# design 1

### Supply network, design 1

Pins as bars on the die edge. Tap cells in gray.
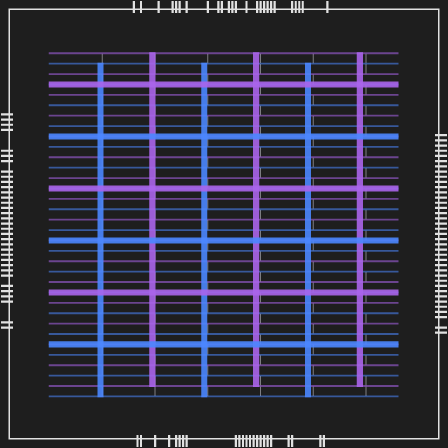

### src/rtl/if_id_stage_pkg.sv
// Shared types and constants for the fetch/decode pipeline register.
package if_id_stage_pkg;

  localparam int unsigned INSTR_W          = 16;
  localparam int unsigned PC_W             = 32;
  localparam int unsigned IMM_FLAG_BIT_DEF = 15;
  localparam logic [INSTR_W-1:0] NOP_WORD_DEF = 16'h0000;

  typedef enum logic {
    S_FIRST = 1'b0,
    S_IMM   = 1'b1
  } state_t;

endpackage

### src/rtl/if_id_stage_imm_assembler.sv
// Joins an opcode word carrying the immediate flag with the following word
// so that decode receives a two-word instruction as one slot.
//
//   state   | meaning
//   --------+------------------------------------------------------
//   S_FIRST | expecting an opcode word (or plain one-word instr)
//   S_IMM   | opcode word held, next word is its immediate
module if_id_stage_imm_assembler
  import if_id_stage_pkg::*;
#(
  parameter int unsigned IMM_FLAG_BIT = IMM_FLAG_BIT_DEF
) (
  input  logic               i_clk,
  input  logic               i_reset,
  input  logic               i_advance,
  input  logic               i_clear,
  input  logic [INSTR_W-1:0] i_word,
  output logic [INSTR_W-1:0] o_instr,
  output logic [INSTR_W-1:0] o_imm,
  output logic               o_has_imm,
  output logic               o_ready,
  output logic               o_in_first
);

  state_t             state;
  state_t             state_nxt;
  logic [INSTR_W-1:0] held_word;

  // State register
  always_ff @(posedge i_clk or negedge i_reset) begin
    if (!i_reset) state <= S_FIRST;
    else          state <= state_nxt;
  end

  // Next-state: clear wins, otherwise only move when the top lets us advance
  always_comb begin
    state_nxt = state;
    if (i_clear) begin
      state_nxt = S_FIRST;
    end else if (i_advance) begin
      case (state)
        S_FIRST: if (i_word[IMM_FLAG_BIT]) state_nxt = S_IMM;
        S_IMM:   state_nxt = S_FIRST;
        default: state_nxt = S_FIRST;
      endcase
    end
  end

  // Held opcode word; dropped on clear so a flushed opcode cannot resurface
  always_ff @(posedge i_clk or negedge i_reset) begin
    if (!i_reset) begin
      held_word <= '0;
    end else if (i_clear) begin
      held_word <= '0;
    end else if (i_advance && (state == S_FIRST) && i_word[IMM_FLAG_BIT]) begin
      held_word <= i_word;
    end
  end

  // Outputs: what a capture this cycle would present to decode
  always_comb begin
    o_in_first = (state == S_FIRST);
    o_has_imm  = (state == S_IMM);
    o_instr    = (state == S_IMM) ? held_word : i_word;
    o_imm      = i_word;
    o_ready    = (state == S_IMM) || !i_word[IMM_FLAG_BIT];
  end

endmodule

### src/rtl/if_id_stage.sv
// Fetch-to-decode pipeline register with two-word assembly, stall, flush
// and interrupt injection. Decode sees one full instruction or a bubble.
module if_id_stage
  import if_id_stage_pkg::*;
#(
  parameter int unsigned        IMM_FLAG_BIT = IMM_FLAG_BIT_DEF,
  parameter logic [INSTR_W-1:0] NOP_WORD     = NOP_WORD_DEF
) (
  input  logic               i_clk,
  input  logic               i_reset,
  input  logic [INSTR_W-1:0] i_instr,
  input  logic [PC_W-1:0]    i_pc_inc,
  input  logic               i_stall,
  input  logic               i_flush,
  input  logic               i_interrupt,
  output logic [INSTR_W-1:0] o_instr,
  output logic [INSTR_W-1:0] o_imm,
  output logic [PC_W-1:0]    o_pc_inc,
  output logic               o_valid,
  output logic               o_has_imm,
  output logic               o_int
);

  logic               int_pending;
  logic               inject;
  logic               advance;
  logic               asm_ready;
  logic               asm_has_imm;
  logic               asm_in_first;
  logic [INSTR_W-1:0] asm_instr;
  logic [INSTR_W-1:0] asm_imm;

  // Interrupts only enter between instructions, never between opcode and immediate
  assign inject  = int_pending && asm_in_first;
  assign advance = !i_flush && !i_stall && !inject;

  if_id_stage_imm_assembler #(
    .IMM_FLAG_BIT (IMM_FLAG_BIT)
  ) u_imm_asm (
    .i_clk      (i_clk),
    .i_reset    (i_reset),
    .i_advance  (advance),
    .i_clear    (i_flush),
    .i_word     (i_instr),
    .o_instr    (asm_instr),
    .o_imm      (asm_imm),
    .o_has_imm  (asm_has_imm),
    .o_ready    (asm_ready),
    .o_in_first (asm_in_first)
  );

  // Pending interrupt: a new request always sets it, issuing a slot clears it
  always_ff @(posedge i_clk or negedge i_reset) begin
    if (!i_reset) begin
      int_pending <= 1'b0;
    end else begin
      int_pending <= i_interrupt || (int_pending && !(inject && !i_flush && !i_stall));
    end
  end

  // Decode slot: flush > stall > interrupt slot > normal capture
  always_ff @(posedge i_clk or negedge i_reset) begin
    if (!i_reset) begin
      o_instr   <= NOP_WORD;
      o_imm     <= '0;
      o_pc_inc  <= '0;
      o_valid   <= 1'b0;
      o_has_imm <= 1'b0;
      o_int     <= 1'b0;
    end else if (i_flush) begin
      o_instr   <= NOP_WORD;
      o_valid   <= 1'b0;
      o_has_imm <= 1'b0;
      o_int     <= 1'b0;
    end else if (i_stall) begin
      o_instr   <= o_instr;
    end else if (inject) begin
      // Point back at the word being dropped so it re-executes after the handler
      o_instr   <= NOP_WORD;
      o_pc_inc  <= i_pc_inc - 32'd1;
      o_valid   <= 1'b1;
      o_has_imm <= 1'b0;
      o_int     <= 1'b1;
    end else if (asm_ready) begin
      o_instr   <= asm_instr;
      o_pc_inc  <= i_pc_inc;
      o_valid   <= 1'b1;
      o_has_imm <= asm_has_imm;
      o_int     <= 1'b0;
      if (asm_has_imm) o_imm <= asm_imm;
    end else begin
      // Opcode half of a two-word instruction: nothing complete yet
      o_instr   <= NOP_WORD;
      o_valid   <= 1'b0;
      o_has_imm <= 1'b0;
      o_int     <= 1'b0;
    end
  end

endmodule

### config.mk
export PLATFORM = sky130hd
export DESIGN_NAME = if_id_stage
export DESIGN_NICKNAME = d
export VERILOG_FILES = /design/src/rtl/if_id_stage_pkg.sv /design/src/rtl/if_id_stage_imm_assembler.sv /design/src/rtl/if_id_stage.sv
export SDC_FILE = /design/constraint.sdc
export NUM_CORES = 1
export LEC_CHECK = 0
export CAP_MARGIN = 20
export CORE_MARGIN = 10
export CORE_UTILIZATION = 47
export DETAILED_ROUTE_END_ITERATION = 12
export PLACE_DENSITY = 0.82
export SLEW_MARGIN = 20
export SYNTH_ARGS = -nofsm -noshare
export SYNTH_HDL_FRONTEND = slang
export SYNTH_SLANG_ARGS = --single-unit
### constraint.sdc
create_clock -name i_clk -period 2.4 [get_ports i_clk]
set_input_delay 0.6 -clock i_clk [delete_from_list [all_inputs] [get_ports i_clk]]
set_output_delay 0.6 -clock i_clk [all_outputs]
set_load 0.1 [all_outputs]
# design 2

==> config.mk <==
export PLATFORM = sky130hd
export DESIGN_NAME = bch_key_equation_solver_flat
export DESIGN_NICKNAME = d
export VERILOG_FILES = /design/src/rtl/bch_key_equation_solver_if.sv /design/src/rtl/bch_key_equation_solver.sv /design/src/flat_wrapper.sv
export SDC_FILE = /design/constraint.sdc
export NUM_CORES = 2
export LEC_CHECK = 0
export CELL_PAD_IN_SITES_DETAIL_PLACEMENT = 0
export CELL_PAD_IN_SITES_GLOBAL_PLACEMENT = 1
export CORE_MARGIN = 2
export CORE_UTILIZATION = 40
export DETAILED_ROUTE_END_ITERATION = 10
export PLACE_DENSITY_LB_ADDON = 0.1
export SLEW_MARGIN = 20
export SYNTH_ARGS = -nofsm -noshare
export SYNTH_HDL_FRONTEND = slang
export SYNTH_SLANG_ARGS = --single-unit
==> constraint.sdc <==
create_clock -name i_clk -period 13.9 [get_ports i_clk]
set_input_delay 4.17 -clock i_clk [delete_from_list [all_inputs] [get_ports i_clk]]
set_output_delay 4.17 -clock i_clk [all_outputs]
set_load 0.1 [all_outputs]
==> src/rtl/bch_key_equation_solver_if.sv <==
// rtl/bch_key_equation_solver_if.sv - syndrome-in / error-locator-out bundle for the BCH key equation solver
//
// master : syndrome side (drives i_code, i_S1..i_S8, i_odd_valid, i_all_valid; sees results)
// slave  : key equation solver (drives o_lambda0..4, o_deg, o_valid, o_busy, o_fail, o_no_err)
interface bch_key_equation_solver_if #(
    parameter int W = 10
);
    logic [1:0]   i_code;
    logic [W-1:0] i_S1, i_S2, i_S3, i_S4, i_S5, i_S6, i_S7, i_S8;
    logic         i_odd_valid;
    logic         i_all_valid;
    logic [W-1:0] o_lambda0, o_lambda1, o_lambda2, o_lambda3, o_lambda4;
    logic [2:0]   o_deg;
    logic         o_valid;
    logic         o_busy;
    logic         o_fail;
    logic         o_no_err;

    modport master (
        output i_code, i_S1, i_S2, i_S3, i_S4, i_S5, i_S6, i_S7, i_S8,
        output i_odd_valid, i_all_valid,
        input  o_lambda0, o_lambda1, o_lambda2, o_lambda3, o_lambda4,
        input  o_deg, o_valid, o_busy, o_fail, o_no_err
    );

    modport slave (
        input  i_code, i_S1, i_S2, i_S3, i_S4, i_S5, i_S6, i_S7, i_S8,
        input  i_odd_valid, i_all_valid,
        output o_lambda0, o_lambda1, o_lambda2, o_lambda3, o_lambda4,
        output o_deg, o_valid, o_busy, o_fail, o_no_err
    );
endinterface

==> src/rtl/bch_key_equation_solver.sv <==
// rtl/bch_key_equation_solver.sv - inversionless Berlekamp-Massey key equation solver for binary BCH
//
// Computes the error-locator Lambda(x) (scaled, not monic), its BM length and status flags
// from syndromes S1..S8 for BCH(63,51) t=2, BCH(255,239) t=2 and BCH(1023,983) t=4.
// Ports:
//   i_clk    clock, rising edge
//   i_rst_n  asynchronous reset, active-low
//   kes      slave side of bch_key_equation_solver_if:
//            i_code, i_S1..i_S8, i_odd_valid, i_all_valid in;
//            o_lambda0..4, o_deg, o_valid (1-cycle pulse), o_busy, o_fail, o_no_err out
// Option macro KES_EARLY_START_EN: start on i_odd_valid, capture odd syndromes only and
// derive the even ones by squaring during LOAD.
module bch_key_equation_solver #(
    parameter int W     = 10,
    parameter int T_MAX = 4
) (
    input  logic                      i_clk,
    input  logic                      i_rst_n,
    bch_key_equation_solver_if.slave  kes
);
    typedef enum logic [2:0] {IDLE, LOAD, DISC, UPD, DONE} state_t;

    state_t       state;
    logic         trig_q, trig_q2;
    logic [1:0]   code_q;
    logic [W-1:0] s   [0:7];          // s[k] holds S(k+1)
    logic [W-1:0] lam [0:T_MAX];
    logic [W-1:0] b   [0:T_MAX];
    logic [W-1:0] gamma, delta;
    logic [2:0]   l_q, r_q;
    logic [2:0]   t_q;
    logic         trig, start;

    // GF(2^m) multiply, MSB-first shift-and-add; operands have bits [W-1:m] clear,
    // so reducing at bit m keeps the result inside the field.
    function automatic logic [W-1:0] gf_mul(input logic [W-1:0] a, input logic [W-1:0] bb,
                                            input logic [1:0] code);
        logic [W:0] p;
        logic [W:0] poly;
        logic [3:0] m;
        case (code)
            2'b00:   begin poly = (W+1)'(11'h043); m = 4'd6;  end
            2'b01:   begin poly = (W+1)'(11'h11D); m = 4'd8;  end
            default: begin poly = (W+1)'(11'h409); m = 4'd10; end
        endcase
        p = '0;
        for (int i = W - 1; i >= 0; i--) begin
            p = {p[W-1:0], 1'b0};
            if (p[m]) p = p ^ poly;
            if (bb[i]) p = p ^ {1'b0, a};
        end
        return p[W-1:0];
    endfunction

    assign t_q   = (code_q == 2'b10) ? 3'd4 : 3'd2;
    assign start = trig_q & ~trig_q2;

`ifdef KES_EARLY_START_EN
    logic         unused_even;
    logic [W-1:0] sq2, sq4, sq8, sq6;
    assign trig        = kes.i_odd_valid;
    assign unused_even = ^{kes.i_S2, kes.i_S4, kes.i_S6, kes.i_S8, kes.i_all_valid};
    assign sq2 = gf_mul(s[0], s[0], code_q);
    assign sq4 = gf_mul(sq2, sq2, code_q);
    assign sq8 = gf_mul(sq4, sq4, code_q);
    assign sq6 = gf_mul(s[2], s[2], code_q);
`else
    logic unused_odd;
    assign trig       = kes.i_all_valid;
    assign unused_odd = kes.i_odd_valid;
`endif

    // Discrepancy for iteration r: sum Lambda_i * S(2r+1-i), only terms with a real syndrome index.
    logic [W-1:0] delta_c;
    always_comb begin
        delta_c = '0;
        for (int i = 0; i <= T_MAX; i++) begin
            if (i <= 2 * int'(r_q) && i <= int'(t_q))
                delta_c = delta_c ^ gf_mul(lam[i], s[3'(2 * int'(r_q) - i)], code_q);
        end
    end

    // Update step. B carries the x^2 from the skipped even iteration of binary BM.
    logic         upd_b;
    logic [W-1:0] lam_n [0:T_MAX];
    logic [W-1:0] b_n   [0:T_MAX];
    logic [2:0]   l_n;
    always_comb begin
        upd_b    = (delta != '0) && (l_q <= r_q);
        lam_n[0] = gf_mul(gamma, lam[0], code_q);
        for (int i = 1; i <= T_MAX; i++)
            lam_n[i] = gf_mul(gamma, lam[i], code_q) ^ gf_mul(delta, b[i-1], code_q);
        b_n[0] = '0;
        b_n[1] = upd_b ? lam[0] : '0;
        for (int i = 2; i <= T_MAX; i++)
            b_n[i] = upd_b ? lam[i-1] : b[i-2];
        l_n = upd_b ? ({r_q[1:0], 1'b1} - l_q) : l_q;
    end

    logic no_err_c;
    assign no_err_c = ((s[0] | s[1] | s[2] | s[3]) == '0) &&
                      ((t_q == 3'd2) || ((s[4] | s[5] | s[6] | s[7]) == '0));

    always_ff @(posedge i_clk or negedge i_rst_n) begin
        if (!i_rst_n) begin
            state         <= IDLE;
            trig_q        <= 1'b0;
            trig_q2       <= 1'b0;
            code_q        <= 2'b00;
            gamma         <= '0;
            delta         <= '0;
            l_q           <= '0;
            r_q           <= '0;
            for (int i = 0; i < 8; i++) s[i] <= '0;
            for (int i = 0; i <= T_MAX; i++) begin
                lam[i] <= '0;
                b[i]   <= '0;
            end
            kes.o_lambda0 <= '0;
            kes.o_lambda1 <= '0;
            kes.o_lambda2 <= '0;
            kes.o_lambda3 <= '0;
            kes.o_lambda4 <= '0;
            kes.o_deg     <= '0;
            kes.o_valid   <= 1'b0;
            kes.o_busy    <= 1'b0;
            kes.o_fail    <= 1'b0;
            kes.o_no_err  <= 1'b0;
        end else begin
            trig_q      <= trig;
            trig_q2     <= trig_q;
            kes.o_valid <= 1'b0;
            case (state)
                IDLE: begin
                    if (start && kes.i_code != 2'b11) begin
                        code_q     <= kes.i_code;
                        s[0]       <= kes.i_S1;
                        s[2]       <= kes.i_S3;
                        s[4]       <= kes.i_S5;
                        s[6]       <= kes.i_S7;
`ifndef KES_EARLY_START_EN
                        s[1]       <= kes.i_S2;
                        s[3]       <= kes.i_S4;
                        s[5]       <= kes.i_S6;
                        s[7]       <= kes.i_S8;
`endif
                        kes.o_busy <= 1'b1;
                        state      <= LOAD;
                    end
                end
                LOAD: begin
                    for (int i = 0; i <= T_MAX; i++) begin
                        lam[i] <= (i == 0) ? W'(1) : '0;
                        b[i]   <= (i == 0) ? W'(1) : '0;
                    end
                    gamma      <= W'(1);
                    l_q        <= '0;
                    r_q        <= '0;
                    kes.o_busy <= 1'b1;
`ifdef KES_EARLY_START_EN
                    s[1]       <= sq2;
                    s[3]       <= sq4;
                    s[5]       <= sq6;
                    s[7]       <= sq8;
`endif
                    state      <= DISC;
                end
                DISC: begin
                    delta <= delta_c;
                    state <= UPD;
                end
                UPD: begin
                    for (int i = 0; i <= T_MAX; i++) begin
                        lam[i] <= lam_n[i];
                        b[i]   <= b_n[i];
                    end
                    if (upd_b) gamma <= delta;
                    l_q   <= l_n;
                    r_q   <= r_q + 3'd1;
                    state <= (r_q + 3'd1 == t_q) ? DONE : DISC;
                end
                DONE: begin
                    kes.o_lambda0 <= lam[0];
                    kes.o_lambda1 <= lam[1];
                    kes.o_lambda2 <= lam[2];
                    kes.o_lambda3 <= (t_q == 3'd4) ? lam[3] : '0;
                    kes.o_lambda4 <= (t_q == 3'd4) ? lam[4] : '0;
                    kes.o_deg     <= l_q;
                    kes.o_fail    <= (l_q > t_q);
                    kes.o_no_err  <= no_err_c;
                    kes.o_valid   <= 1'b1;
                    kes.o_busy    <= 1'b0;
                    state         <= IDLE;
                end
                default: state <= IDLE;
            endcase
        end
    end
endmodule
==> src/flat_wrapper.sv <==
// flat-port wrapper written by rule: the top's interface ports become plain ports
module bch_key_equation_solver_flat 
#(
    parameter int W     = 10,
    parameter int T_MAX = 4
)
  (i_clk, i_rst_n, kes_i_code, kes_i_S1, kes_i_S2, kes_i_S3, kes_i_S4, kes_i_S5, kes_i_S6, kes_i_S7, kes_i_S8, kes_i_odd_valid, kes_i_all_valid, kes_o_lambda0, kes_o_lambda1, kes_o_lambda2, kes_o_lambda3, kes_o_lambda4, kes_o_deg, kes_o_valid, kes_o_busy, kes_o_fail, kes_o_no_err);
  bch_key_equation_solver_if #(.W(W)) kes_i ();
  input  logic i_clk;
  input  logic i_rst_n;
  input wire logic [$bits(kes_i.i_code)-1:0] kes_i_code;
  input wire logic [$bits(kes_i.i_S1)-1:0] kes_i_S1;
  input wire logic [$bits(kes_i.i_S2)-1:0] kes_i_S2;
  input wire logic [$bits(kes_i.i_S3)-1:0] kes_i_S3;
  input wire logic [$bits(kes_i.i_S4)-1:0] kes_i_S4;
  input wire logic [$bits(kes_i.i_S5)-1:0] kes_i_S5;
  input wire logic [$bits(kes_i.i_S6)-1:0] kes_i_S6;
  input wire logic [$bits(kes_i.i_S7)-1:0] kes_i_S7;
  input wire logic [$bits(kes_i.i_S8)-1:0] kes_i_S8;
  input wire logic [$bits(kes_i.i_odd_valid)-1:0] kes_i_odd_valid;
  input wire logic [$bits(kes_i.i_all_valid)-1:0] kes_i_all_valid;
  output wire logic [$bits(kes_i.o_lambda0)-1:0] kes_o_lambda0;
  output wire logic [$bits(kes_i.o_lambda1)-1:0] kes_o_lambda1;
  output wire logic [$bits(kes_i.o_lambda2)-1:0] kes_o_lambda2;
  output wire logic [$bits(kes_i.o_lambda3)-1:0] kes_o_lambda3;
  output wire logic [$bits(kes_i.o_lambda4)-1:0] kes_o_lambda4;
  output wire logic [$bits(kes_i.o_deg)-1:0] kes_o_deg;
  output wire logic [$bits(kes_i.o_valid)-1:0] kes_o_valid;
  output wire logic [$bits(kes_i.o_busy)-1:0] kes_o_busy;
  output wire logic [$bits(kes_i.o_fail)-1:0] kes_o_fail;
  output wire logic [$bits(kes_i.o_no_err)-1:0] kes_o_no_err;
  assign kes_i.i_code = kes_i_code;
  assign kes_i.i_S1 = kes_i_S1;
  assign kes_i.i_S2 = kes_i_S2;
  assign kes_i.i_S3 = kes_i_S3;
  assign kes_i.i_S4 = kes_i_S4;
  assign kes_i.i_S5 = kes_i_S5;
  assign kes_i.i_S6 = kes_i_S6;
  assign kes_i.i_S7 = kes_i_S7;
  assign kes_i.i_S8 = kes_i_S8;
  assign kes_i.i_odd_valid = kes_i_odd_valid;
  assign kes_i.i_all_valid = kes_i_all_valid;
  assign kes_o_lambda0 = kes_i.o_lambda0;
  assign kes_o_lambda1 = kes_i.o_lambda1;
  assign kes_o_lambda2 = kes_i.o_lambda2;
  assign kes_o_lambda3 = kes_i.o_lambda3;
  assign kes_o_lambda4 = kes_i.o_lambda4;
  assign kes_o_deg = kes_i.o_deg;
  assign kes_o_valid = kes_i.o_valid;
  assign kes_o_busy = kes_i.o_busy;
  assign kes_o_fail = kes_i.o_fail;
  assign kes_o_no_err = kes_i.o_no_err;
  bch_key_equation_solver #(.W(W), .T_MAX(T_MAX)) u_core (.i_clk(i_clk), .i_rst_n(i_rst_n), .kes(kes_i));
endmodule
# design 3

--- src/rtl/dmem_port_arbiter.sv ---
// -----------------------------------------------------------------------------
// dmem_port_arbiter
//
// Shares the single data-memory port of cache_top between the core load/store
// path and a DMA/debug master. Arbitration is round-robin. A granted transaction
// owns the port until cache_top drops its stall. The core stall is regenerated
// here, and a saturating counter records the cycles a requester spent waiting.
//
// Ports
//   clk, rst          system clock; synchronous active-high reset
//   c_rd, c_wr        core load / store request (store wins if both are high)
//   c_addr, c_wdata   core word address and store data
//   c_rdata, c_stall  core load data and stall back to the datapath
//   d_req, d_we       DMA request (held until d_ack) and write/read select
//   d_addr, d_wdata   DMA word address and write data
//   d_ack, d_rdata    DMA one-cycle completion pulse and read data
//   m_read, m_write   request strobes to cache_top
//   m_addr, m_wdata   address and write data to cache_top
//   m_stall, m_rdata  miss-in-progress and read data from cache_top
//   contention        saturating count of blocked-requester cycles
// -----------------------------------------------------------------------------
module dmem_port_arbiter #(
    parameter int ADDR_W = 10,
    parameter int DATA_W = 32,
    parameter int CNT_W  = 16
) (
    input  logic              clk,
    input  logic              rst,
    input  logic              c_rd,
    input  logic              c_wr,
    input  logic [ADDR_W-1:0] c_addr,
    input  logic [DATA_W-1:0] c_wdata,
    output logic [DATA_W-1:0] c_rdata,
    output logic              c_stall,
    input  logic              d_req,
    input  logic              d_we,
    input  logic [ADDR_W-1:0] d_addr,
    input  logic [DATA_W-1:0] d_wdata,
    output logic              d_ack,
    output logic [DATA_W-1:0] d_rdata,
    output logic              m_read,
    output logic              m_write,
    output logic [ADDR_W-1:0] m_addr,
    output logic [DATA_W-1:0] m_wdata,
    input  logic              m_stall,
    input  logic [DATA_W-1:0] m_rdata,
    output logic [CNT_W-1:0]  contention
);

    typedef enum logic [1:0] {
        IDLE   = 2'd0,
        BUSY_C = 2'd1,
        BUSY_D = 2'd2
    } state_t;

    // lastGrant encoding: 0 = core, 1 = DMA
    localparam logic GRANT_CORE = 1'b0;
    localparam logic GRANT_DMA  = 1'b1;

    state_t              state_q, state_d;
    logic                lastGrant_q, lastGrant_d;
    logic                we_q, we_d;
    logic [ADDR_W-1:0]   addr_q, addr_d;
    logic [DATA_W-1:0]   wdata_q, wdata_d;
    logic                dAck_q, dAck_d;
    logic [DATA_W-1:0]   dRdata_q, dRdata_d;
    logic [CNT_W-1:0]    cnt_q, cnt_d;

    logic                coreReq;
    logic                coreOwns;
    logic                dmaOwns;
    logic                blocked;
    logic                mRead;
    logic                mWrite;

    assign coreReq = c_rd | c_wr;

    // State register. The request registers (we/addr/wdata) serve two roles:
    // they hold the in-flight op while BUSY, and they keep m_addr/m_wdata
    // stable at their last driven value when nobody is requesting.
    always_ff @(posedge clk) begin
        if (rst) begin
            state_q     <= IDLE;
            lastGrant_q <= GRANT_DMA;
            we_q        <= 1'b0;
            addr_q      <= '0;
            wdata_q     <= '0;
            dAck_q      <= 1'b0;
            dRdata_q    <= '0;
            cnt_q       <= '0;
        end else begin
            state_q     <= state_d;
            lastGrant_q <= lastGrant_d;
            we_q        <= we_d;
            addr_q      <= addr_d;
            wdata_q     <= wdata_d;
            dAck_q      <= dAck_d;
            dRdata_q    <= dRdata_d;
            cnt_q       <= cnt_d;
        end
    end

    // Arbitration and next-state logic. In IDLE the winner's op goes straight
    // to the memory port so a hit finishes with no added latency; only a miss
    // moves us into a BUSY state, where requester inputs are ignored and the
    // latched op is replayed until cache_top releases the stall. A DMA
    // completion is acknowledged one cycle later through the registered d_ack.
    always_comb begin
        state_d     = state_q;
        lastGrant_d = lastGrant_q;
        we_d        = we_q;
        addr_d      = addr_q;
        wdata_d     = wdata_q;
        dAck_d      = 1'b0;
        dRdata_d    = dRdata_q;
        coreOwns    = 1'b0;
        dmaOwns     = 1'b0;
        blocked     = 1'b0;
        mRead       = 1'b0;
        mWrite      = 1'b0;

        case (state_q)
            IDLE: begin
                // On a tie the requester that was not granted last time wins.
                if (coreReq && (!d_req || lastGrant_q == GRANT_DMA)) begin
                    coreOwns = 1'b1;
                end else if (d_req) begin
                    dmaOwns = 1'b1;
                end
                blocked = coreReq & d_req;

                if (coreOwns) begin
                    we_d    = c_wr;
                    addr_d  = c_addr;
                    wdata_d = c_wdata;
                    mWrite  = c_wr;
                    mRead   = ~c_wr;
                    if (m_stall) begin
                        state_d = BUSY_C;
                    end else begin
                        lastGrant_d = GRANT_CORE;
                    end
                end else if (dmaOwns) begin
                    we_d    = d_we;
                    addr_d  = d_addr;
                    wdata_d = d_wdata;
                    mWrite  = d_we;
                    mRead   = ~d_we;
                    if (m_stall) begin
                        state_d = BUSY_D;
                    end else begin
                        lastGrant_d = GRANT_DMA;
                        dAck_d      = 1'b1;
                        dRdata_d    = m_rdata;
                    end
                end
            end

            BUSY_C: begin
                coreOwns = 1'b1;
                blocked  = d_req;
                mWrite   = we_q;
                mRead    = ~we_q;
                if (!m_stall) begin
                    state_d     = IDLE;
                    lastGrant_d = GRANT_CORE;
                end
            end

            BUSY_D: begin
                dmaOwns = 1'b1;
                blocked = coreReq;
                mWrite  = we_q;
                mRead   = ~we_q;
                if (!m_stall) begin
                    state_d     = IDLE;
                    lastGrant_d = GRANT_DMA;
                    dAck_d      = 1'b1;
                    dRdata_d    = m_rdata;
                end
            end

            default: begin
                state_d = IDLE;
            end
        endcase

        // Saturating contention counter: stops at all-ones instead of wrapping.
        cnt_d = cnt_q;
        if (blocked && (cnt_q != {CNT_W{1'b1}})) begin
            cnt_d = cnt_q + 1'b1;
        end
    end

    // The core only proceeds in a cycle where it owns the port and the cache
    // is not stalling; a core that has dropped its request is never stalled.
    assign c_stall    = coreReq & ~(coreOwns & ~m_stall) & ~rst;
    assign c_rdata    = m_rdata;

    assign m_read     = mRead & ~rst;
    assign m_write    = mWrite & ~rst;
    assign m_addr     = addr_d;
    assign m_wdata    = wdata_d;

    assign d_ack      = dAck_q;
    assign d_rdata    = dRdata_q;
    assign contention = cnt_q;

endmodule

--- config.mk ---
export PLATFORM = sky130hd
export DESIGN_NAME = dmem_port_arbiter
export DESIGN_NICKNAME = d
export VERILOG_FILES = /design/src/rtl/dmem_port_arbiter.sv
export SDC_FILE = /design/constraint.sdc
export NUM_CORES = 1
export LEC_CHECK = 0
export CAP_MARGIN = 20
export CORE_UTILIZATION = 38
export CTS_CLUSTER_DIAMETER = 100
export DETAILED_ROUTE_END_ITERATION = 12
export GPL_TIMING_DRIVEN = 0
export PLACE_DENSITY_LB_ADDON = 0.25
export SETUP_SLACK_MARGIN = 0.2
export SLEW_MARGIN = 30
export SYNTH_ARGS = -nofsm -noshare
export SYNTH_HDL_FRONTEND = slang
export SYNTH_SLANG_ARGS = --single-unit
--- constraint.sdc ---
create_clock -name clk -period 1.9 [get_ports clk]
set_input_delay 0.285 -clock clk [delete_from_list [all_inputs] [get_ports clk]]
set_output_delay 0.285 -clock clk [all_outputs]
set_load 0.005 [all_outputs]
### Clock nets, design 1

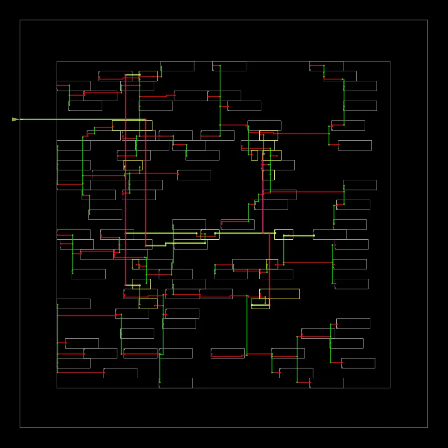
clk ins delay skew pair: 360 ps
Clock Skew: 8.297 ps
seq_cells: 85
clock buffer count: 9

## Picture notes: 'Supply network' of design 1
legend:
  VDD:
    color: purple
  VSS:
    color: blue
signal pins: 120
met5 straps: 6
rows: 33
tap cells: 105
met1 rails: 34
Die Ht: 112.0 microns
Die Wd: 112.0 microns
core area: 8217 sq um

==> results_slide.txt, design 1 <==
Physical Implementation Snapshot

GRT
  – Largest net degree at the start of global routing: 53
  – First-pass GRT wire length: 18.45 mm
  – Total GRT Usage: 17.67%

Synthesis
  – Ys async rst share: 100.0%
  – AO/OA Area Share: 7.208%
  – Multiplexer share: 8.845%

Clocking
  – H-Tree Depth: 3
  – Clock tree buffer depth: 2
  – Num CTS Buffers: 9

Place
  – PortBufs: 119

Layout
  – Fraction of layout cells with a size suffix above 1: 31.90%
  – Area grow syn2layout: 45.14%
  – Most numerous logic cells after layout: 118 x buf_4, 85 x dfrtp_1, 51 x nand2_1, 47 x nor2_1, 43 x clkdlybuf4s50_1
  – Comb. cell area: 1869 sq um
  – Final Util: 70.21%
  – Max-area cell class: sequential cells

Final timing
  – Final setup vio count: 0

Setup path
  – Critical Path AT: 2650 ps
  – CP max FO: 4
  – Startpoint types: primary input
  – CP max-delay cell: or4_4

Detailed routing
  – Overall routed net length: 11.34 mm
  – Via density: 5.362
  – Drt wl/cell: 17.10 microns

Run status
  – Outcome: completed
[design 1: state kept, by name (all words and copies together) (netlist names)]
| name | count |
|---|---|
| o_has_imm | 1 |
| o_pc_inc | 32 |
| u_imm_asm.o_has_imm | 1 |
| o_valid | 1 |
| o_int | 1 |
| o_imm | 16 |
| o_instr | 16 |
| int_pending | 1 |
| u_imm_asm.held_word | 16 |
[design 1: worst paths after layout]
path,startpoint,endpoint,slack [ps],cells past startpoint
worst max register to register,u_imm_asm.o_has_imm,o_pc_inc[21],470,8
worst min register to register,o_has_imm,o_has_imm,480,1
worst min-delay path,i_reset,o_pc_inc[27],220,1
max in group asynchronous,i_reset,o_imm[9],1580,2
min in group i_clk,o_has_imm,o_has_imm,480,1
worst max-delay path,i_pc_inc[0],o_pc_inc[10],40,8
[design 1: what timing repair did]
action / CTS / global route
setup endpoints to repair: 18 / 3
gates resized: 24 / 10
pin swaps: 7 / 7
setup buffers: 2 / 1
[design 1: layer usage]
metal / share of wire [%] / wire length (microns)
met2: 48 / 5470
met5: 0 / 0
met4: 1.6 / 180
met1: 43 / 4887
met3: 7.0 / 797
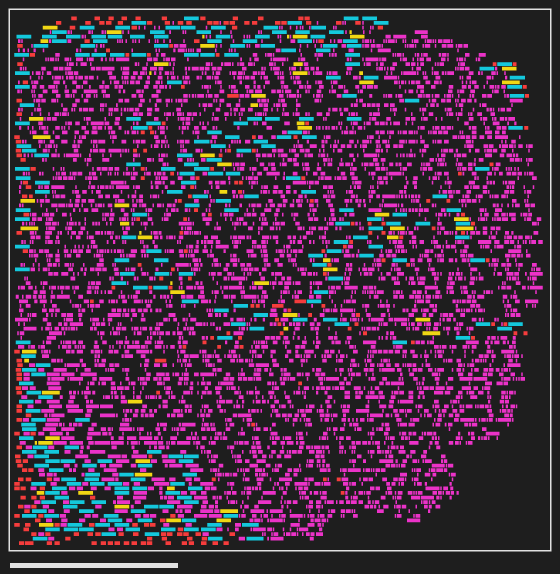
*Cells colored by class, design 2*
Bar = 100 microns.
legend:
  registers:
    color: cyan
    cells: 251
    share_of_their_area: 15%
  clock drivers and dummy loads:
    color: yellow
    cells: 63
    share_of_their_area: 3.1%
  remaining logic cells:
    color: magenta
    cells: 4695
    share_of_their_area: 77%
  remaining buffers and delay cells:
    color: red
    cells: 251
    share_of_their_area: 5.4%
Final Instance Area: 43980 sq um
core area: 100100 sq um
fraction of area in registers: 14.35%
Final Util: 43.91%

==> results_slide.txt, design 2 <==
Physical Implementation Snapshot

Setup path
  – R2r startpoint: u_core.r_q[1]
  – CP max FO: 50
  – CP required: 14400 ps
  – Worst Path Buf+Inv: 5

Detailed routing
  – Post-detailed-route count of antenna-violating nets: 0
  – Residual DRC: 0
  – Vias: 35950

Layout
  – Largest regs: u_core.s: 80 flops, u_core.lam: 50 flops, u_core.b: 31 flops
  – Fillcell total: 10230
  – Fin nets: 5446

Final timing
  – Crit path setup slack, layout: 6854 ps
  – Unrepaired setup endpoints after global routing: false
  – Final setup vio count: 0
  – Tmin final: 7046 ps

Place
  – Placed cells: 6495

Synthesis
  – Average size of a mapped cell: 7.516 sq um
  – Yosys chip area: 40420 sq um
  – Top post-synthesis cells by area: xnor2_1 22%, nand2_1 16%, dfrtp_1 16%, xor2_1 7.4%, xnor3_1 4.6%
  – Yosys warning tally: 0
  – Post-synth cell types: 100

Clocking
  – Clk ins delay skew pair: 630 ps
  – H-Tree Depth: 2
  – Clock sinks: 251

Die
  – Die Ht: 321.9 microns
  – I/O Pins: 143

Run status
  – Outcome: completed

Min path
  – WHS Endpoint: u_core.trig_q2

Job
  – Reported max-cap violation count: 0
## design 2: cells by family (layout without fill, tap and decap cells)
group                    Yosys count  after routing  synth area share [%]
AND/OR/NAND/NOR                 2131           2131                 21.34
XOR/XNOR                        1463           1463                 35.20
buffers and inverters            527            409                 5.287
adder cells (fa/ha/maj)          126            126                 3.900
flip-flops                       251            251                 15.54
multiplexers                     288            288                 9.175
AND-OR/OR-AND                    592            592                 9.559
## design 2: per-layer routing
metal	routed length [microns]	track usage [%]	vias to the layer above	part of all wire, %
met5	53	0	-	0.034
met4	3670	7.196	8	2.3
met3	9290	3.370	155	5.9
met2	70090	47.68	1091	45
met1	73990	43.43	17630	47
li1	-	-	17060	-
## design 2: cell type report
class	instances	area, sq um	area share (%)
multi-input cells	4600	32070	72.92
flip-flops and latches	251	6309	14.35
repair buffers	251	2292	5.212
well taps	1298	1624	3.693
clock buffers	46	987.2	2.245
inverters	95	364.1	0.8280
clock inverters	17	332.8	0.7568
### Supply network, design 3

Pins as bars on the die edge. Tap cells in gray.
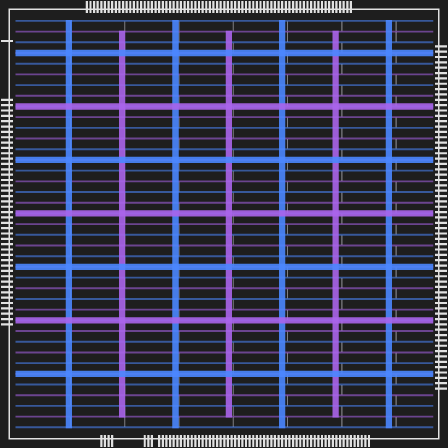
legend:
  VDD:
    color: purple
  VSS:
    color: blue
met1 rails: 39
rows: 38
Die Wd: 108.9 microns
Die Ht: 108.9 microns

### Cells colored by class, design 3

Bar = 20 microns.
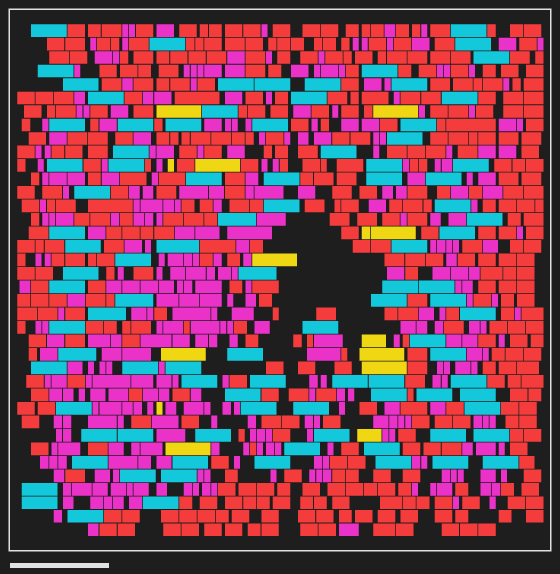
legend:
  registers:
    color: cyan
    cells: 95
    share_of_their_area: 22%
  clock drivers and dummy loads:
    color: yellow
    cells: 14
    share_of_their_area: 3.0%
  remaining logic cells:
    color: magenta
    cells: 355
    share_of_their_area: 27%
  remaining buffers and delay cells:
    color: red
    cells: 454
    share_of_their_area: 49%
core area: 10980 sq um
FP Rows: 38

==> results_slide.txt, design 3 <==
Physical Implementation Snapshot

Final timing
  – Crit path setup slack, layout: -697.6 ps
  – Final setup vio count: 75
  – Final period util: 136.7%
  – Slew Viols, Final: 0

Layout
  – Top cell excl fill/tap: clkdlybuf4s50_1
  – Fillcell total: 625

GRT
  – Initial antenna violation count: 0
  – Largest net degree at the start of global routing: 14
  – Grt ovf: 0

Place
  – Hpwl dp: 10.46 mm

Setup path
  – Nature of the critical path endpoint: output port
  – Setup CP Type: register to output port
  – Startpoint types: register
  – R2r startpoint: state_q[1]
  – Critical Path AT: 2310 ps

Synthesis
  – Post-Syn Nets: 643
  – Synth Flop Type: dfxtp_1

Min path
  – Cells on Worst Hold Path: 3

Detailed routing
  – Post-detailed-route count of antenna-violating nets: 0

Run status
  – Outcome: finished with violations
  – Failing checks: setup timing

Clocking
  – # hold bufs at CTS: 0
  – CTS tree: done
[design 3: cell type report]
cell class / count / share of cell area [%]
Clock inverter: 1 / 0.05598
Inverter: 48 / 2.015
Multi-Input combinational cell: 307 / 24.10
Buffer: 67 / 6.368
Timing Repair Buffer: 387 / 41.20
Sequential cell: 95 / 21.39
Tap cell: 140 / 1.959
Clock buffer: 13 / 2.911
[design 3: per-layer routing]
| metal | GRT usage, % | vias up | share of wire (%) |
|---|---|---|---|
| met5 | 0 | - | 0 |
| met4 | 10.71 | 0 | 4.4 |
| met3 | 6.515 | 74 | 7.8 |
| met2 | 48.20 | 325 | 53 |
| met1 | 28.24 | 2714 | 35 |
| li1 | - | 2566 | - |
[design 3: logic make-up (layout without fill, tap and decap cells)]
logic type               Yosys count  count (layout)
adder cells (fa/ha/maj)            5               5
XOR/XNOR                           7               7
AND/OR/NAND/NOR                  181             181
AND-OR/OR-AND                    110             112
buffers and inverters            115             516
multiplexers                       2               2
flip-flops                        95              95
[design 3: metrics by stage]
step           std cells  util [%]
4_1_cts             1030     74.73
3_5_place_dp         901     63.92
3_3_place_gp         901     63.92
6_report            1058     81.40
5_1_grt             1058     81.40
2_1_floorplan        515         -

# design 4

### Supply network, design 4

Pins as bars on the die edge. Tap cells in gray.
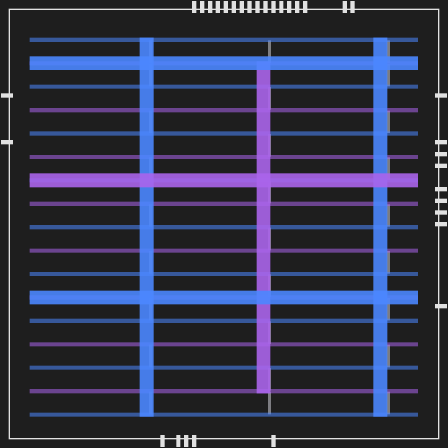

===== src/rtl/mux21_ctrl_pkg.sv =====
// Shared encodings for the round-robin 2:1 channel arbiter: FSM state codes
// and the select values driven onto the gate-level mux cells.
package mux21_ctrl_pkg;

  localparam logic [1:0] IDLE = 2'b00;
  localparam logic [1:0] G0   = 2'b01;
  localparam logic [1:0] G1   = 2'b10;

  localparam logic SEL_D0 = 1'b0;
  localparam logic SEL_D1 = 1'b1;

endpackage : mux21_ctrl_pkg


===== src/rtl/rr_pick2.sv =====
// Combinational next-grant picker for two requesters: round-robin on ties,
// hand-off without an idle bubble, and burst preemption under contention.
module rr_pick2
  import mux21_ctrl_pkg::*;
(
  input  logic       req0,
  input  logic       req1,
  input  logic       last,
  input  logic [1:0] cur_state,
  input  logic       burst_done,
  output logic [1:0] next_state
);

  // NOTE: default assignment first so every path through the case drives
  // next_state; a missing branch would otherwise infer a latch.
  always_comb begin
    next_state = IDLE;
    case (cur_state)
      IDLE: begin
        if (req0 && req1)  next_state = last ? G0 : G1;
        else if (req0)     next_state = G0;
        else if (req1)     next_state = G1;
        else               next_state = IDLE;
      end
      G0: begin
        if (!req0)                  next_state = req1 ? G1 : IDLE;
        else if (req1 && burst_done) next_state = G1;
        else                        next_state = G0;
      end
      G1: begin
        if (!req1)                  next_state = req0 ? G0 : IDLE;
        else if (req0 && burst_done) next_state = G0;
        else                        next_state = G1;
      end
      default: next_state = IDLE;
    endcase
  end

endmodule : rr_pick2


===== src/rtl/rr_mux21_arbiter.sv =====
// Round-robin arbiter for one shared 2:1 datapath channel: owns the grant FSM,
// burst counter, registered mux select and the registered output sample.
module rr_mux21_arbiter
  import mux21_ctrl_pkg::*;
#(
  parameter int WIDTH     = 8,
  parameter int MAX_BURST = 4
) (
  input  logic             clk,
  input  logic             rst,
  input  logic             req0,
  input  logic             req1,
  input  logic [WIDTH-1:0] d0,
  input  logic [WIDTH-1:0] d1,
  output logic             gnt0,
  output logic             gnt1,
  output logic             s,
  output logic [WIDTH-1:0] y,
  output logic             y_valid,
  output logic             busy
);

  localparam int               CNT_W   = $clog2(MAX_BURST) + 1;
  localparam logic [CNT_W-1:0] CNT_MAX = CNT_W'(MAX_BURST - 1);

  logic [1:0]       state_q, state_d;
  logic [CNT_W-1:0] cnt_q, cnt_d;
  logic             last_q, last_d;
  logic             s_q, s_d;
  logic [WIDTH-1:0] y_q, y_d;
  logic             y_valid_q, y_valid_d;
  logic             burst_done;

  assign burst_done = (cnt_q == CNT_MAX);

  rr_pick2 u_pick (
    .req0       (req0),
    .req1       (req1),
    .last       (last_q),
    .cur_state  (state_q),
    .burst_done (burst_done),
    .next_state (state_d)
  );

  always_comb begin
    s_d    = s_q;
    last_d = last_q;
    cnt_d  = '0;
    if (state_d != state_q && state_d == G0) begin
      s_d    = SEL_D0;
      last_d = 1'b0;
    end else if (state_d != state_q && state_d == G1) begin
      s_d    = SEL_D1;
      last_d = 1'b1;
    end else if (state_d == state_q && state_d != IDLE) begin
      cnt_d = burst_done ? cnt_q : cnt_q + 1'b1;
    end
  end

  // In Gk the registered select already equals k, so the sample follows s_q.
  always_comb begin
    y_d       = y_q;
    y_valid_d = 1'b0;
    if ((state_q == G0 && req0) || (state_q == G1 && req1)) begin
      y_d       = (s_q == SEL_D1) ? d1 : d0;
      y_valid_d = 1'b1;
    end
  end

  // NOTE: sequential state uses non-blocking assignments so every register
  // samples the pre-edge values of the others.
  always_ff @(posedge clk or posedge rst) begin
    if (rst) begin
      state_q   <= IDLE;
      cnt_q     <= '0;
      last_q    <= 1'b1;
      s_q       <= SEL_D0;
      y_q       <= '0;
      y_valid_q <= 1'b0;
    end else begin
      state_q   <= state_d;
      cnt_q     <= cnt_d;
      last_q    <= last_d;
      s_q       <= s_d;
      y_q       <= y_d;
      y_valid_q <= y_valid_d;
    end
  end

  assign gnt0    = (state_q == G0);
  assign gnt1    = (state_q == G1);
  assign busy    = (state_q != IDLE);
  assign s       = s_q;
  assign y       = y_q;
  assign y_valid = y_valid_q;

  grant_onehot: assert property (@(posedge clk) disable iff (rst) !(gnt0 && gnt1));

endmodule : rr_mux21_arbiter


===== config.mk =====
export PLATFORM = sky130hd
export DESIGN_NAME = rr_mux21_arbiter
export DESIGN_NICKNAME = d
export VERILOG_FILES = /design/src/rtl/mux21_ctrl_pkg.sv /design/src/rtl/rr_pick2.sv /design/src/rtl/rr_mux21_arbiter.sv
export SDC_FILE = /design/constraint.sdc
export NUM_CORES = 1
export LEC_CHECK = 0
export CORE_MARGIN = 2
export CORE_UTILIZATION = 43
export DETAILED_ROUTE_END_ITERATION = 10
export HOLD_SLACK_MARGIN = 0.08
export PLACE_DENSITY = 0.78
export SYNTH_ARGS = -nofsm -noshare
export SYNTH_HDL_FRONTEND = slang
export SYNTH_SLANG_ARGS = --single-unit

===== constraint.sdc =====
create_clock -name clk -period 2 [get_ports clk]
set_input_delay 0.4 -clock clk [delete_from_list [all_inputs] [get_ports clk]]
set_output_delay 0.4 -clock clk [all_outputs]
set_load 0.05 [all_outputs]

# design 5

`config.mk`:
```
export PLATFORM = sky130hd
export DESIGN_NAME = serial_word_receiver
export DESIGN_NICKNAME = d
export VERILOG_FILES = /design/src/rtl/serial_word_receiver_pkg.sv /design/src/rtl/serial_word_receiver_out_buffer.sv /design/src/rtl/serial_word_receiver.sv
export SDC_FILE = /design/constraint.sdc
export NUM_CORES = 1
export LEC_CHECK = 0
export CORE_UTILIZATION = 35
export CTS_CLUSTER_DIAMETER = 30
export DETAILED_ROUTE_END_ITERATION = 8
export HOLD_SLACK_MARGIN = 0.08
export SYNTH_ARGS = -nofsm -noshare
export SYNTH_HDL_FRONTEND = slang
export SYNTH_SLANG_ARGS = --single-unit
```
`constraint.sdc`:
```
create_clock -name clk -period 2.6 [get_ports clk]
set_input_delay 0.39 -clock clk [delete_from_list [all_inputs] [get_ports clk]]
set_output_delay 0.39 -clock clk [all_outputs]
set_load 0.005 [all_outputs]
```
`src/rtl/serial_word_receiver_pkg.sv`:
```
// Shared types and sizing helpers for the serial word receiver.
// The frame counter width follows the data width of each instance.
package serial_word_receiver_pkg;

    typedef enum logic [1:0] {
        IDLE = 2'd0,
        DATA = 2'd1,
        PAR  = 2'd2
    } rx_state_t;

    localparam int RX_WIDTH_DEFAULT = 4;
    localparam int RX_CNT_W         = $clog2(RX_WIDTH_DEFAULT + 1);

    // Counter width for an arbitrary data width (must hold 0..WIDTH).
    function automatic int rx_cnt_w(input int width);
        return $clog2(width + 1);
    endfunction

endpackage

```
`src/rtl/serial_word_receiver_out_buffer.sv`:
```
// Holding register for completed words: valid/ready handshake plus a
// sticky overrun flag raised when a word arrives with nowhere to go.
module rx_out_buffer #(
    parameter int WIDTH = 4
) (
    input  logic             clk,
    input  logic             rst,
    input  logic             load,
    input  logic [WIDTH-1:0] word,
    input  logic             out_ready,
    output logic [WIDTH-1:0] data_out,
    output logic             out_valid,
    output logic             overrun
);

    // NOTE: state is written with non-blocking assignments so every register
    // samples the pre-edge values of its neighbours regardless of statement order.
    always_ff @(posedge clk or posedge rst) begin
        if (rst) begin
            data_out  <= '0;
            out_valid <= 1'b0;
            overrun   <= 1'b0;
        end else if (load) begin
            if (!out_valid || out_ready) begin
                data_out  <= word;
                out_valid <= 1'b1;
            end else begin
                // Slot still owned by the consumer: the new word is lost.
                overrun <= 1'b1;
            end
        end else if (out_valid && out_ready) begin
            out_valid <= 1'b0;
        end
    end

endmodule

```
`src/rtl/serial_word_receiver.sv`:
```
// Serial-in, parallel-out receiver for an LSB-first serial link.
// Define SERIAL_WORD_RECEIVER_PARITY_EN to add a trailing even-parity bit.
module serial_word_receiver
    import serial_word_receiver_pkg::*;
#(
    parameter int WIDTH = RX_WIDTH_DEFAULT
) (
    input  logic             clk,
    input  logic             rst,
    input  logic             ser_in,
    input  logic             ser_valid,
    output logic [WIDTH-1:0] data_out,
    output logic             out_valid,
    input  logic             out_ready,
    output logic             busy,
    output logic             overrun,
    output logic             parity_err
);

    localparam int CNT_W = rx_cnt_w(WIDTH);
    localparam logic [CNT_W-1:0] LAST_IDX = CNT_W'(WIDTH - 1);

    rx_state_t        state, state_next;
    logic [WIDTH-1:0] shreg, shreg_next, shifted, word;
    logic [CNT_W-1:0] cnt, cnt_next;
    logic             frame_done;
    logic             busy_q;
`ifdef SERIAL_WORD_RECEIVER_PARITY_EN
    logic             par_bad;
    logic             parity_q;
`endif

    assign shifted = {ser_in, shreg[WIDTH-1:1]};

    // NOTE: every signal driven here gets a default first, so no path
    // through the case leaves a value unassigned and no latch is inferred.
    always_comb begin
        state_next = state;
        shreg_next = shreg;
        cnt_next   = cnt;
        frame_done = 1'b0;
        word       = shreg;
`ifdef SERIAL_WORD_RECEIVER_PARITY_EN
        par_bad    = 1'b0;
`endif
        case (state)
            IDLE: begin
                if (ser_valid) begin
                    shreg_next = shifted;
                    cnt_next   = CNT_W'(1);
                    state_next = DATA;
                end
            end
            DATA: begin
                if (ser_valid) begin
                    shreg_next = shifted;
                    if (cnt == LAST_IDX) begin
`ifdef SERIAL_WORD_RECEIVER_PARITY_EN
                        cnt_next   = cnt + CNT_W'(1);
                        state_next = PAR;
`else
                        cnt_next   = '0;
                        state_next = IDLE;
                        frame_done = 1'b1;
                        word       = shifted;
`endif
                    end else begin
                        cnt_next = cnt + CNT_W'(1);
                    end
                end
            end
`ifdef SERIAL_WORD_RECEIVER_PARITY_EN
            PAR: begin
                // Even parity: data bits and parity bit must XOR to zero.
                if (ser_valid) begin
                    frame_done = 1'b1;
                    word       = shreg;
                    par_bad    = ^{ser_in, shreg};
                    cnt_next   = '0;
                    state_next = IDLE;
                end
            end
`endif
            default: begin
                cnt_next   = '0;
                state_next = IDLE;
            end
        endcase
    end

    always_ff @(posedge clk or posedge rst) begin
        if (rst) begin
            state  <= IDLE;
            shreg  <= '0;
            cnt    <= '0;
            busy_q <= 1'b0;
        end else begin
            state  <= state_next;
            shreg  <= shreg_next;
            cnt    <= cnt_next;
            busy_q <= (state_next != IDLE);
        end
    end

    assign busy = busy_q;

`ifdef SERIAL_WORD_RECEIVER_PARITY_EN
    always_ff @(posedge clk or posedge rst) begin
        if (rst) begin
            parity_q <= 1'b0;
        end else if (par_bad) begin
            parity_q <= 1'b1;
        end
    end

    assign parity_err = parity_q;
`else
    assign parity_err = 1'b0;
`endif

    rx_out_buffer #(
        .WIDTH (WIDTH)
    ) u_out_buffer (
        .clk       (clk),
        .rst       (rst),
        .load      (frame_done),
        .word      (word),
        .out_ready (out_ready),
        .data_out  (data_out),
        .out_valid (out_valid),
        .overrun   (overrun)
    );

endmodule

```
# design 6

File: config.mk
export PLATFORM = sky130hd
export DESIGN_NAME = regfile_port_arbiter
export DESIGN_NICKNAME = d
export VERILOG_FILES = /design/src/rtl/regfile_port_arbiter.sv
export SDC_FILE = /design/constraint.sdc
export NUM_CORES = 1
export LEC_CHECK = 0
export CORE_MARGIN = 3
export CORE_UTILIZATION = 35
export DETAILED_ROUTE_END_ITERATION = 10
export HOLD_SLACK_MARGIN = 0.12
export PLACE_DENSITY = 0.79
export SLEW_MARGIN = 20
export SYNTH_ARGS = -nofsm -noshare
export SYNTH_HDL_FRONTEND = slang
export SYNTH_SLANG_ARGS = --single-unit
File: constraint.sdc
create_clock -name clk -period 2.1 [get_ports clk]
set_input_delay 0.42 -clock clk [delete_from_list [all_inputs] [get_ports clk]]
set_output_delay 0.42 -clock clk [all_outputs]
set_load 0.03 [all_outputs]
File: src/rtl/regfile_port_arbiter.sv
// ============================================================================
// regfile_port_arbiter: round-robin sharing of one 16x16 register file port
// among NUM_REQ requesters. Optional macro RF_ARB_WPROT_EN write-protects addr 0.
// Revision: 1.0
// ============================================================================
`default_nettype none

module regfile_port_arbiter #(
    parameter int NUM_REQ = 4,
    parameter int ADDR_W  = 4,
    parameter int DATA_W  = 16
) (
    input  logic                      clk,
    input  logic                      reset,
    input  logic [NUM_REQ-1:0]        req_valid,
    input  logic [NUM_REQ-1:0]        req_write,
    input  logic [NUM_REQ*ADDR_W-1:0] req_addr,
    input  logic [NUM_REQ*DATA_W-1:0] req_wdata,
    output logic [NUM_REQ-1:0]        req_ready,
    output logic [NUM_REQ-1:0]        rsp_valid,
    output logic [DATA_W-1:0]         rsp_rdata,
    output logic                      rsp_err,
    output logic                      rf_write_enable,
    output logic [ADDR_W-1:0]         rf_write_address,
    output logic [ADDR_W-1:0]         rf_read_address,
    output logic [DATA_W-1:0]         rf_data_in,
    input  logic [DATA_W-1:0]         rf_data_out
);

    localparam int PTR_W = (NUM_REQ > 1) ? $clog2(NUM_REQ) : 1;

    localparam logic [1:0] IDLE   = 2'd0;
    localparam logic [1:0] ACCESS = 2'd1;
    localparam logic [1:0] RESP   = 2'd2;

    localparam logic [PTR_W:0]       NUM_REQ_P = (PTR_W+1)'(NUM_REQ);
    localparam logic [PTR_W-1:0]     LAST_IDX  = PTR_W'(NUM_REQ - 1);
    localparam logic [NUM_REQ-1:0]   ONE_HOT0  = NUM_REQ'(1);

    logic [1:0]         state_q, state_d;
    logic [PTR_W-1:0]   rr_ptr_q, rr_ptr_d;
    logic [PTR_W-1:0]   win_q;
    logic               write_q;
    logic               blocked_q;
    logic [NUM_REQ-1:0] ready_q;
    logic [NUM_REQ-1:0] rsp_valid_q;
    logic [DATA_W-1:0]  rdata_q;
    logic               err_q;
    logic               we_q;
    logic [ADDR_W-1:0]  addr_q;
    logic [DATA_W-1:0]  din_q;

    logic [PTR_W:0]     cand;
    logic [PTR_W-1:0]   grant_idx;
    logic               grant_found;
    logic               grant_write;
    logic               grant_blocked;
    logic [ADDR_W-1:0]  grant_addr;
    logic [DATA_W-1:0]  grant_wdata;

    // Scan from rr_ptr upward with wrap; the first requester found wins.
    always_comb begin
        grant_found = 1'b0;
        grant_idx   = '0;
        cand        = '0;
        for (int i = 0; i < NUM_REQ; i++) begin
            cand = {1'b0, rr_ptr_q} + (PTR_W+1)'(i);
            if (cand >= NUM_REQ_P) begin
                cand = cand - NUM_REQ_P;
            end
            if (!grant_found && req_valid[cand[PTR_W-1:0]]) begin
                grant_found = 1'b1;
                grant_idx   = cand[PTR_W-1:0];
            end
        end
    end

    assign grant_write = req_write[grant_idx];
    assign grant_addr  = req_addr[grant_idx*ADDR_W +: ADDR_W];
    assign grant_wdata = req_wdata[grant_idx*DATA_W +: DATA_W];

`ifdef RF_ARB_WPROT_EN
    assign grant_blocked = grant_write && (grant_addr == '0);
`else
    assign grant_blocked = 1'b0;
`endif

    always_comb begin
        state_d  = state_q;
        rr_ptr_d = rr_ptr_q;
        case (state_q)
            IDLE:    if (grant_found) state_d = ACCESS;
            ACCESS: begin
                state_d  = RESP;
                rr_ptr_d = (win_q == LAST_IDX) ? '0 : win_q + 1'b1;
            end
            RESP:    state_d = IDLE;
            default: state_d = IDLE;
        endcase
    end

    // Every output is a flop; pulses default low and are set only in their phase.
    always_ff @(posedge clk or negedge reset) begin
        if (!reset) begin
            state_q     <= IDLE;
            rr_ptr_q    <= '0;
            win_q       <= '0;
            write_q     <= 1'b0;
            blocked_q   <= 1'b0;
            ready_q     <= '0;
            rsp_valid_q <= '0;
            rdata_q     <= '0;
            err_q       <= 1'b0;
            we_q        <= 1'b0;
            addr_q      <= '0;
            din_q       <= '0;
        end else begin
            state_q     <= state_d;
            rr_ptr_q    <= rr_ptr_d;
            ready_q     <= '0;
            rsp_valid_q <= '0;
            rdata_q     <= '0;
            err_q       <= 1'b0;
            we_q        <= 1'b0;
            addr_q      <= '0;
            din_q       <= '0;
            case (state_q)
                IDLE: begin
                    if (grant_found) begin
                        win_q     <= grant_idx;
                        write_q   <= grant_write;
                        blocked_q <= grant_blocked;
                        ready_q   <= ONE_HOT0 << grant_idx;
                        we_q      <= grant_write && !grant_blocked;
                        addr_q    <= grant_addr;
                        din_q     <= grant_write ? grant_wdata : '0;
                    end
                end
                ACCESS: begin
                    rsp_valid_q <= ONE_HOT0 << win_q;
                    rdata_q     <= write_q ? '0 : rf_data_out;
                    err_q       <= blocked_q;
                end
                default: ;
            endcase
        end
    end

    assign req_ready        = ready_q;
    assign rsp_valid        = rsp_valid_q;
    assign rsp_rdata        = rdata_q;
    assign rsp_err          = err_q;
    assign rf_write_enable  = we_q;
    assign rf_write_address = addr_q;
    assign rf_read_address  = addr_q;
    assign rf_data_in       = din_q;

endmodule

`default_nettype wire

# design 7

--- src/rtl/wb_gpio_debounce_if.sv ---
// rtl/wb_gpio_debounce_if.sv - Wishbone classic bus bundle for the GPIO debounce controller
interface wb_gpio_debounce_if;
  logic [4:0]  wb_adr_i;
  logic [31:0] wb_dat_i;
  logic [31:0] wb_dat_o;
  logic [3:0]  wb_sel_i;
  logic        wb_we_i;
  logic        wb_stb_i;
  logic        wb_cyc_i;
  logic        wb_ack_o;
  logic        wb_err_o;

  modport slave (
    input  wb_adr_i, wb_dat_i, wb_sel_i, wb_we_i, wb_stb_i, wb_cyc_i,
    output wb_dat_o, wb_ack_o, wb_err_o
  );

  modport master (
    output wb_adr_i, wb_dat_i, wb_sel_i, wb_we_i, wb_stb_i, wb_cyc_i,
    input  wb_dat_o, wb_ack_o, wb_err_o
  );
endinterface

--- src/rtl/wb_gpio_debounce.sv ---
// rtl/wb_gpio_debounce.sv - Wishbone GPIO slave with synchronised, debounced inputs and sticky edge IRQs
module wb_gpio_debounce #(
  parameter int GPIO_WIDTH       = 8,
  parameter int DEBOUNCE_WIDTH   = 16,
  parameter int DEBOUNCE_DEFAULT = 24000,
  parameter logic [GPIO_WIDTH-1:0] OUT_RESET = '0,
  parameter logic [GPIO_WIDTH-1:0] DIR_RESET = '0
) (
  input  logic                  wb_clk_i,
  input  logic                  wb_rst_i,
  wb_gpio_debounce_if.slave     bus,
  input  logic [GPIO_WIDTH-1:0] gpio_i,
  output logic [GPIO_WIDTH-1:0] gpio_o,
  output logic [GPIO_WIDTH-1:0] gpio_oe_o,
  output logic                  irq_o
);
  localparam logic [DEBOUNCE_WIDTH-1:0] DB_RST = DEBOUNCE_WIDTH'(DEBOUNCE_DEFAULT);

  logic [GPIO_WIDTH-1:0]     data_out, dir, irq_mask, irq_edge, irq_status;
  logic [DEBOUNCE_WIDTH-1:0] debounce;
  logic [GPIO_WIDTH-1:0]     sync1, raw, stable, stable_nxt, ev, clr;
  logic [DEBOUNCE_WIDTH-1:0] cnt [GPIO_WIDTH];
  logic                      deb_load, ack, irq;
  logic [31:0]               dat, rdata, bmask, wbits, merged;
  logic                      req, wr;
  logic [2:0]                word;
  logic                      unused_bits;

  assign req   = bus.wb_cyc_i & bus.wb_stb_i & ~ack;
  assign wr    = req & bus.wb_we_i;
  assign word  = bus.wb_adr_i[4:2];
  assign bmask = {{8{bus.wb_sel_i[3]}}, {8{bus.wb_sel_i[2]}},
                  {8{bus.wb_sel_i[1]}}, {8{bus.wb_sel_i[0]}}};
  assign wbits  = bus.wb_dat_i & bmask;
  // rdata doubles as the current value of the addressed register for byte merging
  assign merged = (rdata & ~bmask) | wbits;
  assign clr    = (wr && word == 3'd5) ? wbits[GPIO_WIDTH-1:0] : '0;
  assign unused_bits = ^{merged, wbits, bus.wb_adr_i[1:0]};

  assign bus.wb_dat_o = dat;
  assign bus.wb_ack_o = ack;
  assign bus.wb_err_o = 1'b0;
  assign gpio_o       = data_out;
  assign gpio_oe_o    = dir;
  assign irq_o        = irq;

  always_comb begin
    rdata = '0;
    case (word)
      3'd0:    rdata = 32'(stable);
      3'd1:    rdata = 32'(data_out);
      3'd2:    rdata = 32'(dir);
      3'd3:    rdata = 32'(irq_mask);
      3'd4:    rdata = 32'(irq_edge);
      3'd5:    rdata = 32'(irq_status);
      3'd6:    rdata = 32'(debounce);
      default: rdata = '0;
    endcase
  end

  // A channel accepts the raw level once its counter has run out; a DEBOUNCE reload blocks that cycle
  always_comb begin
    stable_nxt = stable;
    for (int i = 0; i < GPIO_WIDTH; i++) begin
      if (!deb_load && raw[i] != stable[i] && cnt[i] == '0) stable_nxt[i] = raw[i];
    end
    ev = (stable_nxt & ~stable & ~irq_edge) | (~stable_nxt & stable & irq_edge);
  end

  always_ff @(posedge wb_clk_i or posedge wb_rst_i) begin
    if (wb_rst_i) begin
      ack        <= 1'b0;
      dat        <= '0;
      irq        <= 1'b0;
      deb_load   <= 1'b0;
      data_out   <= OUT_RESET;
      dir        <= DIR_RESET;
      irq_mask   <= '0;
      irq_edge   <= '0;
      irq_status <= '0;
      debounce   <= DB_RST;
      sync1      <= '0;
      raw        <= '0;
      stable     <= '0;
      for (int i = 0; i < GPIO_WIDTH; i++) cnt[i] <= DB_RST;
    end else begin
      ack      <= req;
      deb_load <= wr && (word == 3'd6) && (|bus.wb_sel_i);
      if (req) dat <= rdata;
      if (wr) begin
        case (word)
          3'd1:    data_out <= merged[GPIO_WIDTH-1:0];
          3'd2:    dir      <= merged[GPIO_WIDTH-1:0];
          3'd3:    irq_mask <= merged[GPIO_WIDTH-1:0];
          3'd4:    irq_edge <= merged[GPIO_WIDTH-1:0];
          3'd6:    debounce <= merged[DEBOUNCE_WIDTH-1:0];
          default: ;
        endcase
      end
      // A new event outranks a simultaneous write-one-to-clear
      irq_status <= (irq_status & ~clr) | ev;
      irq        <= |(irq_status & irq_mask);
      sync1      <= gpio_i;
      raw        <= sync1;
      stable     <= stable_nxt;
      for (int i = 0; i < GPIO_WIDTH; i++) begin
        if (deb_load || raw[i] == stable[i] || cnt[i] == '0) cnt[i] <= debounce;
        else cnt[i] <= cnt[i] - DEBOUNCE_WIDTH'(1);
      end
    end
  end
endmodule
--- src/flat_wrapper.sv ---
// flat-port wrapper written by rule: the top's interface ports become plain ports
module wb_gpio_debounce_flat 
#(
  parameter int GPIO_WIDTH       = 8,
  parameter int DEBOUNCE_WIDTH   = 16,
  parameter int DEBOUNCE_DEFAULT = 24000,
  parameter logic [GPIO_WIDTH-1:0] OUT_RESET = '0,
  parameter logic [GPIO_WIDTH-1:0] DIR_RESET = '0
)
  (wb_clk_i, wb_rst_i, gpio_i, gpio_o, gpio_oe_o, irq_o, bus_wb_adr_i, bus_wb_dat_i, bus_wb_sel_i, bus_wb_we_i, bus_wb_stb_i, bus_wb_cyc_i, bus_wb_dat_o, bus_wb_ack_o, bus_wb_err_o);
  wb_gpio_debounce_if bus_i ();
  input  logic wb_clk_i;
  input  logic wb_rst_i;
  input  logic [GPIO_WIDTH-1:0] gpio_i;
  output logic [GPIO_WIDTH-1:0] gpio_o;
  output logic [GPIO_WIDTH-1:0] gpio_oe_o;
  output logic irq_o;
  input wire logic [$bits(bus_i.wb_adr_i)-1:0] bus_wb_adr_i;
  input wire logic [$bits(bus_i.wb_dat_i)-1:0] bus_wb_dat_i;
  input wire logic [$bits(bus_i.wb_sel_i)-1:0] bus_wb_sel_i;
  input wire logic [$bits(bus_i.wb_we_i)-1:0] bus_wb_we_i;
  input wire logic [$bits(bus_i.wb_stb_i)-1:0] bus_wb_stb_i;
  input wire logic [$bits(bus_i.wb_cyc_i)-1:0] bus_wb_cyc_i;
  output wire logic [$bits(bus_i.wb_dat_o)-1:0] bus_wb_dat_o;
  output wire logic [$bits(bus_i.wb_ack_o)-1:0] bus_wb_ack_o;
  output wire logic [$bits(bus_i.wb_err_o)-1:0] bus_wb_err_o;
  assign bus_i.wb_adr_i = bus_wb_adr_i;
  assign bus_i.wb_dat_i = bus_wb_dat_i;
  assign bus_i.wb_sel_i = bus_wb_sel_i;
  assign bus_i.wb_we_i = bus_wb_we_i;
  assign bus_i.wb_stb_i = bus_wb_stb_i;
  assign bus_i.wb_cyc_i = bus_wb_cyc_i;
  assign bus_wb_dat_o = bus_i.wb_dat_o;
  assign bus_wb_ack_o = bus_i.wb_ack_o;
  assign bus_wb_err_o = bus_i.wb_err_o;
  wb_gpio_debounce #(.GPIO_WIDTH(GPIO_WIDTH), .DEBOUNCE_WIDTH(DEBOUNCE_WIDTH), .DEBOUNCE_DEFAULT(DEBOUNCE_DEFAULT), .OUT_RESET(OUT_RESET), .DIR_RESET(DIR_RESET)) u_core (.wb_clk_i(wb_clk_i), .wb_rst_i(wb_rst_i), .bus(bus_i), .gpio_i(gpio_i), .gpio_o(gpio_o), .gpio_oe_o(gpio_oe_o), .irq_o(irq_o));
endmodule
--- config.mk ---
export PLATFORM = sky130hd
export DESIGN_NAME = wb_gpio_debounce_flat
export DESIGN_NICKNAME = d
export VERILOG_FILES = /design/src/rtl/wb_gpio_debounce_if.sv /design/src/rtl/wb_gpio_debounce.sv /design/src/flat_wrapper.sv
export SDC_FILE = /design/constraint.sdc
export NUM_CORES = 1
export LEC_CHECK = 0
export ABC_AREA = 1
export CORE_MARGIN = 4
export CORE_UTILIZATION = 59
export DETAILED_ROUTE_END_ITERATION = 8
export PLACE_DENSITY = 0.82
export SETUP_SLACK_MARGIN = 0.2
export SLEW_MARGIN = 20
export SYNTH_ARGS = -nofsm -noshare
export SYNTH_HDL_FRONTEND = slang
export SYNTH_SLANG_ARGS = --single-unit
--- constraint.sdc ---
create_clock -name wb_clk_i -period 10.3 [get_ports wb_clk_i]
set_clock_uncertainty 0.1 [all_clocks]
set_input_delay 2.575 -clock wb_clk_i [delete_from_list [all_inputs] [get_ports wb_clk_i]]
set_output_delay 2.575 -clock wb_clk_i [all_outputs]
set_load 0.05 [all_outputs]
### Clock nets, design 7

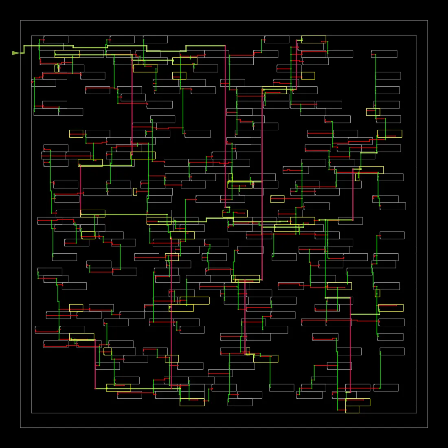
P_clk: 892 uW
clock sinks: 227
Num CTS Buffers: 25
clk ins delay skew pair: 520 ps
clock buffer count: 41

### Logic cells by family, design 7

Bar = 50 microns.
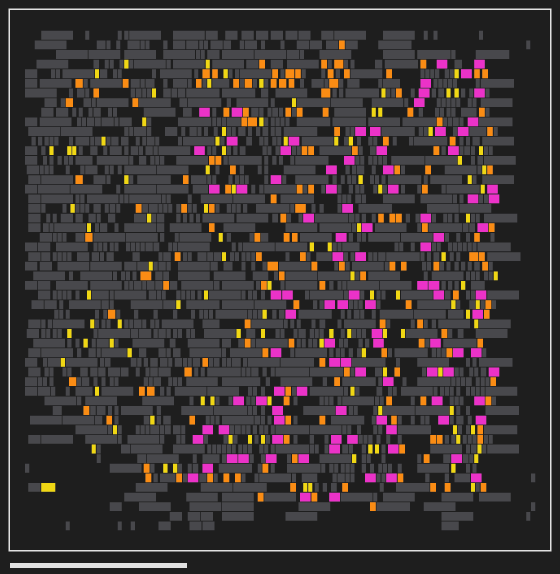
legend:
  aoi and oai cells:
    color: orange
    cells: 156
    where: spread over the die
  xor and xnor cells:
    color: magenta
    cells: 100
  inv cells:
    color: yellow
    cells: 108
    where: spread over the die
Top cell excl fill/tap: nand2_1
multi-input logic portion of the cell area: 41.78%
fin cells: 1932

==> results_slide.txt, design 7 <==
Physical Implementation Snapshot

Run status
  – Outcome: completed

Synthesis
  – Synth Flop Type: dfrtp_1
  – XOR/XNOR Fraction of Synth Area: 7.094%
  – Mapped Area: 12350 sq um
  – Top post-synthesis cells by area: dfrtp_1 33%, nand2_1 17%, dfstp_2 13%, nor2_1 6.6%, o21ai_0 4.5%
  – Post-synth EDFFs: 0
  – Yosys chip area: 12350 sq um

GRT
  – Initial antenna violation count: 0

Die
  – FP Rows: 52

Layout
  – Fin nets: 1708
  – Final Util: 67.82%

Setup path
  – Max incr delay on CP: 930 ps
  – Worst Path Buf+Inv: 4
  – R2r startpoint: u_core.bus.wb_ack_o
  – CP max FO: 20
  – Crit path launch: bus_wb_adr_i[2]

Job
  – Reported max-cap violation count: 0

Pwr
  – Seq power: 1.34 mW

Final timing
  – Max Clk Rate: 193.8 MHz
  – Setup tns final: 0 ps

Detailed routing
  – Wire length on met3: 2.274 mm
  – Drt wl/cell: 16.29 microns
  – First-pass DRT Iterations: 5

Clocking
  – Clock tree buffer depth: 3
[design 7: sequential cells by signal, indices dropped and copies added (netlist names)]
| signal | count |
|---|---|
| u_core.debounce | 16 |
| u_core.irq_mask | 8 |
| u_core.irq_edge | 8 |
| u_core.gpio_oe_o | 8 |
| u_core.cnt | 128 |
| u_core.gpio_o | 8 |
| u_core.bus.wb_dat_o | 16 |
| u_core.irq_o | 1 |
| u_core.raw | 8 |
| u_core.irq_status | 8 |
| u_core.sync1 | 8 |
| u_core.stable | 8 |
| u_core.deb_load | 1 |
| u_core.bus.wb_ack_o | 1 |
[design 7: layout make-up]
class | instances | area [sq um]
clock buffer | 41 | 785.8
tap | 270 | 337.8
inverter | 108 | 412.9
multi-input combinational | 1209 | 5788
clock inverter | 3 | 42.54
sequential | 227 | 5759
timing repair buffer | 74 | 728.2
fill | 1663 | 6575
[design 7: per-stage QoR]
stage                     setup slack [ps]  hold slack, ps
final                                 5141           246.2
after global routing                  4949           250.2
after CTS                             5194           247.9
after detailed placement              4723           234.7
after global placement                4785           232.7
after floorplan                       1510           231.2
### Cells colored by class, design 4

Bar = 10 microns.
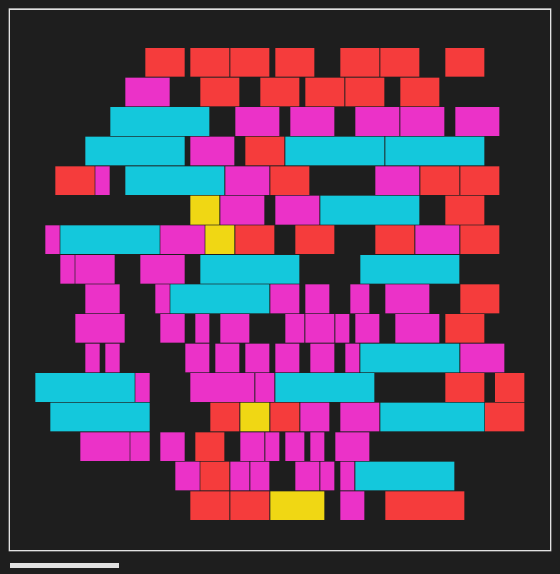
legend:
  remaining buffers and delay cells:
    color: red
    cells: 34
    share_of_their_area: 27%
  remaining logic cells:
    color: magenta
    cells: 62
    share_of_their_area: 38%
  clock drivers and dummy loads:
    color: yellow
    cells: 4
    share_of_their_area: 2.9%
  registers:
    color: cyan
    cells: 16
    share_of_their_area: 32%
Final Instance Area: 1279 sq um
Final Util: 65.18%
FP Rows: 16

### Logic cells by family, design 4

Bar = 10 microns.
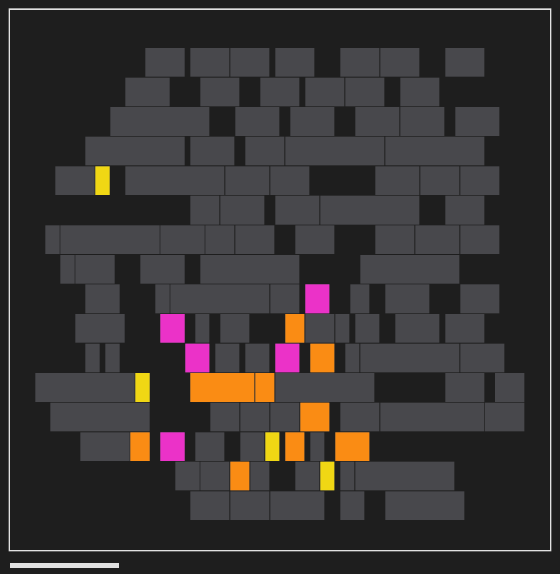
legend:
  inv cells:
    color: yellow
    cells: 4
  and/or cells:
    color: magenta
    cells: 5
  aoi and oai cells:
    color: orange
    cells: 9
    where: bottom center
Top cell excl fill/tap: clkdlybuf4s50_1
fin cells: 143
multi-input logic portion of the cell area: 35.52%

## Picture notes: 'Supply network' of design 4
legend:
  VDD:
    color: purple
  VSS:
    color: blue
tap cells: 27
signal pins: 33
met4 straps: 3
met1 rails: 17
met5 straps: 3
core area: 1962 sq um
Die Wd: 49.71 microns
Die Ht: 49.71 microns
peak supply drop: 0.7313 mV

==> results_slide.txt, design 4 <==
Physical Implementation Snapshot

Setup path
  – CP max FO: 13
  – Worst r2r path cells: 5
  – Startpoint types: register
  – Crit path launch: state_q[0]
  – Nature of the critical path endpoint: output port

Synthesis
  – Comb area leader: multiplexers
  – Top post-synthesis cells by count: 16 x mux2_2, 15 x dfrtp_1, 5 x nand2_1, 5 x nor2_1, 5 x nor2b_1
  – Sequential area share after synthesis: 44.71%
  – Largest type area fraction: 41.78%
  – Cell count in the Yosys report: 83
  – Post-synth EDFFs: 0

Pwr
  – Share of total power in combinational logic: 53.4%
  – Tot Pwr: 1.605 mW
  – Part of the power in registers: 33.3%
  – Largest Pwr Group: combinational cells
  – Sw Ratio: 43.81%

Final timing
  – Hold Slack: 471.1 ps
  – Slew Viols, Final: 0
  – Setup tns final: 0 ps
  – Unrepaired setup endpoints after global routing: false

Layout
  – ANT cells: 0
  – Largest register FFs: 8

Run status
  – Outcome: completed

Job
  – Tool Warnings: 26

Die
  – Chip area: 2471 sq um

Place
  – Hpwl dp: 1.593 mm

GRT
  – Initial antenna violation count: 0
  – Top Usage Layer GRT: met2
-- design 4: final cells by class --
cell class / instances / area (sq um) / area share [%]
clock buffers: 4 / 36.28 / 2.838
inverters: 4 / 15.01 / 1.174
well taps: 27 / 33.78 / 2.642
multi-input cells: 58 / 454.2 / 35.52
flip-flops and latches: 16 / 401.6 / 31.41
repair buffers: 34 / 337.8 / 26.42
-- design 4: layer usage --
| metal | up-vias | share of wire [%] | wire, microns |
|---|---|---|---|
| met5 | - | 0 | 0 |
| met4 | 0 | 0 | 0 |
| met3 | 0 | 2.9 | 60 |
| met2 | 13 | 54 | 1108 |
| met1 | 363 | 43 | 867 |
| li1 | 355 | - | - |
-- design 4: critical path: stages, from the launching register on --
cell and delay [ps]:
dfrtp_1 630, inv_1 160, nor2_1 220, buf_12 170
-- design 4: cell usage in the layout, fill, tap and decap left out, drive strengths merged --
cell type	instances
a21o	1
a21oi	1
a221o	1
a31oi	1
and2	2
and3	2
buf	6
clkbuf	4
clkdlybuf4s50	28
dfrtp	15
dfstp	1
ha	2
inv	4
mux2	16
mux2i	1
nand2	6
nand2b	1
nand3b	1
nor2	5
nor2b	5
nor3	2
nor3b	1
o211ai	1
o21ai	5
o32a	1
o32ai	1
or2	1
xor2	1
### Supply network, design 5

Pins as bars on the die edge. Tap cells in gray.
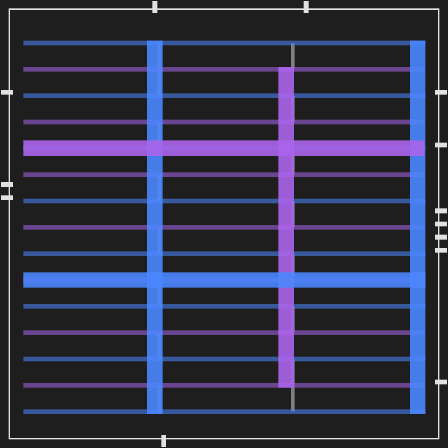
legend:
  VDD:
    color: purple
  VSS:
    color: blue
met4 straps: 3
signal pins: 13
Die Wd: 44.20 microns
peak supply drop: 0.2621 mV
Die Ht: 44.20 microns
core area: 1577 sq um

==> results_slide.txt, design 5 <==
Physical Implementation Snapshot

Run status
  – Outcome: finished with violations
  – Failing checks: DRC

GRT
  – Total GRT Usage: 12.74%
  – Top Usage Layer GRT: met2
  – Vias in the first global route: 419
  – Largest net degree at the start of global routing: 16

Setup path
  – Nature of the critical path endpoint: register
  – Setup CP Type: primary input to register

Pwr
  – Logic power comb: 42.9 uW
  – Largest Pwr Group: registers
  – Seq power: 264 uW

Place
  – PortBufs: 11
  – RD Place Congestion: 0.7286

Layout
  – ANT cells: 0
  – Clock buf/inv share: 3.387%
  – Comb gates: 31
  – Most flop-heavy register: u_out_buffer.data_out
  – Fraction of area in registers: 48.39%

Clocking
  – Num CTS Buffers: 3

Detailed routing
  – Residual DRC: 3
  – Drt wl/cell: 12.10 microns
  – Iter 0 DRT Violations: 7

Final timing
  – Hold Slack: 448.0 ps

Synthesis
  – Adder Share, Synth: 2.008%
  – Synth Register Bits: 15
## design 5: final timing paths
| path | start | end |
|---|---|---|
| max in group asynchronous | rst | cnt[1] |
| max | ser_valid | u_out_buffer.data_out[1] |
| max reg2reg | cnt[0] | u_out_buffer.data_out[1] |
| min | rst | u_out_buffer.data_out[2] |
| min reg2reg | u_out_buffer.overrun | u_out_buffer.overrun |
| min in group clk | u_out_buffer.overrun | u_out_buffer.overrun |
## design 5: cells in the mapped netlist
cell / count / area, sq um
dfrtp_1: 15 / 375.4
mux2_2: 7 / 78.83
inv_1: 3 / 11.26
nor2_1: 3 / 11.26
nor3_1: 3 / 15.01
a21oi_1: 2 / 10.01
nand2_1: 2 / 7.510
nand2b_1: 2 / 12.51
and2b_1: 1 / 7.510
and3b_1: 1 / 8.760
buf_4: 1 / 7.510
conb_1: 1 / 3.750
ha_1: 1 / 12.51
nand3_1: 1 / 5.000
nand3b_1: 1 / 7.510
nor3b_4: 1 / 18.77
o21ai_0: 1 / 5.000
o21bai_1: 1 / 7.510
or2_2: 1 / 6.260
or2b_4: 1 / 11.26
## design 5: worst reg2reg max path: stages, from the launching register on
cell     delay (ps)
dfrtp_1         370
ha_1            160
or2b_4          290
nor3b_4         280
mux2_2          370
### Clock distribution, design 6

Bar = 20 microns.
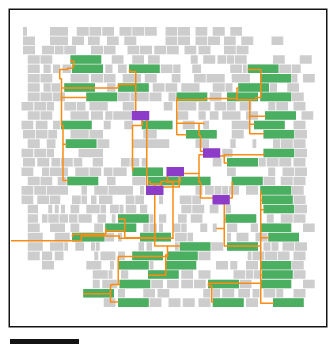
legend:
  clock-net drivers:
    color: purple
    count: 5
  clock wires:
    color: orange
    length: 581 microns
  flip-flops:
    color: green
    count: 52
routed clock nets: 6
flops lie: spread over the die
clk ins delay skew pair: 290 ps
P_clk: 665 uW
clock power share: 12.5%
Clock Skew: 8.293 ps

### Supply network, design 6

Pins as bars on the die edge. Tap cells in gray.
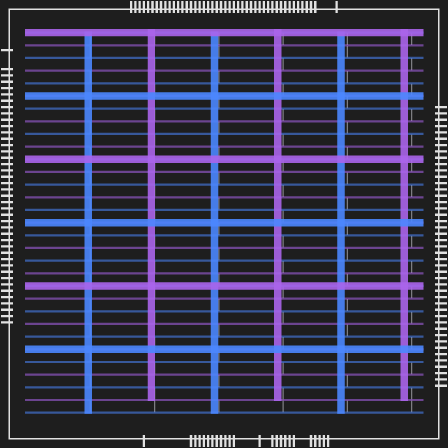
legend:
  VDD:
    color: purple
  VSS:
    color: blue
met5 straps: 6
tap cells: 96
peak supply drop: 0.7169 mV
core area: 6982 sq um
Die Wd: 91.90 microns
Die Ht: 91.90 microns

==> results_slide.txt, design 6 <==
Physical Implementation Snapshot

Place
  – Dpl cell area: 4298 sq um
  – RD Place Congestion: 0.8258

Final timing
  – Final setup vio count: 0

Pwr
  – Share of total power in combinational logic: 59.6%

Clocking
  – Num CTS Buffers: 5
  – Clock sinks: 52
  – Clock tree buffer depth: 2

Synthesis
  – Synth Flop Type: dfrtp_1
  – Largest type area fraction: 50.39%

Detailed routing
  – First-pass DRT Iterations: 4

Setup path
  – R2r startpoint: rr_ptr_q[0]
  – Startpoint types: primary input

Run status
  – Outcome: completed

Job
  – Tool Warnings: 30

Layout
  – Seq_cells: 52
  – Final Instance Area: 4558 sq um
  – Comb. cell area: 1214 sq um
## design 6: repair_timing
action,CTS,global route
buffers inserted,1,1
resized,9,21
endpoints found under the setup margin,24,24
cloned,1,2
pin swaps,5,7
## design 6: kinds of logic (layout without fill, tap and decap cells)
| logic type | Yosys count | count (layout) | share of synthesized area (%) |
|---|---|---|---|
| fa+ha+maj | 4 | 4 | 1.938 |
| compound gates | 53 | 53 | 18.27 |
| mux | 16 | 16 | 6.201 |
| buf+inv | 29 | 195 | 6.201 |
| other cells | 1 | 2 | 0.1452 |
| simple gates | 76 | 77 | 16.86 |
| flops | 52 | 52 | 50.39 |
## design 6: layer usage
metal	up-vias	wire [microns]
met1	1172	3352
met5	-	0
li1	1177	-
met2	97	4320
met3	4	579
met4	0	40
## design 6: placed cells by master, fill, tap and decap left out, drive strengths merged, types with 6 or more instances in the layout
cell,instances
clkdlybuf4s50,149
dfrtp,52
buf,29
and3,22
a211oi,21
and2,20
mux2i,16
a221oi,16
nand2,15
nand3,7
clkbuf,6

# design 8

### Clock distribution, design 8

Bar = 20 microns.
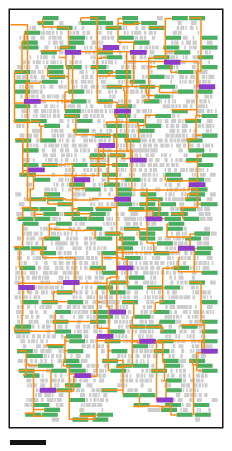

$ cat src/rtl/key_event_gen.sv
// Debounced push-button event generator: per-key short / long / auto-repeat
// pulses plus a lowest-index-wins event report.

module key_event_lane #(
  parameter int DEB_CYC   = 1_000_000,
  parameter int LONG_CYC  = 50_000_000,
  parameter int REP_CYC   = 10_000_000,
  parameter int REPEAT_EN = 1,
  parameter int CW        = 26
) (
  input  logic i_clk,
  input  logic i_rst_n,
  input  logic i_key,
  input  logic i_en,
  output logic o_held,
  output logic o_short,
  output logic o_long,
  output logic o_rep,
  output logic o_short_nxt,
  output logic o_long_nxt,
  output logic o_rep_nxt
);
  typedef enum logic [2:0] {IDLE, DEB_P, PRESSED, LONG, DEB_R} state_t;

  localparam logic [CW-1:0] DEB_LAST  = CW'(DEB_CYC - 1);
  localparam logic [CW-1:0] LONG_LAST = CW'(LONG_CYC - 1);
  localparam logic [CW-1:0] REP_LAST  = CW'(REP_CYC - 1);

  logic [1:0]    r_sync;
  state_t        r_state, w_state_nxt;
  logic [CW-1:0] r_dcnt, w_dcnt_nxt;
  logic [CW-1:0] r_hcnt, w_hcnt_nxt;
  logic          r_lflag, w_lflag_nxt;
  logic          r_held, w_held_nxt;
  logic          r_short, r_long, r_rep;
  logic          w_key_s;

  // Raw KEY is active-low; reset value 1 means "released".
  always_ff @(posedge i_clk or negedge i_rst_n) begin
    if (!i_rst_n) r_sync <= 2'b11;
    else          r_sync <= {r_sync[0], i_key};
  end

  assign w_key_s = ~r_sync[1];

  always_ff @(posedge i_clk or negedge i_rst_n) begin
    if (!i_rst_n) begin
      r_state <= IDLE;
      r_dcnt  <= '0;
      r_hcnt  <= '0;
      r_lflag <= 1'b0;
      r_held  <= 1'b0;
      r_short <= 1'b0;
      r_long  <= 1'b0;
      r_rep   <= 1'b0;
    end else begin
      r_state <= w_state_nxt;
      r_dcnt  <= w_dcnt_nxt;
      r_hcnt  <= w_hcnt_nxt;
      r_lflag <= w_lflag_nxt;
      r_held  <= w_held_nxt;
      r_short <= o_short_nxt;
      r_long  <= o_long_nxt;
      r_rep   <= o_rep_nxt;
    end
  end

  always_comb begin
    w_state_nxt = r_state;
    w_dcnt_nxt  = r_dcnt;
    w_hcnt_nxt  = r_hcnt;
    w_lflag_nxt = r_lflag;
    w_held_nxt  = r_held;
    o_short_nxt = 1'b0;
    o_long_nxt  = 1'b0;
    o_rep_nxt   = 1'b0;
    if (!i_en) begin
      w_state_nxt = IDLE;
      w_dcnt_nxt  = '0;
      w_hcnt_nxt  = '0;
      w_lflag_nxt = 1'b0;
      w_held_nxt  = 1'b0;
    end else begin
      case (r_state)
        IDLE: if (w_key_s) begin
          w_state_nxt = DEB_P;
          w_dcnt_nxt  = '0;
        end
        DEB_P: begin
          if (!w_key_s) w_state_nxt = IDLE;
          else if (r_dcnt == DEB_LAST) begin
            w_state_nxt = PRESSED;
            w_held_nxt  = 1'b1;
            w_hcnt_nxt  = '0;
            w_lflag_nxt = 1'b0;
          end else w_dcnt_nxt = r_dcnt + 1'b1;
        end
        PRESSED: begin
          if (!w_key_s) begin
            w_state_nxt = DEB_R;
            w_dcnt_nxt  = '0;
          end else if (r_hcnt == LONG_LAST) begin
            w_state_nxt = LONG;
            o_long_nxt  = 1'b1;
            w_lflag_nxt = 1'b1;
            w_hcnt_nxt  = '0;
          end else w_hcnt_nxt = r_hcnt + 1'b1;
        end
        LONG: begin
          if (!w_key_s) begin
            w_state_nxt = DEB_R;
            w_dcnt_nxt  = '0;
          end else if (REPEAT_EN != 0) begin
            if (r_hcnt == REP_LAST) begin
              o_rep_nxt  = 1'b1;
              w_hcnt_nxt = '0;
            end else w_hcnt_nxt = r_hcnt + 1'b1;
          end else if (r_hcnt != '1) w_hcnt_nxt = r_hcnt + 1'b1;
        end
        // Hold count is frozen here so a release bounce does not eat hold time.
        DEB_R: begin
          if (w_key_s) w_state_nxt = r_lflag ? LONG : PRESSED;
          else if (r_dcnt == DEB_LAST) begin
            w_state_nxt = IDLE;
            w_held_nxt  = 1'b0;
            o_short_nxt = ~r_lflag;
          end else w_dcnt_nxt = r_dcnt + 1'b1;
        end
        default: w_state_nxt = IDLE;
      endcase
    end
  end

  assign o_held  = r_held;
  assign o_short = r_short;
  assign o_long  = r_long;
  assign o_rep   = r_rep;
endmodule

module key_event_gen #(
  parameter int N_KEYS    = 4,
  parameter int DEB_CYC   = 1_000_000,
  parameter int LONG_CYC  = 50_000_000,
  parameter int REP_CYC   = 10_000_000,
  parameter int REPEAT_EN = 1,
  localparam int KW = (N_KEYS > 1) ? $clog2(N_KEYS) : 1
) (
  input  logic              CLOCK_50,
  input  logic              rst_n,
  input  logic [N_KEYS-1:0] KEY,
  input  logic [N_KEYS-1:0] key_en,
  output logic [N_KEYS-1:0] held,
  output logic [N_KEYS-1:0] short_pulse,
  output logic [N_KEYS-1:0] long_pulse,
  output logic [N_KEYS-1:0] repeat_pulse,
  output logic              event_valid,
  output logic [KW-1:0]     event_key,
  output logic [1:0]        event_type
);
  localparam int MAXC = (DEB_CYC > LONG_CYC) ?
                        ((DEB_CYC > REP_CYC) ? DEB_CYC : REP_CYC) :
                        ((LONG_CYC > REP_CYC) ? LONG_CYC : REP_CYC);
  localparam int CW = (MAXC > 1) ? $clog2(MAXC) : 1;

  logic [N_KEYS-1:0] w_short_nxt, w_long_nxt, w_rep_nxt;
  logic              w_ev_valid;
  logic [KW-1:0]     w_ev_key;
  logic [1:0]        w_ev_type;

  for (genvar g = 0; g < N_KEYS; g++) begin : g_lane
    key_event_lane #(
      .DEB_CYC(DEB_CYC), .LONG_CYC(LONG_CYC), .REP_CYC(REP_CYC),
      .REPEAT_EN(REPEAT_EN), .CW(CW)
    ) u_lane (
      .i_clk      (CLOCK_50),
      .i_rst_n    (rst_n),
      .i_key      (KEY[g]),
      .i_en       (key_en[g]),
      .o_held     (held[g]),
      .o_short    (short_pulse[g]),
      .o_long     (long_pulse[g]),
      .o_rep      (repeat_pulse[g]),
      .o_short_nxt(w_short_nxt[g]),
      .o_long_nxt (w_long_nxt[g]),
      .o_rep_nxt  (w_rep_nxt[g])
    );
  end

  // Scan high-to-low so the lowest-index reporting key wins.
  always_comb begin
    w_ev_valid = 1'b0;
    w_ev_key   = '0;
    w_ev_type  = 2'b00;
    for (int i = N_KEYS - 1; i >= 0; i--) begin
      if (w_short_nxt[i] | w_long_nxt[i] | w_rep_nxt[i]) begin
        w_ev_valid = 1'b1;
        w_ev_key   = KW'(i);
        w_ev_type  = w_short_nxt[i] ? 2'b01 : (w_long_nxt[i] ? 2'b10 : 2'b11);
      end
    end
  end

  always_ff @(posedge CLOCK_50 or negedge rst_n) begin
    if (!rst_n) begin
      event_valid <= 1'b0;
      event_key   <= '0;
      event_type  <= 2'b00;
    end else begin
      event_valid <= w_ev_valid;
      event_key   <= w_ev_key;
      event_type  <= w_ev_type;
    end
  end
endmodule

$ cat config.mk
export PLATFORM = sky130hd
export DESIGN_NAME = key_event_gen
export DESIGN_NICKNAME = d
export VERILOG_FILES = /design/src/rtl/key_event_gen.sv
export SDC_FILE = /design/constraint.sdc
export NUM_CORES = 1
export LEC_CHECK = 0
export CAP_MARGIN = 5
export CORE_ASPECT_RATIO = 2
export CORE_MARGIN = 2
export CORE_UTILIZATION = 57
export DETAILED_ROUTE_END_ITERATION = 8
export PLACE_DENSITY_LB_ADDON = 0.1
export RECOVER_POWER = 50
export SLEW_MARGIN = 20
export SYNTH_ARGS = -nofsm -noshare
export SYNTH_HDL_FRONTEND = slang
export SYNTH_HIERARCHICAL = 1
export SYNTH_SLANG_ARGS = --single-unit
$ cat constraint.sdc
create_clock -name CLOCK_50 -period 3 [get_ports CLOCK_50]
set_clock_uncertainty 0.1 [all_clocks]
set_input_delay 0.45 -clock CLOCK_50 [delete_from_list [all_inputs] [get_ports CLOCK_50]]
set_output_delay 0.45 -clock CLOCK_50 [all_outputs]
set_load 0.005 [all_outputs]
# design 9

==> src/rtl/mul_seq.sv <==
// rtl/mul_seq.sv - sequential shift-add multiplier, unsigned or signed, start/rdy handshake
module mul_seq #(
   parameter int BITS = 32
) (
   input  logic            clk,
   input  logic            rst_n,
   input  logic [BITS-1:0] a,
   input  logic [BITS-1:0] b,
   input  logic            sgn,
   input  logic            start,
   output logic [BITS-1:0] p_hi,
   output logic [BITS-1:0] p_lo,
   output logic            ovf,
   output logic            rdy
);

   localparam int CW = (BITS > 2) ? $clog2(BITS) : 1;
   localparam logic [CW-1:0] LAST = CW'(BITS - 1);

   typedef enum logic [1:0] {IDLE, RUN, FIX} state_t;

   state_t              state_q;
   logic [2*BITS-1:0]   mcand_q;
   logic [BITS-1:0]     mplier_q;
   logic [2*BITS-1:0]   acc_q;
   logic [CW-1:0]       cnt_q;
   logic                neg_q;
   logic                sgn_q;
   logic [BITS-1:0]     p_hi_q;
   logic [BITS-1:0]     p_lo_q;
   logic                ovf_q;
   logic                rdy_q;

   logic [BITS-1:0]     a_mag_d;
   logic [BITS-1:0]     b_mag_d;
   logic [2*BITS-1:0]   acc_d;
   logic [2*BITS-1:0]   res_d;
   logic                ovf_d;

   // Operand magnitudes, next partial sum, and the sign-corrected final result
   always_comb begin
      a_mag_d = (sgn && a[BITS-1]) ? -a : a;
      b_mag_d = (sgn && b[BITS-1]) ? -b : b;
      acc_d   = acc_q + (mplier_q[0] ? mcand_q : '0);
      res_d   = neg_q ? -acc_q : acc_q;
      if (sgn_q) begin
         ovf_d = (res_d[2*BITS-1:BITS] != {BITS{res_d[BITS-1]}});
      end else begin
         ovf_d = (res_d[2*BITS-1:BITS] != '0);
      end
   end

   // Control FSM and datapath; a start in any state restarts the operation
   always_ff @(posedge clk or negedge rst_n) begin
      if (!rst_n) begin
         state_q  <= IDLE;
         mcand_q  <= '0;
         mplier_q <= '0;
         acc_q    <= '0;
         cnt_q    <= '0;
         neg_q    <= 1'b0;
         sgn_q    <= 1'b0;
         p_hi_q   <= '0;
         p_lo_q   <= '0;
         ovf_q    <= 1'b0;
         rdy_q    <= 1'b0;
      end else if (start) begin
         mcand_q  <= {{BITS{1'b0}}, a_mag_d};
         mplier_q <= b_mag_d;
         neg_q    <= sgn & (a[BITS-1] ^ b[BITS-1]);
         sgn_q    <= sgn;
         acc_q    <= '0;
         cnt_q    <= '0;
         rdy_q    <= 1'b0;
         state_q  <= RUN;
      end else begin
         case (state_q)
            RUN: begin
               acc_q    <= acc_d;
               mcand_q  <= mcand_q << 1;
               mplier_q <= mplier_q >> 1;
               cnt_q    <= cnt_q + CW'(1);
               if (cnt_q == LAST) begin
                  state_q <= FIX;
               end
            end
            FIX: begin
               p_hi_q  <= res_d[2*BITS-1:BITS];
               p_lo_q  <= res_d[BITS-1:0];
               ovf_q   <= ovf_d;
               rdy_q   <= 1'b1;
               state_q <= IDLE;
            end
            default: state_q <= IDLE;
         endcase
      end
   end

   assign p_hi = p_hi_q;
   assign p_lo = p_lo_q;
   assign ovf  = ovf_q;
   assign rdy  = rdy_q & ~start;

endmodule

==> config.mk <==
export PLATFORM = sky130hd
export DESIGN_NAME = mul_seq
export DESIGN_NICKNAME = d
export VERILOG_FILES = /design/src/rtl/mul_seq.sv
export SDC_FILE = /design/constraint.sdc
export NUM_CORES = 1
export LEC_CHECK = 0
export ABC_AREA = 1
export CORE_MARGIN = 4
export CORE_UTILIZATION = 60
export DETAILED_ROUTE_END_ITERATION = 6
export DONT_BUFFER_PORTS = 1
export PLACE_DENSITY = 0.76
export SYNTH_ARGS = -nofsm -noshare
export SYNTH_HDL_FRONTEND = slang
export SYNTH_SLANG_ARGS = --single-unit
==> constraint.sdc <==
create_clock -name clk -period 9.2 [get_ports clk]
set_input_delay 1.38 -clock clk [delete_from_list [all_inputs] [get_ports clk]]
set_output_delay 1.38 -clock clk [all_outputs]
set_load 0.02 [all_outputs]
# design 10

**src/rtl/peripheral_port_arbiter.sv**
```systemverilog
// -----------------------------------------------------------------------------
// peripheral_port_arbiter
//
// Serialises NUM_LSU peripheral-local read/write request ports onto a single
// single-ported memory/peripheral interface. Each cycle it makes one
// combinational arbitration decision and announces the winner on the
// grant-next-cycle vectors. At the next edge it registers the winning access
// onto the oMem* strobes. It returns write-accept pulses and tagged read data
// to the LSU that owns each access.
//
// Build option:
//   PPA_ROUND_ROBIN_EN  defined   : rotating priority pointer (starvation-free)
//                       undefined : fixed priority, lowest LSU index wins
//
// Ports:
//   iClk, iReset            clock (rising edge), async active-high reset
//   iReadRequest/iWriteRequest   per-LSU request bits
//   iReadAddress/iWriteAddress   packed per-LSU addresses
//   iWriteEnable/iWriteData      packed per-LSU byte enables / write data
//   oReadGrantNextCycle/oWriteGrantNextCycle  one-hot combinational grants
//   oWriteAccept            one-cycle pulse when the granted write is performed
//   oReadData/oReadDataValid  read return, owner slice only
//   oMemAddress/oMemReadEnable/oMemWriteEnable/oMemWriteData  registered strobes
//   iMemReadData            memory read data, MEM_READ_LATENCY after the strobe
// -----------------------------------------------------------------------------
module peripheral_port_arbiter #(
  parameter int INTERFACE_WIDTH      = 32,
  parameter int INTERFACE_ADDR_WIDTH = 32,
  parameter int NUM_LSU              = 1,
  parameter int MEM_READ_LATENCY     = 1
) (
  input  logic                                   iClk,
  input  logic                                   iReset,
  input  logic [NUM_LSU-1:0]                     iReadRequest,
  input  logic [NUM_LSU-1:0]                     iWriteRequest,
  input  logic [NUM_LSU*INTERFACE_ADDR_WIDTH-1:0] iReadAddress,
  input  logic [NUM_LSU*INTERFACE_ADDR_WIDTH-1:0] iWriteAddress,
  input  logic [NUM_LSU*(INTERFACE_WIDTH/8)-1:0] iWriteEnable,
  input  logic [NUM_LSU*INTERFACE_WIDTH-1:0]     iWriteData,
  output logic [NUM_LSU-1:0]                     oReadGrantNextCycle,
  output logic [NUM_LSU-1:0]                     oWriteGrantNextCycle,
  output logic [NUM_LSU-1:0]                     oWriteAccept,
  output logic [NUM_LSU*INTERFACE_WIDTH-1:0]     oReadData,
  output logic [NUM_LSU-1:0]                     oReadDataValid,
  output logic [INTERFACE_ADDR_WIDTH-1:0]        oMemAddress,
  output logic                                   oMemReadEnable,
  output logic [INTERFACE_WIDTH/8-1:0]           oMemWriteEnable,
  output logic [INTERFACE_WIDTH-1:0]             oMemWriteData,
  input  logic [INTERFACE_WIDTH-1:0]             iMemReadData
);

  localparam int DW    = INTERFACE_WIDTH;
  localparam int AW    = INTERFACE_ADDR_WIDTH;
  localparam int BE_W  = INTERFACE_WIDTH / 8;
  localparam int IDX_W = (NUM_LSU > 1) ? $clog2(NUM_LSU) : 1;
  localparam int LAT   = MEM_READ_LATENCY;

  localparam logic [NUM_LSU-1:0] LSU0_MASK = {{(NUM_LSU-1){1'b0}}, 1'b1};

  logic [NUM_LSU-1:0] req_any;
  logic [IDX_W-1:0]   prio;
  logic               win_found;
  logic [IDX_W-1:0]   win_idx;
  logic [NUM_LSU-1:0] win_mask;
  logic               win_write;
  int                 cand;
  logic [NUM_LSU-1:0] cand_mask;

  logic [AW-1:0]      sel_raddr;
  logic [AW-1:0]      sel_waddr;
  logic [BE_W-1:0]    sel_be;
  logic [DW-1:0]      sel_wd;

  logic [IDX_W-1:0]   issue_lsu;
  logic [LAT-1:0]            tag_v;
  logic [LAT-1:0][IDX_W-1:0] tag_idx;
  logic [NUM_LSU-1:0] ret_mask;

  assign req_any = iReadRequest | iWriteRequest;

  // ---------------------------------------------------------------------------
  // Priority pointer. Without rotation the search always starts at LSU 0.
  // ---------------------------------------------------------------------------
`ifdef PPA_ROUND_ROBIN_EN
  logic [IDX_W-1:0] rr_ptr;

  always_ff @(posedge iClk or posedge iReset) begin
    if (iReset) begin
      rr_ptr <= '0;
    end else if (win_found) begin
      if (win_idx == IDX_W'(NUM_LSU - 1)) begin
        rr_ptr <= '0;
      end else begin
        rr_ptr <= win_idx + IDX_W'(1);
      end
    end
  end

  assign prio = rr_ptr;
`else
  assign prio = '0;
`endif

  // ---------------------------------------------------------------------------
  // Arbitration: search from prio upward, wrapping modulo NUM_LSU. The pointer
  // is always below NUM_LSU, so a single subtraction is enough to wrap.
  // ---------------------------------------------------------------------------
  always_comb begin
    win_found = 1'b0;
    win_idx   = '0;
    cand      = 0;
    cand_mask = '0;
    for (int i = 0; i < NUM_LSU; i++) begin
      cand = int'(prio) + i;
      if (cand >= NUM_LSU) begin
        cand = cand - NUM_LSU;
      end
      cand_mask = LSU0_MASK << cand;
      if (!win_found && ((req_any & cand_mask) != '0)) begin
        win_found = 1'b1;
        win_idx   = cand[IDX_W-1:0];
      end
    end
  end

  assign win_mask  = win_found ? (LSU0_MASK << win_idx) : '0;
  // A winner with both requests pending does its write first.
  assign win_write = (iWriteRequest & win_mask) != '0;

  assign oWriteGrantNextCycle = (win_write && !iReset) ? win_mask : '0;
  assign oReadGrantNextCycle  = (win_found && !win_write && !iReset) ? win_mask : '0;

  // Winner slice selection; win_mask is one-hot or zero.
  always_comb begin
    sel_raddr = '0;
    sel_waddr = '0;
    sel_be    = '0;
    sel_wd    = '0;
    for (int k = 0; k < NUM_LSU; k++) begin
      if (win_mask[k]) begin
        sel_raddr = iReadAddress[k*AW +: AW];
        sel_waddr = iWriteAddress[k*AW +: AW];
        sel_be    = iWriteEnable[k*BE_W +: BE_W];
        sel_wd    = iWriteData[k*DW +: DW];
      end
    end
  end

  // ---------------------------------------------------------------------------
  // Registered memory access. Address and write data hold when idle.
  // ---------------------------------------------------------------------------
  always_ff @(posedge iClk or posedge iReset) begin
    if (iReset) begin
      oMemAddress     <= '0;
      oMemReadEnable  <= 1'b0;
      oMemWriteEnable <= '0;
      oMemWriteData   <= '0;
      oWriteAccept    <= '0;
      issue_lsu       <= '0;
    end else begin
      oMemReadEnable  <= win_found && !win_write;
      oMemWriteEnable <= win_write ? sel_be : '0;
      // Accepted even with all-zero byte enables: the access slot was used.
      oWriteAccept    <= win_write ? win_mask : '0;
      if (win_found) begin
        oMemAddress <= win_write ? sel_waddr : sel_raddr;
        issue_lsu   <= win_idx;
      end
      if (win_write) begin
        oMemWriteData <= sel_wd;
      end
    end
  end

  // ---------------------------------------------------------------------------
  // Read tag pipeline. Stage 0 lines up with the first cycle after the strobe,
  // so the last stage is valid exactly when iMemReadData carries that read.
  // One entry per cycle, so returning reads can never collide.
  // ---------------------------------------------------------------------------
  always_ff @(posedge iClk or posedge iReset) begin
    if (iReset) begin
      tag_v   <= '0;
      tag_idx <= '0;
    end else begin
      tag_v[0]   <= oMemReadEnable;
      tag_idx[0] <= issue_lsu;
      for (int i = 1; i < LAT; i++) begin
        tag_v[i]   <= tag_v[i-1];
        tag_idx[i] <= tag_idx[i-1];
      end
    end
  end

  assign ret_mask       = tag_v[LAT-1] ? (LSU0_MASK << tag_idx[LAT-1]) : '0;
  assign oReadDataValid = ret_mask;

  // Only the owner's slice carries data; every other slice reads zero.
  always_comb begin
    oReadData = '0;
    for (int k = 0; k < NUM_LSU; k++) begin
      if (ret_mask[k]) begin
        oReadData[k*DW +: DW] = iMemReadData;
      end
    end
  end

endmodule

```
**config.mk**
```make
export PLATFORM = sky130hd
export DESIGN_NAME = peripheral_port_arbiter
export DESIGN_NICKNAME = d
export VERILOG_FILES = /design/src/rtl/peripheral_port_arbiter.sv
export SDC_FILE = /design/constraint.sdc
export NUM_CORES = 1
export LEC_CHECK = 0
export CAP_MARGIN = 20
export CORE_MARGIN = 8
export CORE_UTILIZATION = 34
export DETAILED_ROUTE_END_ITERATION = 6
export PLACE_DENSITY = 0.86
export SLEW_MARGIN = 20
export SYNTH_ARGS = -nofsm -noshare
export SYNTH_HDL_FRONTEND = slang
export SYNTH_SLANG_ARGS = --single-unit
```
**constraint.sdc**
```tcl
create_clock -name iClk -period 2.8 [get_ports iClk]
set_clock_uncertainty 0.05 [all_clocks]
set_input_delay 0.42 -clock iClk [delete_from_list [all_inputs] [get_ports iClk]]
set_output_delay 0.42 -clock iClk [all_outputs]
set_load 0.05 [all_outputs]
```

## Gallery

Cells colored by class.
picture 1
Bar = 20 microns.
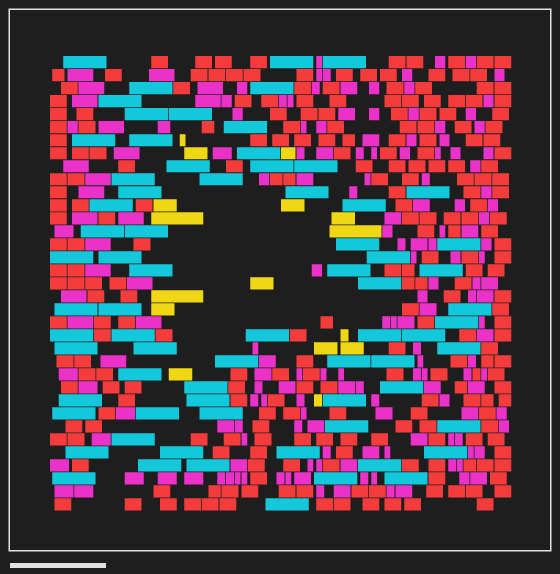
picture 2
Bar = 50 microns.
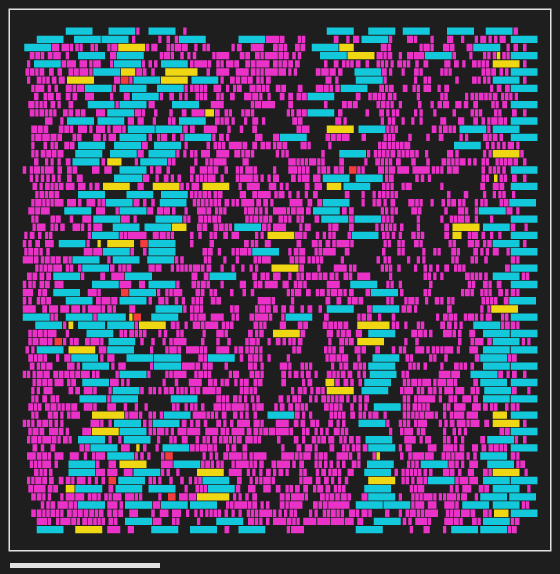
picture 3
Bar = 20 microns.
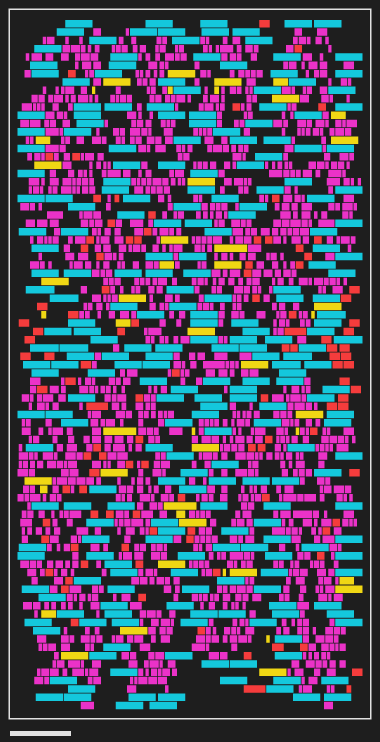
For design 10, see picture 1.
For design 8, see picture 3.
For design 9, see picture 2.

### Clock nets, design 10

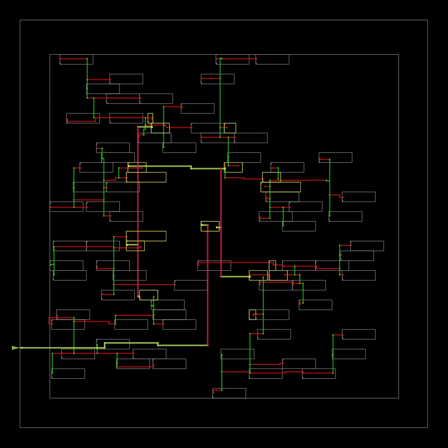
clk ins delay skew pair: 330 ps
clock buffer count: 10
seq_cells: 71

==> results_slide.txt, design 10 <==
Physical Implementation Snapshot

Run status
  – Outcome: completed

Setup path
  – CP required: 2330 ps
  – Crit path to: oReadDataValid
  – R2r endpoint: oMemAddress[8]
  – R2r startpoint: oMemAddress[8]

Synthesis
  – Post-synth cell types: 13
  – Yosys warning tally: 0
  – Cell count in the Yosys report: 258

Layout
  – Number of non-clock buffers: 245
  – Register area: 1777 sq um
  – Fin nets: 631
  – Fin cells: 611

Die
  – Chip area: 12750 sq um
  – FP Rows: 35

Pwr
  – Static Leak: 2.554 nW

Detailed routing
  – First-pass DRT Iterations: 4

Clocking
  – Clock tree buffer depth: 2
## design 10: report_power, final
part / internal, mW / switching [mW] / leakage [nW] / total, mW
Clock: 0.591 / 0.376 / 0.120 / 0.967
Sequential: 1.12 / 0.0557 / 0.849 / 1.17
Combinational: 0.456 / 0.607 / 1.58 / 1.06
Total: 2.17 / 1.04 / 2.55 / 3.20
## design 10: registers in the layout, indices dropped and copies added, names as in the netlist
register,cells
oMemAddress,32
oMemReadEnable,1
oWriteAccept,1
tag_v,1
oMemWriteEnable,4
oMemWriteData,32
## design 10: cells in the mapped netlist
| cell type | instances | area (sq um) |
|---|---|---|
| o21ai_0 | 32 | 160.2 |
| nand2_1 | 32 | 120.1 |
| mux2_4 | 20 | 300.3 |
| mux2i_1 | 32 | 320.3 |
| buf_4 | 2 | 15.01 |
| buf_2 | 7 | 35.03 |
| clkbuf_1 | 4 | 15.01 |
| dfrtp_1 | 71 | 1777 |
| inv_1 | 1 | 3.750 |
| and2_1 | 37 | 231.5 |
| mux2_2 | 12 | 135.1 |
| buf_6 | 6 | 67.56 |
| nor2b_1 | 2 | 12.51 |
## design 10: worst max-delay path, cell delays in order, from the launching register on
cell and delay (ps):
dfrtp_1 720, buf_4 260, clkdlybuf4s50_1 810
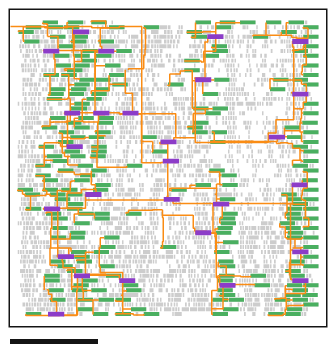
*Clock distribution, design 9*
Bar = 50 microns.
legend:
  clock-net drivers:
    color: purple
    count: 27
  clock wires:
    color: orange
    length: 3090 microns
  flip-flops:
    color: green
    count: 235
flops lie: spread over the die
routed clock nets: 28
clk ins delay skew pair: 540 ps
Clock Skew: 8.844 ps
P_clk: 1.15 mW

### Supply network, design 9

Pins as bars on the die edge. Tap cells in gray.
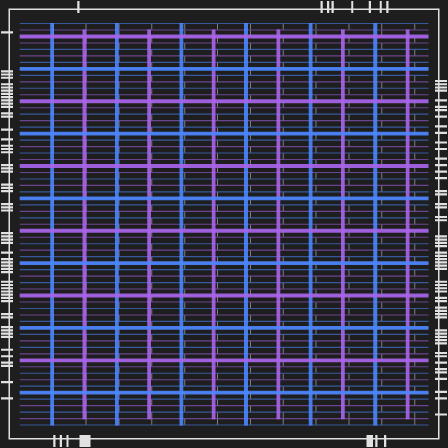
legend:
  VSS:
    color: blue
  VDD:
    color: purple
met5 straps: 12
met1 rails: 63
Die Wd: 179.8 microns
peak supply drop: 0.1082 mV
Die Ht: 179.8 microns
core area: 28940 sq um

==> results_slide.txt, design 9 <==
Physical Implementation Snapshot

Run status
  – Outcome: completed

Synthesis
  – Simple-Gate Area Share: 30.06%
  – Post-synth cell types: 54
  – Comb area leader: simple AND/OR/NAND/NOR gates
  – Ys async rst share: 100.0%

GRT
  – Vias in the first global route: 16960
  – Initial antenna violation count: 0

Die
  – Chip area: 32310 sq um

Layout
  – ANT cells: 0
  – Fraction of layout cells with a size suffix above 1: 4.171%

Clocking
  – Post-CTS Setup Inserts: 0
  – Clock tree buffer depth: 3
  – Clock slew at reported path FFs: 60 ps

Min path
  – Min-delay src: cnt_q[3]

Setup path
  – CP required: 9570 ps
  – CP max-delay cell: buf_4
  – Crit-path cells: buf_4 > nand2_1 > inv_1 > ha_1 > inv_1 > fa_1 > inv_1 > nand2_1 > o21ai_1 > a21oi_1 > o21ai_1 > nand3_1 > nand3_1 > nand2_1 > nand3_1 > a21oi_1 > o21ai_0 > o21ai_0
  – Nature of the critical path endpoint: register
  – R2r endpoint: acc_q[60]

Detailed routing
  – Wire length on met3: 5.702 mm
  – Post-detailed-route count of antenna-violating nets: 0

Final timing
  – Tmin final: 3516 ps
  – Hold Slack: 468.9 ps
[design 9: layout make-up]
class                           instances  area [sq um]
Sequential cell                       235          5883
Timing Repair Buffer                    9         67.56
Fill cell                            2662         10010
Inverter                              394          1479
Multi-Input combinational cell       1974         10060
Tap cell                              384         480.5
Clock buffer                           40         794.5
Clock inverter                          9         160.2
[design 9: how the worst max path moves through the flow]
stage / start / endpoint / slack, ps / cells past startpoint
floorplan: start / rdy / 5750 / 3
global placement: mplier_q[0] / acc_q[60] / 5790 / 18
detailed placement: mplier_q[0] / acc_q[60] / 5760 / 18
CTS: mplier_q[0] / acc_q[60] / 5750 / 18
global route: mplier_q[0] / acc_q[60] / 5390 / 18
finish: mplier_q[0] / acc_q[60] / 5680 / 18
[design 9: report_power, final]
part	internal, mW	leakage, nW	switching, mW
combinational	0.248	5.88	0.553
sequential	1.09	3.13	0.0803
clock	0.709	0.468	0.443
total	2.05	9.47	1.08
[design 9: worst max-delay path: cells and delay by family, from the launching register on]
kind	cells	cell delay [ps]
AOI/OAI and AO/OA	6	1040
adders and majority gates	2	550
buffers and inverters	4	700
DFF	1	340
and+or+nand+nor	6	710
### Supply network, design 8

Pins as bars on the die edge. Tap cells in gray.
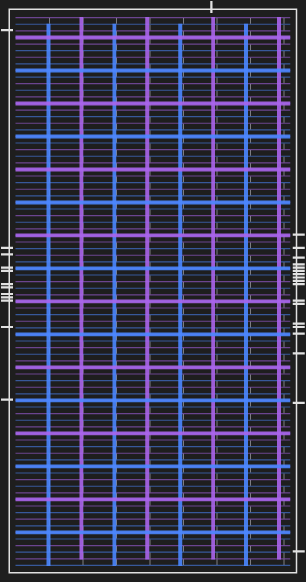
legend:
  VDD:
    color: purple
  VSS:
    color: blue
met5 straps: 16
tap cells: 340
peak supply drop: 0.4383 mV
Die Wd: 117.8 microns
Die Ht: 231.6 microns
core area: 25550 sq um

### Logic cells by family, design 8

Bar = 20 microns.
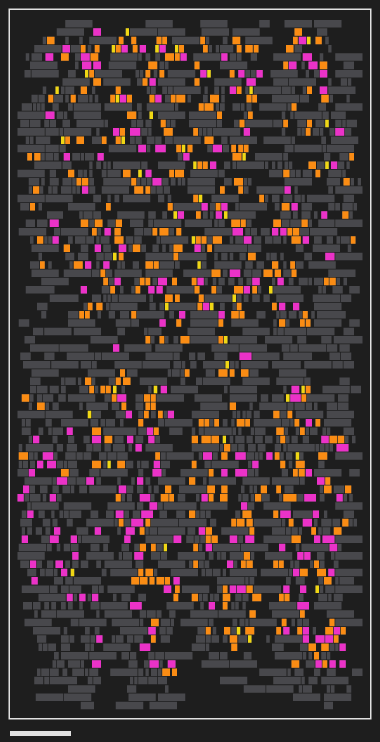
legend:
  inv cells:
    color: yellow
    cells: 44
  aoi and oai cells:
    color: orange
    cells: 328
  and/or cells:
    color: magenta
    cells: 185
    where: spread over the die
Top cell excl fill/tap: dfrtp_1
multi-input logic portion of the cell area: 47.37%
fin cells: 2097

## Picture notes: 'Clock distribution' of design 8
legend:
  flip-flops:
    color: green
    count: 253
  clock-net drivers:
    color: purple
    count: 25
  clock wires:
    color: orange
    length: 3410 microns
routed clock nets: 26
flops lie: spread over the die
P_clk: 3.34 mW
clock power share: 45.7%
clk ins delay skew pair: 540 ps

==> results_slide.txt, design 8 <==
Physical Implementation Snapshot

Place
  – Dpl cell area: 15710 sq um
  – RD Place Congestion: 0.9453

Layout
  – Final Instance Area: 16570 sq um
  – Seq_cells: 253
  – Non-CTS inverters: 44
  – Data buffer area share: 5.566%
  – Comb gates: 1306
  – ANT cells: 0

Synthesis
  – Yosys warning tally: 6
  – Post-synth EDFFs: 0
  – Synth Flop Type: dfrtp_1
  – Top post-synthesis cells by area: dfrtp_1 42%, nand2_1 4.5%, nor2_1 3.6%, nand3_1 3.3%, o21ai_0 3.3%
  – Comb area leader: simple AND/OR/NAND/NOR gates
  – Count leader, synth: dfrtp_1

Final timing
  – Slew margin rel.: -27.48%
  – Hold Slack: 254.5 ps
  – Slew Viols, Final: 71

Clocking
  – Post-cts repair resize count: 0
  – Clock slew at reported path FFs: 60 ps

Job
  – Reported max-cap violation count: 1

GRT
  – Vias in the first global route: 13420

Detailed routing
  – First-pass DRT Iterations: 7
  – Vias: 13600
  – Wire length on met3: 1.348 mm

Setup path
  – CP required: 3320 ps
  – Worst Path Buf+Inv: 1

Run status
  – Outcome: finished with violations
  – Failing checks: capacitance limit, slew limit
-- design 8: layout by cell type, fill, tap and decap left out, drive strengths merged, types with 8 or more instances in the layout --
cell	synthesis	layout
o31a	8	8
clkbuf	68	40
nor4	39	39
nand3	98	98
nand2	178	178
ha	8	8
and4	22	22
o21a	15	15
dfrtp	245	245
a21oi	83	83
a31o	24	24
a211o	14	14
clkdlybuf4s50	0	25
o31ai	32	32
nor3	72	72
and2	20	20
or4	30	30
buf	27	76
o41ai	19	19
a41o	11	11
nor3b	14	14
dfstp	8	8
nand4	53	53
or2	10	10
a221o	9	9
nor2b	15	15
or3	38	38
nand2b	16	16
xor2	10	10
o21ai	110	110
xnor2	20	20
nor4b	11	11
a31oi	44	44
inv	44	45
and3	47	47
nor2	143	143
o211ai	9	9
-- design 8: power by group through the flow --
stage                     registers (mW)  clock network [mW]  logic [mW]
after global placement              3.55                   0       0.468
after global routing                3.49                3.54       0.528
after detailed placement            3.55                   0       0.477
after floorplan                     3.53                   0       0.285
after CTS                           3.49                3.41       0.479
final                               3.49                3.34       0.469
-- design 8: layer usage --
metal  GRT usage (%)  up-vias
li1                -     6466
met1           30.91     6628
met2           53.22      378
met3           2.953      125
met4           12.91        0
met5               0        -

# design 11

## config.mk

```make
export PLATFORM = sky130hd
export DESIGN_NAME = ps2_key_event_ctrl
export DESIGN_NICKNAME = d
export VERILOG_FILES = /design/src/rtl/ps2_key_event_ctrl_pkg.sv /design/src/rtl/ps2_event_fifo.sv /design/src/rtl/ps2_key_event_ctrl.sv
export SDC_FILE = /design/constraint.sdc
export NUM_CORES = 1
export LEC_CHECK = 0
export CAP_MARGIN = 0
export CORE_MARGIN = 5
export CORE_UTILIZATION = 45
export CTS_CLUSTER_DIAMETER = 80
export DETAILED_ROUTE_END_ITERATION = 16
export PLACE_DENSITY = 0.69
export SETUP_SLACK_MARGIN = 0.02
export SLEW_MARGIN = 25
export SYNTH_ARGS = -nofsm -noshare
export SYNTH_HDL_FRONTEND = slang
export SYNTH_SLANG_ARGS = --single-unit
```

## constraint.sdc

```tcl
create_clock -name clk -period 4.9 [get_ports clk]
set_input_delay 1.225 -clock clk [delete_from_list [all_inputs] [get_ports clk]]
set_output_delay 1.225 -clock clk [all_outputs]
set_load 0.03 [all_outputs]
```

## src/rtl/ps2_key_event_ctrl_pkg.sv

```systemverilog
// Shared PS/2 definitions: special bytes, parser state encoding and event-word layout.
// Used by the receiver, the key-event sequencer and the command logic.
package ps2_key_event_ctrl_pkg;

    localparam logic [7:0] PS2_EXT    = 8'hE0;
    localparam logic [7:0] PS2_BRK    = 8'hF0;
    localparam logic [7:0] PS2_BAT    = 8'hAA;
    localparam logic [7:0] PS2_ACK    = 8'hFA;
    localparam logic [7:0] PS2_RESEND = 8'hFE;
    localparam logic [7:0] PS2_ECHO   = 8'hEE;
    localparam logic [7:0] PS2_ERR0   = 8'h00;
    localparam logic [7:0] PS2_ERRF   = 8'hFF;

    localparam int EV_W       = 10;
    localparam int EV_EXT_BIT = 9;
    localparam int EV_BRK_BIT = 8;

    typedef enum logic [1:0] {
        ST_IDLE    = 2'b00,
        ST_EXT     = 2'b01,
        ST_BRK     = 2'b10,
        ST_EXT_BRK = 2'b11
    } state_e;

    // Device-status bytes that carry no key information when seen outside a sequence.
    function automatic logic is_status_byte(input logic [7:0] b);
        return (b == PS2_ERR0) || (b == PS2_BAT) || (b == PS2_ECHO) ||
               (b == PS2_ACK)  || (b == PS2_RESEND) || (b == PS2_ERRF);
    endfunction

endpackage

```

## src/rtl/ps2_event_fifo.sv

```systemverilog
// First-word-fall-through event queue; a push into a full queue is accepted only
// when a pop frees a slot in the same cycle.
module ps2_event_fifo #(
    parameter int W     = 10,
    parameter int DEPTH = 4
) (
    input  logic         clk,
    input  logic         rst_n,
    input  logic         push,
    input  logic [W-1:0] din,
    input  logic         pop,
    output logic [W-1:0] dout,
    output logic         empty,
    output logic         full
);

    localparam int AW = (DEPTH > 1) ? $clog2(DEPTH) : 1;
    localparam int CW = AW + 1;

    logic [W-1:0]  mem_q [DEPTH];
    logic [AW-1:0] wr_ptr_q, rd_ptr_q;
    logic [CW-1:0] count_q;
    logic          do_push, do_pop;

    assign empty   = (count_q == '0);
    assign full    = (count_q == CW'(DEPTH));
    assign do_pop  = pop && !empty;
    assign do_push = push && (!full || do_pop);
    assign dout    = mem_q[rd_ptr_q];

    always_ff @(posedge clk or negedge rst_n) begin
        if (!rst_n) begin
            // NOTE: storage is reset too, so the head outputs read zero out of reset.
            for (int i = 0; i < DEPTH; i++) begin
                mem_q[i] <= '0;
            end
            wr_ptr_q <= '0;
            rd_ptr_q <= '0;
            count_q  <= '0;
        end else begin
            if (do_push) begin
                mem_q[wr_ptr_q] <= din;
                wr_ptr_q        <= wr_ptr_q + AW'(1);
            end
            if (do_pop) begin
                rd_ptr_q <= rd_ptr_q + AW'(1);
            end
            count_q <= count_q + {{AW{1'b0}}, do_push} - {{AW{1'b0}}, do_pop};
        end
    end

endmodule

```

## src/rtl/ps2_key_event_ctrl.sv

```systemverilog
// Turns the PS/2 receiver byte stream into {extended, break, code} key events,
// with prefix stripping, status-byte filtering, inter-byte timeout and an event queue.
module ps2_key_event_ctrl
    import ps2_key_event_ctrl_pkg::*;
#(
    parameter int FIFO_DEPTH  = 4,
    parameter int TIMEOUT_CYC = 1000000
) (
    input  logic       clk,
    input  logic       reset,
    input  logic       rx_done_tick,
    input  logic [7:0] rx_data,
    output logic       ev_valid,
    input  logic       ev_ready,
    output logic [7:0] ev_code,
    output logic       ev_break,
    output logic       ev_ext,
    output logic       busy,
    output logic       overflow,
    input  logic       clr_overflow
);

    localparam int               CNT_W    = (TIMEOUT_CYC > 2) ? $clog2(TIMEOUT_CYC) : 1;
    localparam logic [CNT_W-1:0] CNT_LAST = CNT_W'(TIMEOUT_CYC - 1);

    state_e            state_q, state_d;
    logic [CNT_W-1:0]  cnt_q, cnt_d;
    logic              overflow_q, overflow_d;
    logic              emit, timeout, drop, is_ext, is_brk;
    logic              fifo_pop, fifo_empty, fifo_full;
    logic [EV_W-1:0]   ev_word, head;

    assign timeout = (state_q != ST_IDLE) && (cnt_q == CNT_LAST);
    assign is_ext  = (state_q == ST_EXT) || (state_q == ST_EXT_BRK);
    assign is_brk  = (state_q == ST_BRK) || (state_q == ST_EXT_BRK);
    assign ev_word = {is_ext, is_brk, rx_data};

    always_comb begin
        // NOTE: defaults first so every path assigns and no latch is inferred.
        state_d = state_q;
        emit    = 1'b0;
        if (rx_done_tick) begin
            case (state_q)
                ST_IDLE: begin
                    if (rx_data == PS2_EXT)          state_d = ST_EXT;
                    else if (rx_data == PS2_BRK)     state_d = ST_BRK;
                    else if (!is_status_byte(rx_data)) emit  = 1'b1;
                end
                ST_EXT: begin
                    if (rx_data == PS2_BRK)          state_d = ST_EXT_BRK;
                    else if (rx_data != PS2_EXT) begin
                        emit    = 1'b1;
                        state_d = ST_IDLE;
                    end
                end
                ST_BRK: begin
                    if (rx_data == PS2_EXT)          state_d = ST_EXT_BRK;
                    else if (rx_data != PS2_BRK) begin
                        emit    = 1'b1;
                        state_d = ST_IDLE;
                    end
                end
                ST_EXT_BRK: begin
                    if (rx_data != PS2_EXT && rx_data != PS2_BRK) begin
                        emit    = 1'b1;
                        state_d = ST_IDLE;
                    end
                end
                default: state_d = ST_IDLE;
            endcase
        end else if (timeout) begin
            // A truncated sequence is abandoned silently.
            state_d = ST_IDLE;
        end
    end

    always_comb begin
        if (rx_done_tick || (state_q == ST_IDLE) || timeout) cnt_d = '0;
        else                                                cnt_d = cnt_q + CNT_W'(1);
    end

    assign fifo_pop   = ev_valid && ev_ready;
    assign drop       = emit && fifo_full && !fifo_pop;
    assign overflow_d = drop ? 1'b1 : (clr_overflow ? 1'b0 : overflow_q);

    always_ff @(posedge clk or negedge reset) begin
        if (!reset) begin
            state_q    <= ST_IDLE;
            cnt_q      <= '0;
            overflow_q <= 1'b0;
        end else begin
            // NOTE: non-blocking so every register samples pre-edge values.
            state_q    <= state_d;
            cnt_q      <= cnt_d;
            overflow_q <= overflow_d;
        end
    end

    ps2_event_fifo #(
        .W     (EV_W),
        .DEPTH (FIFO_DEPTH)
    ) u_fifo (
        .clk   (clk),
        .rst_n (reset),
        .push  (emit),
        .din   (ev_word),
        .pop   (fifo_pop),
        .dout  (head),
        .empty (fifo_empty),
        .full  (fifo_full)
    );

    assign ev_valid = !fifo_empty;
    assign ev_code  = head[7:0];
    assign ev_break = head[EV_BRK_BIT];
    assign ev_ext   = head[EV_EXT_BIT];
    assign busy     = (state_q != ST_IDLE);
    assign overflow = overflow_q;

endmodule

```

# design 12

===== src/rtl/frame_ram_arbiter.sv =====
// ---------------------------------------------------------------------------
// frame_ram_arbiter
//
// Shares the single-port frame RAM between three requesters:
//   - Ethernet sender (reads), fixed top priority, unlimited burst length
//   - FCS engine (reads)      } round-robin between these two, each grant
//   - camera pixel writer     } optionally capped at MAX_BURST accesses
//
// A requester raises x_req and waits for x_gnt. While granted it may strobe
// one access per cycle (x_rd / cam_wr). Dropping x_req releases the RAM;
// every release is followed by GAP_CYCLES idle turnaround cycles before the
// next arbitration.
//
// Ports:
//   clk, reset            system clock; synchronous active-low reset
//   eth_req/rd/addr       Ethernet request, read strobe, address
//   eth_gnt, eth_valid    Ethernet owns RAM; rd_data valid for Ethernet
//   fcs_req/rd/addr       FCS request, read strobe, address
//   fcs_gnt, fcs_valid    FCS owns RAM; rd_data valid for FCS
//   cam_req/wr/addr/data  camera request, write strobe, address, data
//   cam_gnt               camera owns RAM
//   rd_data               shared read data (ram_dout passthrough)
//   ram_addr/din/wr_en    RAM control, combinational from the owner
//   ram_dout              RAM read data, one cycle after the address
//   fsm_state             current state code for debug
//   protocol_err          sticky: a strobe was seen without its own grant
// ---------------------------------------------------------------------------
module frame_ram_arbiter #(
  parameter int ADDR_W     = 11,
  parameter int DATA_W     = 8,
  parameter int MAX_BURST  = 64,
  parameter int GAP_CYCLES = 1
) (
  input  logic              clk,
  input  logic              reset,

  input  logic              eth_req,
  input  logic              eth_rd,
  input  logic [ADDR_W-1:0] eth_addr,
  output logic              eth_gnt,
  output logic              eth_valid,

  input  logic              fcs_req,
  input  logic              fcs_rd,
  input  logic [ADDR_W-1:0] fcs_addr,
  output logic              fcs_gnt,
  output logic              fcs_valid,

  input  logic              cam_req,
  input  logic              cam_wr,
  input  logic [ADDR_W-1:0] cam_addr,
  input  logic [DATA_W-1:0] cam_data,
  output logic              cam_gnt,

  output logic [DATA_W-1:0] rd_data,

  output logic [ADDR_W-1:0] ram_addr,
  output logic [DATA_W-1:0] ram_din,
  output logic              ram_wr_en,
  input  logic [DATA_W-1:0] ram_dout,

  output logic [2:0]        fsm_state,
  output logic              protocol_err
);

  localparam logic [2:0] ST_IDLE    = 3'd0;
  localparam logic [2:0] ST_GNT_ETH = 3'd1;
  localparam logic [2:0] ST_GNT_FCS = 3'd2;
  localparam logic [2:0] ST_GNT_CAM = 3'd3;
  localparam logic [2:0] ST_GAP     = 3'd4;

  // Burst counter must hold MAX_BURST-1; the +2 keeps the width >= 1 when
  // MAX_BURST is 0 (unlimited) and the counter is never consulted.
  localparam int CNT_W = $clog2(MAX_BURST + 2);
  localparam int GAP_W = $clog2(GAP_CYCLES + 1);

  localparam logic [CNT_W-1:0] BURST_LAST =
    (MAX_BURST == 0) ? '0 : CNT_W'(MAX_BURST - 1);
  localparam logic [GAP_W-1:0] GAP_LAST = GAP_W'(GAP_CYCLES - 1);

  logic [2:0]       state;
  logic [2:0]       state_nxt;
  logic [CNT_W-1:0] burst_cnt;
  logic [GAP_W-1:0] gap_cnt;
  logic             rr_prefer_cam;

  logic eth_acc;
  logic fcs_acc;
  logic cam_acc;
  logic burst_last;
  logic gap_last;
  logic strobe_err;

  // Grants decode straight from the state register so they are glitch-free
  // and change exactly one cycle after the arbitration decision.
  assign eth_gnt   = (state == ST_GNT_ETH);
  assign fcs_gnt   = (state == ST_GNT_FCS);
  assign cam_gnt   = (state == ST_GNT_CAM);
  assign fsm_state = state;

  assign eth_acc = eth_gnt & eth_rd;
  assign fcs_acc = fcs_gnt & fcs_rd;
  assign cam_acc = cam_gnt & cam_wr;

  // The access being accepted this cycle is the last one the grant allows.
  assign burst_last = (MAX_BURST != 0) && (burst_cnt == BURST_LAST);
  assign gap_last   = (gap_cnt == GAP_LAST);

  // A strobe from anyone not currently owning the RAM; such accesses are
  // never routed to the RAM, they only raise the sticky error.
  assign strobe_err = (eth_rd & ~eth_gnt) |
                      (fcs_rd & ~fcs_gnt) |
                      (cam_wr & ~cam_gnt);

  // RAM read data is simply forwarded; the valids say who it belongs to.
  assign rd_data = ram_dout;

  // -------------------------------------------------------------------------
  // Next-state logic
  // -------------------------------------------------------------------------
  always_comb begin
    // NOTE: every output of a combinational block gets a default before any
    // branch, otherwise an unassigned path infers a latch.
    state_nxt = state;
    case (state)
      ST_IDLE: begin
        if (eth_req) begin
          state_nxt = ST_GNT_ETH;
        end else if (fcs_req && cam_req) begin
          state_nxt = rr_prefer_cam ? ST_GNT_CAM : ST_GNT_FCS;
        end else if (fcs_req) begin
          state_nxt = ST_GNT_FCS;
        end else if (cam_req) begin
          state_nxt = ST_GNT_CAM;
        end
      end
      // Ethernet is never cut short: a frame cannot pause on MII.
      ST_GNT_ETH: begin
        if (!eth_req) state_nxt = ST_GAP;
      end
      ST_GNT_FCS: begin
        if (!fcs_req || (fcs_acc && burst_last)) state_nxt = ST_GAP;
      end
      ST_GNT_CAM: begin
        if (!cam_req || (cam_acc && burst_last)) state_nxt = ST_GAP;
      end
      ST_GAP: begin
        if (gap_last) state_nxt = ST_IDLE;
      end
      default: state_nxt = ST_IDLE;
    endcase
  end

  // -------------------------------------------------------------------------
  // RAM port mux: only the owner reaches the RAM, everything else reads 0.
  // -------------------------------------------------------------------------
  always_comb begin
    ram_addr  = '0;
    ram_din   = '0;
    ram_wr_en = 1'b0;
    case (state)
      ST_GNT_ETH: ram_addr = eth_addr;
      ST_GNT_FCS: ram_addr = fcs_addr;
      ST_GNT_CAM: begin
        ram_addr  = cam_addr;
        ram_din   = cam_data;
        ram_wr_en = cam_wr;
      end
      default: ;
    endcase
  end

  // -------------------------------------------------------------------------
  // Sequential state
  // -------------------------------------------------------------------------
  // NOTE: clocked state uses non-blocking assignments so every register
  // samples pre-edge values, independent of statement order.
  always_ff @(posedge clk) begin
    if (!reset) begin
      state         <= ST_IDLE;
      burst_cnt     <= '0;
      gap_cnt       <= '0;
      rr_prefer_cam <= 1'b0;
      eth_valid     <= 1'b0;
      fcs_valid     <= 1'b0;
      protocol_err  <= 1'b0;
    end else begin
      state <= state_nxt;

      // Grants are only ever entered from IDLE, so clearing there covers
      // every new grant. Ethernet accesses are not counted.
      if (state == ST_IDLE) begin
        burst_cnt <= '0;
      end else if (fcs_acc || cam_acc) begin
        burst_cnt <= burst_cnt + CNT_W'(1);
      end

      // Turnaround counter restarts on each entry into GAP.
      if (state != ST_GAP) begin
        gap_cnt <= '0;
      end else if (!gap_last) begin
        gap_cnt <= gap_cnt + GAP_W'(1);
      end

      // Whoever just gave up the RAM loses the next tie.
      if (state == ST_GNT_FCS && state_nxt != ST_GNT_FCS) begin
        rr_prefer_cam <= 1'b1;
      end else if (state == ST_GNT_CAM && state_nxt != ST_GNT_CAM) begin
        rr_prefer_cam <= 1'b0;
      end

      // Valid follows the accepted read by the RAM's one-cycle latency and
      // is delivered even if the grant has just dropped.
      eth_valid <= eth_acc;
      fcs_valid <= fcs_acc;

      protocol_err <= protocol_err | strobe_err;
    end
  end

  // -------------------------------------------------------------------------
  // Structural invariants
  // -------------------------------------------------------------------------
  a_one_grant : assert property (@(posedge clk) disable iff (!reset)
    $onehot0({eth_gnt, fcs_gnt, cam_gnt}));

  a_one_valid : assert property (@(posedge clk) disable iff (!reset)
    !(eth_valid && fcs_valid));

endmodule


===== config.mk =====
export PLATFORM = sky130hd
export DESIGN_NAME = frame_ram_arbiter
export DESIGN_NICKNAME = d
export VERILOG_FILES = /design/src/rtl/frame_ram_arbiter.sv
export SDC_FILE = /design/constraint.sdc
export NUM_CORES = 1
export LEC_CHECK = 0
export CAP_MARGIN = 20
export CORE_MARGIN = 4
export CORE_UTILIZATION = 36
export CTS_BUF_LIST = sky130_fd_sc_hd__clkbuf_4
export CTS_CLUSTER_DIAMETER = 80
export DETAILED_ROUTE_END_ITERATION = 16
export PLACE_DENSITY = 0.88
export SYNTH_ARGS = -nofsm -noshare
export SYNTH_HDL_FRONTEND = slang
export SYNTH_SLANG_ARGS = --single-unit

===== constraint.sdc =====
create_clock -name clk -period 3 [get_ports clk]
set_input_delay 0.3 -clock clk [delete_from_list [all_inputs] [get_ports clk]]
set_output_delay 0.3 -clock clk [all_outputs]
set_load 0.01 [all_outputs]

# design 13

$ cat config.mk
export PLATFORM = sky130hd
export DESIGN_NAME = gc_dram_ctrl
export DESIGN_NICKNAME = d
export VERILOG_FILES = /design/src/rtl/gc_dram_ctrl.sv
export SDC_FILE = /design/constraint.sdc
export NUM_CORES = 2
export LEC_CHECK = 0
export ABC_AREA = 0
export CAP_MARGIN = 0
export CORE_MARGIN = 2
export CORE_UTILIZATION = 40
export DETAILED_ROUTE_END_ITERATION = 12
export PLACE_DENSITY = 0.59
export SETUP_SLACK_MARGIN = 0.15
export SKIP_LAST_GASP = 1
export SLEW_MARGIN = 10
export SYNTH_ARGS = -nofsm -noshare
export SYNTH_HDL_FRONTEND = slang
export SYNTH_SLANG_ARGS = --single-unit
$ cat constraint.sdc
create_clock -name clk -period 10.3 [get_ports clk]
set_clock_uncertainty 0.05 [all_clocks]
set_input_delay 2.575 -clock clk [delete_from_list [all_inputs] [get_ports clk]]
set_output_delay 2.575 -clock clk [all_outputs]
set_load 0.01 [all_outputs]
$ cat src/rtl/gc_dram_ctrl.sv
// Gain-cell DRAM controller: single-word client port plus an age-tracked read/write-back refresh engine.
// Reads respond 1 cycle after accept. req_ready drops while a refresh read or write-back uses the macro.
module gc_dram_ctrl #(
    parameter int ROWS        = 128,
    parameter int AW          = 7,
    parameter int DW          = 64,
    parameter int RETENTION   = 49,
    parameter int REFRESH_AGE = 32
) (
    input  logic          clk,
    input  logic          rst_n,
    input  logic          req_valid,
    output logic          req_ready,
    input  logic          req_we,
    input  logic [AW-1:0] req_addr,
    input  logic [DW-1:0] req_wdata,
    output logic          rsp_valid,
    output logic [DW-1:0] rsp_data,
    output logic          rsp_err,
    output logic          loss_valid,
    output logic [AW-1:0] loss_addr,
    output logic          dram_re,
    output logic          dram_we,
    output logic [AW-1:0] dram_raddr,
    output logic [AW-1:0] dram_waddr,
    output logic [DW-1:0] dram_in,
    input  logic [DW-1:0] dram_rd
);

    localparam int AGEW = $clog2(RETENTION + 1);
    localparam logic [AGEW-1:0] AGE_REF = AGEW'(REFRESH_AGE);
    localparam logic [AGEW-1:0] AGE_HI  = AGEW'(RETENTION - 2);
    localparam logic [AGEW-1:0] AGE_EXP = AGEW'(RETENTION - 1);
    localparam logic [AGEW-1:0] AGE_SAT = AGEW'(RETENTION);

    logic [ROWS-1:0] valid_q, valid_d;
    logic [AGEW-1:0] age_q [ROWS];
    logic [AGEW-1:0] age_d [ROWS];
    logic            wb_pend_q, wb_pend_d;
    logic [AW-1:0]   wb_row_q, wb_row_d;
    logic            rsp_valid_q, rsp_valid_d;
    logic            rsp_err_q, rsp_err_d;
    logic            loss_valid_q, loss_valid_d;
    logic [AW-1:0]   loss_addr_q, loss_addr_d;

    logic            ref_hit;
    logic [AW-1:0]   ref_row;
    logic            cmd_re, cmd_we;
    logic [AW-1:0]   cmd_raddr, cmd_waddr;
    logic [DW-1:0]   cmd_in;

    // Descending scan so the lowest eligible row wins.
    always_comb begin
        ref_hit = 1'b0;
        ref_row = '0;
        for (int i = ROWS - 1; i >= 0; i--) begin
            if (valid_q[i] && age_q[i] >= AGE_REF && age_q[i] <= AGE_HI) begin
                ref_hit = 1'b1;
                ref_row = AW'(i);
            end
        end
    end

    assign req_ready = rst_n & ~wb_pend_q & ~ref_hit;

    always_comb begin
        cmd_re      = 1'b0;
        cmd_we      = 1'b0;
        cmd_raddr   = '0;
        cmd_waddr   = '0;
        cmd_in      = '0;
        wb_pend_d   = 1'b0;
        wb_row_d    = wb_row_q;
        rsp_valid_d = 1'b0;
        rsp_err_d   = 1'b0;
        if (rst_n) begin
            if (wb_pend_q) begin
                cmd_we    = 1'b1;
                cmd_waddr = wb_row_q;
                cmd_in    = dram_rd;
            end else if (ref_hit) begin
                cmd_re    = 1'b1;
                cmd_raddr = ref_row;
                wb_pend_d = 1'b1;
                wb_row_d  = ref_row;
            end else if (req_valid) begin
                if (req_we) begin
                    cmd_we    = 1'b1;
                    cmd_waddr = req_addr;
                    cmd_in    = req_wdata;
                end else begin
                    rsp_valid_d = 1'b1;
                    rsp_err_d   = ~valid_q[req_addr];
                    cmd_re      = valid_q[req_addr];
                    cmd_raddr   = valid_q[req_addr] ? req_addr : '0;
                end
            end
        end
    end

    // A write this cycle rescues a row that would otherwise expire at this edge.
    always_comb begin
        valid_d      = valid_q;
        loss_valid_d = 1'b0;
        loss_addr_d  = loss_addr_q;
        for (int i = ROWS - 1; i >= 0; i--) begin
            age_d[i] = age_q[i];
            if (cmd_we && cmd_waddr == AW'(i)) begin
                age_d[i]   = '0;
                valid_d[i] = 1'b1;
            end else if (valid_q[i] && age_q[i] == AGE_EXP) begin
                valid_d[i]   = 1'b0;
                loss_valid_d = 1'b1;
                loss_addr_d  = AW'(i);
            end else if (valid_q[i] && age_q[i] != AGE_SAT) begin
                age_d[i] = age_q[i] + 1'b1;
            end
        end
    end

    always_ff @(posedge clk) begin
        if (!rst_n) begin
            valid_q      <= '0;
            wb_pend_q    <= 1'b0;
            wb_row_q     <= '0;
            rsp_valid_q  <= 1'b0;
            rsp_err_q    <= 1'b0;
            loss_valid_q <= 1'b0;
            loss_addr_q  <= '0;
            for (int i = 0; i < ROWS; i++) begin
                age_q[i] <= '0;
            end
        end else begin
            valid_q      <= valid_d;
            wb_pend_q    <= wb_pend_d;
            wb_row_q     <= wb_row_d;
            rsp_valid_q  <= rsp_valid_d;
            rsp_err_q    <= rsp_err_d;
            loss_valid_q <= loss_valid_d;
            loss_addr_q  <= loss_addr_d;
            for (int i = 0; i < ROWS; i++) begin
                age_q[i] <= age_d[i];
            end
        end
    end

    // Registered outputs are also gated so they read 0 from the first reset cycle.
    assign rsp_valid  = rsp_valid_q & rst_n;
    assign rsp_err    = rsp_err_q & rst_n;
    assign rsp_data   = (rsp_valid_q && !rsp_err_q && rst_n) ? dram_rd : '0;
    assign loss_valid = loss_valid_q & rst_n;
    assign loss_addr  = rst_n ? loss_addr_q : '0;
    assign dram_re    = cmd_re;
    assign dram_we    = cmd_we;
    assign dram_raddr = cmd_raddr;
    assign dram_waddr = cmd_waddr;
    assign dram_in    = cmd_in;

endmodule


==> notes/layouts.md <==
Pictures saved along the way, in no particular order.

Logic cells by family.
(a)
Bar = 20 microns.
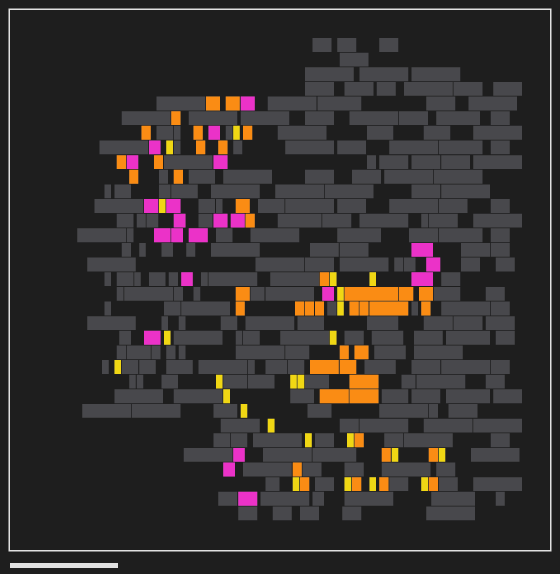
(b)
Bar = 20 microns.
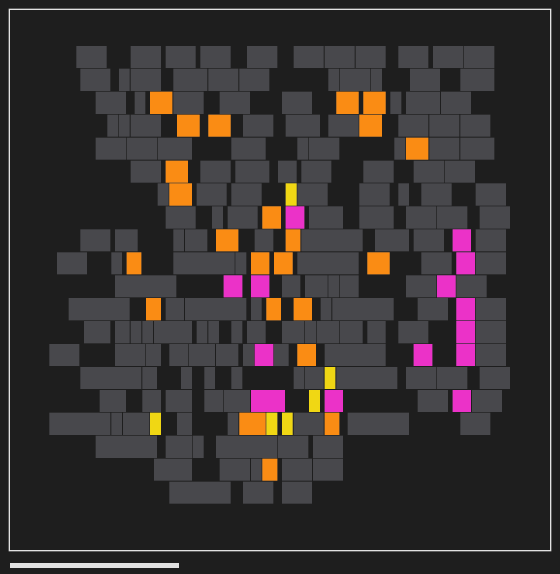
(c)
Bar = 100 microns.
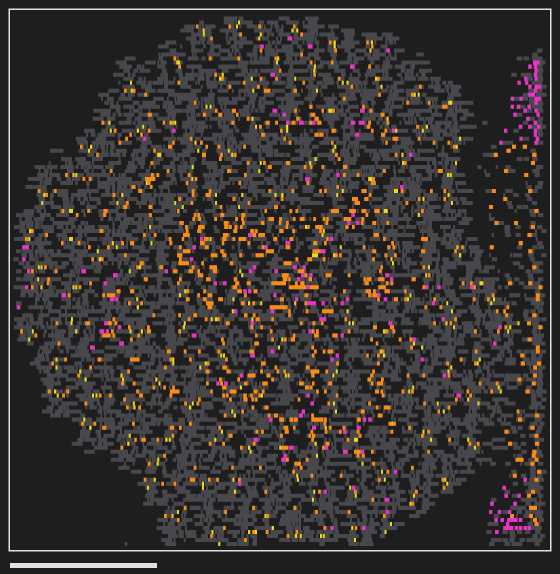
(b) comes from design 12.
(a) comes from design 11.
(c) comes from design 13.
The one with the largest die is (c).
The one with the smallest die is (b).

### Supply network, design 12

Pins as bars on the die edge. Tap cells in gray.
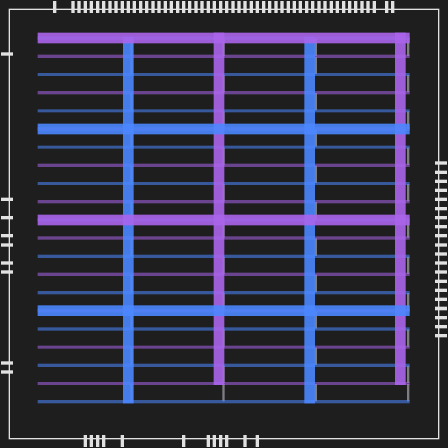
legend:
  VDD:
    color: purple
  VSS:
    color: blue
met4 straps: 4
signal pins: 94
core area: 3028 sq um
Die Wd: 64.05 microns
peak supply drop: 0.2398 mV
Die Ht: 64.05 microns

==> results_slide.txt, design 12 <==
Physical Implementation Snapshot

Run status
  – Outcome: completed

Clocking
  – CTS root buffer: clkbuf_4
  – Clock sinks: 15
  – # hold bufs at CTS: 0
  – H-Tree Depth: 1
  – Clk ins delay skew pair: 290 ps

Place
  – Dpl cell area: 1857 sq um

Setup path
  – CP required: 2700 ps
  – Setup CP Type: register to output port
  – CP max FO: 22

Layout
  – Fraction of area in registers: 15.94%
  – Multi-input logic portion of the cell area: 36.79%

Pwr
  – Sw Ratio: 31.75%

Final timing
  – Tmin final: 2692 ps

Synthesis
  – Yosys chip area: 1131 sq um
  – Synth area leader: dfxtp_1

Die
  – I/O Pins: 94
[design 12: how the worst max path moves through the flow]
stage	start	end	slack, ps
after floorplan	fsm_state[0]	ram_addr[2]	1380
after global placement	fsm_state[1]	ram_wr_en	690
after detailed placement	fsm_state[1]	ram_wr_en	640
after CTS	fsm_state[1]	ram_wr_en	300
after global routing	fsm_state[0]	ram_addr[1]	80
final	fsm_state[1]	ram_wr_en	310
[design 12: cell usage in the layout, fill, tap and decap left out, drive strengths merged]
master	instances
clkdlybuf4s50	77
nor2	24
dfxtp	15
mux2	11
a22oi	11
and3	9
nand2	8
inv	6
xnor2	6
nand2b	5
o21ai	4
a31oi	4
nor4	4
nand3	3
or3	3
clkbuf	3
a21oi	2
nand4	2
buf	2
nor2b	1
o31a	1
o41ai	1
or4	1
a21o	1
o22ai	1
mux2i	1
or2	1
nor3	1
nor3b	1
ha	1
clkinv	1
conb	1
[design 12: state kept, by name, summed over array words and instances, names as in the netlist]
| name | count |
|---|---|
| fsm_state | 3 |
| protocol_err | 1 |
| rr_prefer_cam | 1 |
| burst_cnt | 7 |
| eth_valid | 1 |
| fcs_valid | 1 |
| gap_cnt | 1 |
### Cells colored by class, design 11

Bar = 20 microns.
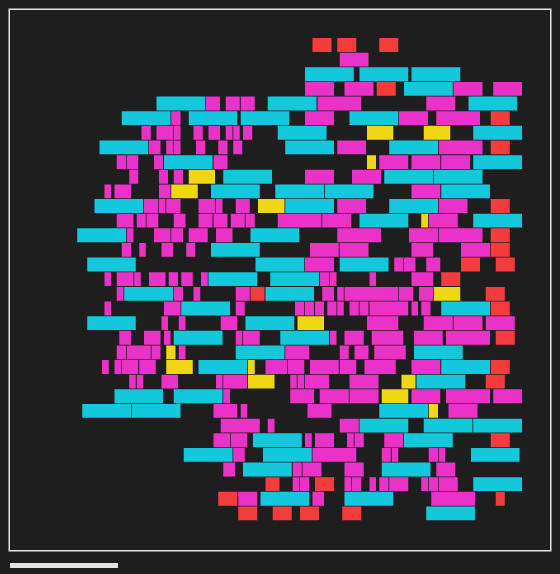
legend:
  remaining logic cells:
    color: magenta
    cells: 207
    share_of_their_area: 46%
  remaining buffers and delay cells:
    color: red
    cells: 27
    share_of_their_area: 6.4%
  clock drivers and dummy loads:
    color: yellow
    cells: 16
    share_of_their_area: 4.1%
  registers:
    color: cyan
    cells: 70
    share_of_their_area: 43%
fraction of area in registers: 41.93%
Final Instance Area: 4178 sq um
FP Rows: 33

==> results_slide.txt, design 11 <==
Physical Implementation Snapshot

GRT
  – Top Usage Layer GRT: met2
  – Met1 Usage GRT: 19.58%
  – Met2 usage: 25.28%
  – Largest net degree at the start of global routing: 37

Synthesis
  – Post-synth EDFFs: 0
  – Yosys warning tally: 0
  – Post-synth cell types: 44
  – Comb area leader: multiplexers
  – Mapped Cells: 285
  – Yosys chip area: 3672 sq um

Clocking
  – Clock sinks: 70
  – Clk ins delay skew pair: 340 ps

Final timing
  – Final period util: 74.61%
  – Hold Slack: 490.3 ps
  – Final setup vio count: 0
  – Slew margin rel.: 46.36%

Layout
  – Fin nets: 336

Run status
  – Outcome: completed

Min path
  – Min-delay src: u_fifo.count_q[2]

Place
  – PortBufs: 25
  – RD Place Congestion: 0.8319

Setup path
  – CP max FO: 12
  – Setup CP Type: register to output port
  – Nature of the critical path endpoint: output port
  – CP required: 3670 ps
design 11: worst max-delay path by stage:
stage                   endpoint  slack, ps  cells past startpoint
3_3_place_gp   u_fifo.count_q[1]       1010                      8
4_1_cts               ev_code[3]       1170                      2
5_1_grt               ev_code[3]       1110                      2
6_report              ev_code[4]       1240                      2
3_5_place_dp   u_fifo.count_q[1]        980                      8
2_1_floorplan  u_fifo.count_q[1]       1680                      7
design 11: layout make-up:
type                            count  area [sq um]
Clock buffer                       12         145.1
Clock inverter                      4         22.52
Fill cell                         723          3915
Inverter                           24         90.09
Multi-Input combinational cell    183          1777
Sequential cell                    70          1752
Tap cell                          105         131.4
Timing Repair Buffer               27         260.3
design 11: critical path: stages (launching register included):
cell	delay (ps)
dfrtp_1	870
mux4_2	610
clkdlybuf4s50_1	610
design 11: state kept, by name, indices dropped and copies added (netlist names):
signal and flops:
overflow 1, u_fifo.wr_ptr_q 2, cnt_q 20, u_fifo.count_q 3, state_q 2, u_fifo.rd_ptr_q 2
u_fifo.mem_q 40
design 11: layer usage:
layer / wire [microns] / part of all wire [%]
met4: 113 / 1.6
met5: 0 / 0
met1: 3274 / 46
met3: 325 / 4.5
met2: 3469 / 48
### Supply network, design 13

Pins as bars on the die edge. Tap cells in gray.
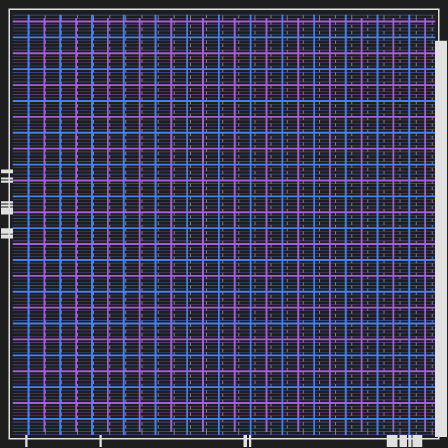
legend:
  VSS:
    color: blue
  VDD:
    color: purple
rows: 132
met1 rails: 133
met5 straps: 26
Die Ht: 366.2 microns
peak supply drop: 0.1247 mV
core area: 129800 sq um
Die Wd: 366.2 microns

==> results_slide.txt, design 13 <==
Physical Implementation Snapshot

GRT
  – First-pass GRT wire length: 265.1 mm
  – Met1 Usage GRT: 32.91%
  – Initial antenna violation count: 7
  – Total GRT Usage: 25.29%
  – Top Usage Layer GRT: met2
  – Largest net degree at the start of global routing: 71

Detailed routing
  – DRT met1 WL: 75.18 mm
  – Via density: 5.521
  – Drt wl/cell: 20.36 microns
  – Overall routed net length: 175.5 mm

Clocking
  – H-Tree Depth: 3
  – Num CTS Buffers: 105

Layout
  – Seq_cells: 914
  – Final Instance Area: 60690 sq um
  – Fraction of area in registers: 30.16%
  – Final Util: 46.75%

Die
  – FP Rows: 132

Pwr
  – P_clk: 3.96 mW
  – Power per cell area: 128.4 nW/um^2

Synthesis
  – Mapped Cells: 6581
  – Synth Register Bits: 914
  – Adder Share, Synth: 9.158%

Final timing
  – Final period util: 94.37%

Min path
  – Hold Crit Class: register to register

Place
  – RD Place Congestion: 0.9740

Run status
  – Outcome: completed
## design 13: cells in the mapped netlist (all sizes together) (101+ instances only)
library cell,count,area (sq um)
xnor2,261,2286
nand4,265,1658
nand3,419,2112
nand2,874,3281
ha,384,4805
dfxtp,914,18300
a22oi,121,932.1
nor2,1041,3910
nand3b,106,795.8
inv,283,1062
nor3,101,584.3
xor2,379,3319
o21ai,239,1196
a21oi,352,1769
clkbuf,188,705.7
## design 13: critical path, stage by stage
cell             delay, ps
buf_2                  900
mux4_2                 450
mux4_2                 340
mux4_2                 250
mux2_2                 160
nand2_1                 60
nor3_1                 900
a21oi_1                170
buf_4                  210
nor2_1                 380
clkdlybuf4s50_1        640
## design 13: flip-flops by register name (all words and copies together) (netlist names)
signal and cells:
age_q 768, loss_addr_q 7, loss_valid_q 1, rsp_err_q 1, rsp_valid_q 1, valid_q 128
wb_pend_q 1, wb_row_q 7
## design 13: path summary, 6_finish.rpt
kind                                    start       endpoint  cells after the start
worst max-delay path              req_addr[1]  dram_raddr[6]                     11
worst min-delay path            age_q[1][247]  age_q[1][247]                      2
worst max register to register    valid_q[97]   loss_valid_q                     14
worst min register to register  age_q[1][247]  age_q[1][247]                      2

# design 14

### Logic cells by family, design 14

Bar = 50 microns.
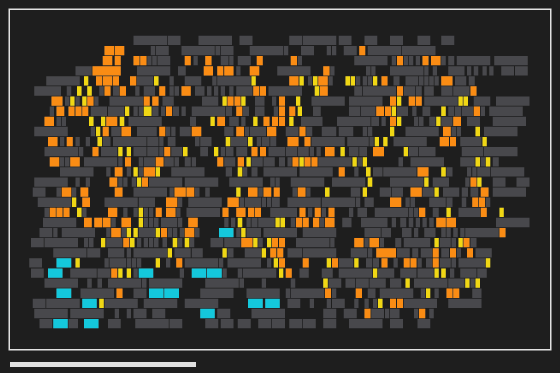

--- src/rtl/fp_add_sequencer.sv ---
// fp_add_sequencer: multi-cycle 16-bit float adder controller.
// Sequences compare, align, add/sub and normalize one step per cycle.
// Ports: clk, rst_n (async, active-low), start, in_A, in_B -> busy,
//   done (1-cycle pulse), result (held), overflow (held with result).
// Optional macro FP_ADD_SUB_EN adds op_sub (B sign flipped at latch).
module fp_add_sequencer #(
   parameter int MAX_ALIGN = 12
) (
   input  logic        clk,
   input  logic        rst_n,
`ifdef FP_ADD_SUB_EN
   input  logic        op_sub,
`endif
   input  logic        start,
   input  logic [15:0] in_A,
   input  logic [15:0] in_B,
   output logic        busy,
   output logic        done,
   output logic [15:0] result,
   output logic        overflow
);

   typedef enum logic [2:0] {
      S_IDLE,
      S_CMP,
      S_ALIGN,
      S_ADD,
      S_NORM,
      S_DONE
   } state_t;

   state_t      r_state;
   state_t      w_next;

   logic [15:0] r_a;
   logic [15:0] r_b;
   logic        r_sig_l;
   logic        r_sig_s;
   logic [4:0]  r_exp;
   logic [11:0] r_man_l;
   logic [11:0] r_man_s;
   logic [4:0]  r_cnt;
   logic [15:0] r_result;
   logic        r_ovf;

   logic [15:0] w_b_in;
   logic [4:0]  w_ea;
   logic [4:0]  w_eb;
   logic [11:0] w_ma;
   logic [11:0] w_mb;
   logic        w_a_ge;
   logic [4:0]  w_diff;
   logic        w_cap;
   logic [5:0]  w_exp_inc;
   logic [4:0]  w_exp_dec;

`ifdef FP_ADD_SUB_EN
   assign w_b_in = {in_B[15] ^ op_sub, in_B[14:0]};
`else
   assign w_b_in = in_B;
`endif

   // Zero exponent flushes the operand to zero (no denormals).
   assign w_ea = r_a[14:10];
   assign w_eb = r_b[14:10];
   assign w_ma = (w_ea == 5'd0) ? 12'd0 : {2'b01, r_a[9:0]};
   assign w_mb = (w_eb == 5'd0) ? 12'd0 : {2'b01, r_b[9:0]};

   // Ties on exponent fall back to mantissa; A wins full ties.
   assign w_a_ge = (w_ea > w_eb) ||
                   ((w_ea == w_eb) && (w_ma >= w_mb));
   assign w_diff = w_a_ge ? (w_ea - w_eb) : (w_eb - w_ea);

   assign w_cap     = (r_cnt > 5'(MAX_ALIGN));
   assign w_exp_inc = {1'b0, r_exp} + 6'd1;
   assign w_exp_dec = r_exp - 5'd1;

   always_ff @(posedge clk or negedge rst_n) begin
      if (!rst_n) r_state <= S_IDLE;
      else        r_state <= w_next;
   end

   always_comb begin
      w_next = r_state;
      busy   = 1'b0;
      done   = 1'b0;
      unique case (r_state)
         S_IDLE: begin
            if (start) w_next = S_CMP;
         end
         S_CMP: begin
            busy   = 1'b1;
            w_next = (w_diff != 5'd0) ? S_ALIGN : S_ADD;
         end
         S_ALIGN: begin
            busy = 1'b1;
            if (w_cap || r_cnt == 5'd1) w_next = S_ADD;
         end
         S_ADD: begin
            busy   = 1'b1;
            w_next = S_NORM;
         end
         S_NORM: begin
            busy   = 1'b1;
            w_next = S_DONE;
            // Only a left shift that keeps exp above 0 stays here.
            if (r_man_l != 12'd0 && !r_man_l[11] &&
                !r_man_l[10] && w_exp_dec != 5'd0)
               w_next = S_NORM;
         end
         S_DONE: begin
            done   = 1'b1;
            w_next = S_IDLE;
         end
         default: w_next = S_IDLE;
      endcase
   end

   always_ff @(posedge clk or negedge rst_n) begin
      if (!rst_n) begin
         r_a      <= 16'd0;
         r_b      <= 16'd0;
         r_sig_l  <= 1'b0;
         r_sig_s  <= 1'b0;
         r_exp    <= 5'd0;
         r_man_l  <= 12'd0;
         r_man_s  <= 12'd0;
         r_cnt    <= 5'd0;
         r_result <= 16'd0;
         r_ovf    <= 1'b0;
      end else begin
         unique case (r_state)
            S_IDLE: begin
               if (start) begin
                  r_a <= in_A;
                  r_b <= w_b_in;
               end
            end
            S_CMP: begin
               r_sig_l <= w_a_ge ? r_a[15] : r_b[15];
               r_sig_s <= w_a_ge ? r_b[15] : r_a[15];
               r_exp   <= w_a_ge ? w_ea : w_eb;
               r_man_l <= w_a_ge ? w_ma : w_mb;
               r_man_s <= w_a_ge ? w_mb : w_ma;
               r_cnt   <= w_diff;
            end
            S_ALIGN: begin
               if (w_cap) begin
                  r_man_s <= 12'd0;
                  r_cnt   <= 5'd0;
               end else begin
                  r_man_s <= r_man_s >> 1;
                  r_cnt   <= r_cnt - 5'd1;
               end
            end
            S_ADD: begin
               // Larger magnitude is r_man_l, so the difference is >= 0.
               if (r_sig_l == r_sig_s) r_man_l <= r_man_l + r_man_s;
               else                    r_man_l <= r_man_l - r_man_s;
            end
            S_NORM: begin
               if (r_man_l == 12'd0) begin
                  r_result <= 16'd0;
                  r_ovf    <= 1'b0;
               end else if (r_man_l[11]) begin
                  // A carry-out shift always leaves a normalized value.
                  if (w_exp_inc >= 6'd31) begin
                     r_result <= {r_sig_l, 5'h1F, 10'd0};
                     r_ovf    <= 1'b1;
                  end else begin
                     r_result <= {r_sig_l, w_exp_inc[4:0],
                                  r_man_l[10:1]};
                     r_ovf    <= 1'b0;
                  end
               end else if (!r_man_l[10]) begin
                  r_man_l <= r_man_l << 1;
                  r_exp   <= w_exp_dec;
                  if (w_exp_dec == 5'd0) begin
                     r_result <= 16'd0;
                     r_ovf    <= 1'b0;
                  end
               end else begin
                  r_result <= {r_sig_l, r_exp, r_man_l[9:0]};
                  r_ovf    <= 1'b0;
               end
            end
            S_DONE: ;
            default: ;
         endcase
      end
   end

   assign result   = r_result;
   assign overflow = r_ovf;

endmodule
--- config.mk ---
export PLATFORM = sky130hd
export DESIGN_NAME = fp_add_sequencer
export DESIGN_NICKNAME = d
export VERILOG_FILES = /design/src/rtl/fp_add_sequencer.sv
export SDC_FILE = /design/constraint.sdc
export NUM_CORES = 1
export LEC_CHECK = 0
export ABC_AREA = 1
export ABC_CLOCK_PERIOD_IN_PS = 3000
export CAP_MARGIN = 20
export CORE_ASPECT_RATIO = 0.6
export CORE_MARGIN = 5
export CORE_UTILIZATION = 55
export CTS_CLUSTER_DIAMETER = 100
export DETAILED_ROUTE_END_ITERATION = 8
export PLACE_DENSITY_LB_ADDON = 0.15
export SYNTH_ARGS = -nofsm -noshare
export SYNTH_HDL_FRONTEND = slang
export SYNTH_SLANG_ARGS = --single-unit
export TNS_END_PERCENT = 50
--- constraint.sdc ---
create_clock -name clk -period 3 [get_ports clk]
set_clock_uncertainty 0.05 [all_clocks]
set_input_delay 0.6 -clock clk [delete_from_list [all_inputs] [get_ports clk]]
set_output_delay 0.6 -clock clk [all_outputs]
set_load 0.02 [all_outputs]
# design 15

**config.mk**
```make
export PLATFORM = sky130hd
export DESIGN_NAME = deserial_fifo
export DESIGN_NICKNAME = d
export VERILOG_FILES = /design/src/rtl/serial_pkg.sv /design/src/rtl/sync_fifo.sv /design/src/rtl/deserial_fifo.sv
export SDC_FILE = /design/constraint.sdc
export NUM_CORES = 1
export LEC_CHECK = 0
export CELL_PAD_IN_SITES_DETAIL_PLACEMENT = 0
export CELL_PAD_IN_SITES_GLOBAL_PLACEMENT = 1
export CORE_MARGIN = 8
export CORE_UTILIZATION = 49
export DETAILED_ROUTE_END_ITERATION = 7
export PLACE_DENSITY_LB_ADDON = 0.1
export SYNTH_ARGS = -nofsm -noshare
export SYNTH_HDL_FRONTEND = slang
export SYNTH_SLANG_ARGS = --single-unit
```
**constraint.sdc**
```tcl
create_clock -name clk_i -period 3.1 [get_ports clk_i]
set_input_delay 0.31 -clock clk_i [delete_from_list [all_inputs] [get_ports clk_i]]
set_output_delay 0.31 -clock clk_i [all_outputs]
set_load 0.05 [all_outputs]
```
**src/rtl/serial_pkg.sv**
```systemverilog
// -----------------------------------------------------------------------------
// serial_pkg
// Types and constants shared by the serial and deserial blocks.
//   DATA_W     : width of a received/transmitted word
//   MOD_W      : width of the bit-count field (counts 1..DATA_W)
//   ser_word_t : one word as stored in the FIFO, left-aligned data plus count
// -----------------------------------------------------------------------------
package serial_pkg;

  localparam int DATA_W = 16;
  localparam int MOD_W  = 5;

  typedef struct packed {
    logic [DATA_W-1:0] data;
    logic [MOD_W-1:0]  mod;
  } ser_word_t;

endpackage

```
**src/rtl/sync_fifo.sv**
```systemverilog
// -----------------------------------------------------------------------------
// sync_fifo
// Single-clock first-word-fall-through FIFO with a type-parameterised element.
//   clk_i   : clock, all logic on posedge
//   rst_i   : synchronous active-high reset (empties the FIFO)
//   push_i  : write wdata_i; accepted when not full, or when full with a pop
//   wdata_i : element to write
//   pop_i   : remove the head element (ignored when empty)
//   rdata_o : current head element (meaningful only when !empty_o)
//   full_o  : FIFO holds DEPTH elements
//   empty_o : FIFO holds no elements
// -----------------------------------------------------------------------------
module sync_fifo #(
  parameter int  DEPTH = 4,
  parameter type T     = logic [7:0]
) (
  input  logic clk_i,
  input  logic rst_i,
  input  logic push_i,
  input  T     wdata_i,
  input  logic pop_i,
  output T     rdata_o,
  output logic full_o,
  output logic empty_o
);

  localparam int AW = $clog2(DEPTH);

  T               mem_q [DEPTH];
  logic [AW-1:0]  wr_ptr_q;
  logic [AW-1:0]  rd_ptr_q;
  logic [AW:0]    cnt_q;
  logic [AW:0]    cnt_d;
  logic           do_push;
  logic           do_pop;

  assign empty_o = (cnt_q == '0);
  assign full_o  = (cnt_q == (AW+1)'(DEPTH));
  assign rdata_o = mem_q[rd_ptr_q];

  // A pop in the same cycle frees the slot, so a full FIFO can still take a write.
  assign do_pop  = pop_i && !empty_o;
  assign do_push = push_i && (!full_o || do_pop);

  always_comb begin
    cnt_d = cnt_q;
    case ({do_push, do_pop})
      2'b10:   cnt_d = cnt_q + 1'b1;
      2'b01:   cnt_d = cnt_q - 1'b1;
      default: cnt_d = cnt_q;
    endcase
  end

  // Pointers wrap naturally because DEPTH is a power of two.
  always_ff @(posedge clk_i) begin
    if (rst_i) begin
      wr_ptr_q <= '0;
      rd_ptr_q <= '0;
      cnt_q    <= '0;
    end else begin
      if (do_push) wr_ptr_q <= wr_ptr_q + 1'b1;
      if (do_pop)  rd_ptr_q <= rd_ptr_q + 1'b1;
      cnt_q <= cnt_d;
    end
  end

  always_ff @(posedge clk_i) begin
    if (do_push) mem_q[wr_ptr_q] <= wdata_i;
  end

endmodule

```
**src/rtl/deserial_fifo.sv**
```systemverilog
// -----------------------------------------------------------------------------
// deserial_fifo
// Collects serial bits (MSB first) of a busy-delimited frame into a
// left-aligned word and queues {data, bit count} in a FWFT FIFO.
//   clk_i          : clock, all logic on posedge
//   rst_i          : synchronous active-high reset
//   ser_data_i     : serial bit
//   ser_data_val_i : ser_data_i valid this cycle
//   busy_i         : high on every cycle of a frame
//   data_o         : head word, first received bit in [15], unused bits 0
//   data_mod_o     : number of valid bits in data_o (1..16)
//   data_val_o     : head word present
//   data_rdy_i     : consumer takes head when data_val_o && data_rdy_i
//   overflow_o     : pulse, completed word dropped because FIFO was full
//   frame_err_o    : pulse, over-long frame or valid bit outside a frame
// -----------------------------------------------------------------------------
module deserial_fifo
  import serial_pkg::*;
#(
  parameter int DEPTH = 4
) (
  input  logic        clk_i,
  input  logic        rst_i,
  input  logic        ser_data_i,
  input  logic        ser_data_val_i,
  input  logic        busy_i,
  output logic [15:0] data_o,
  output logic [4:0]  data_mod_o,
  output logic        data_val_o,
  input  logic        data_rdy_i,
  output logic        overflow_o,
  output logic        frame_err_o
);

  localparam int IDX_W = MOD_W - 1;

  logic              busy_q;
  logic [DATA_W-1:0] shift_q, shift_d;
  logic [MOD_W-1:0]  cnt_q, cnt_d;
  logic              excess_q, excess_d;
  logic              stray_q;
  logic              ovf_q;

  logic              frame_end;
  logic              capture;
  logic              push;
  logic              pop;
  logic              fifo_full;
  logic              fifo_empty;
  ser_word_t         wr_word;
  ser_word_t         head;

  assign frame_end = busy_q && !busy_i;
  assign capture   = busy_i && ser_data_val_i;
  assign push      = frame_end && (cnt_q != '0);
  assign pop       = data_val_o && data_rdy_i;

  assign wr_word.data = shift_q;
  assign wr_word.mod  = cnt_q;

  // Bits are placed directly at their final left-aligned position so the
  // unused low bits stay zero without a final alignment shift.
  always_comb begin
    shift_d  = shift_q;
    cnt_d    = cnt_q;
    excess_d = excess_q;
    if (frame_end) begin
      shift_d  = '0;
      cnt_d    = '0;
      excess_d = 1'b0;
    end else if (capture) begin
      if (cnt_q < MOD_W'(DATA_W)) begin
        shift_d[IDX_W'(DATA_W-1) - cnt_q[IDX_W-1:0]] = ser_data_i;
        cnt_d = cnt_q + 1'b1;
      end else begin
        excess_d = 1'b1;
      end
    end
  end

  always_ff @(posedge clk_i) begin
    if (rst_i) begin
      busy_q   <= 1'b0;
      shift_q  <= '0;
      cnt_q    <= '0;
      excess_q <= 1'b0;
      stray_q  <= 1'b0;
      ovf_q    <= 1'b0;
    end else begin
      busy_q   <= busy_i;
      shift_q  <= shift_d;
      cnt_q    <= cnt_d;
      excess_q <= excess_d;
      stray_q  <= ser_data_val_i && !busy_i;
      ovf_q    <= push && fifo_full && !pop;
    end
  end

  sync_fifo #(
    .DEPTH (DEPTH),
    .T     (ser_word_t)
  ) u_fifo (
    .clk_i   (clk_i),
    .rst_i   (rst_i),
    .push_i  (push),
    .wdata_i (wr_word),
    .pop_i   (pop),
    .rdata_o (head),
    .full_o  (fifo_full),
    .empty_o (fifo_empty)
  );

  // Outputs are forced quiet during reset because the registers behind them
  // only clear on the first reset edge.
  assign data_val_o  = !fifo_empty && !rst_i;
  assign data_o      = data_val_o ? head.data : '0;
  assign data_mod_o  = data_val_o ? head.mod  : '0;
  assign overflow_o  = ovf_q && !rst_i;
  assign frame_err_o = !rst_i && (stray_q || (frame_end && excess_q));

endmodule

```
# design 16

## src/rtl/router_pkt_fifo_if.sv

```systemverilog
// rtl/router_pkt_fifo_if.sv - write/read/status bundle between the controller and one output-port FIFO
interface router_pkt_fifo_if #(
  parameter int DATA_W = 8,
  parameter int DEPTH  = 16
);
  localparam int CW = $clog2(DEPTH) + 1;

  logic              soft_rst;
  logic              write_enb;
  logic              wr_sop;
  logic              wr_eop;
  logic [DATA_W-1:0] data_in;
  logic              full;
  logic              almost_full;
  logic              overflow;
  logic              read_enb;
  logic [DATA_W-1:0] data_out;
  logic              rd_valid;
  logic              rd_sop;
  logic              rd_eop;
  logic              vld_out;
  logic              empty;
  logic [CW-1:0]     pkt_count;
  logic              timeout_flush;

  modport master (
    output soft_rst, write_enb, wr_sop, wr_eop, data_in, read_enb,
    input  full, almost_full, overflow, data_out, rd_valid, rd_sop, rd_eop,
           vld_out, empty, pkt_count, timeout_flush
  );

  modport slave (
    input  soft_rst, write_enb, wr_sop, wr_eop, data_in, read_enb,
    output full, almost_full, overflow, data_out, rd_valid, rd_sop, rd_eop,
           vld_out, empty, pkt_count, timeout_flush
  );
endinterface

```

## src/rtl/router_pkt_fifo.sv

```systemverilog
// rtl/router_pkt_fifo.sv - output-port packet FIFO with cut-through/store-and-forward and read timeout flush
module router_pkt_fifo #(
  parameter int DATA_W    = 8,
  parameter int DEPTH     = 16,
  parameter int MODE      = 0,
  parameter int TIMEOUT   = 30,
  parameter int AF_THRESH = 14
) (
  input  logic              clk,
  input  logic              resetn,
  router_pkt_fifo_if.slave  bus
);
  localparam int AW = $clog2(DEPTH);
  localparam int CW = AW + 1;
  localparam int TW = $clog2(TIMEOUT + 1);
  localparam int MW = DATA_W + 2;

  logic [MW-1:0]     mem_q [DEPTH];
  logic [AW:0]       wr_ptr_q, wr_ptr_d, rd_ptr_q, rd_ptr_d;
  logic [CW-1:0]     pkt_cnt_q, pkt_cnt_d;
  logic [TW-1:0]     timer_q, timer_d;
  logic [DATA_W-1:0] dout_q, dout_d;
  logic              rd_valid_q, rd_valid_d, rd_sop_q, rd_sop_d, rd_eop_q, rd_eop_d;
  logic              overflow_q, overflow_d, tflush_q, tflush_d;
  logic              drop_q, drop_d, in_pkt_q, in_pkt_d;

  logic              full, empty, vld, stall, timeout_hit, flush;
  logic              rd_accept, wr_room, wr_accept, pkt_inc, pkt_dec;
  logic [AW:0]       occupancy;
  logic [MW-1:0]     rd_word;

  assign full        = (wr_ptr_q[AW] != rd_ptr_q[AW]) && (wr_ptr_q[AW-1:0] == rd_ptr_q[AW-1:0]);
  assign empty       = (wr_ptr_q == rd_ptr_q);
  assign occupancy   = wr_ptr_q - rd_ptr_q;
  assign vld         = (MODE == 0) ? !empty : (pkt_cnt_q != '0);
  assign stall       = vld && !bus.read_enb;
  assign timeout_hit = stall && (timer_q == TW'(TIMEOUT - 1));
  assign flush       = bus.soft_rst || timeout_hit;
  assign rd_word     = mem_q[rd_ptr_q[AW-1:0]];
  assign rd_accept   = bus.read_enb && !empty && ((MODE == 0) || (pkt_cnt_q != '0)) && !flush;
  // A pop in the same cycle frees the slot, so a full FIFO still takes a write alongside a read.
  assign wr_room     = !full || rd_accept;
  assign wr_accept   = bus.write_enb && wr_room && (!drop_q || bus.wr_sop) && !flush;
  assign pkt_inc     = wr_accept && bus.wr_eop;
  assign pkt_dec     = rd_accept && rd_word[MW-2] && (pkt_cnt_q != '0);

  always_comb begin
    wr_ptr_d   = wr_ptr_q;
    rd_ptr_d   = rd_ptr_q;
    pkt_cnt_d  = pkt_cnt_q;
    timer_d    = timer_q;
    dout_d     = dout_q;
    rd_sop_d   = rd_sop_q;
    rd_eop_d   = rd_eop_q;
    drop_d     = drop_q;
    in_pkt_d   = in_pkt_q;
    rd_valid_d = rd_accept;
    overflow_d = bus.write_enb && !wr_room;
    tflush_d   = timeout_hit;
    if (flush) begin
      wr_ptr_d  = '0;
      rd_ptr_d  = '0;
      pkt_cnt_d = '0;
      timer_d   = '0;
      dout_d    = '0;
      rd_sop_d  = 1'b0;
      rd_eop_d  = 1'b0;
      // The writer is still mid-packet: discard its tail until the next header.
      drop_d    = drop_q || in_pkt_q;
      in_pkt_d  = 1'b0;
    end else begin
      timer_d = stall ? timer_q + 1'b1 : '0;
      if (wr_accept) begin
        wr_ptr_d = wr_ptr_q + 1'b1;
        drop_d   = 1'b0;
        in_pkt_d = !bus.wr_eop;
      end
      if (rd_accept) begin
        rd_ptr_d = rd_ptr_q + 1'b1;
        dout_d   = rd_word[DATA_W-1:0];
        rd_sop_d = rd_word[MW-1];
        rd_eop_d = rd_word[MW-2];
      end
      if (pkt_inc && !pkt_dec)      pkt_cnt_d = pkt_cnt_q + 1'b1;
      else if (pkt_dec && !pkt_inc) pkt_cnt_d = pkt_cnt_q - 1'b1;
    end
  end

  always_ff @(posedge clk or negedge resetn) begin
    if (!resetn) begin
      wr_ptr_q   <= '0;
      rd_ptr_q   <= '0;
      pkt_cnt_q  <= '0;
      timer_q    <= '0;
      dout_q     <= '0;
      rd_valid_q <= 1'b0;
      rd_sop_q   <= 1'b0;
      rd_eop_q   <= 1'b0;
      overflow_q <= 1'b0;
      tflush_q   <= 1'b0;
      drop_q     <= 1'b0;
      in_pkt_q   <= 1'b0;
    end else begin
      wr_ptr_q   <= wr_ptr_d;
      rd_ptr_q   <= rd_ptr_d;
      pkt_cnt_q  <= pkt_cnt_d;
      timer_q    <= timer_d;
      dout_q     <= dout_d;
      rd_valid_q <= rd_valid_d;
      rd_sop_q   <= rd_sop_d;
      rd_eop_q   <= rd_eop_d;
      overflow_q <= overflow_d;
      tflush_q   <= tflush_d;
      drop_q     <= drop_d;
      in_pkt_q   <= in_pkt_d;
    end
  end

  always_ff @(posedge clk) begin
    if (wr_accept) mem_q[wr_ptr_q[AW-1:0]] <= {bus.wr_sop, bus.wr_eop, bus.data_in};
  end

  assign bus.full          = full;
  assign bus.almost_full   = (occupancy >= CW'(AF_THRESH));
  assign bus.overflow      = overflow_q;
  assign bus.data_out      = dout_q;
  assign bus.rd_valid      = rd_valid_q;
  assign bus.rd_sop        = rd_sop_q;
  assign bus.rd_eop        = rd_eop_q;
  assign bus.vld_out       = vld;
  assign bus.empty         = empty;
  assign bus.pkt_count     = pkt_cnt_q;
  assign bus.timeout_flush = tflush_q;
endmodule

```

## src/flat_wrapper.sv

```systemverilog
// flat-port wrapper written by rule: the top's interface ports become plain ports
module router_pkt_fifo_flat 
#(
  parameter int DATA_W    = 8,
  parameter int DEPTH     = 16,
  parameter int MODE      = 0,
  parameter int TIMEOUT   = 30,
  parameter int AF_THRESH = 14
)
  (clk, resetn, bus_soft_rst, bus_write_enb, bus_wr_sop, bus_wr_eop, bus_data_in, bus_read_enb, bus_full, bus_almost_full, bus_overflow, bus_data_out, bus_rd_valid, bus_rd_sop, bus_rd_eop, bus_vld_out, bus_empty, bus_pkt_count, bus_timeout_flush);
  router_pkt_fifo_if #(.DATA_W(DATA_W), .DEPTH(DEPTH)) bus_i ();
  input  logic clk;
  input  logic resetn;
  input wire logic [$bits(bus_i.soft_rst)-1:0] bus_soft_rst;
  input wire logic [$bits(bus_i.write_enb)-1:0] bus_write_enb;
  input wire logic [$bits(bus_i.wr_sop)-1:0] bus_wr_sop;
  input wire logic [$bits(bus_i.wr_eop)-1:0] bus_wr_eop;
  input wire logic [$bits(bus_i.data_in)-1:0] bus_data_in;
  input wire logic [$bits(bus_i.read_enb)-1:0] bus_read_enb;
  output wire logic [$bits(bus_i.full)-1:0] bus_full;
  output wire logic [$bits(bus_i.almost_full)-1:0] bus_almost_full;
  output wire logic [$bits(bus_i.overflow)-1:0] bus_overflow;
  output wire logic [$bits(bus_i.data_out)-1:0] bus_data_out;
  output wire logic [$bits(bus_i.rd_valid)-1:0] bus_rd_valid;
  output wire logic [$bits(bus_i.rd_sop)-1:0] bus_rd_sop;
  output wire logic [$bits(bus_i.rd_eop)-1:0] bus_rd_eop;
  output wire logic [$bits(bus_i.vld_out)-1:0] bus_vld_out;
  output wire logic [$bits(bus_i.empty)-1:0] bus_empty;
  output wire logic [$bits(bus_i.pkt_count)-1:0] bus_pkt_count;
  output wire logic [$bits(bus_i.timeout_flush)-1:0] bus_timeout_flush;
  assign bus_i.soft_rst = bus_soft_rst;
  assign bus_i.write_enb = bus_write_enb;
  assign bus_i.wr_sop = bus_wr_sop;
  assign bus_i.wr_eop = bus_wr_eop;
  assign bus_i.data_in = bus_data_in;
  assign bus_i.read_enb = bus_read_enb;
  assign bus_full = bus_i.full;
  assign bus_almost_full = bus_i.almost_full;
  assign bus_overflow = bus_i.overflow;
  assign bus_data_out = bus_i.data_out;
  assign bus_rd_valid = bus_i.rd_valid;
  assign bus_rd_sop = bus_i.rd_sop;
  assign bus_rd_eop = bus_i.rd_eop;
  assign bus_vld_out = bus_i.vld_out;
  assign bus_empty = bus_i.empty;
  assign bus_pkt_count = bus_i.pkt_count;
  assign bus_timeout_flush = bus_i.timeout_flush;
  router_pkt_fifo #(.DATA_W(DATA_W), .DEPTH(DEPTH), .MODE(MODE), .TIMEOUT(TIMEOUT), .AF_THRESH(AF_THRESH)) u_core (.clk(clk), .resetn(resetn), .bus(bus_i));
endmodule
```

## config.mk

```make
export PLATFORM = sky130hd
export DESIGN_NAME = router_pkt_fifo_flat
export DESIGN_NICKNAME = d
export VERILOG_FILES = /design/src/rtl/router_pkt_fifo_if.sv /design/src/rtl/router_pkt_fifo.sv /design/src/flat_wrapper.sv
export SDC_FILE = /design/constraint.sdc
export NUM_CORES = 1
export LEC_CHECK = 0
export CORE_AREA = 4 4 139 141
export DETAILED_ROUTE_END_ITERATION = 7
export DIE_AREA = 0 0 143 145
export GPL_ROUTABILITY_DRIVEN = 1
export GPL_TIMING_DRIVEN = 0
export SLEW_MARGIN = 25
export SYNTH_ARGS = -nofsm -noshare
export SYNTH_HDL_FRONTEND = slang
export SYNTH_SLANG_ARGS = --single-unit
```

## constraint.sdc

```tcl
create_clock -name clk -period 3.8 [get_ports clk]
set_clock_uncertainty 0.05 [all_clocks]
set_input_delay 0.76 -clock clk [delete_from_list [all_inputs] [get_ports clk]]
set_output_delay 0.76 -clock clk [all_outputs]
set_load 0.01 [all_outputs]
```

# design 17

**src/rtl/meas_seq.sv**
```systemverilog
// meas_seq: auto-ranging gated count measurement sequencer (clear, gate, settle, evaluate, re-range).
// Optional continuous mode: define MEAS_SEQ_CONT_EN to add the run input.
module meas_seq #(
  parameter int          GATE_BASE  = 1000,
  parameter int          SETTLE_CYC = 2,
  parameter logic [15:0] HI_TH      = 16'd60000,
  parameter logic [15:0] LO_TH      = 16'd5000,
  parameter int          MAX_RETRY  = 3
) (
  input  logic        clk,
  input  logic        reset,
  input  logic        start,
`ifdef MEAS_SEQ_CONT_EN
  input  logic        run,
`endif
  input  logic [15:0] cnt_val,
  input  logic [1:0]  range,
  output logic        cnt_clr,
  output logic        gate,
  output logic        cnt_over,
  output logic        cnt_low,
  output logic        busy,
  output logic [15:0] result,
  output logic [1:0]  res_range,
  output logic        res_valid,
  output logic        range_err
);
  typedef enum logic [2:0] {IDLE, CLEAR, GATE, SETTLE, EVAL, WAIT_RNG} state_t;
  localparam logic [7:0] MAXR = 8'(MAX_RETRY);
  state_t      state_q, state_d;
  logic [23:0] timer_q, timer_d;
  logic [7:0]  retry_q, retry_d;
  logic [15:0] result_q;
  logic [1:0]  res_range_q;
  logic        range_err_q;
  logic        go, again, up, down, err_now;
`ifdef MEAS_SEQ_CONT_EN
  assign go    = start | run;
  assign again = run;
`else
  assign go    = start;
  assign again = 1'b0;
`endif
  assign up      = cnt_val >= HI_TH && range != 2'd3 && retry_q < MAXR;
  assign down    = cnt_val < LO_TH && range != 2'd0 && retry_q < MAXR;
  assign err_now = cnt_val >= HI_TH || cnt_val < LO_TH;
  assign busy    = state_q != IDLE;
  // Accepted values are presented in the EVAL cycle itself, alongside the strobe.
  assign result    = res_valid ? cnt_val : result_q;
  assign res_range = res_valid ? range : res_range_q;
  assign range_err = res_valid ? err_now : range_err_q;
  always_ff @(posedge clk or negedge reset) begin
    if (!reset) begin
      state_q     <= IDLE;
      timer_q     <= '0;
      retry_q     <= '0;
      result_q    <= '0;
      res_range_q <= '0;
      range_err_q <= 1'b0;
    end else begin
      state_q <= state_d;
      timer_q <= timer_d;
      retry_q <= retry_d;
      if (res_valid) begin
        result_q    <= cnt_val;
        res_range_q <= range;
        range_err_q <= err_now;
      end
    end
  end
  always_comb begin
    state_d   = state_q;
    timer_d   = timer_q;
    retry_d   = retry_q;
    cnt_clr   = 1'b0;
    gate      = 1'b0;
    cnt_over  = 1'b0;
    cnt_low   = 1'b0;
    res_valid = 1'b0;
    case (state_q)
      IDLE: if (go) begin
        state_d = CLEAR;
        retry_d = '0;
      end
      CLEAR: begin
        cnt_clr = 1'b1;
        timer_d = 24'(GATE_BASE) << {range, 1'b0};
        state_d = GATE;
      end
      GATE: begin
        gate    = 1'b1;
        timer_d = timer_q - 24'd1;
        if (timer_q <= 24'd1) begin
          state_d = SETTLE;
          timer_d = 24'(SETTLE_CYC);
        end
      end
      SETTLE: begin
        timer_d = timer_q - 24'd1;
        state_d = timer_q <= 24'd1 ? EVAL : SETTLE;
      end
      EVAL: begin
        cnt_over = up;
        cnt_low  = !up && down;
        if (up || down) begin
          retry_d = retry_q + 8'd1;
          timer_d = 24'd2;
          state_d = WAIT_RNG;
        end else begin
          res_valid = 1'b1;
          retry_d   = '0;
          state_d   = again ? CLEAR : IDLE;
        end
      end
      WAIT_RNG: begin
        timer_d = timer_q - 24'd1;
        state_d = timer_q <= 24'd1 ? CLEAR : WAIT_RNG;
      end
      default: state_d = IDLE;
    endcase
  end
endmodule
```
**config.mk**
```make
export PLATFORM = sky130hd
export DESIGN_NAME = meas_seq
export DESIGN_NICKNAME = d
export VERILOG_FILES = /design/src/rtl/meas_seq.sv
export SDC_FILE = /design/constraint.sdc
export NUM_CORES = 1
export LEC_CHECK = 0
export CAP_MARGIN = 20
export CORE_ASPECT_RATIO = 1.1
export CORE_MARGIN = 2
export CORE_UTILIZATION = 55
export DETAILED_ROUTE_END_ITERATION = 10
export PLACE_DENSITY_LB_ADDON = 0.3
export SLEW_MARGIN = 30
export SYNTH_ARGS = -nofsm -noshare
export SYNTH_HDL_FRONTEND = slang
export SYNTH_SLANG_ARGS = --single-unit
export TNS_END_PERCENT = 30
```
**constraint.sdc**
```tcl
create_clock -name clk -period 4 [get_ports clk]
set_input_delay 0.4 -clock clk [delete_from_list [all_inputs] [get_ports clk]]
set_output_delay 0.4 -clock clk [all_outputs]
set_load 0.05 [all_outputs]
```
### Cells colored by class, design 15

Bar = 20 microns.
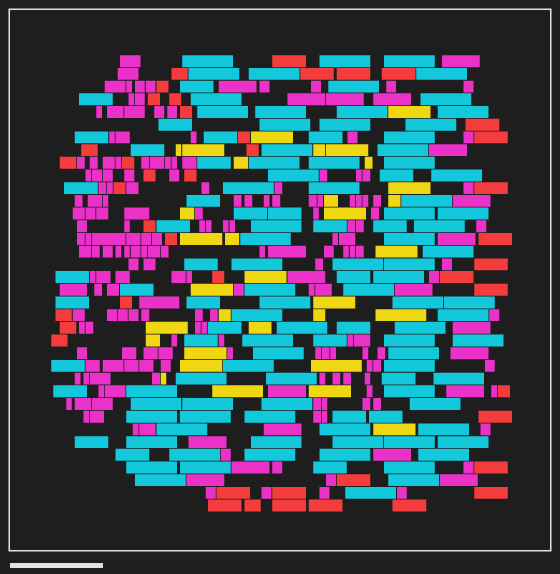
legend:
  remaining logic cells:
    color: magenta
    cells: 202
    share_of_their_area: 27%
  registers:
    color: cyan
    cells: 118
    share_of_their_area: 54%
  clock drivers and dummy loads:
    color: yellow
    cells: 32
    share_of_their_area: 9.9%
  remaining buffers and delay cells:
    color: red
    cells: 43
    share_of_their_area: 10%
FP Rows: 36
Final Util: 63.21%
Final Instance Area: 6150 sq um
fraction of area in registers: 52.09%
core area: 9729 sq um

==> results_slide.txt, design 15 <==
Physical Implementation Snapshot

Run status
  – Outcome: completed

Setup path
  – Crit path launch: cnt_q[0]
  – Startpoint types: register
  – Critical Path AT: 2660 ps

Layout
  – Number of non-clock buffers: 43
  – Register area: 3203 sq um
  – Non-CTS inverters: 7
  – Top cell excl fill/tap: edfxtp_1
  – Max-area cell class: sequential cells

Place
  – Placed cells: 496
  – Dpl cell area: 5559 sq um
  – Hpwl dp: 5.573 mm

GRT
  – Largest net degree at the start of global routing: 23
  – Vias in the first global route: 2807

Detailed routing
  – Iter 0 DRT Violations: 154

Clocking
  – Clk ins delay skew pair: 500 ps
  – Clock slew at reported path FFs: 60 ps
  – Post-cts repair resize count: 0
  – Clock sinks: 118
  – CTS root buffer: clkbuf_8

Final timing
  – Slew margin rel.: 53.80%
  – Slew Viols, Final: 0

Synthesis
  – Comb area leader: simple AND/OR/NAND/NOR gates
  – Adder Share, Synth: 2.467%

Min path
  – Hold Crit Class: register to register

Die
  – Chip area: 13380 sq um
-- design 15: worst max-delay path: stages (launching register included) --
cell      delay [ps]
dfxtp_1          500
inv_1            110
ha_1             240
nor4b_4          140
buf_4            190
a311oi_2         450
and2_1           190
buf_4            320
-- design 15: sequential cells by signal, indices dropped and copies added (netlist names), named ones only --
signal and count:
busy_q 1, u_fifo.mem_q 84, excess_q 1, u_fifo.cnt_q 3
shift_q 16, u_fifo.rd_ptr_q 2, cnt_q 5, stray_q 1
u_fifo.wr_ptr_q 2, ovf_q 1
-- design 15: cells in the mapped netlist, types with 2 or more instances --
cell,n
nor3b_1,3
nor2b_1,24
nor3_1,6
nand4b_1,4
nor2_1,34
nor4_1,2
nand2_1,16
buf_1,2
or2_2,2
clkbuf_1,11
ha_1,8
a21oi_1,16
mux4_2,21
o21ai_0,13
edfxtp_1,84
o221ai_1,2
dfxtp_1,34
nand3_1,3
mux2i_1,6
xnor2_1,3
inv_1,7
xor2_1,4
buf_2,4
and2_1,4
nand2b_1,8
a31oi_1,2
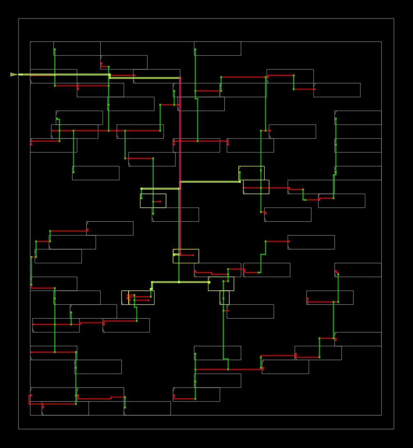
*Clock nets, design 17*
clock sinks: 54
seq_cells: 54

==> results_slide.txt, design 17 <==
Physical Implementation Snapshot

Synthesis
  – Sequential area share after synthesis: 45.92%
  – Multiplexer share: 7.993%
  – Post-synth cell types: 49
  – Yosys chip area: 2943 sq um
  – Adder Share, Synth: 3.401%

Final timing
  – Crit path setup slack, layout: 434.4 ps
  – Final period util: 89.14%

Detailed routing
  – First-pass DRT Iterations: 4
  – Via density: 5.985
  – Drt wl/cell: 15.57 microns

Setup path
  – Max incr delay on CP: 850 ps
  – Critical Path AT: 3170 ps
  – CP max-delay cell: clkdlybuf4s50_1

Place
  – Hpwl dp: 4.436 mm
  – Dpl cell area: 3382 sq um

Die
  – Fp_density: 58.07%
  – I/O Pins: 46
  – Die Wd: 73.75 microns

GRT
  – Initial antenna violation count: 0
  – Grt ovf: 0
  – First-pass GRT wire length: 10.70 mm

Layout
  – Fillcell total: 409

Min path
  – Hold Crit Class: primary input to asynchronous set/reset pin

Run status
  – Outcome: completed

Clocking
  – Post-CTS Setup Inserts: 0
  – H-Tree Depth: 2
  – Clock slew at reported path FFs: 90 ps
  – Post-cts repair resize count: 0
[design 17: cells in the mapped netlist (9+ instances only)]
master and n:
mux2_1 9, dfrtp_1 54, a21oi_1 21, nor2_1 24, nand2_1 16, o21ai_0 9, mux2_2 11, nor2b_1 9
nor3_1 20, a31oi_1 12, inv_1 13
[design 17: path summary, 6_finish.rpt]
kind,from,to,slack (ps),depth (start not counted)
max,cnt_val[12],range_err,430,8
min,reset,timer_q[22],220,2
max reg2reg,timer_q[10],timer_q[19],1270,6
min reg2reg,result_q[4],result_q[4],490,1
max in group asynchronous,reset,timer_q[5],3320,2
min in group clk,result_q[4],result_q[4],490,1
[design 17: final cells by class]
class	count	share of cell area (%)
timing repair buffer	48	12.54
clock inverter	1	0.1441
tap	58	2.089
sequential	54	38.91
clock buffer	7	2.486
multi-input combinational	219	42.44
inverter	13	1.405
[design 17: sequential cells by signal, indices dropped and copies added (netlist names)]
name / cells
state_q: 3
res_range_q: 2
result_q: 16
timer_q: 24
retry_q: 8
range_err_q: 1
[design 17: logic make-up after synthesis]
group / Yosys count
and+or+nand+nor: 108
AOI/OAI and AO/OA: 81
DFF: 54
buffers and inverters: 27
muxes: 21
adders and majority gates: 8
xor gates and xnor gates: 1
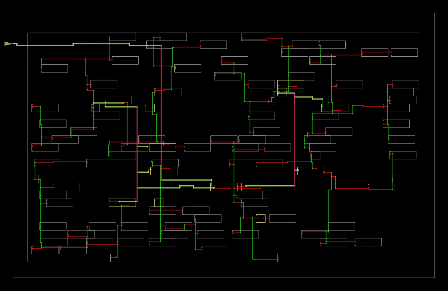
*Clock nets, design 14*
clk ins delay skew pair: 340 ps
clock buffer count: 10
seq_cells: 87
clock sinks: 87

### Cells colored by class, design 14

Bar = 50 microns.
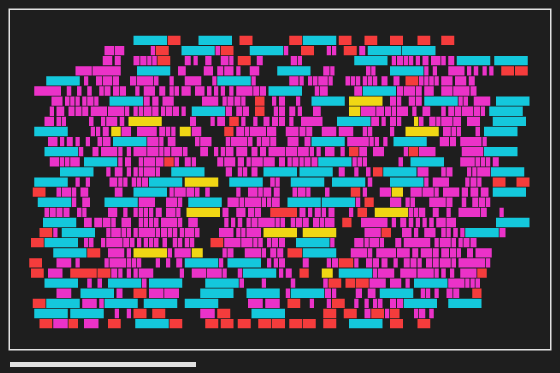
legend:
  remaining logic cells:
    color: magenta
    cells: 658
    share_of_their_area: 54%
  clock drivers and dummy loads:
    color: yellow
    cells: 16
    share_of_their_area: 4.0%
  remaining buffers and delay cells:
    color: red
    cells: 75
    share_of_their_area: 10%
  registers:
    color: cyan
    cells: 87
    share_of_their_area: 31%
Final Util: 66.94%
Final Instance Area: 7117 sq um

About 'Logic cells by family' of design 14:
legend:
  mux cells:
    color: cyan
    cells: 15
  aoi and oai cells:
    color: orange
    cells: 181
  inv cells:
    color: yellow
    cells: 109
fin cells: 975
multi-input logic portion of the cell area: 47.05%
Top cell excl fill/tap: nand2_1

==> results_slide.txt, design 14 <==
Physical Implementation Snapshot

Place
  – Hpwl dp: 12.69 mm

Die
  – I/O Pins: 54

Synthesis
  – Post-synth cell types: 46
  – Synth Flop Type: dfrtp_1
  – Yosys chip area: 6037 sq um

Clocking
  – CTS tree: done
  – Num CTS Buffers: 9

Setup path
  – Crit path to: busy
  – CP max-delay cell: clkdlybuf4s50_1
  – Worst path top cell family by delay: buffers and inverters

Run status
  – Outcome: completed

GRT
  – Largest net degree at the start of global routing: 46
  – Total GRT Usage: 24.88%

Final timing
  – Slew Viols, Final: 0
  – Tmin final: 2847 ps
  – Unrepaired setup endpoints after global routing: true
  – Final Hold Vio Count: 0
  – Crit path setup slack, layout: 152.7 ps

Layout
  – Fin nets: 908
## design 14: cells by family (layout without fill, tap and decap cells)
logic type | after synthesis | count (layout)
fa+ha+maj | 42 | 42
xor+xnor | 26 | 26
simple gates | 284 | 284
buf+inv | 134 | 200
mux | 15 | 15
compound gates | 182 | 182
flops | 87 | 87
## design 14: per-layer routing
metal / up-vias / GRT usage (%) / part of all wire [%] / routed length [microns]
met1: 2665 / 37.05 / 49 / 7984
met2: 191 / 37.58 / 43 / 7025
met3: 22 / 4.677 / 6.8 / 1107
met4: 0 / 6.056 / 1.4 / 223
met5: - / 0 / 0 / 0
li1: 2695 / - / - / -
## design 14: area by class of cell
cell class	count	area, sq um
inverters	109	411.6
clock buffers	10	229.0
multi-input cells	549	3348
flip-flops and latches	87	2177
fillers	893	3515
repair buffers	75	725.7
well taps	139	173.9
clock inverters	6	51.30
## design 14: how the worst min path moves through the flow
stage,from,endpoint,slack (ps),cells after the start
after floorplan,rst_n,overflow,250,0
after global placement,result[10],result[10],410,2
after detailed placement,result[10],result[10],410,2
after CTS,rst_n,r_a[5],210,1
after global routing,rst_n,r_a[5],240,1
final,rst_n,r_a[5],200,1
### Clock distribution, design 16

Bar = 50 microns.
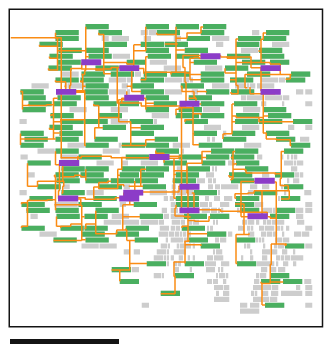
legend:
  clock wires:
    color: orange
    length: 2160 microns
  flip-flops:
    color: green
    count: 195
  clock-net drivers:
    color: purple
    count: 17
routed clock nets: 18
clk ins delay skew pair: 430 ps

==> results_slide.txt, design 16 <==
Physical Implementation Snapshot

Run status
  – Outcome: completed

Synthesis
  – Sequential area share after synthesis: 70.78%
  – Yosys warning tally: 0
  – Average size of a mapped cell: 18.36 sq um

Layout
  – Area grow syn2layout: 17.57%
  – Multi-input logic portion of the cell area: 24.59%
  – Comb. cell area: 2320 sq um
  – Register area: 5680 sq um
  – Max-area cell class: sequential cells

Place
  – RD Place Congestion: 0.7892
  – Hpwl dp: 11.49 mm

Setup path
  – Worst r2r path cells: 14
  – Worst path top cell family by delay: buffers and inverters
  – Reg-to-reg slack, setup: 160 ps
  – Crit path launch: u_core.wr_ptr_q[0]

Detailed routing
  – Drt wl/cell: 23.95 microns

Clocking
  – H-Tree Depth: 4
  – Post-CTS Setup Inserts: 2

Die
  – FP Rows: 49

Final timing
  – Slew margin rel.: 39.78%
==> design 16: layer usage <==
layer	global-route usage, %	share of wire [%]
met4	5.086	1.6
met1	24.09	42
met2	29.32	52
met5	0	0
met3	4.179	4.4
==> design 16: cells by family (layout without fill, tap and decap cells) <==
logic type	after synthesis	after routing	synth area share, %
DFF	195	195	70.78
adders and majority gates	17	17	2.838
AOI/OAI and AO/OA	42	42	3.929
buffers and inverters	33	109	1.668
muxes	58	58	14.48
and+or+nand+nor	77	77	4.662
xor gates and xnor gates	15	15	1.637
==> design 16: stage by stage <==
stage	cell area, sq um	TNS [ps]	cells	worst slack [ps]	hold WS, ps
after global placement	8673	-71190	702	-1097	413.7
final	9435	0	742	156.6	239.7
after floorplan	8026	0	437	181.7	410.8
after detailed placement	8777	-20090	707	-534.1	423.1
after global routing	9435	-30.87	742	-30.87	261.5
after CTS	9389	-0.9273	741	-0.9273	238.1

==> screenshots <==
Logic cells by family.
shot_01.png
Bar = 50 microns.
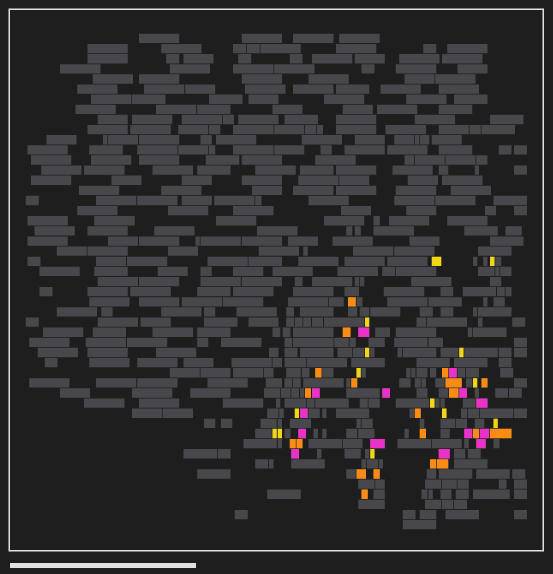
shot_02.png
Bar = 20 microns.
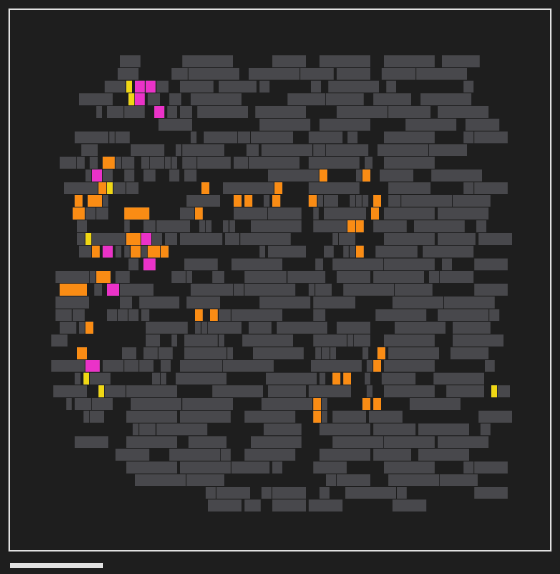
shot_03.png
Bar = 20 microns.
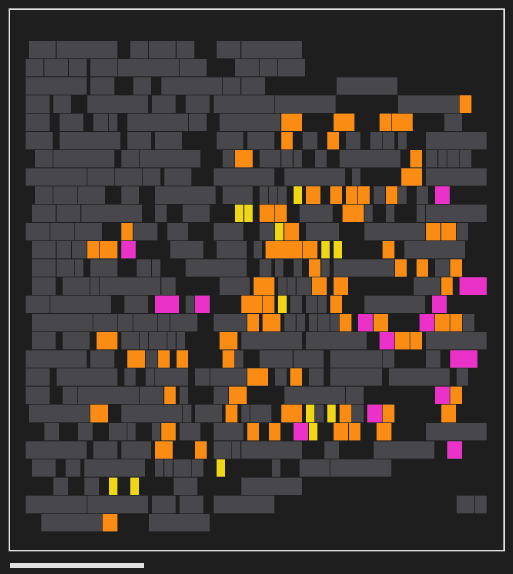
shot_02.png: design 15
shot_01.png: design 16
shot_03.png: design 17



==> gallery <==
Clock distribution.
panel A
Bar = 20 microns.
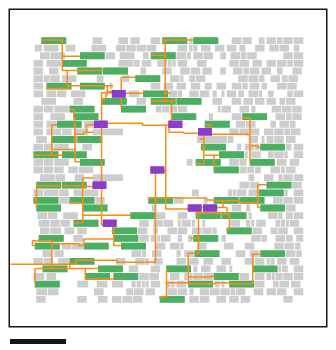
panel B
Bar = 20 microns.
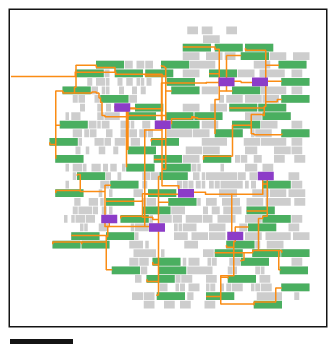
panel C
Bar = 100 microns.
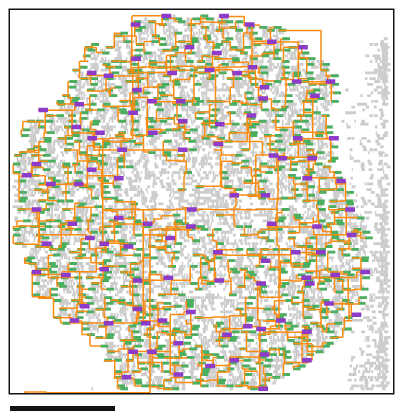
panel D
Bar = 20 microns.
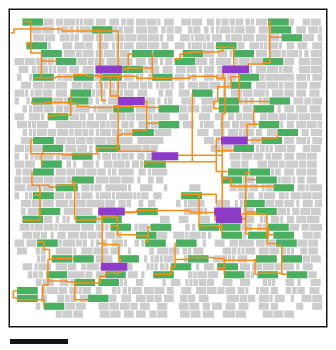
panel E
Bar = 20 microns.
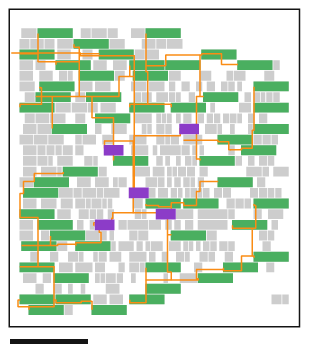
panel F
Bar = 50 microns.
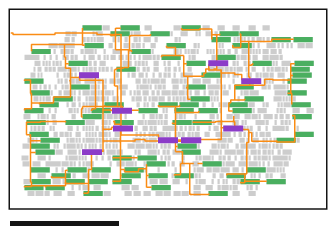
Of these, largest die: panel C
Of these, smallest die: panel E
- design 11 = panel B
- design 10 = panel A
- design 17 = panel E
- design 14 = panel F
- design 13 = panel C
- design 3 = panel D

Key to panel C:
legend:
  clock wires:
    color: orange
    length: 13300 microns
  clock-net drivers:
    color: purple
    count: 105
  flip-flops:
    color: green
    count: 914
flops lie: spread over the die
routed clock nets: 106


==> layout pictures side by side <==
Logic cells by family.
Plate I
Bar = 20 microns.
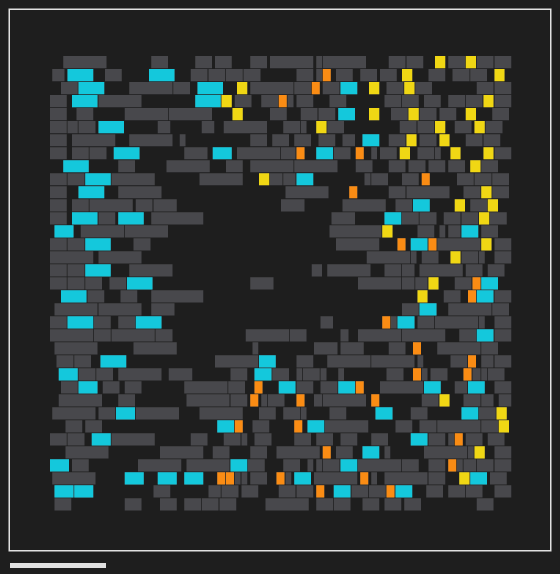
Plate II
Bar = 20 microns.
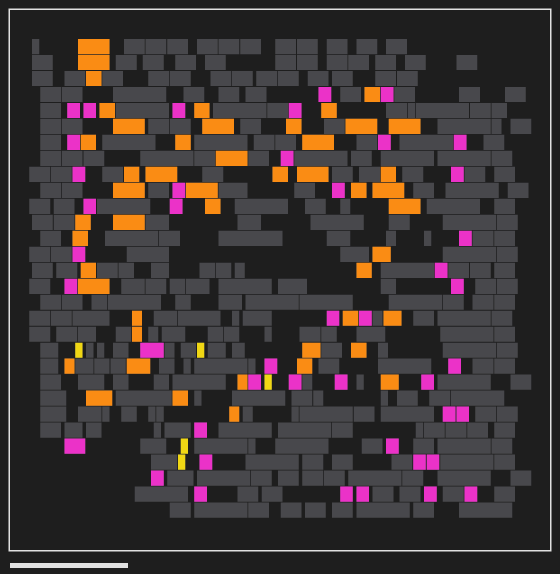
Plate III
Bar = 10 microns.
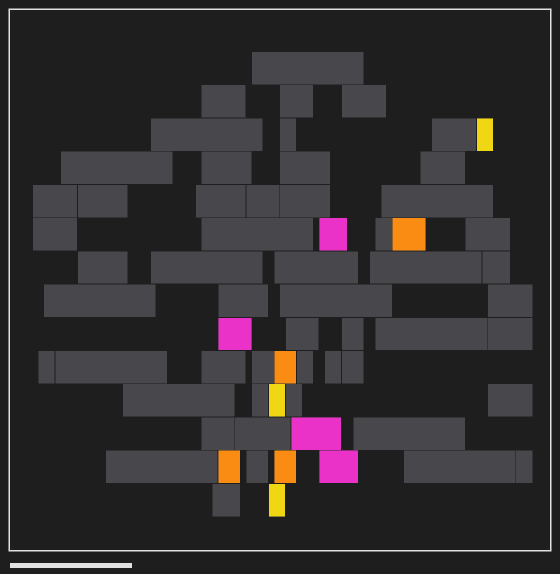
Plate IV
Bar = 20 microns.
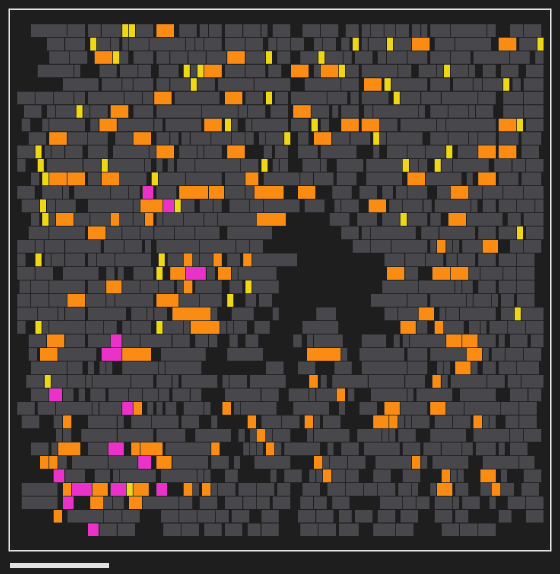
Plate V
Bar = 100 microns.
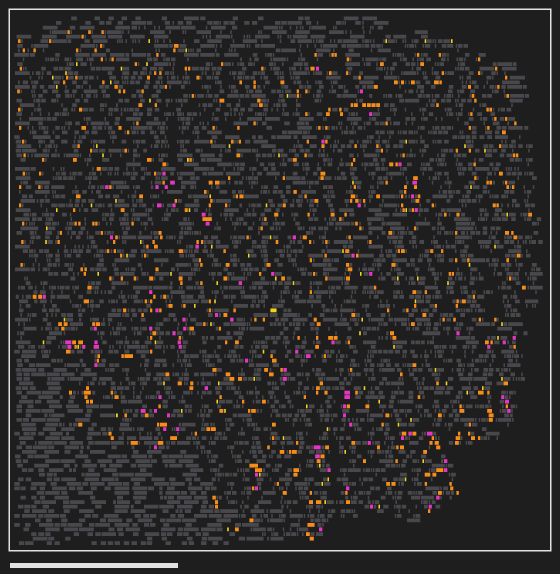
Plate VI
Bar = 50 microns.
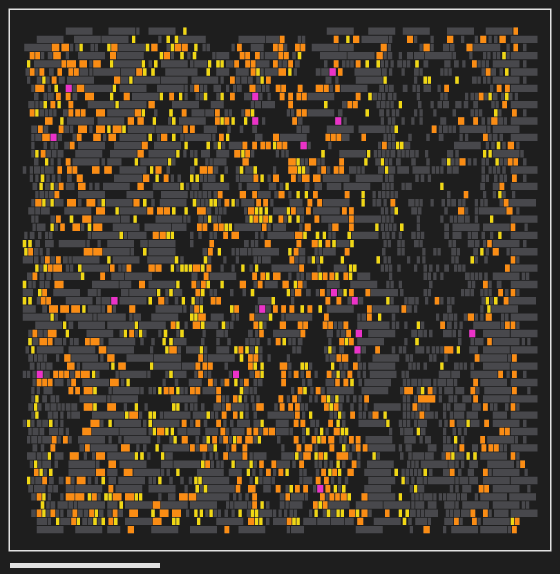
Plate III: design 5
Plate V: design 2
Plate I: design 10
Plate VI: design 9
Plate II: design 6
Plate IV: design 3
The one with the most cells is Plate V.
The one with the smallest die is Plate III.

Power is estimated from default activity; no workload was simulated.
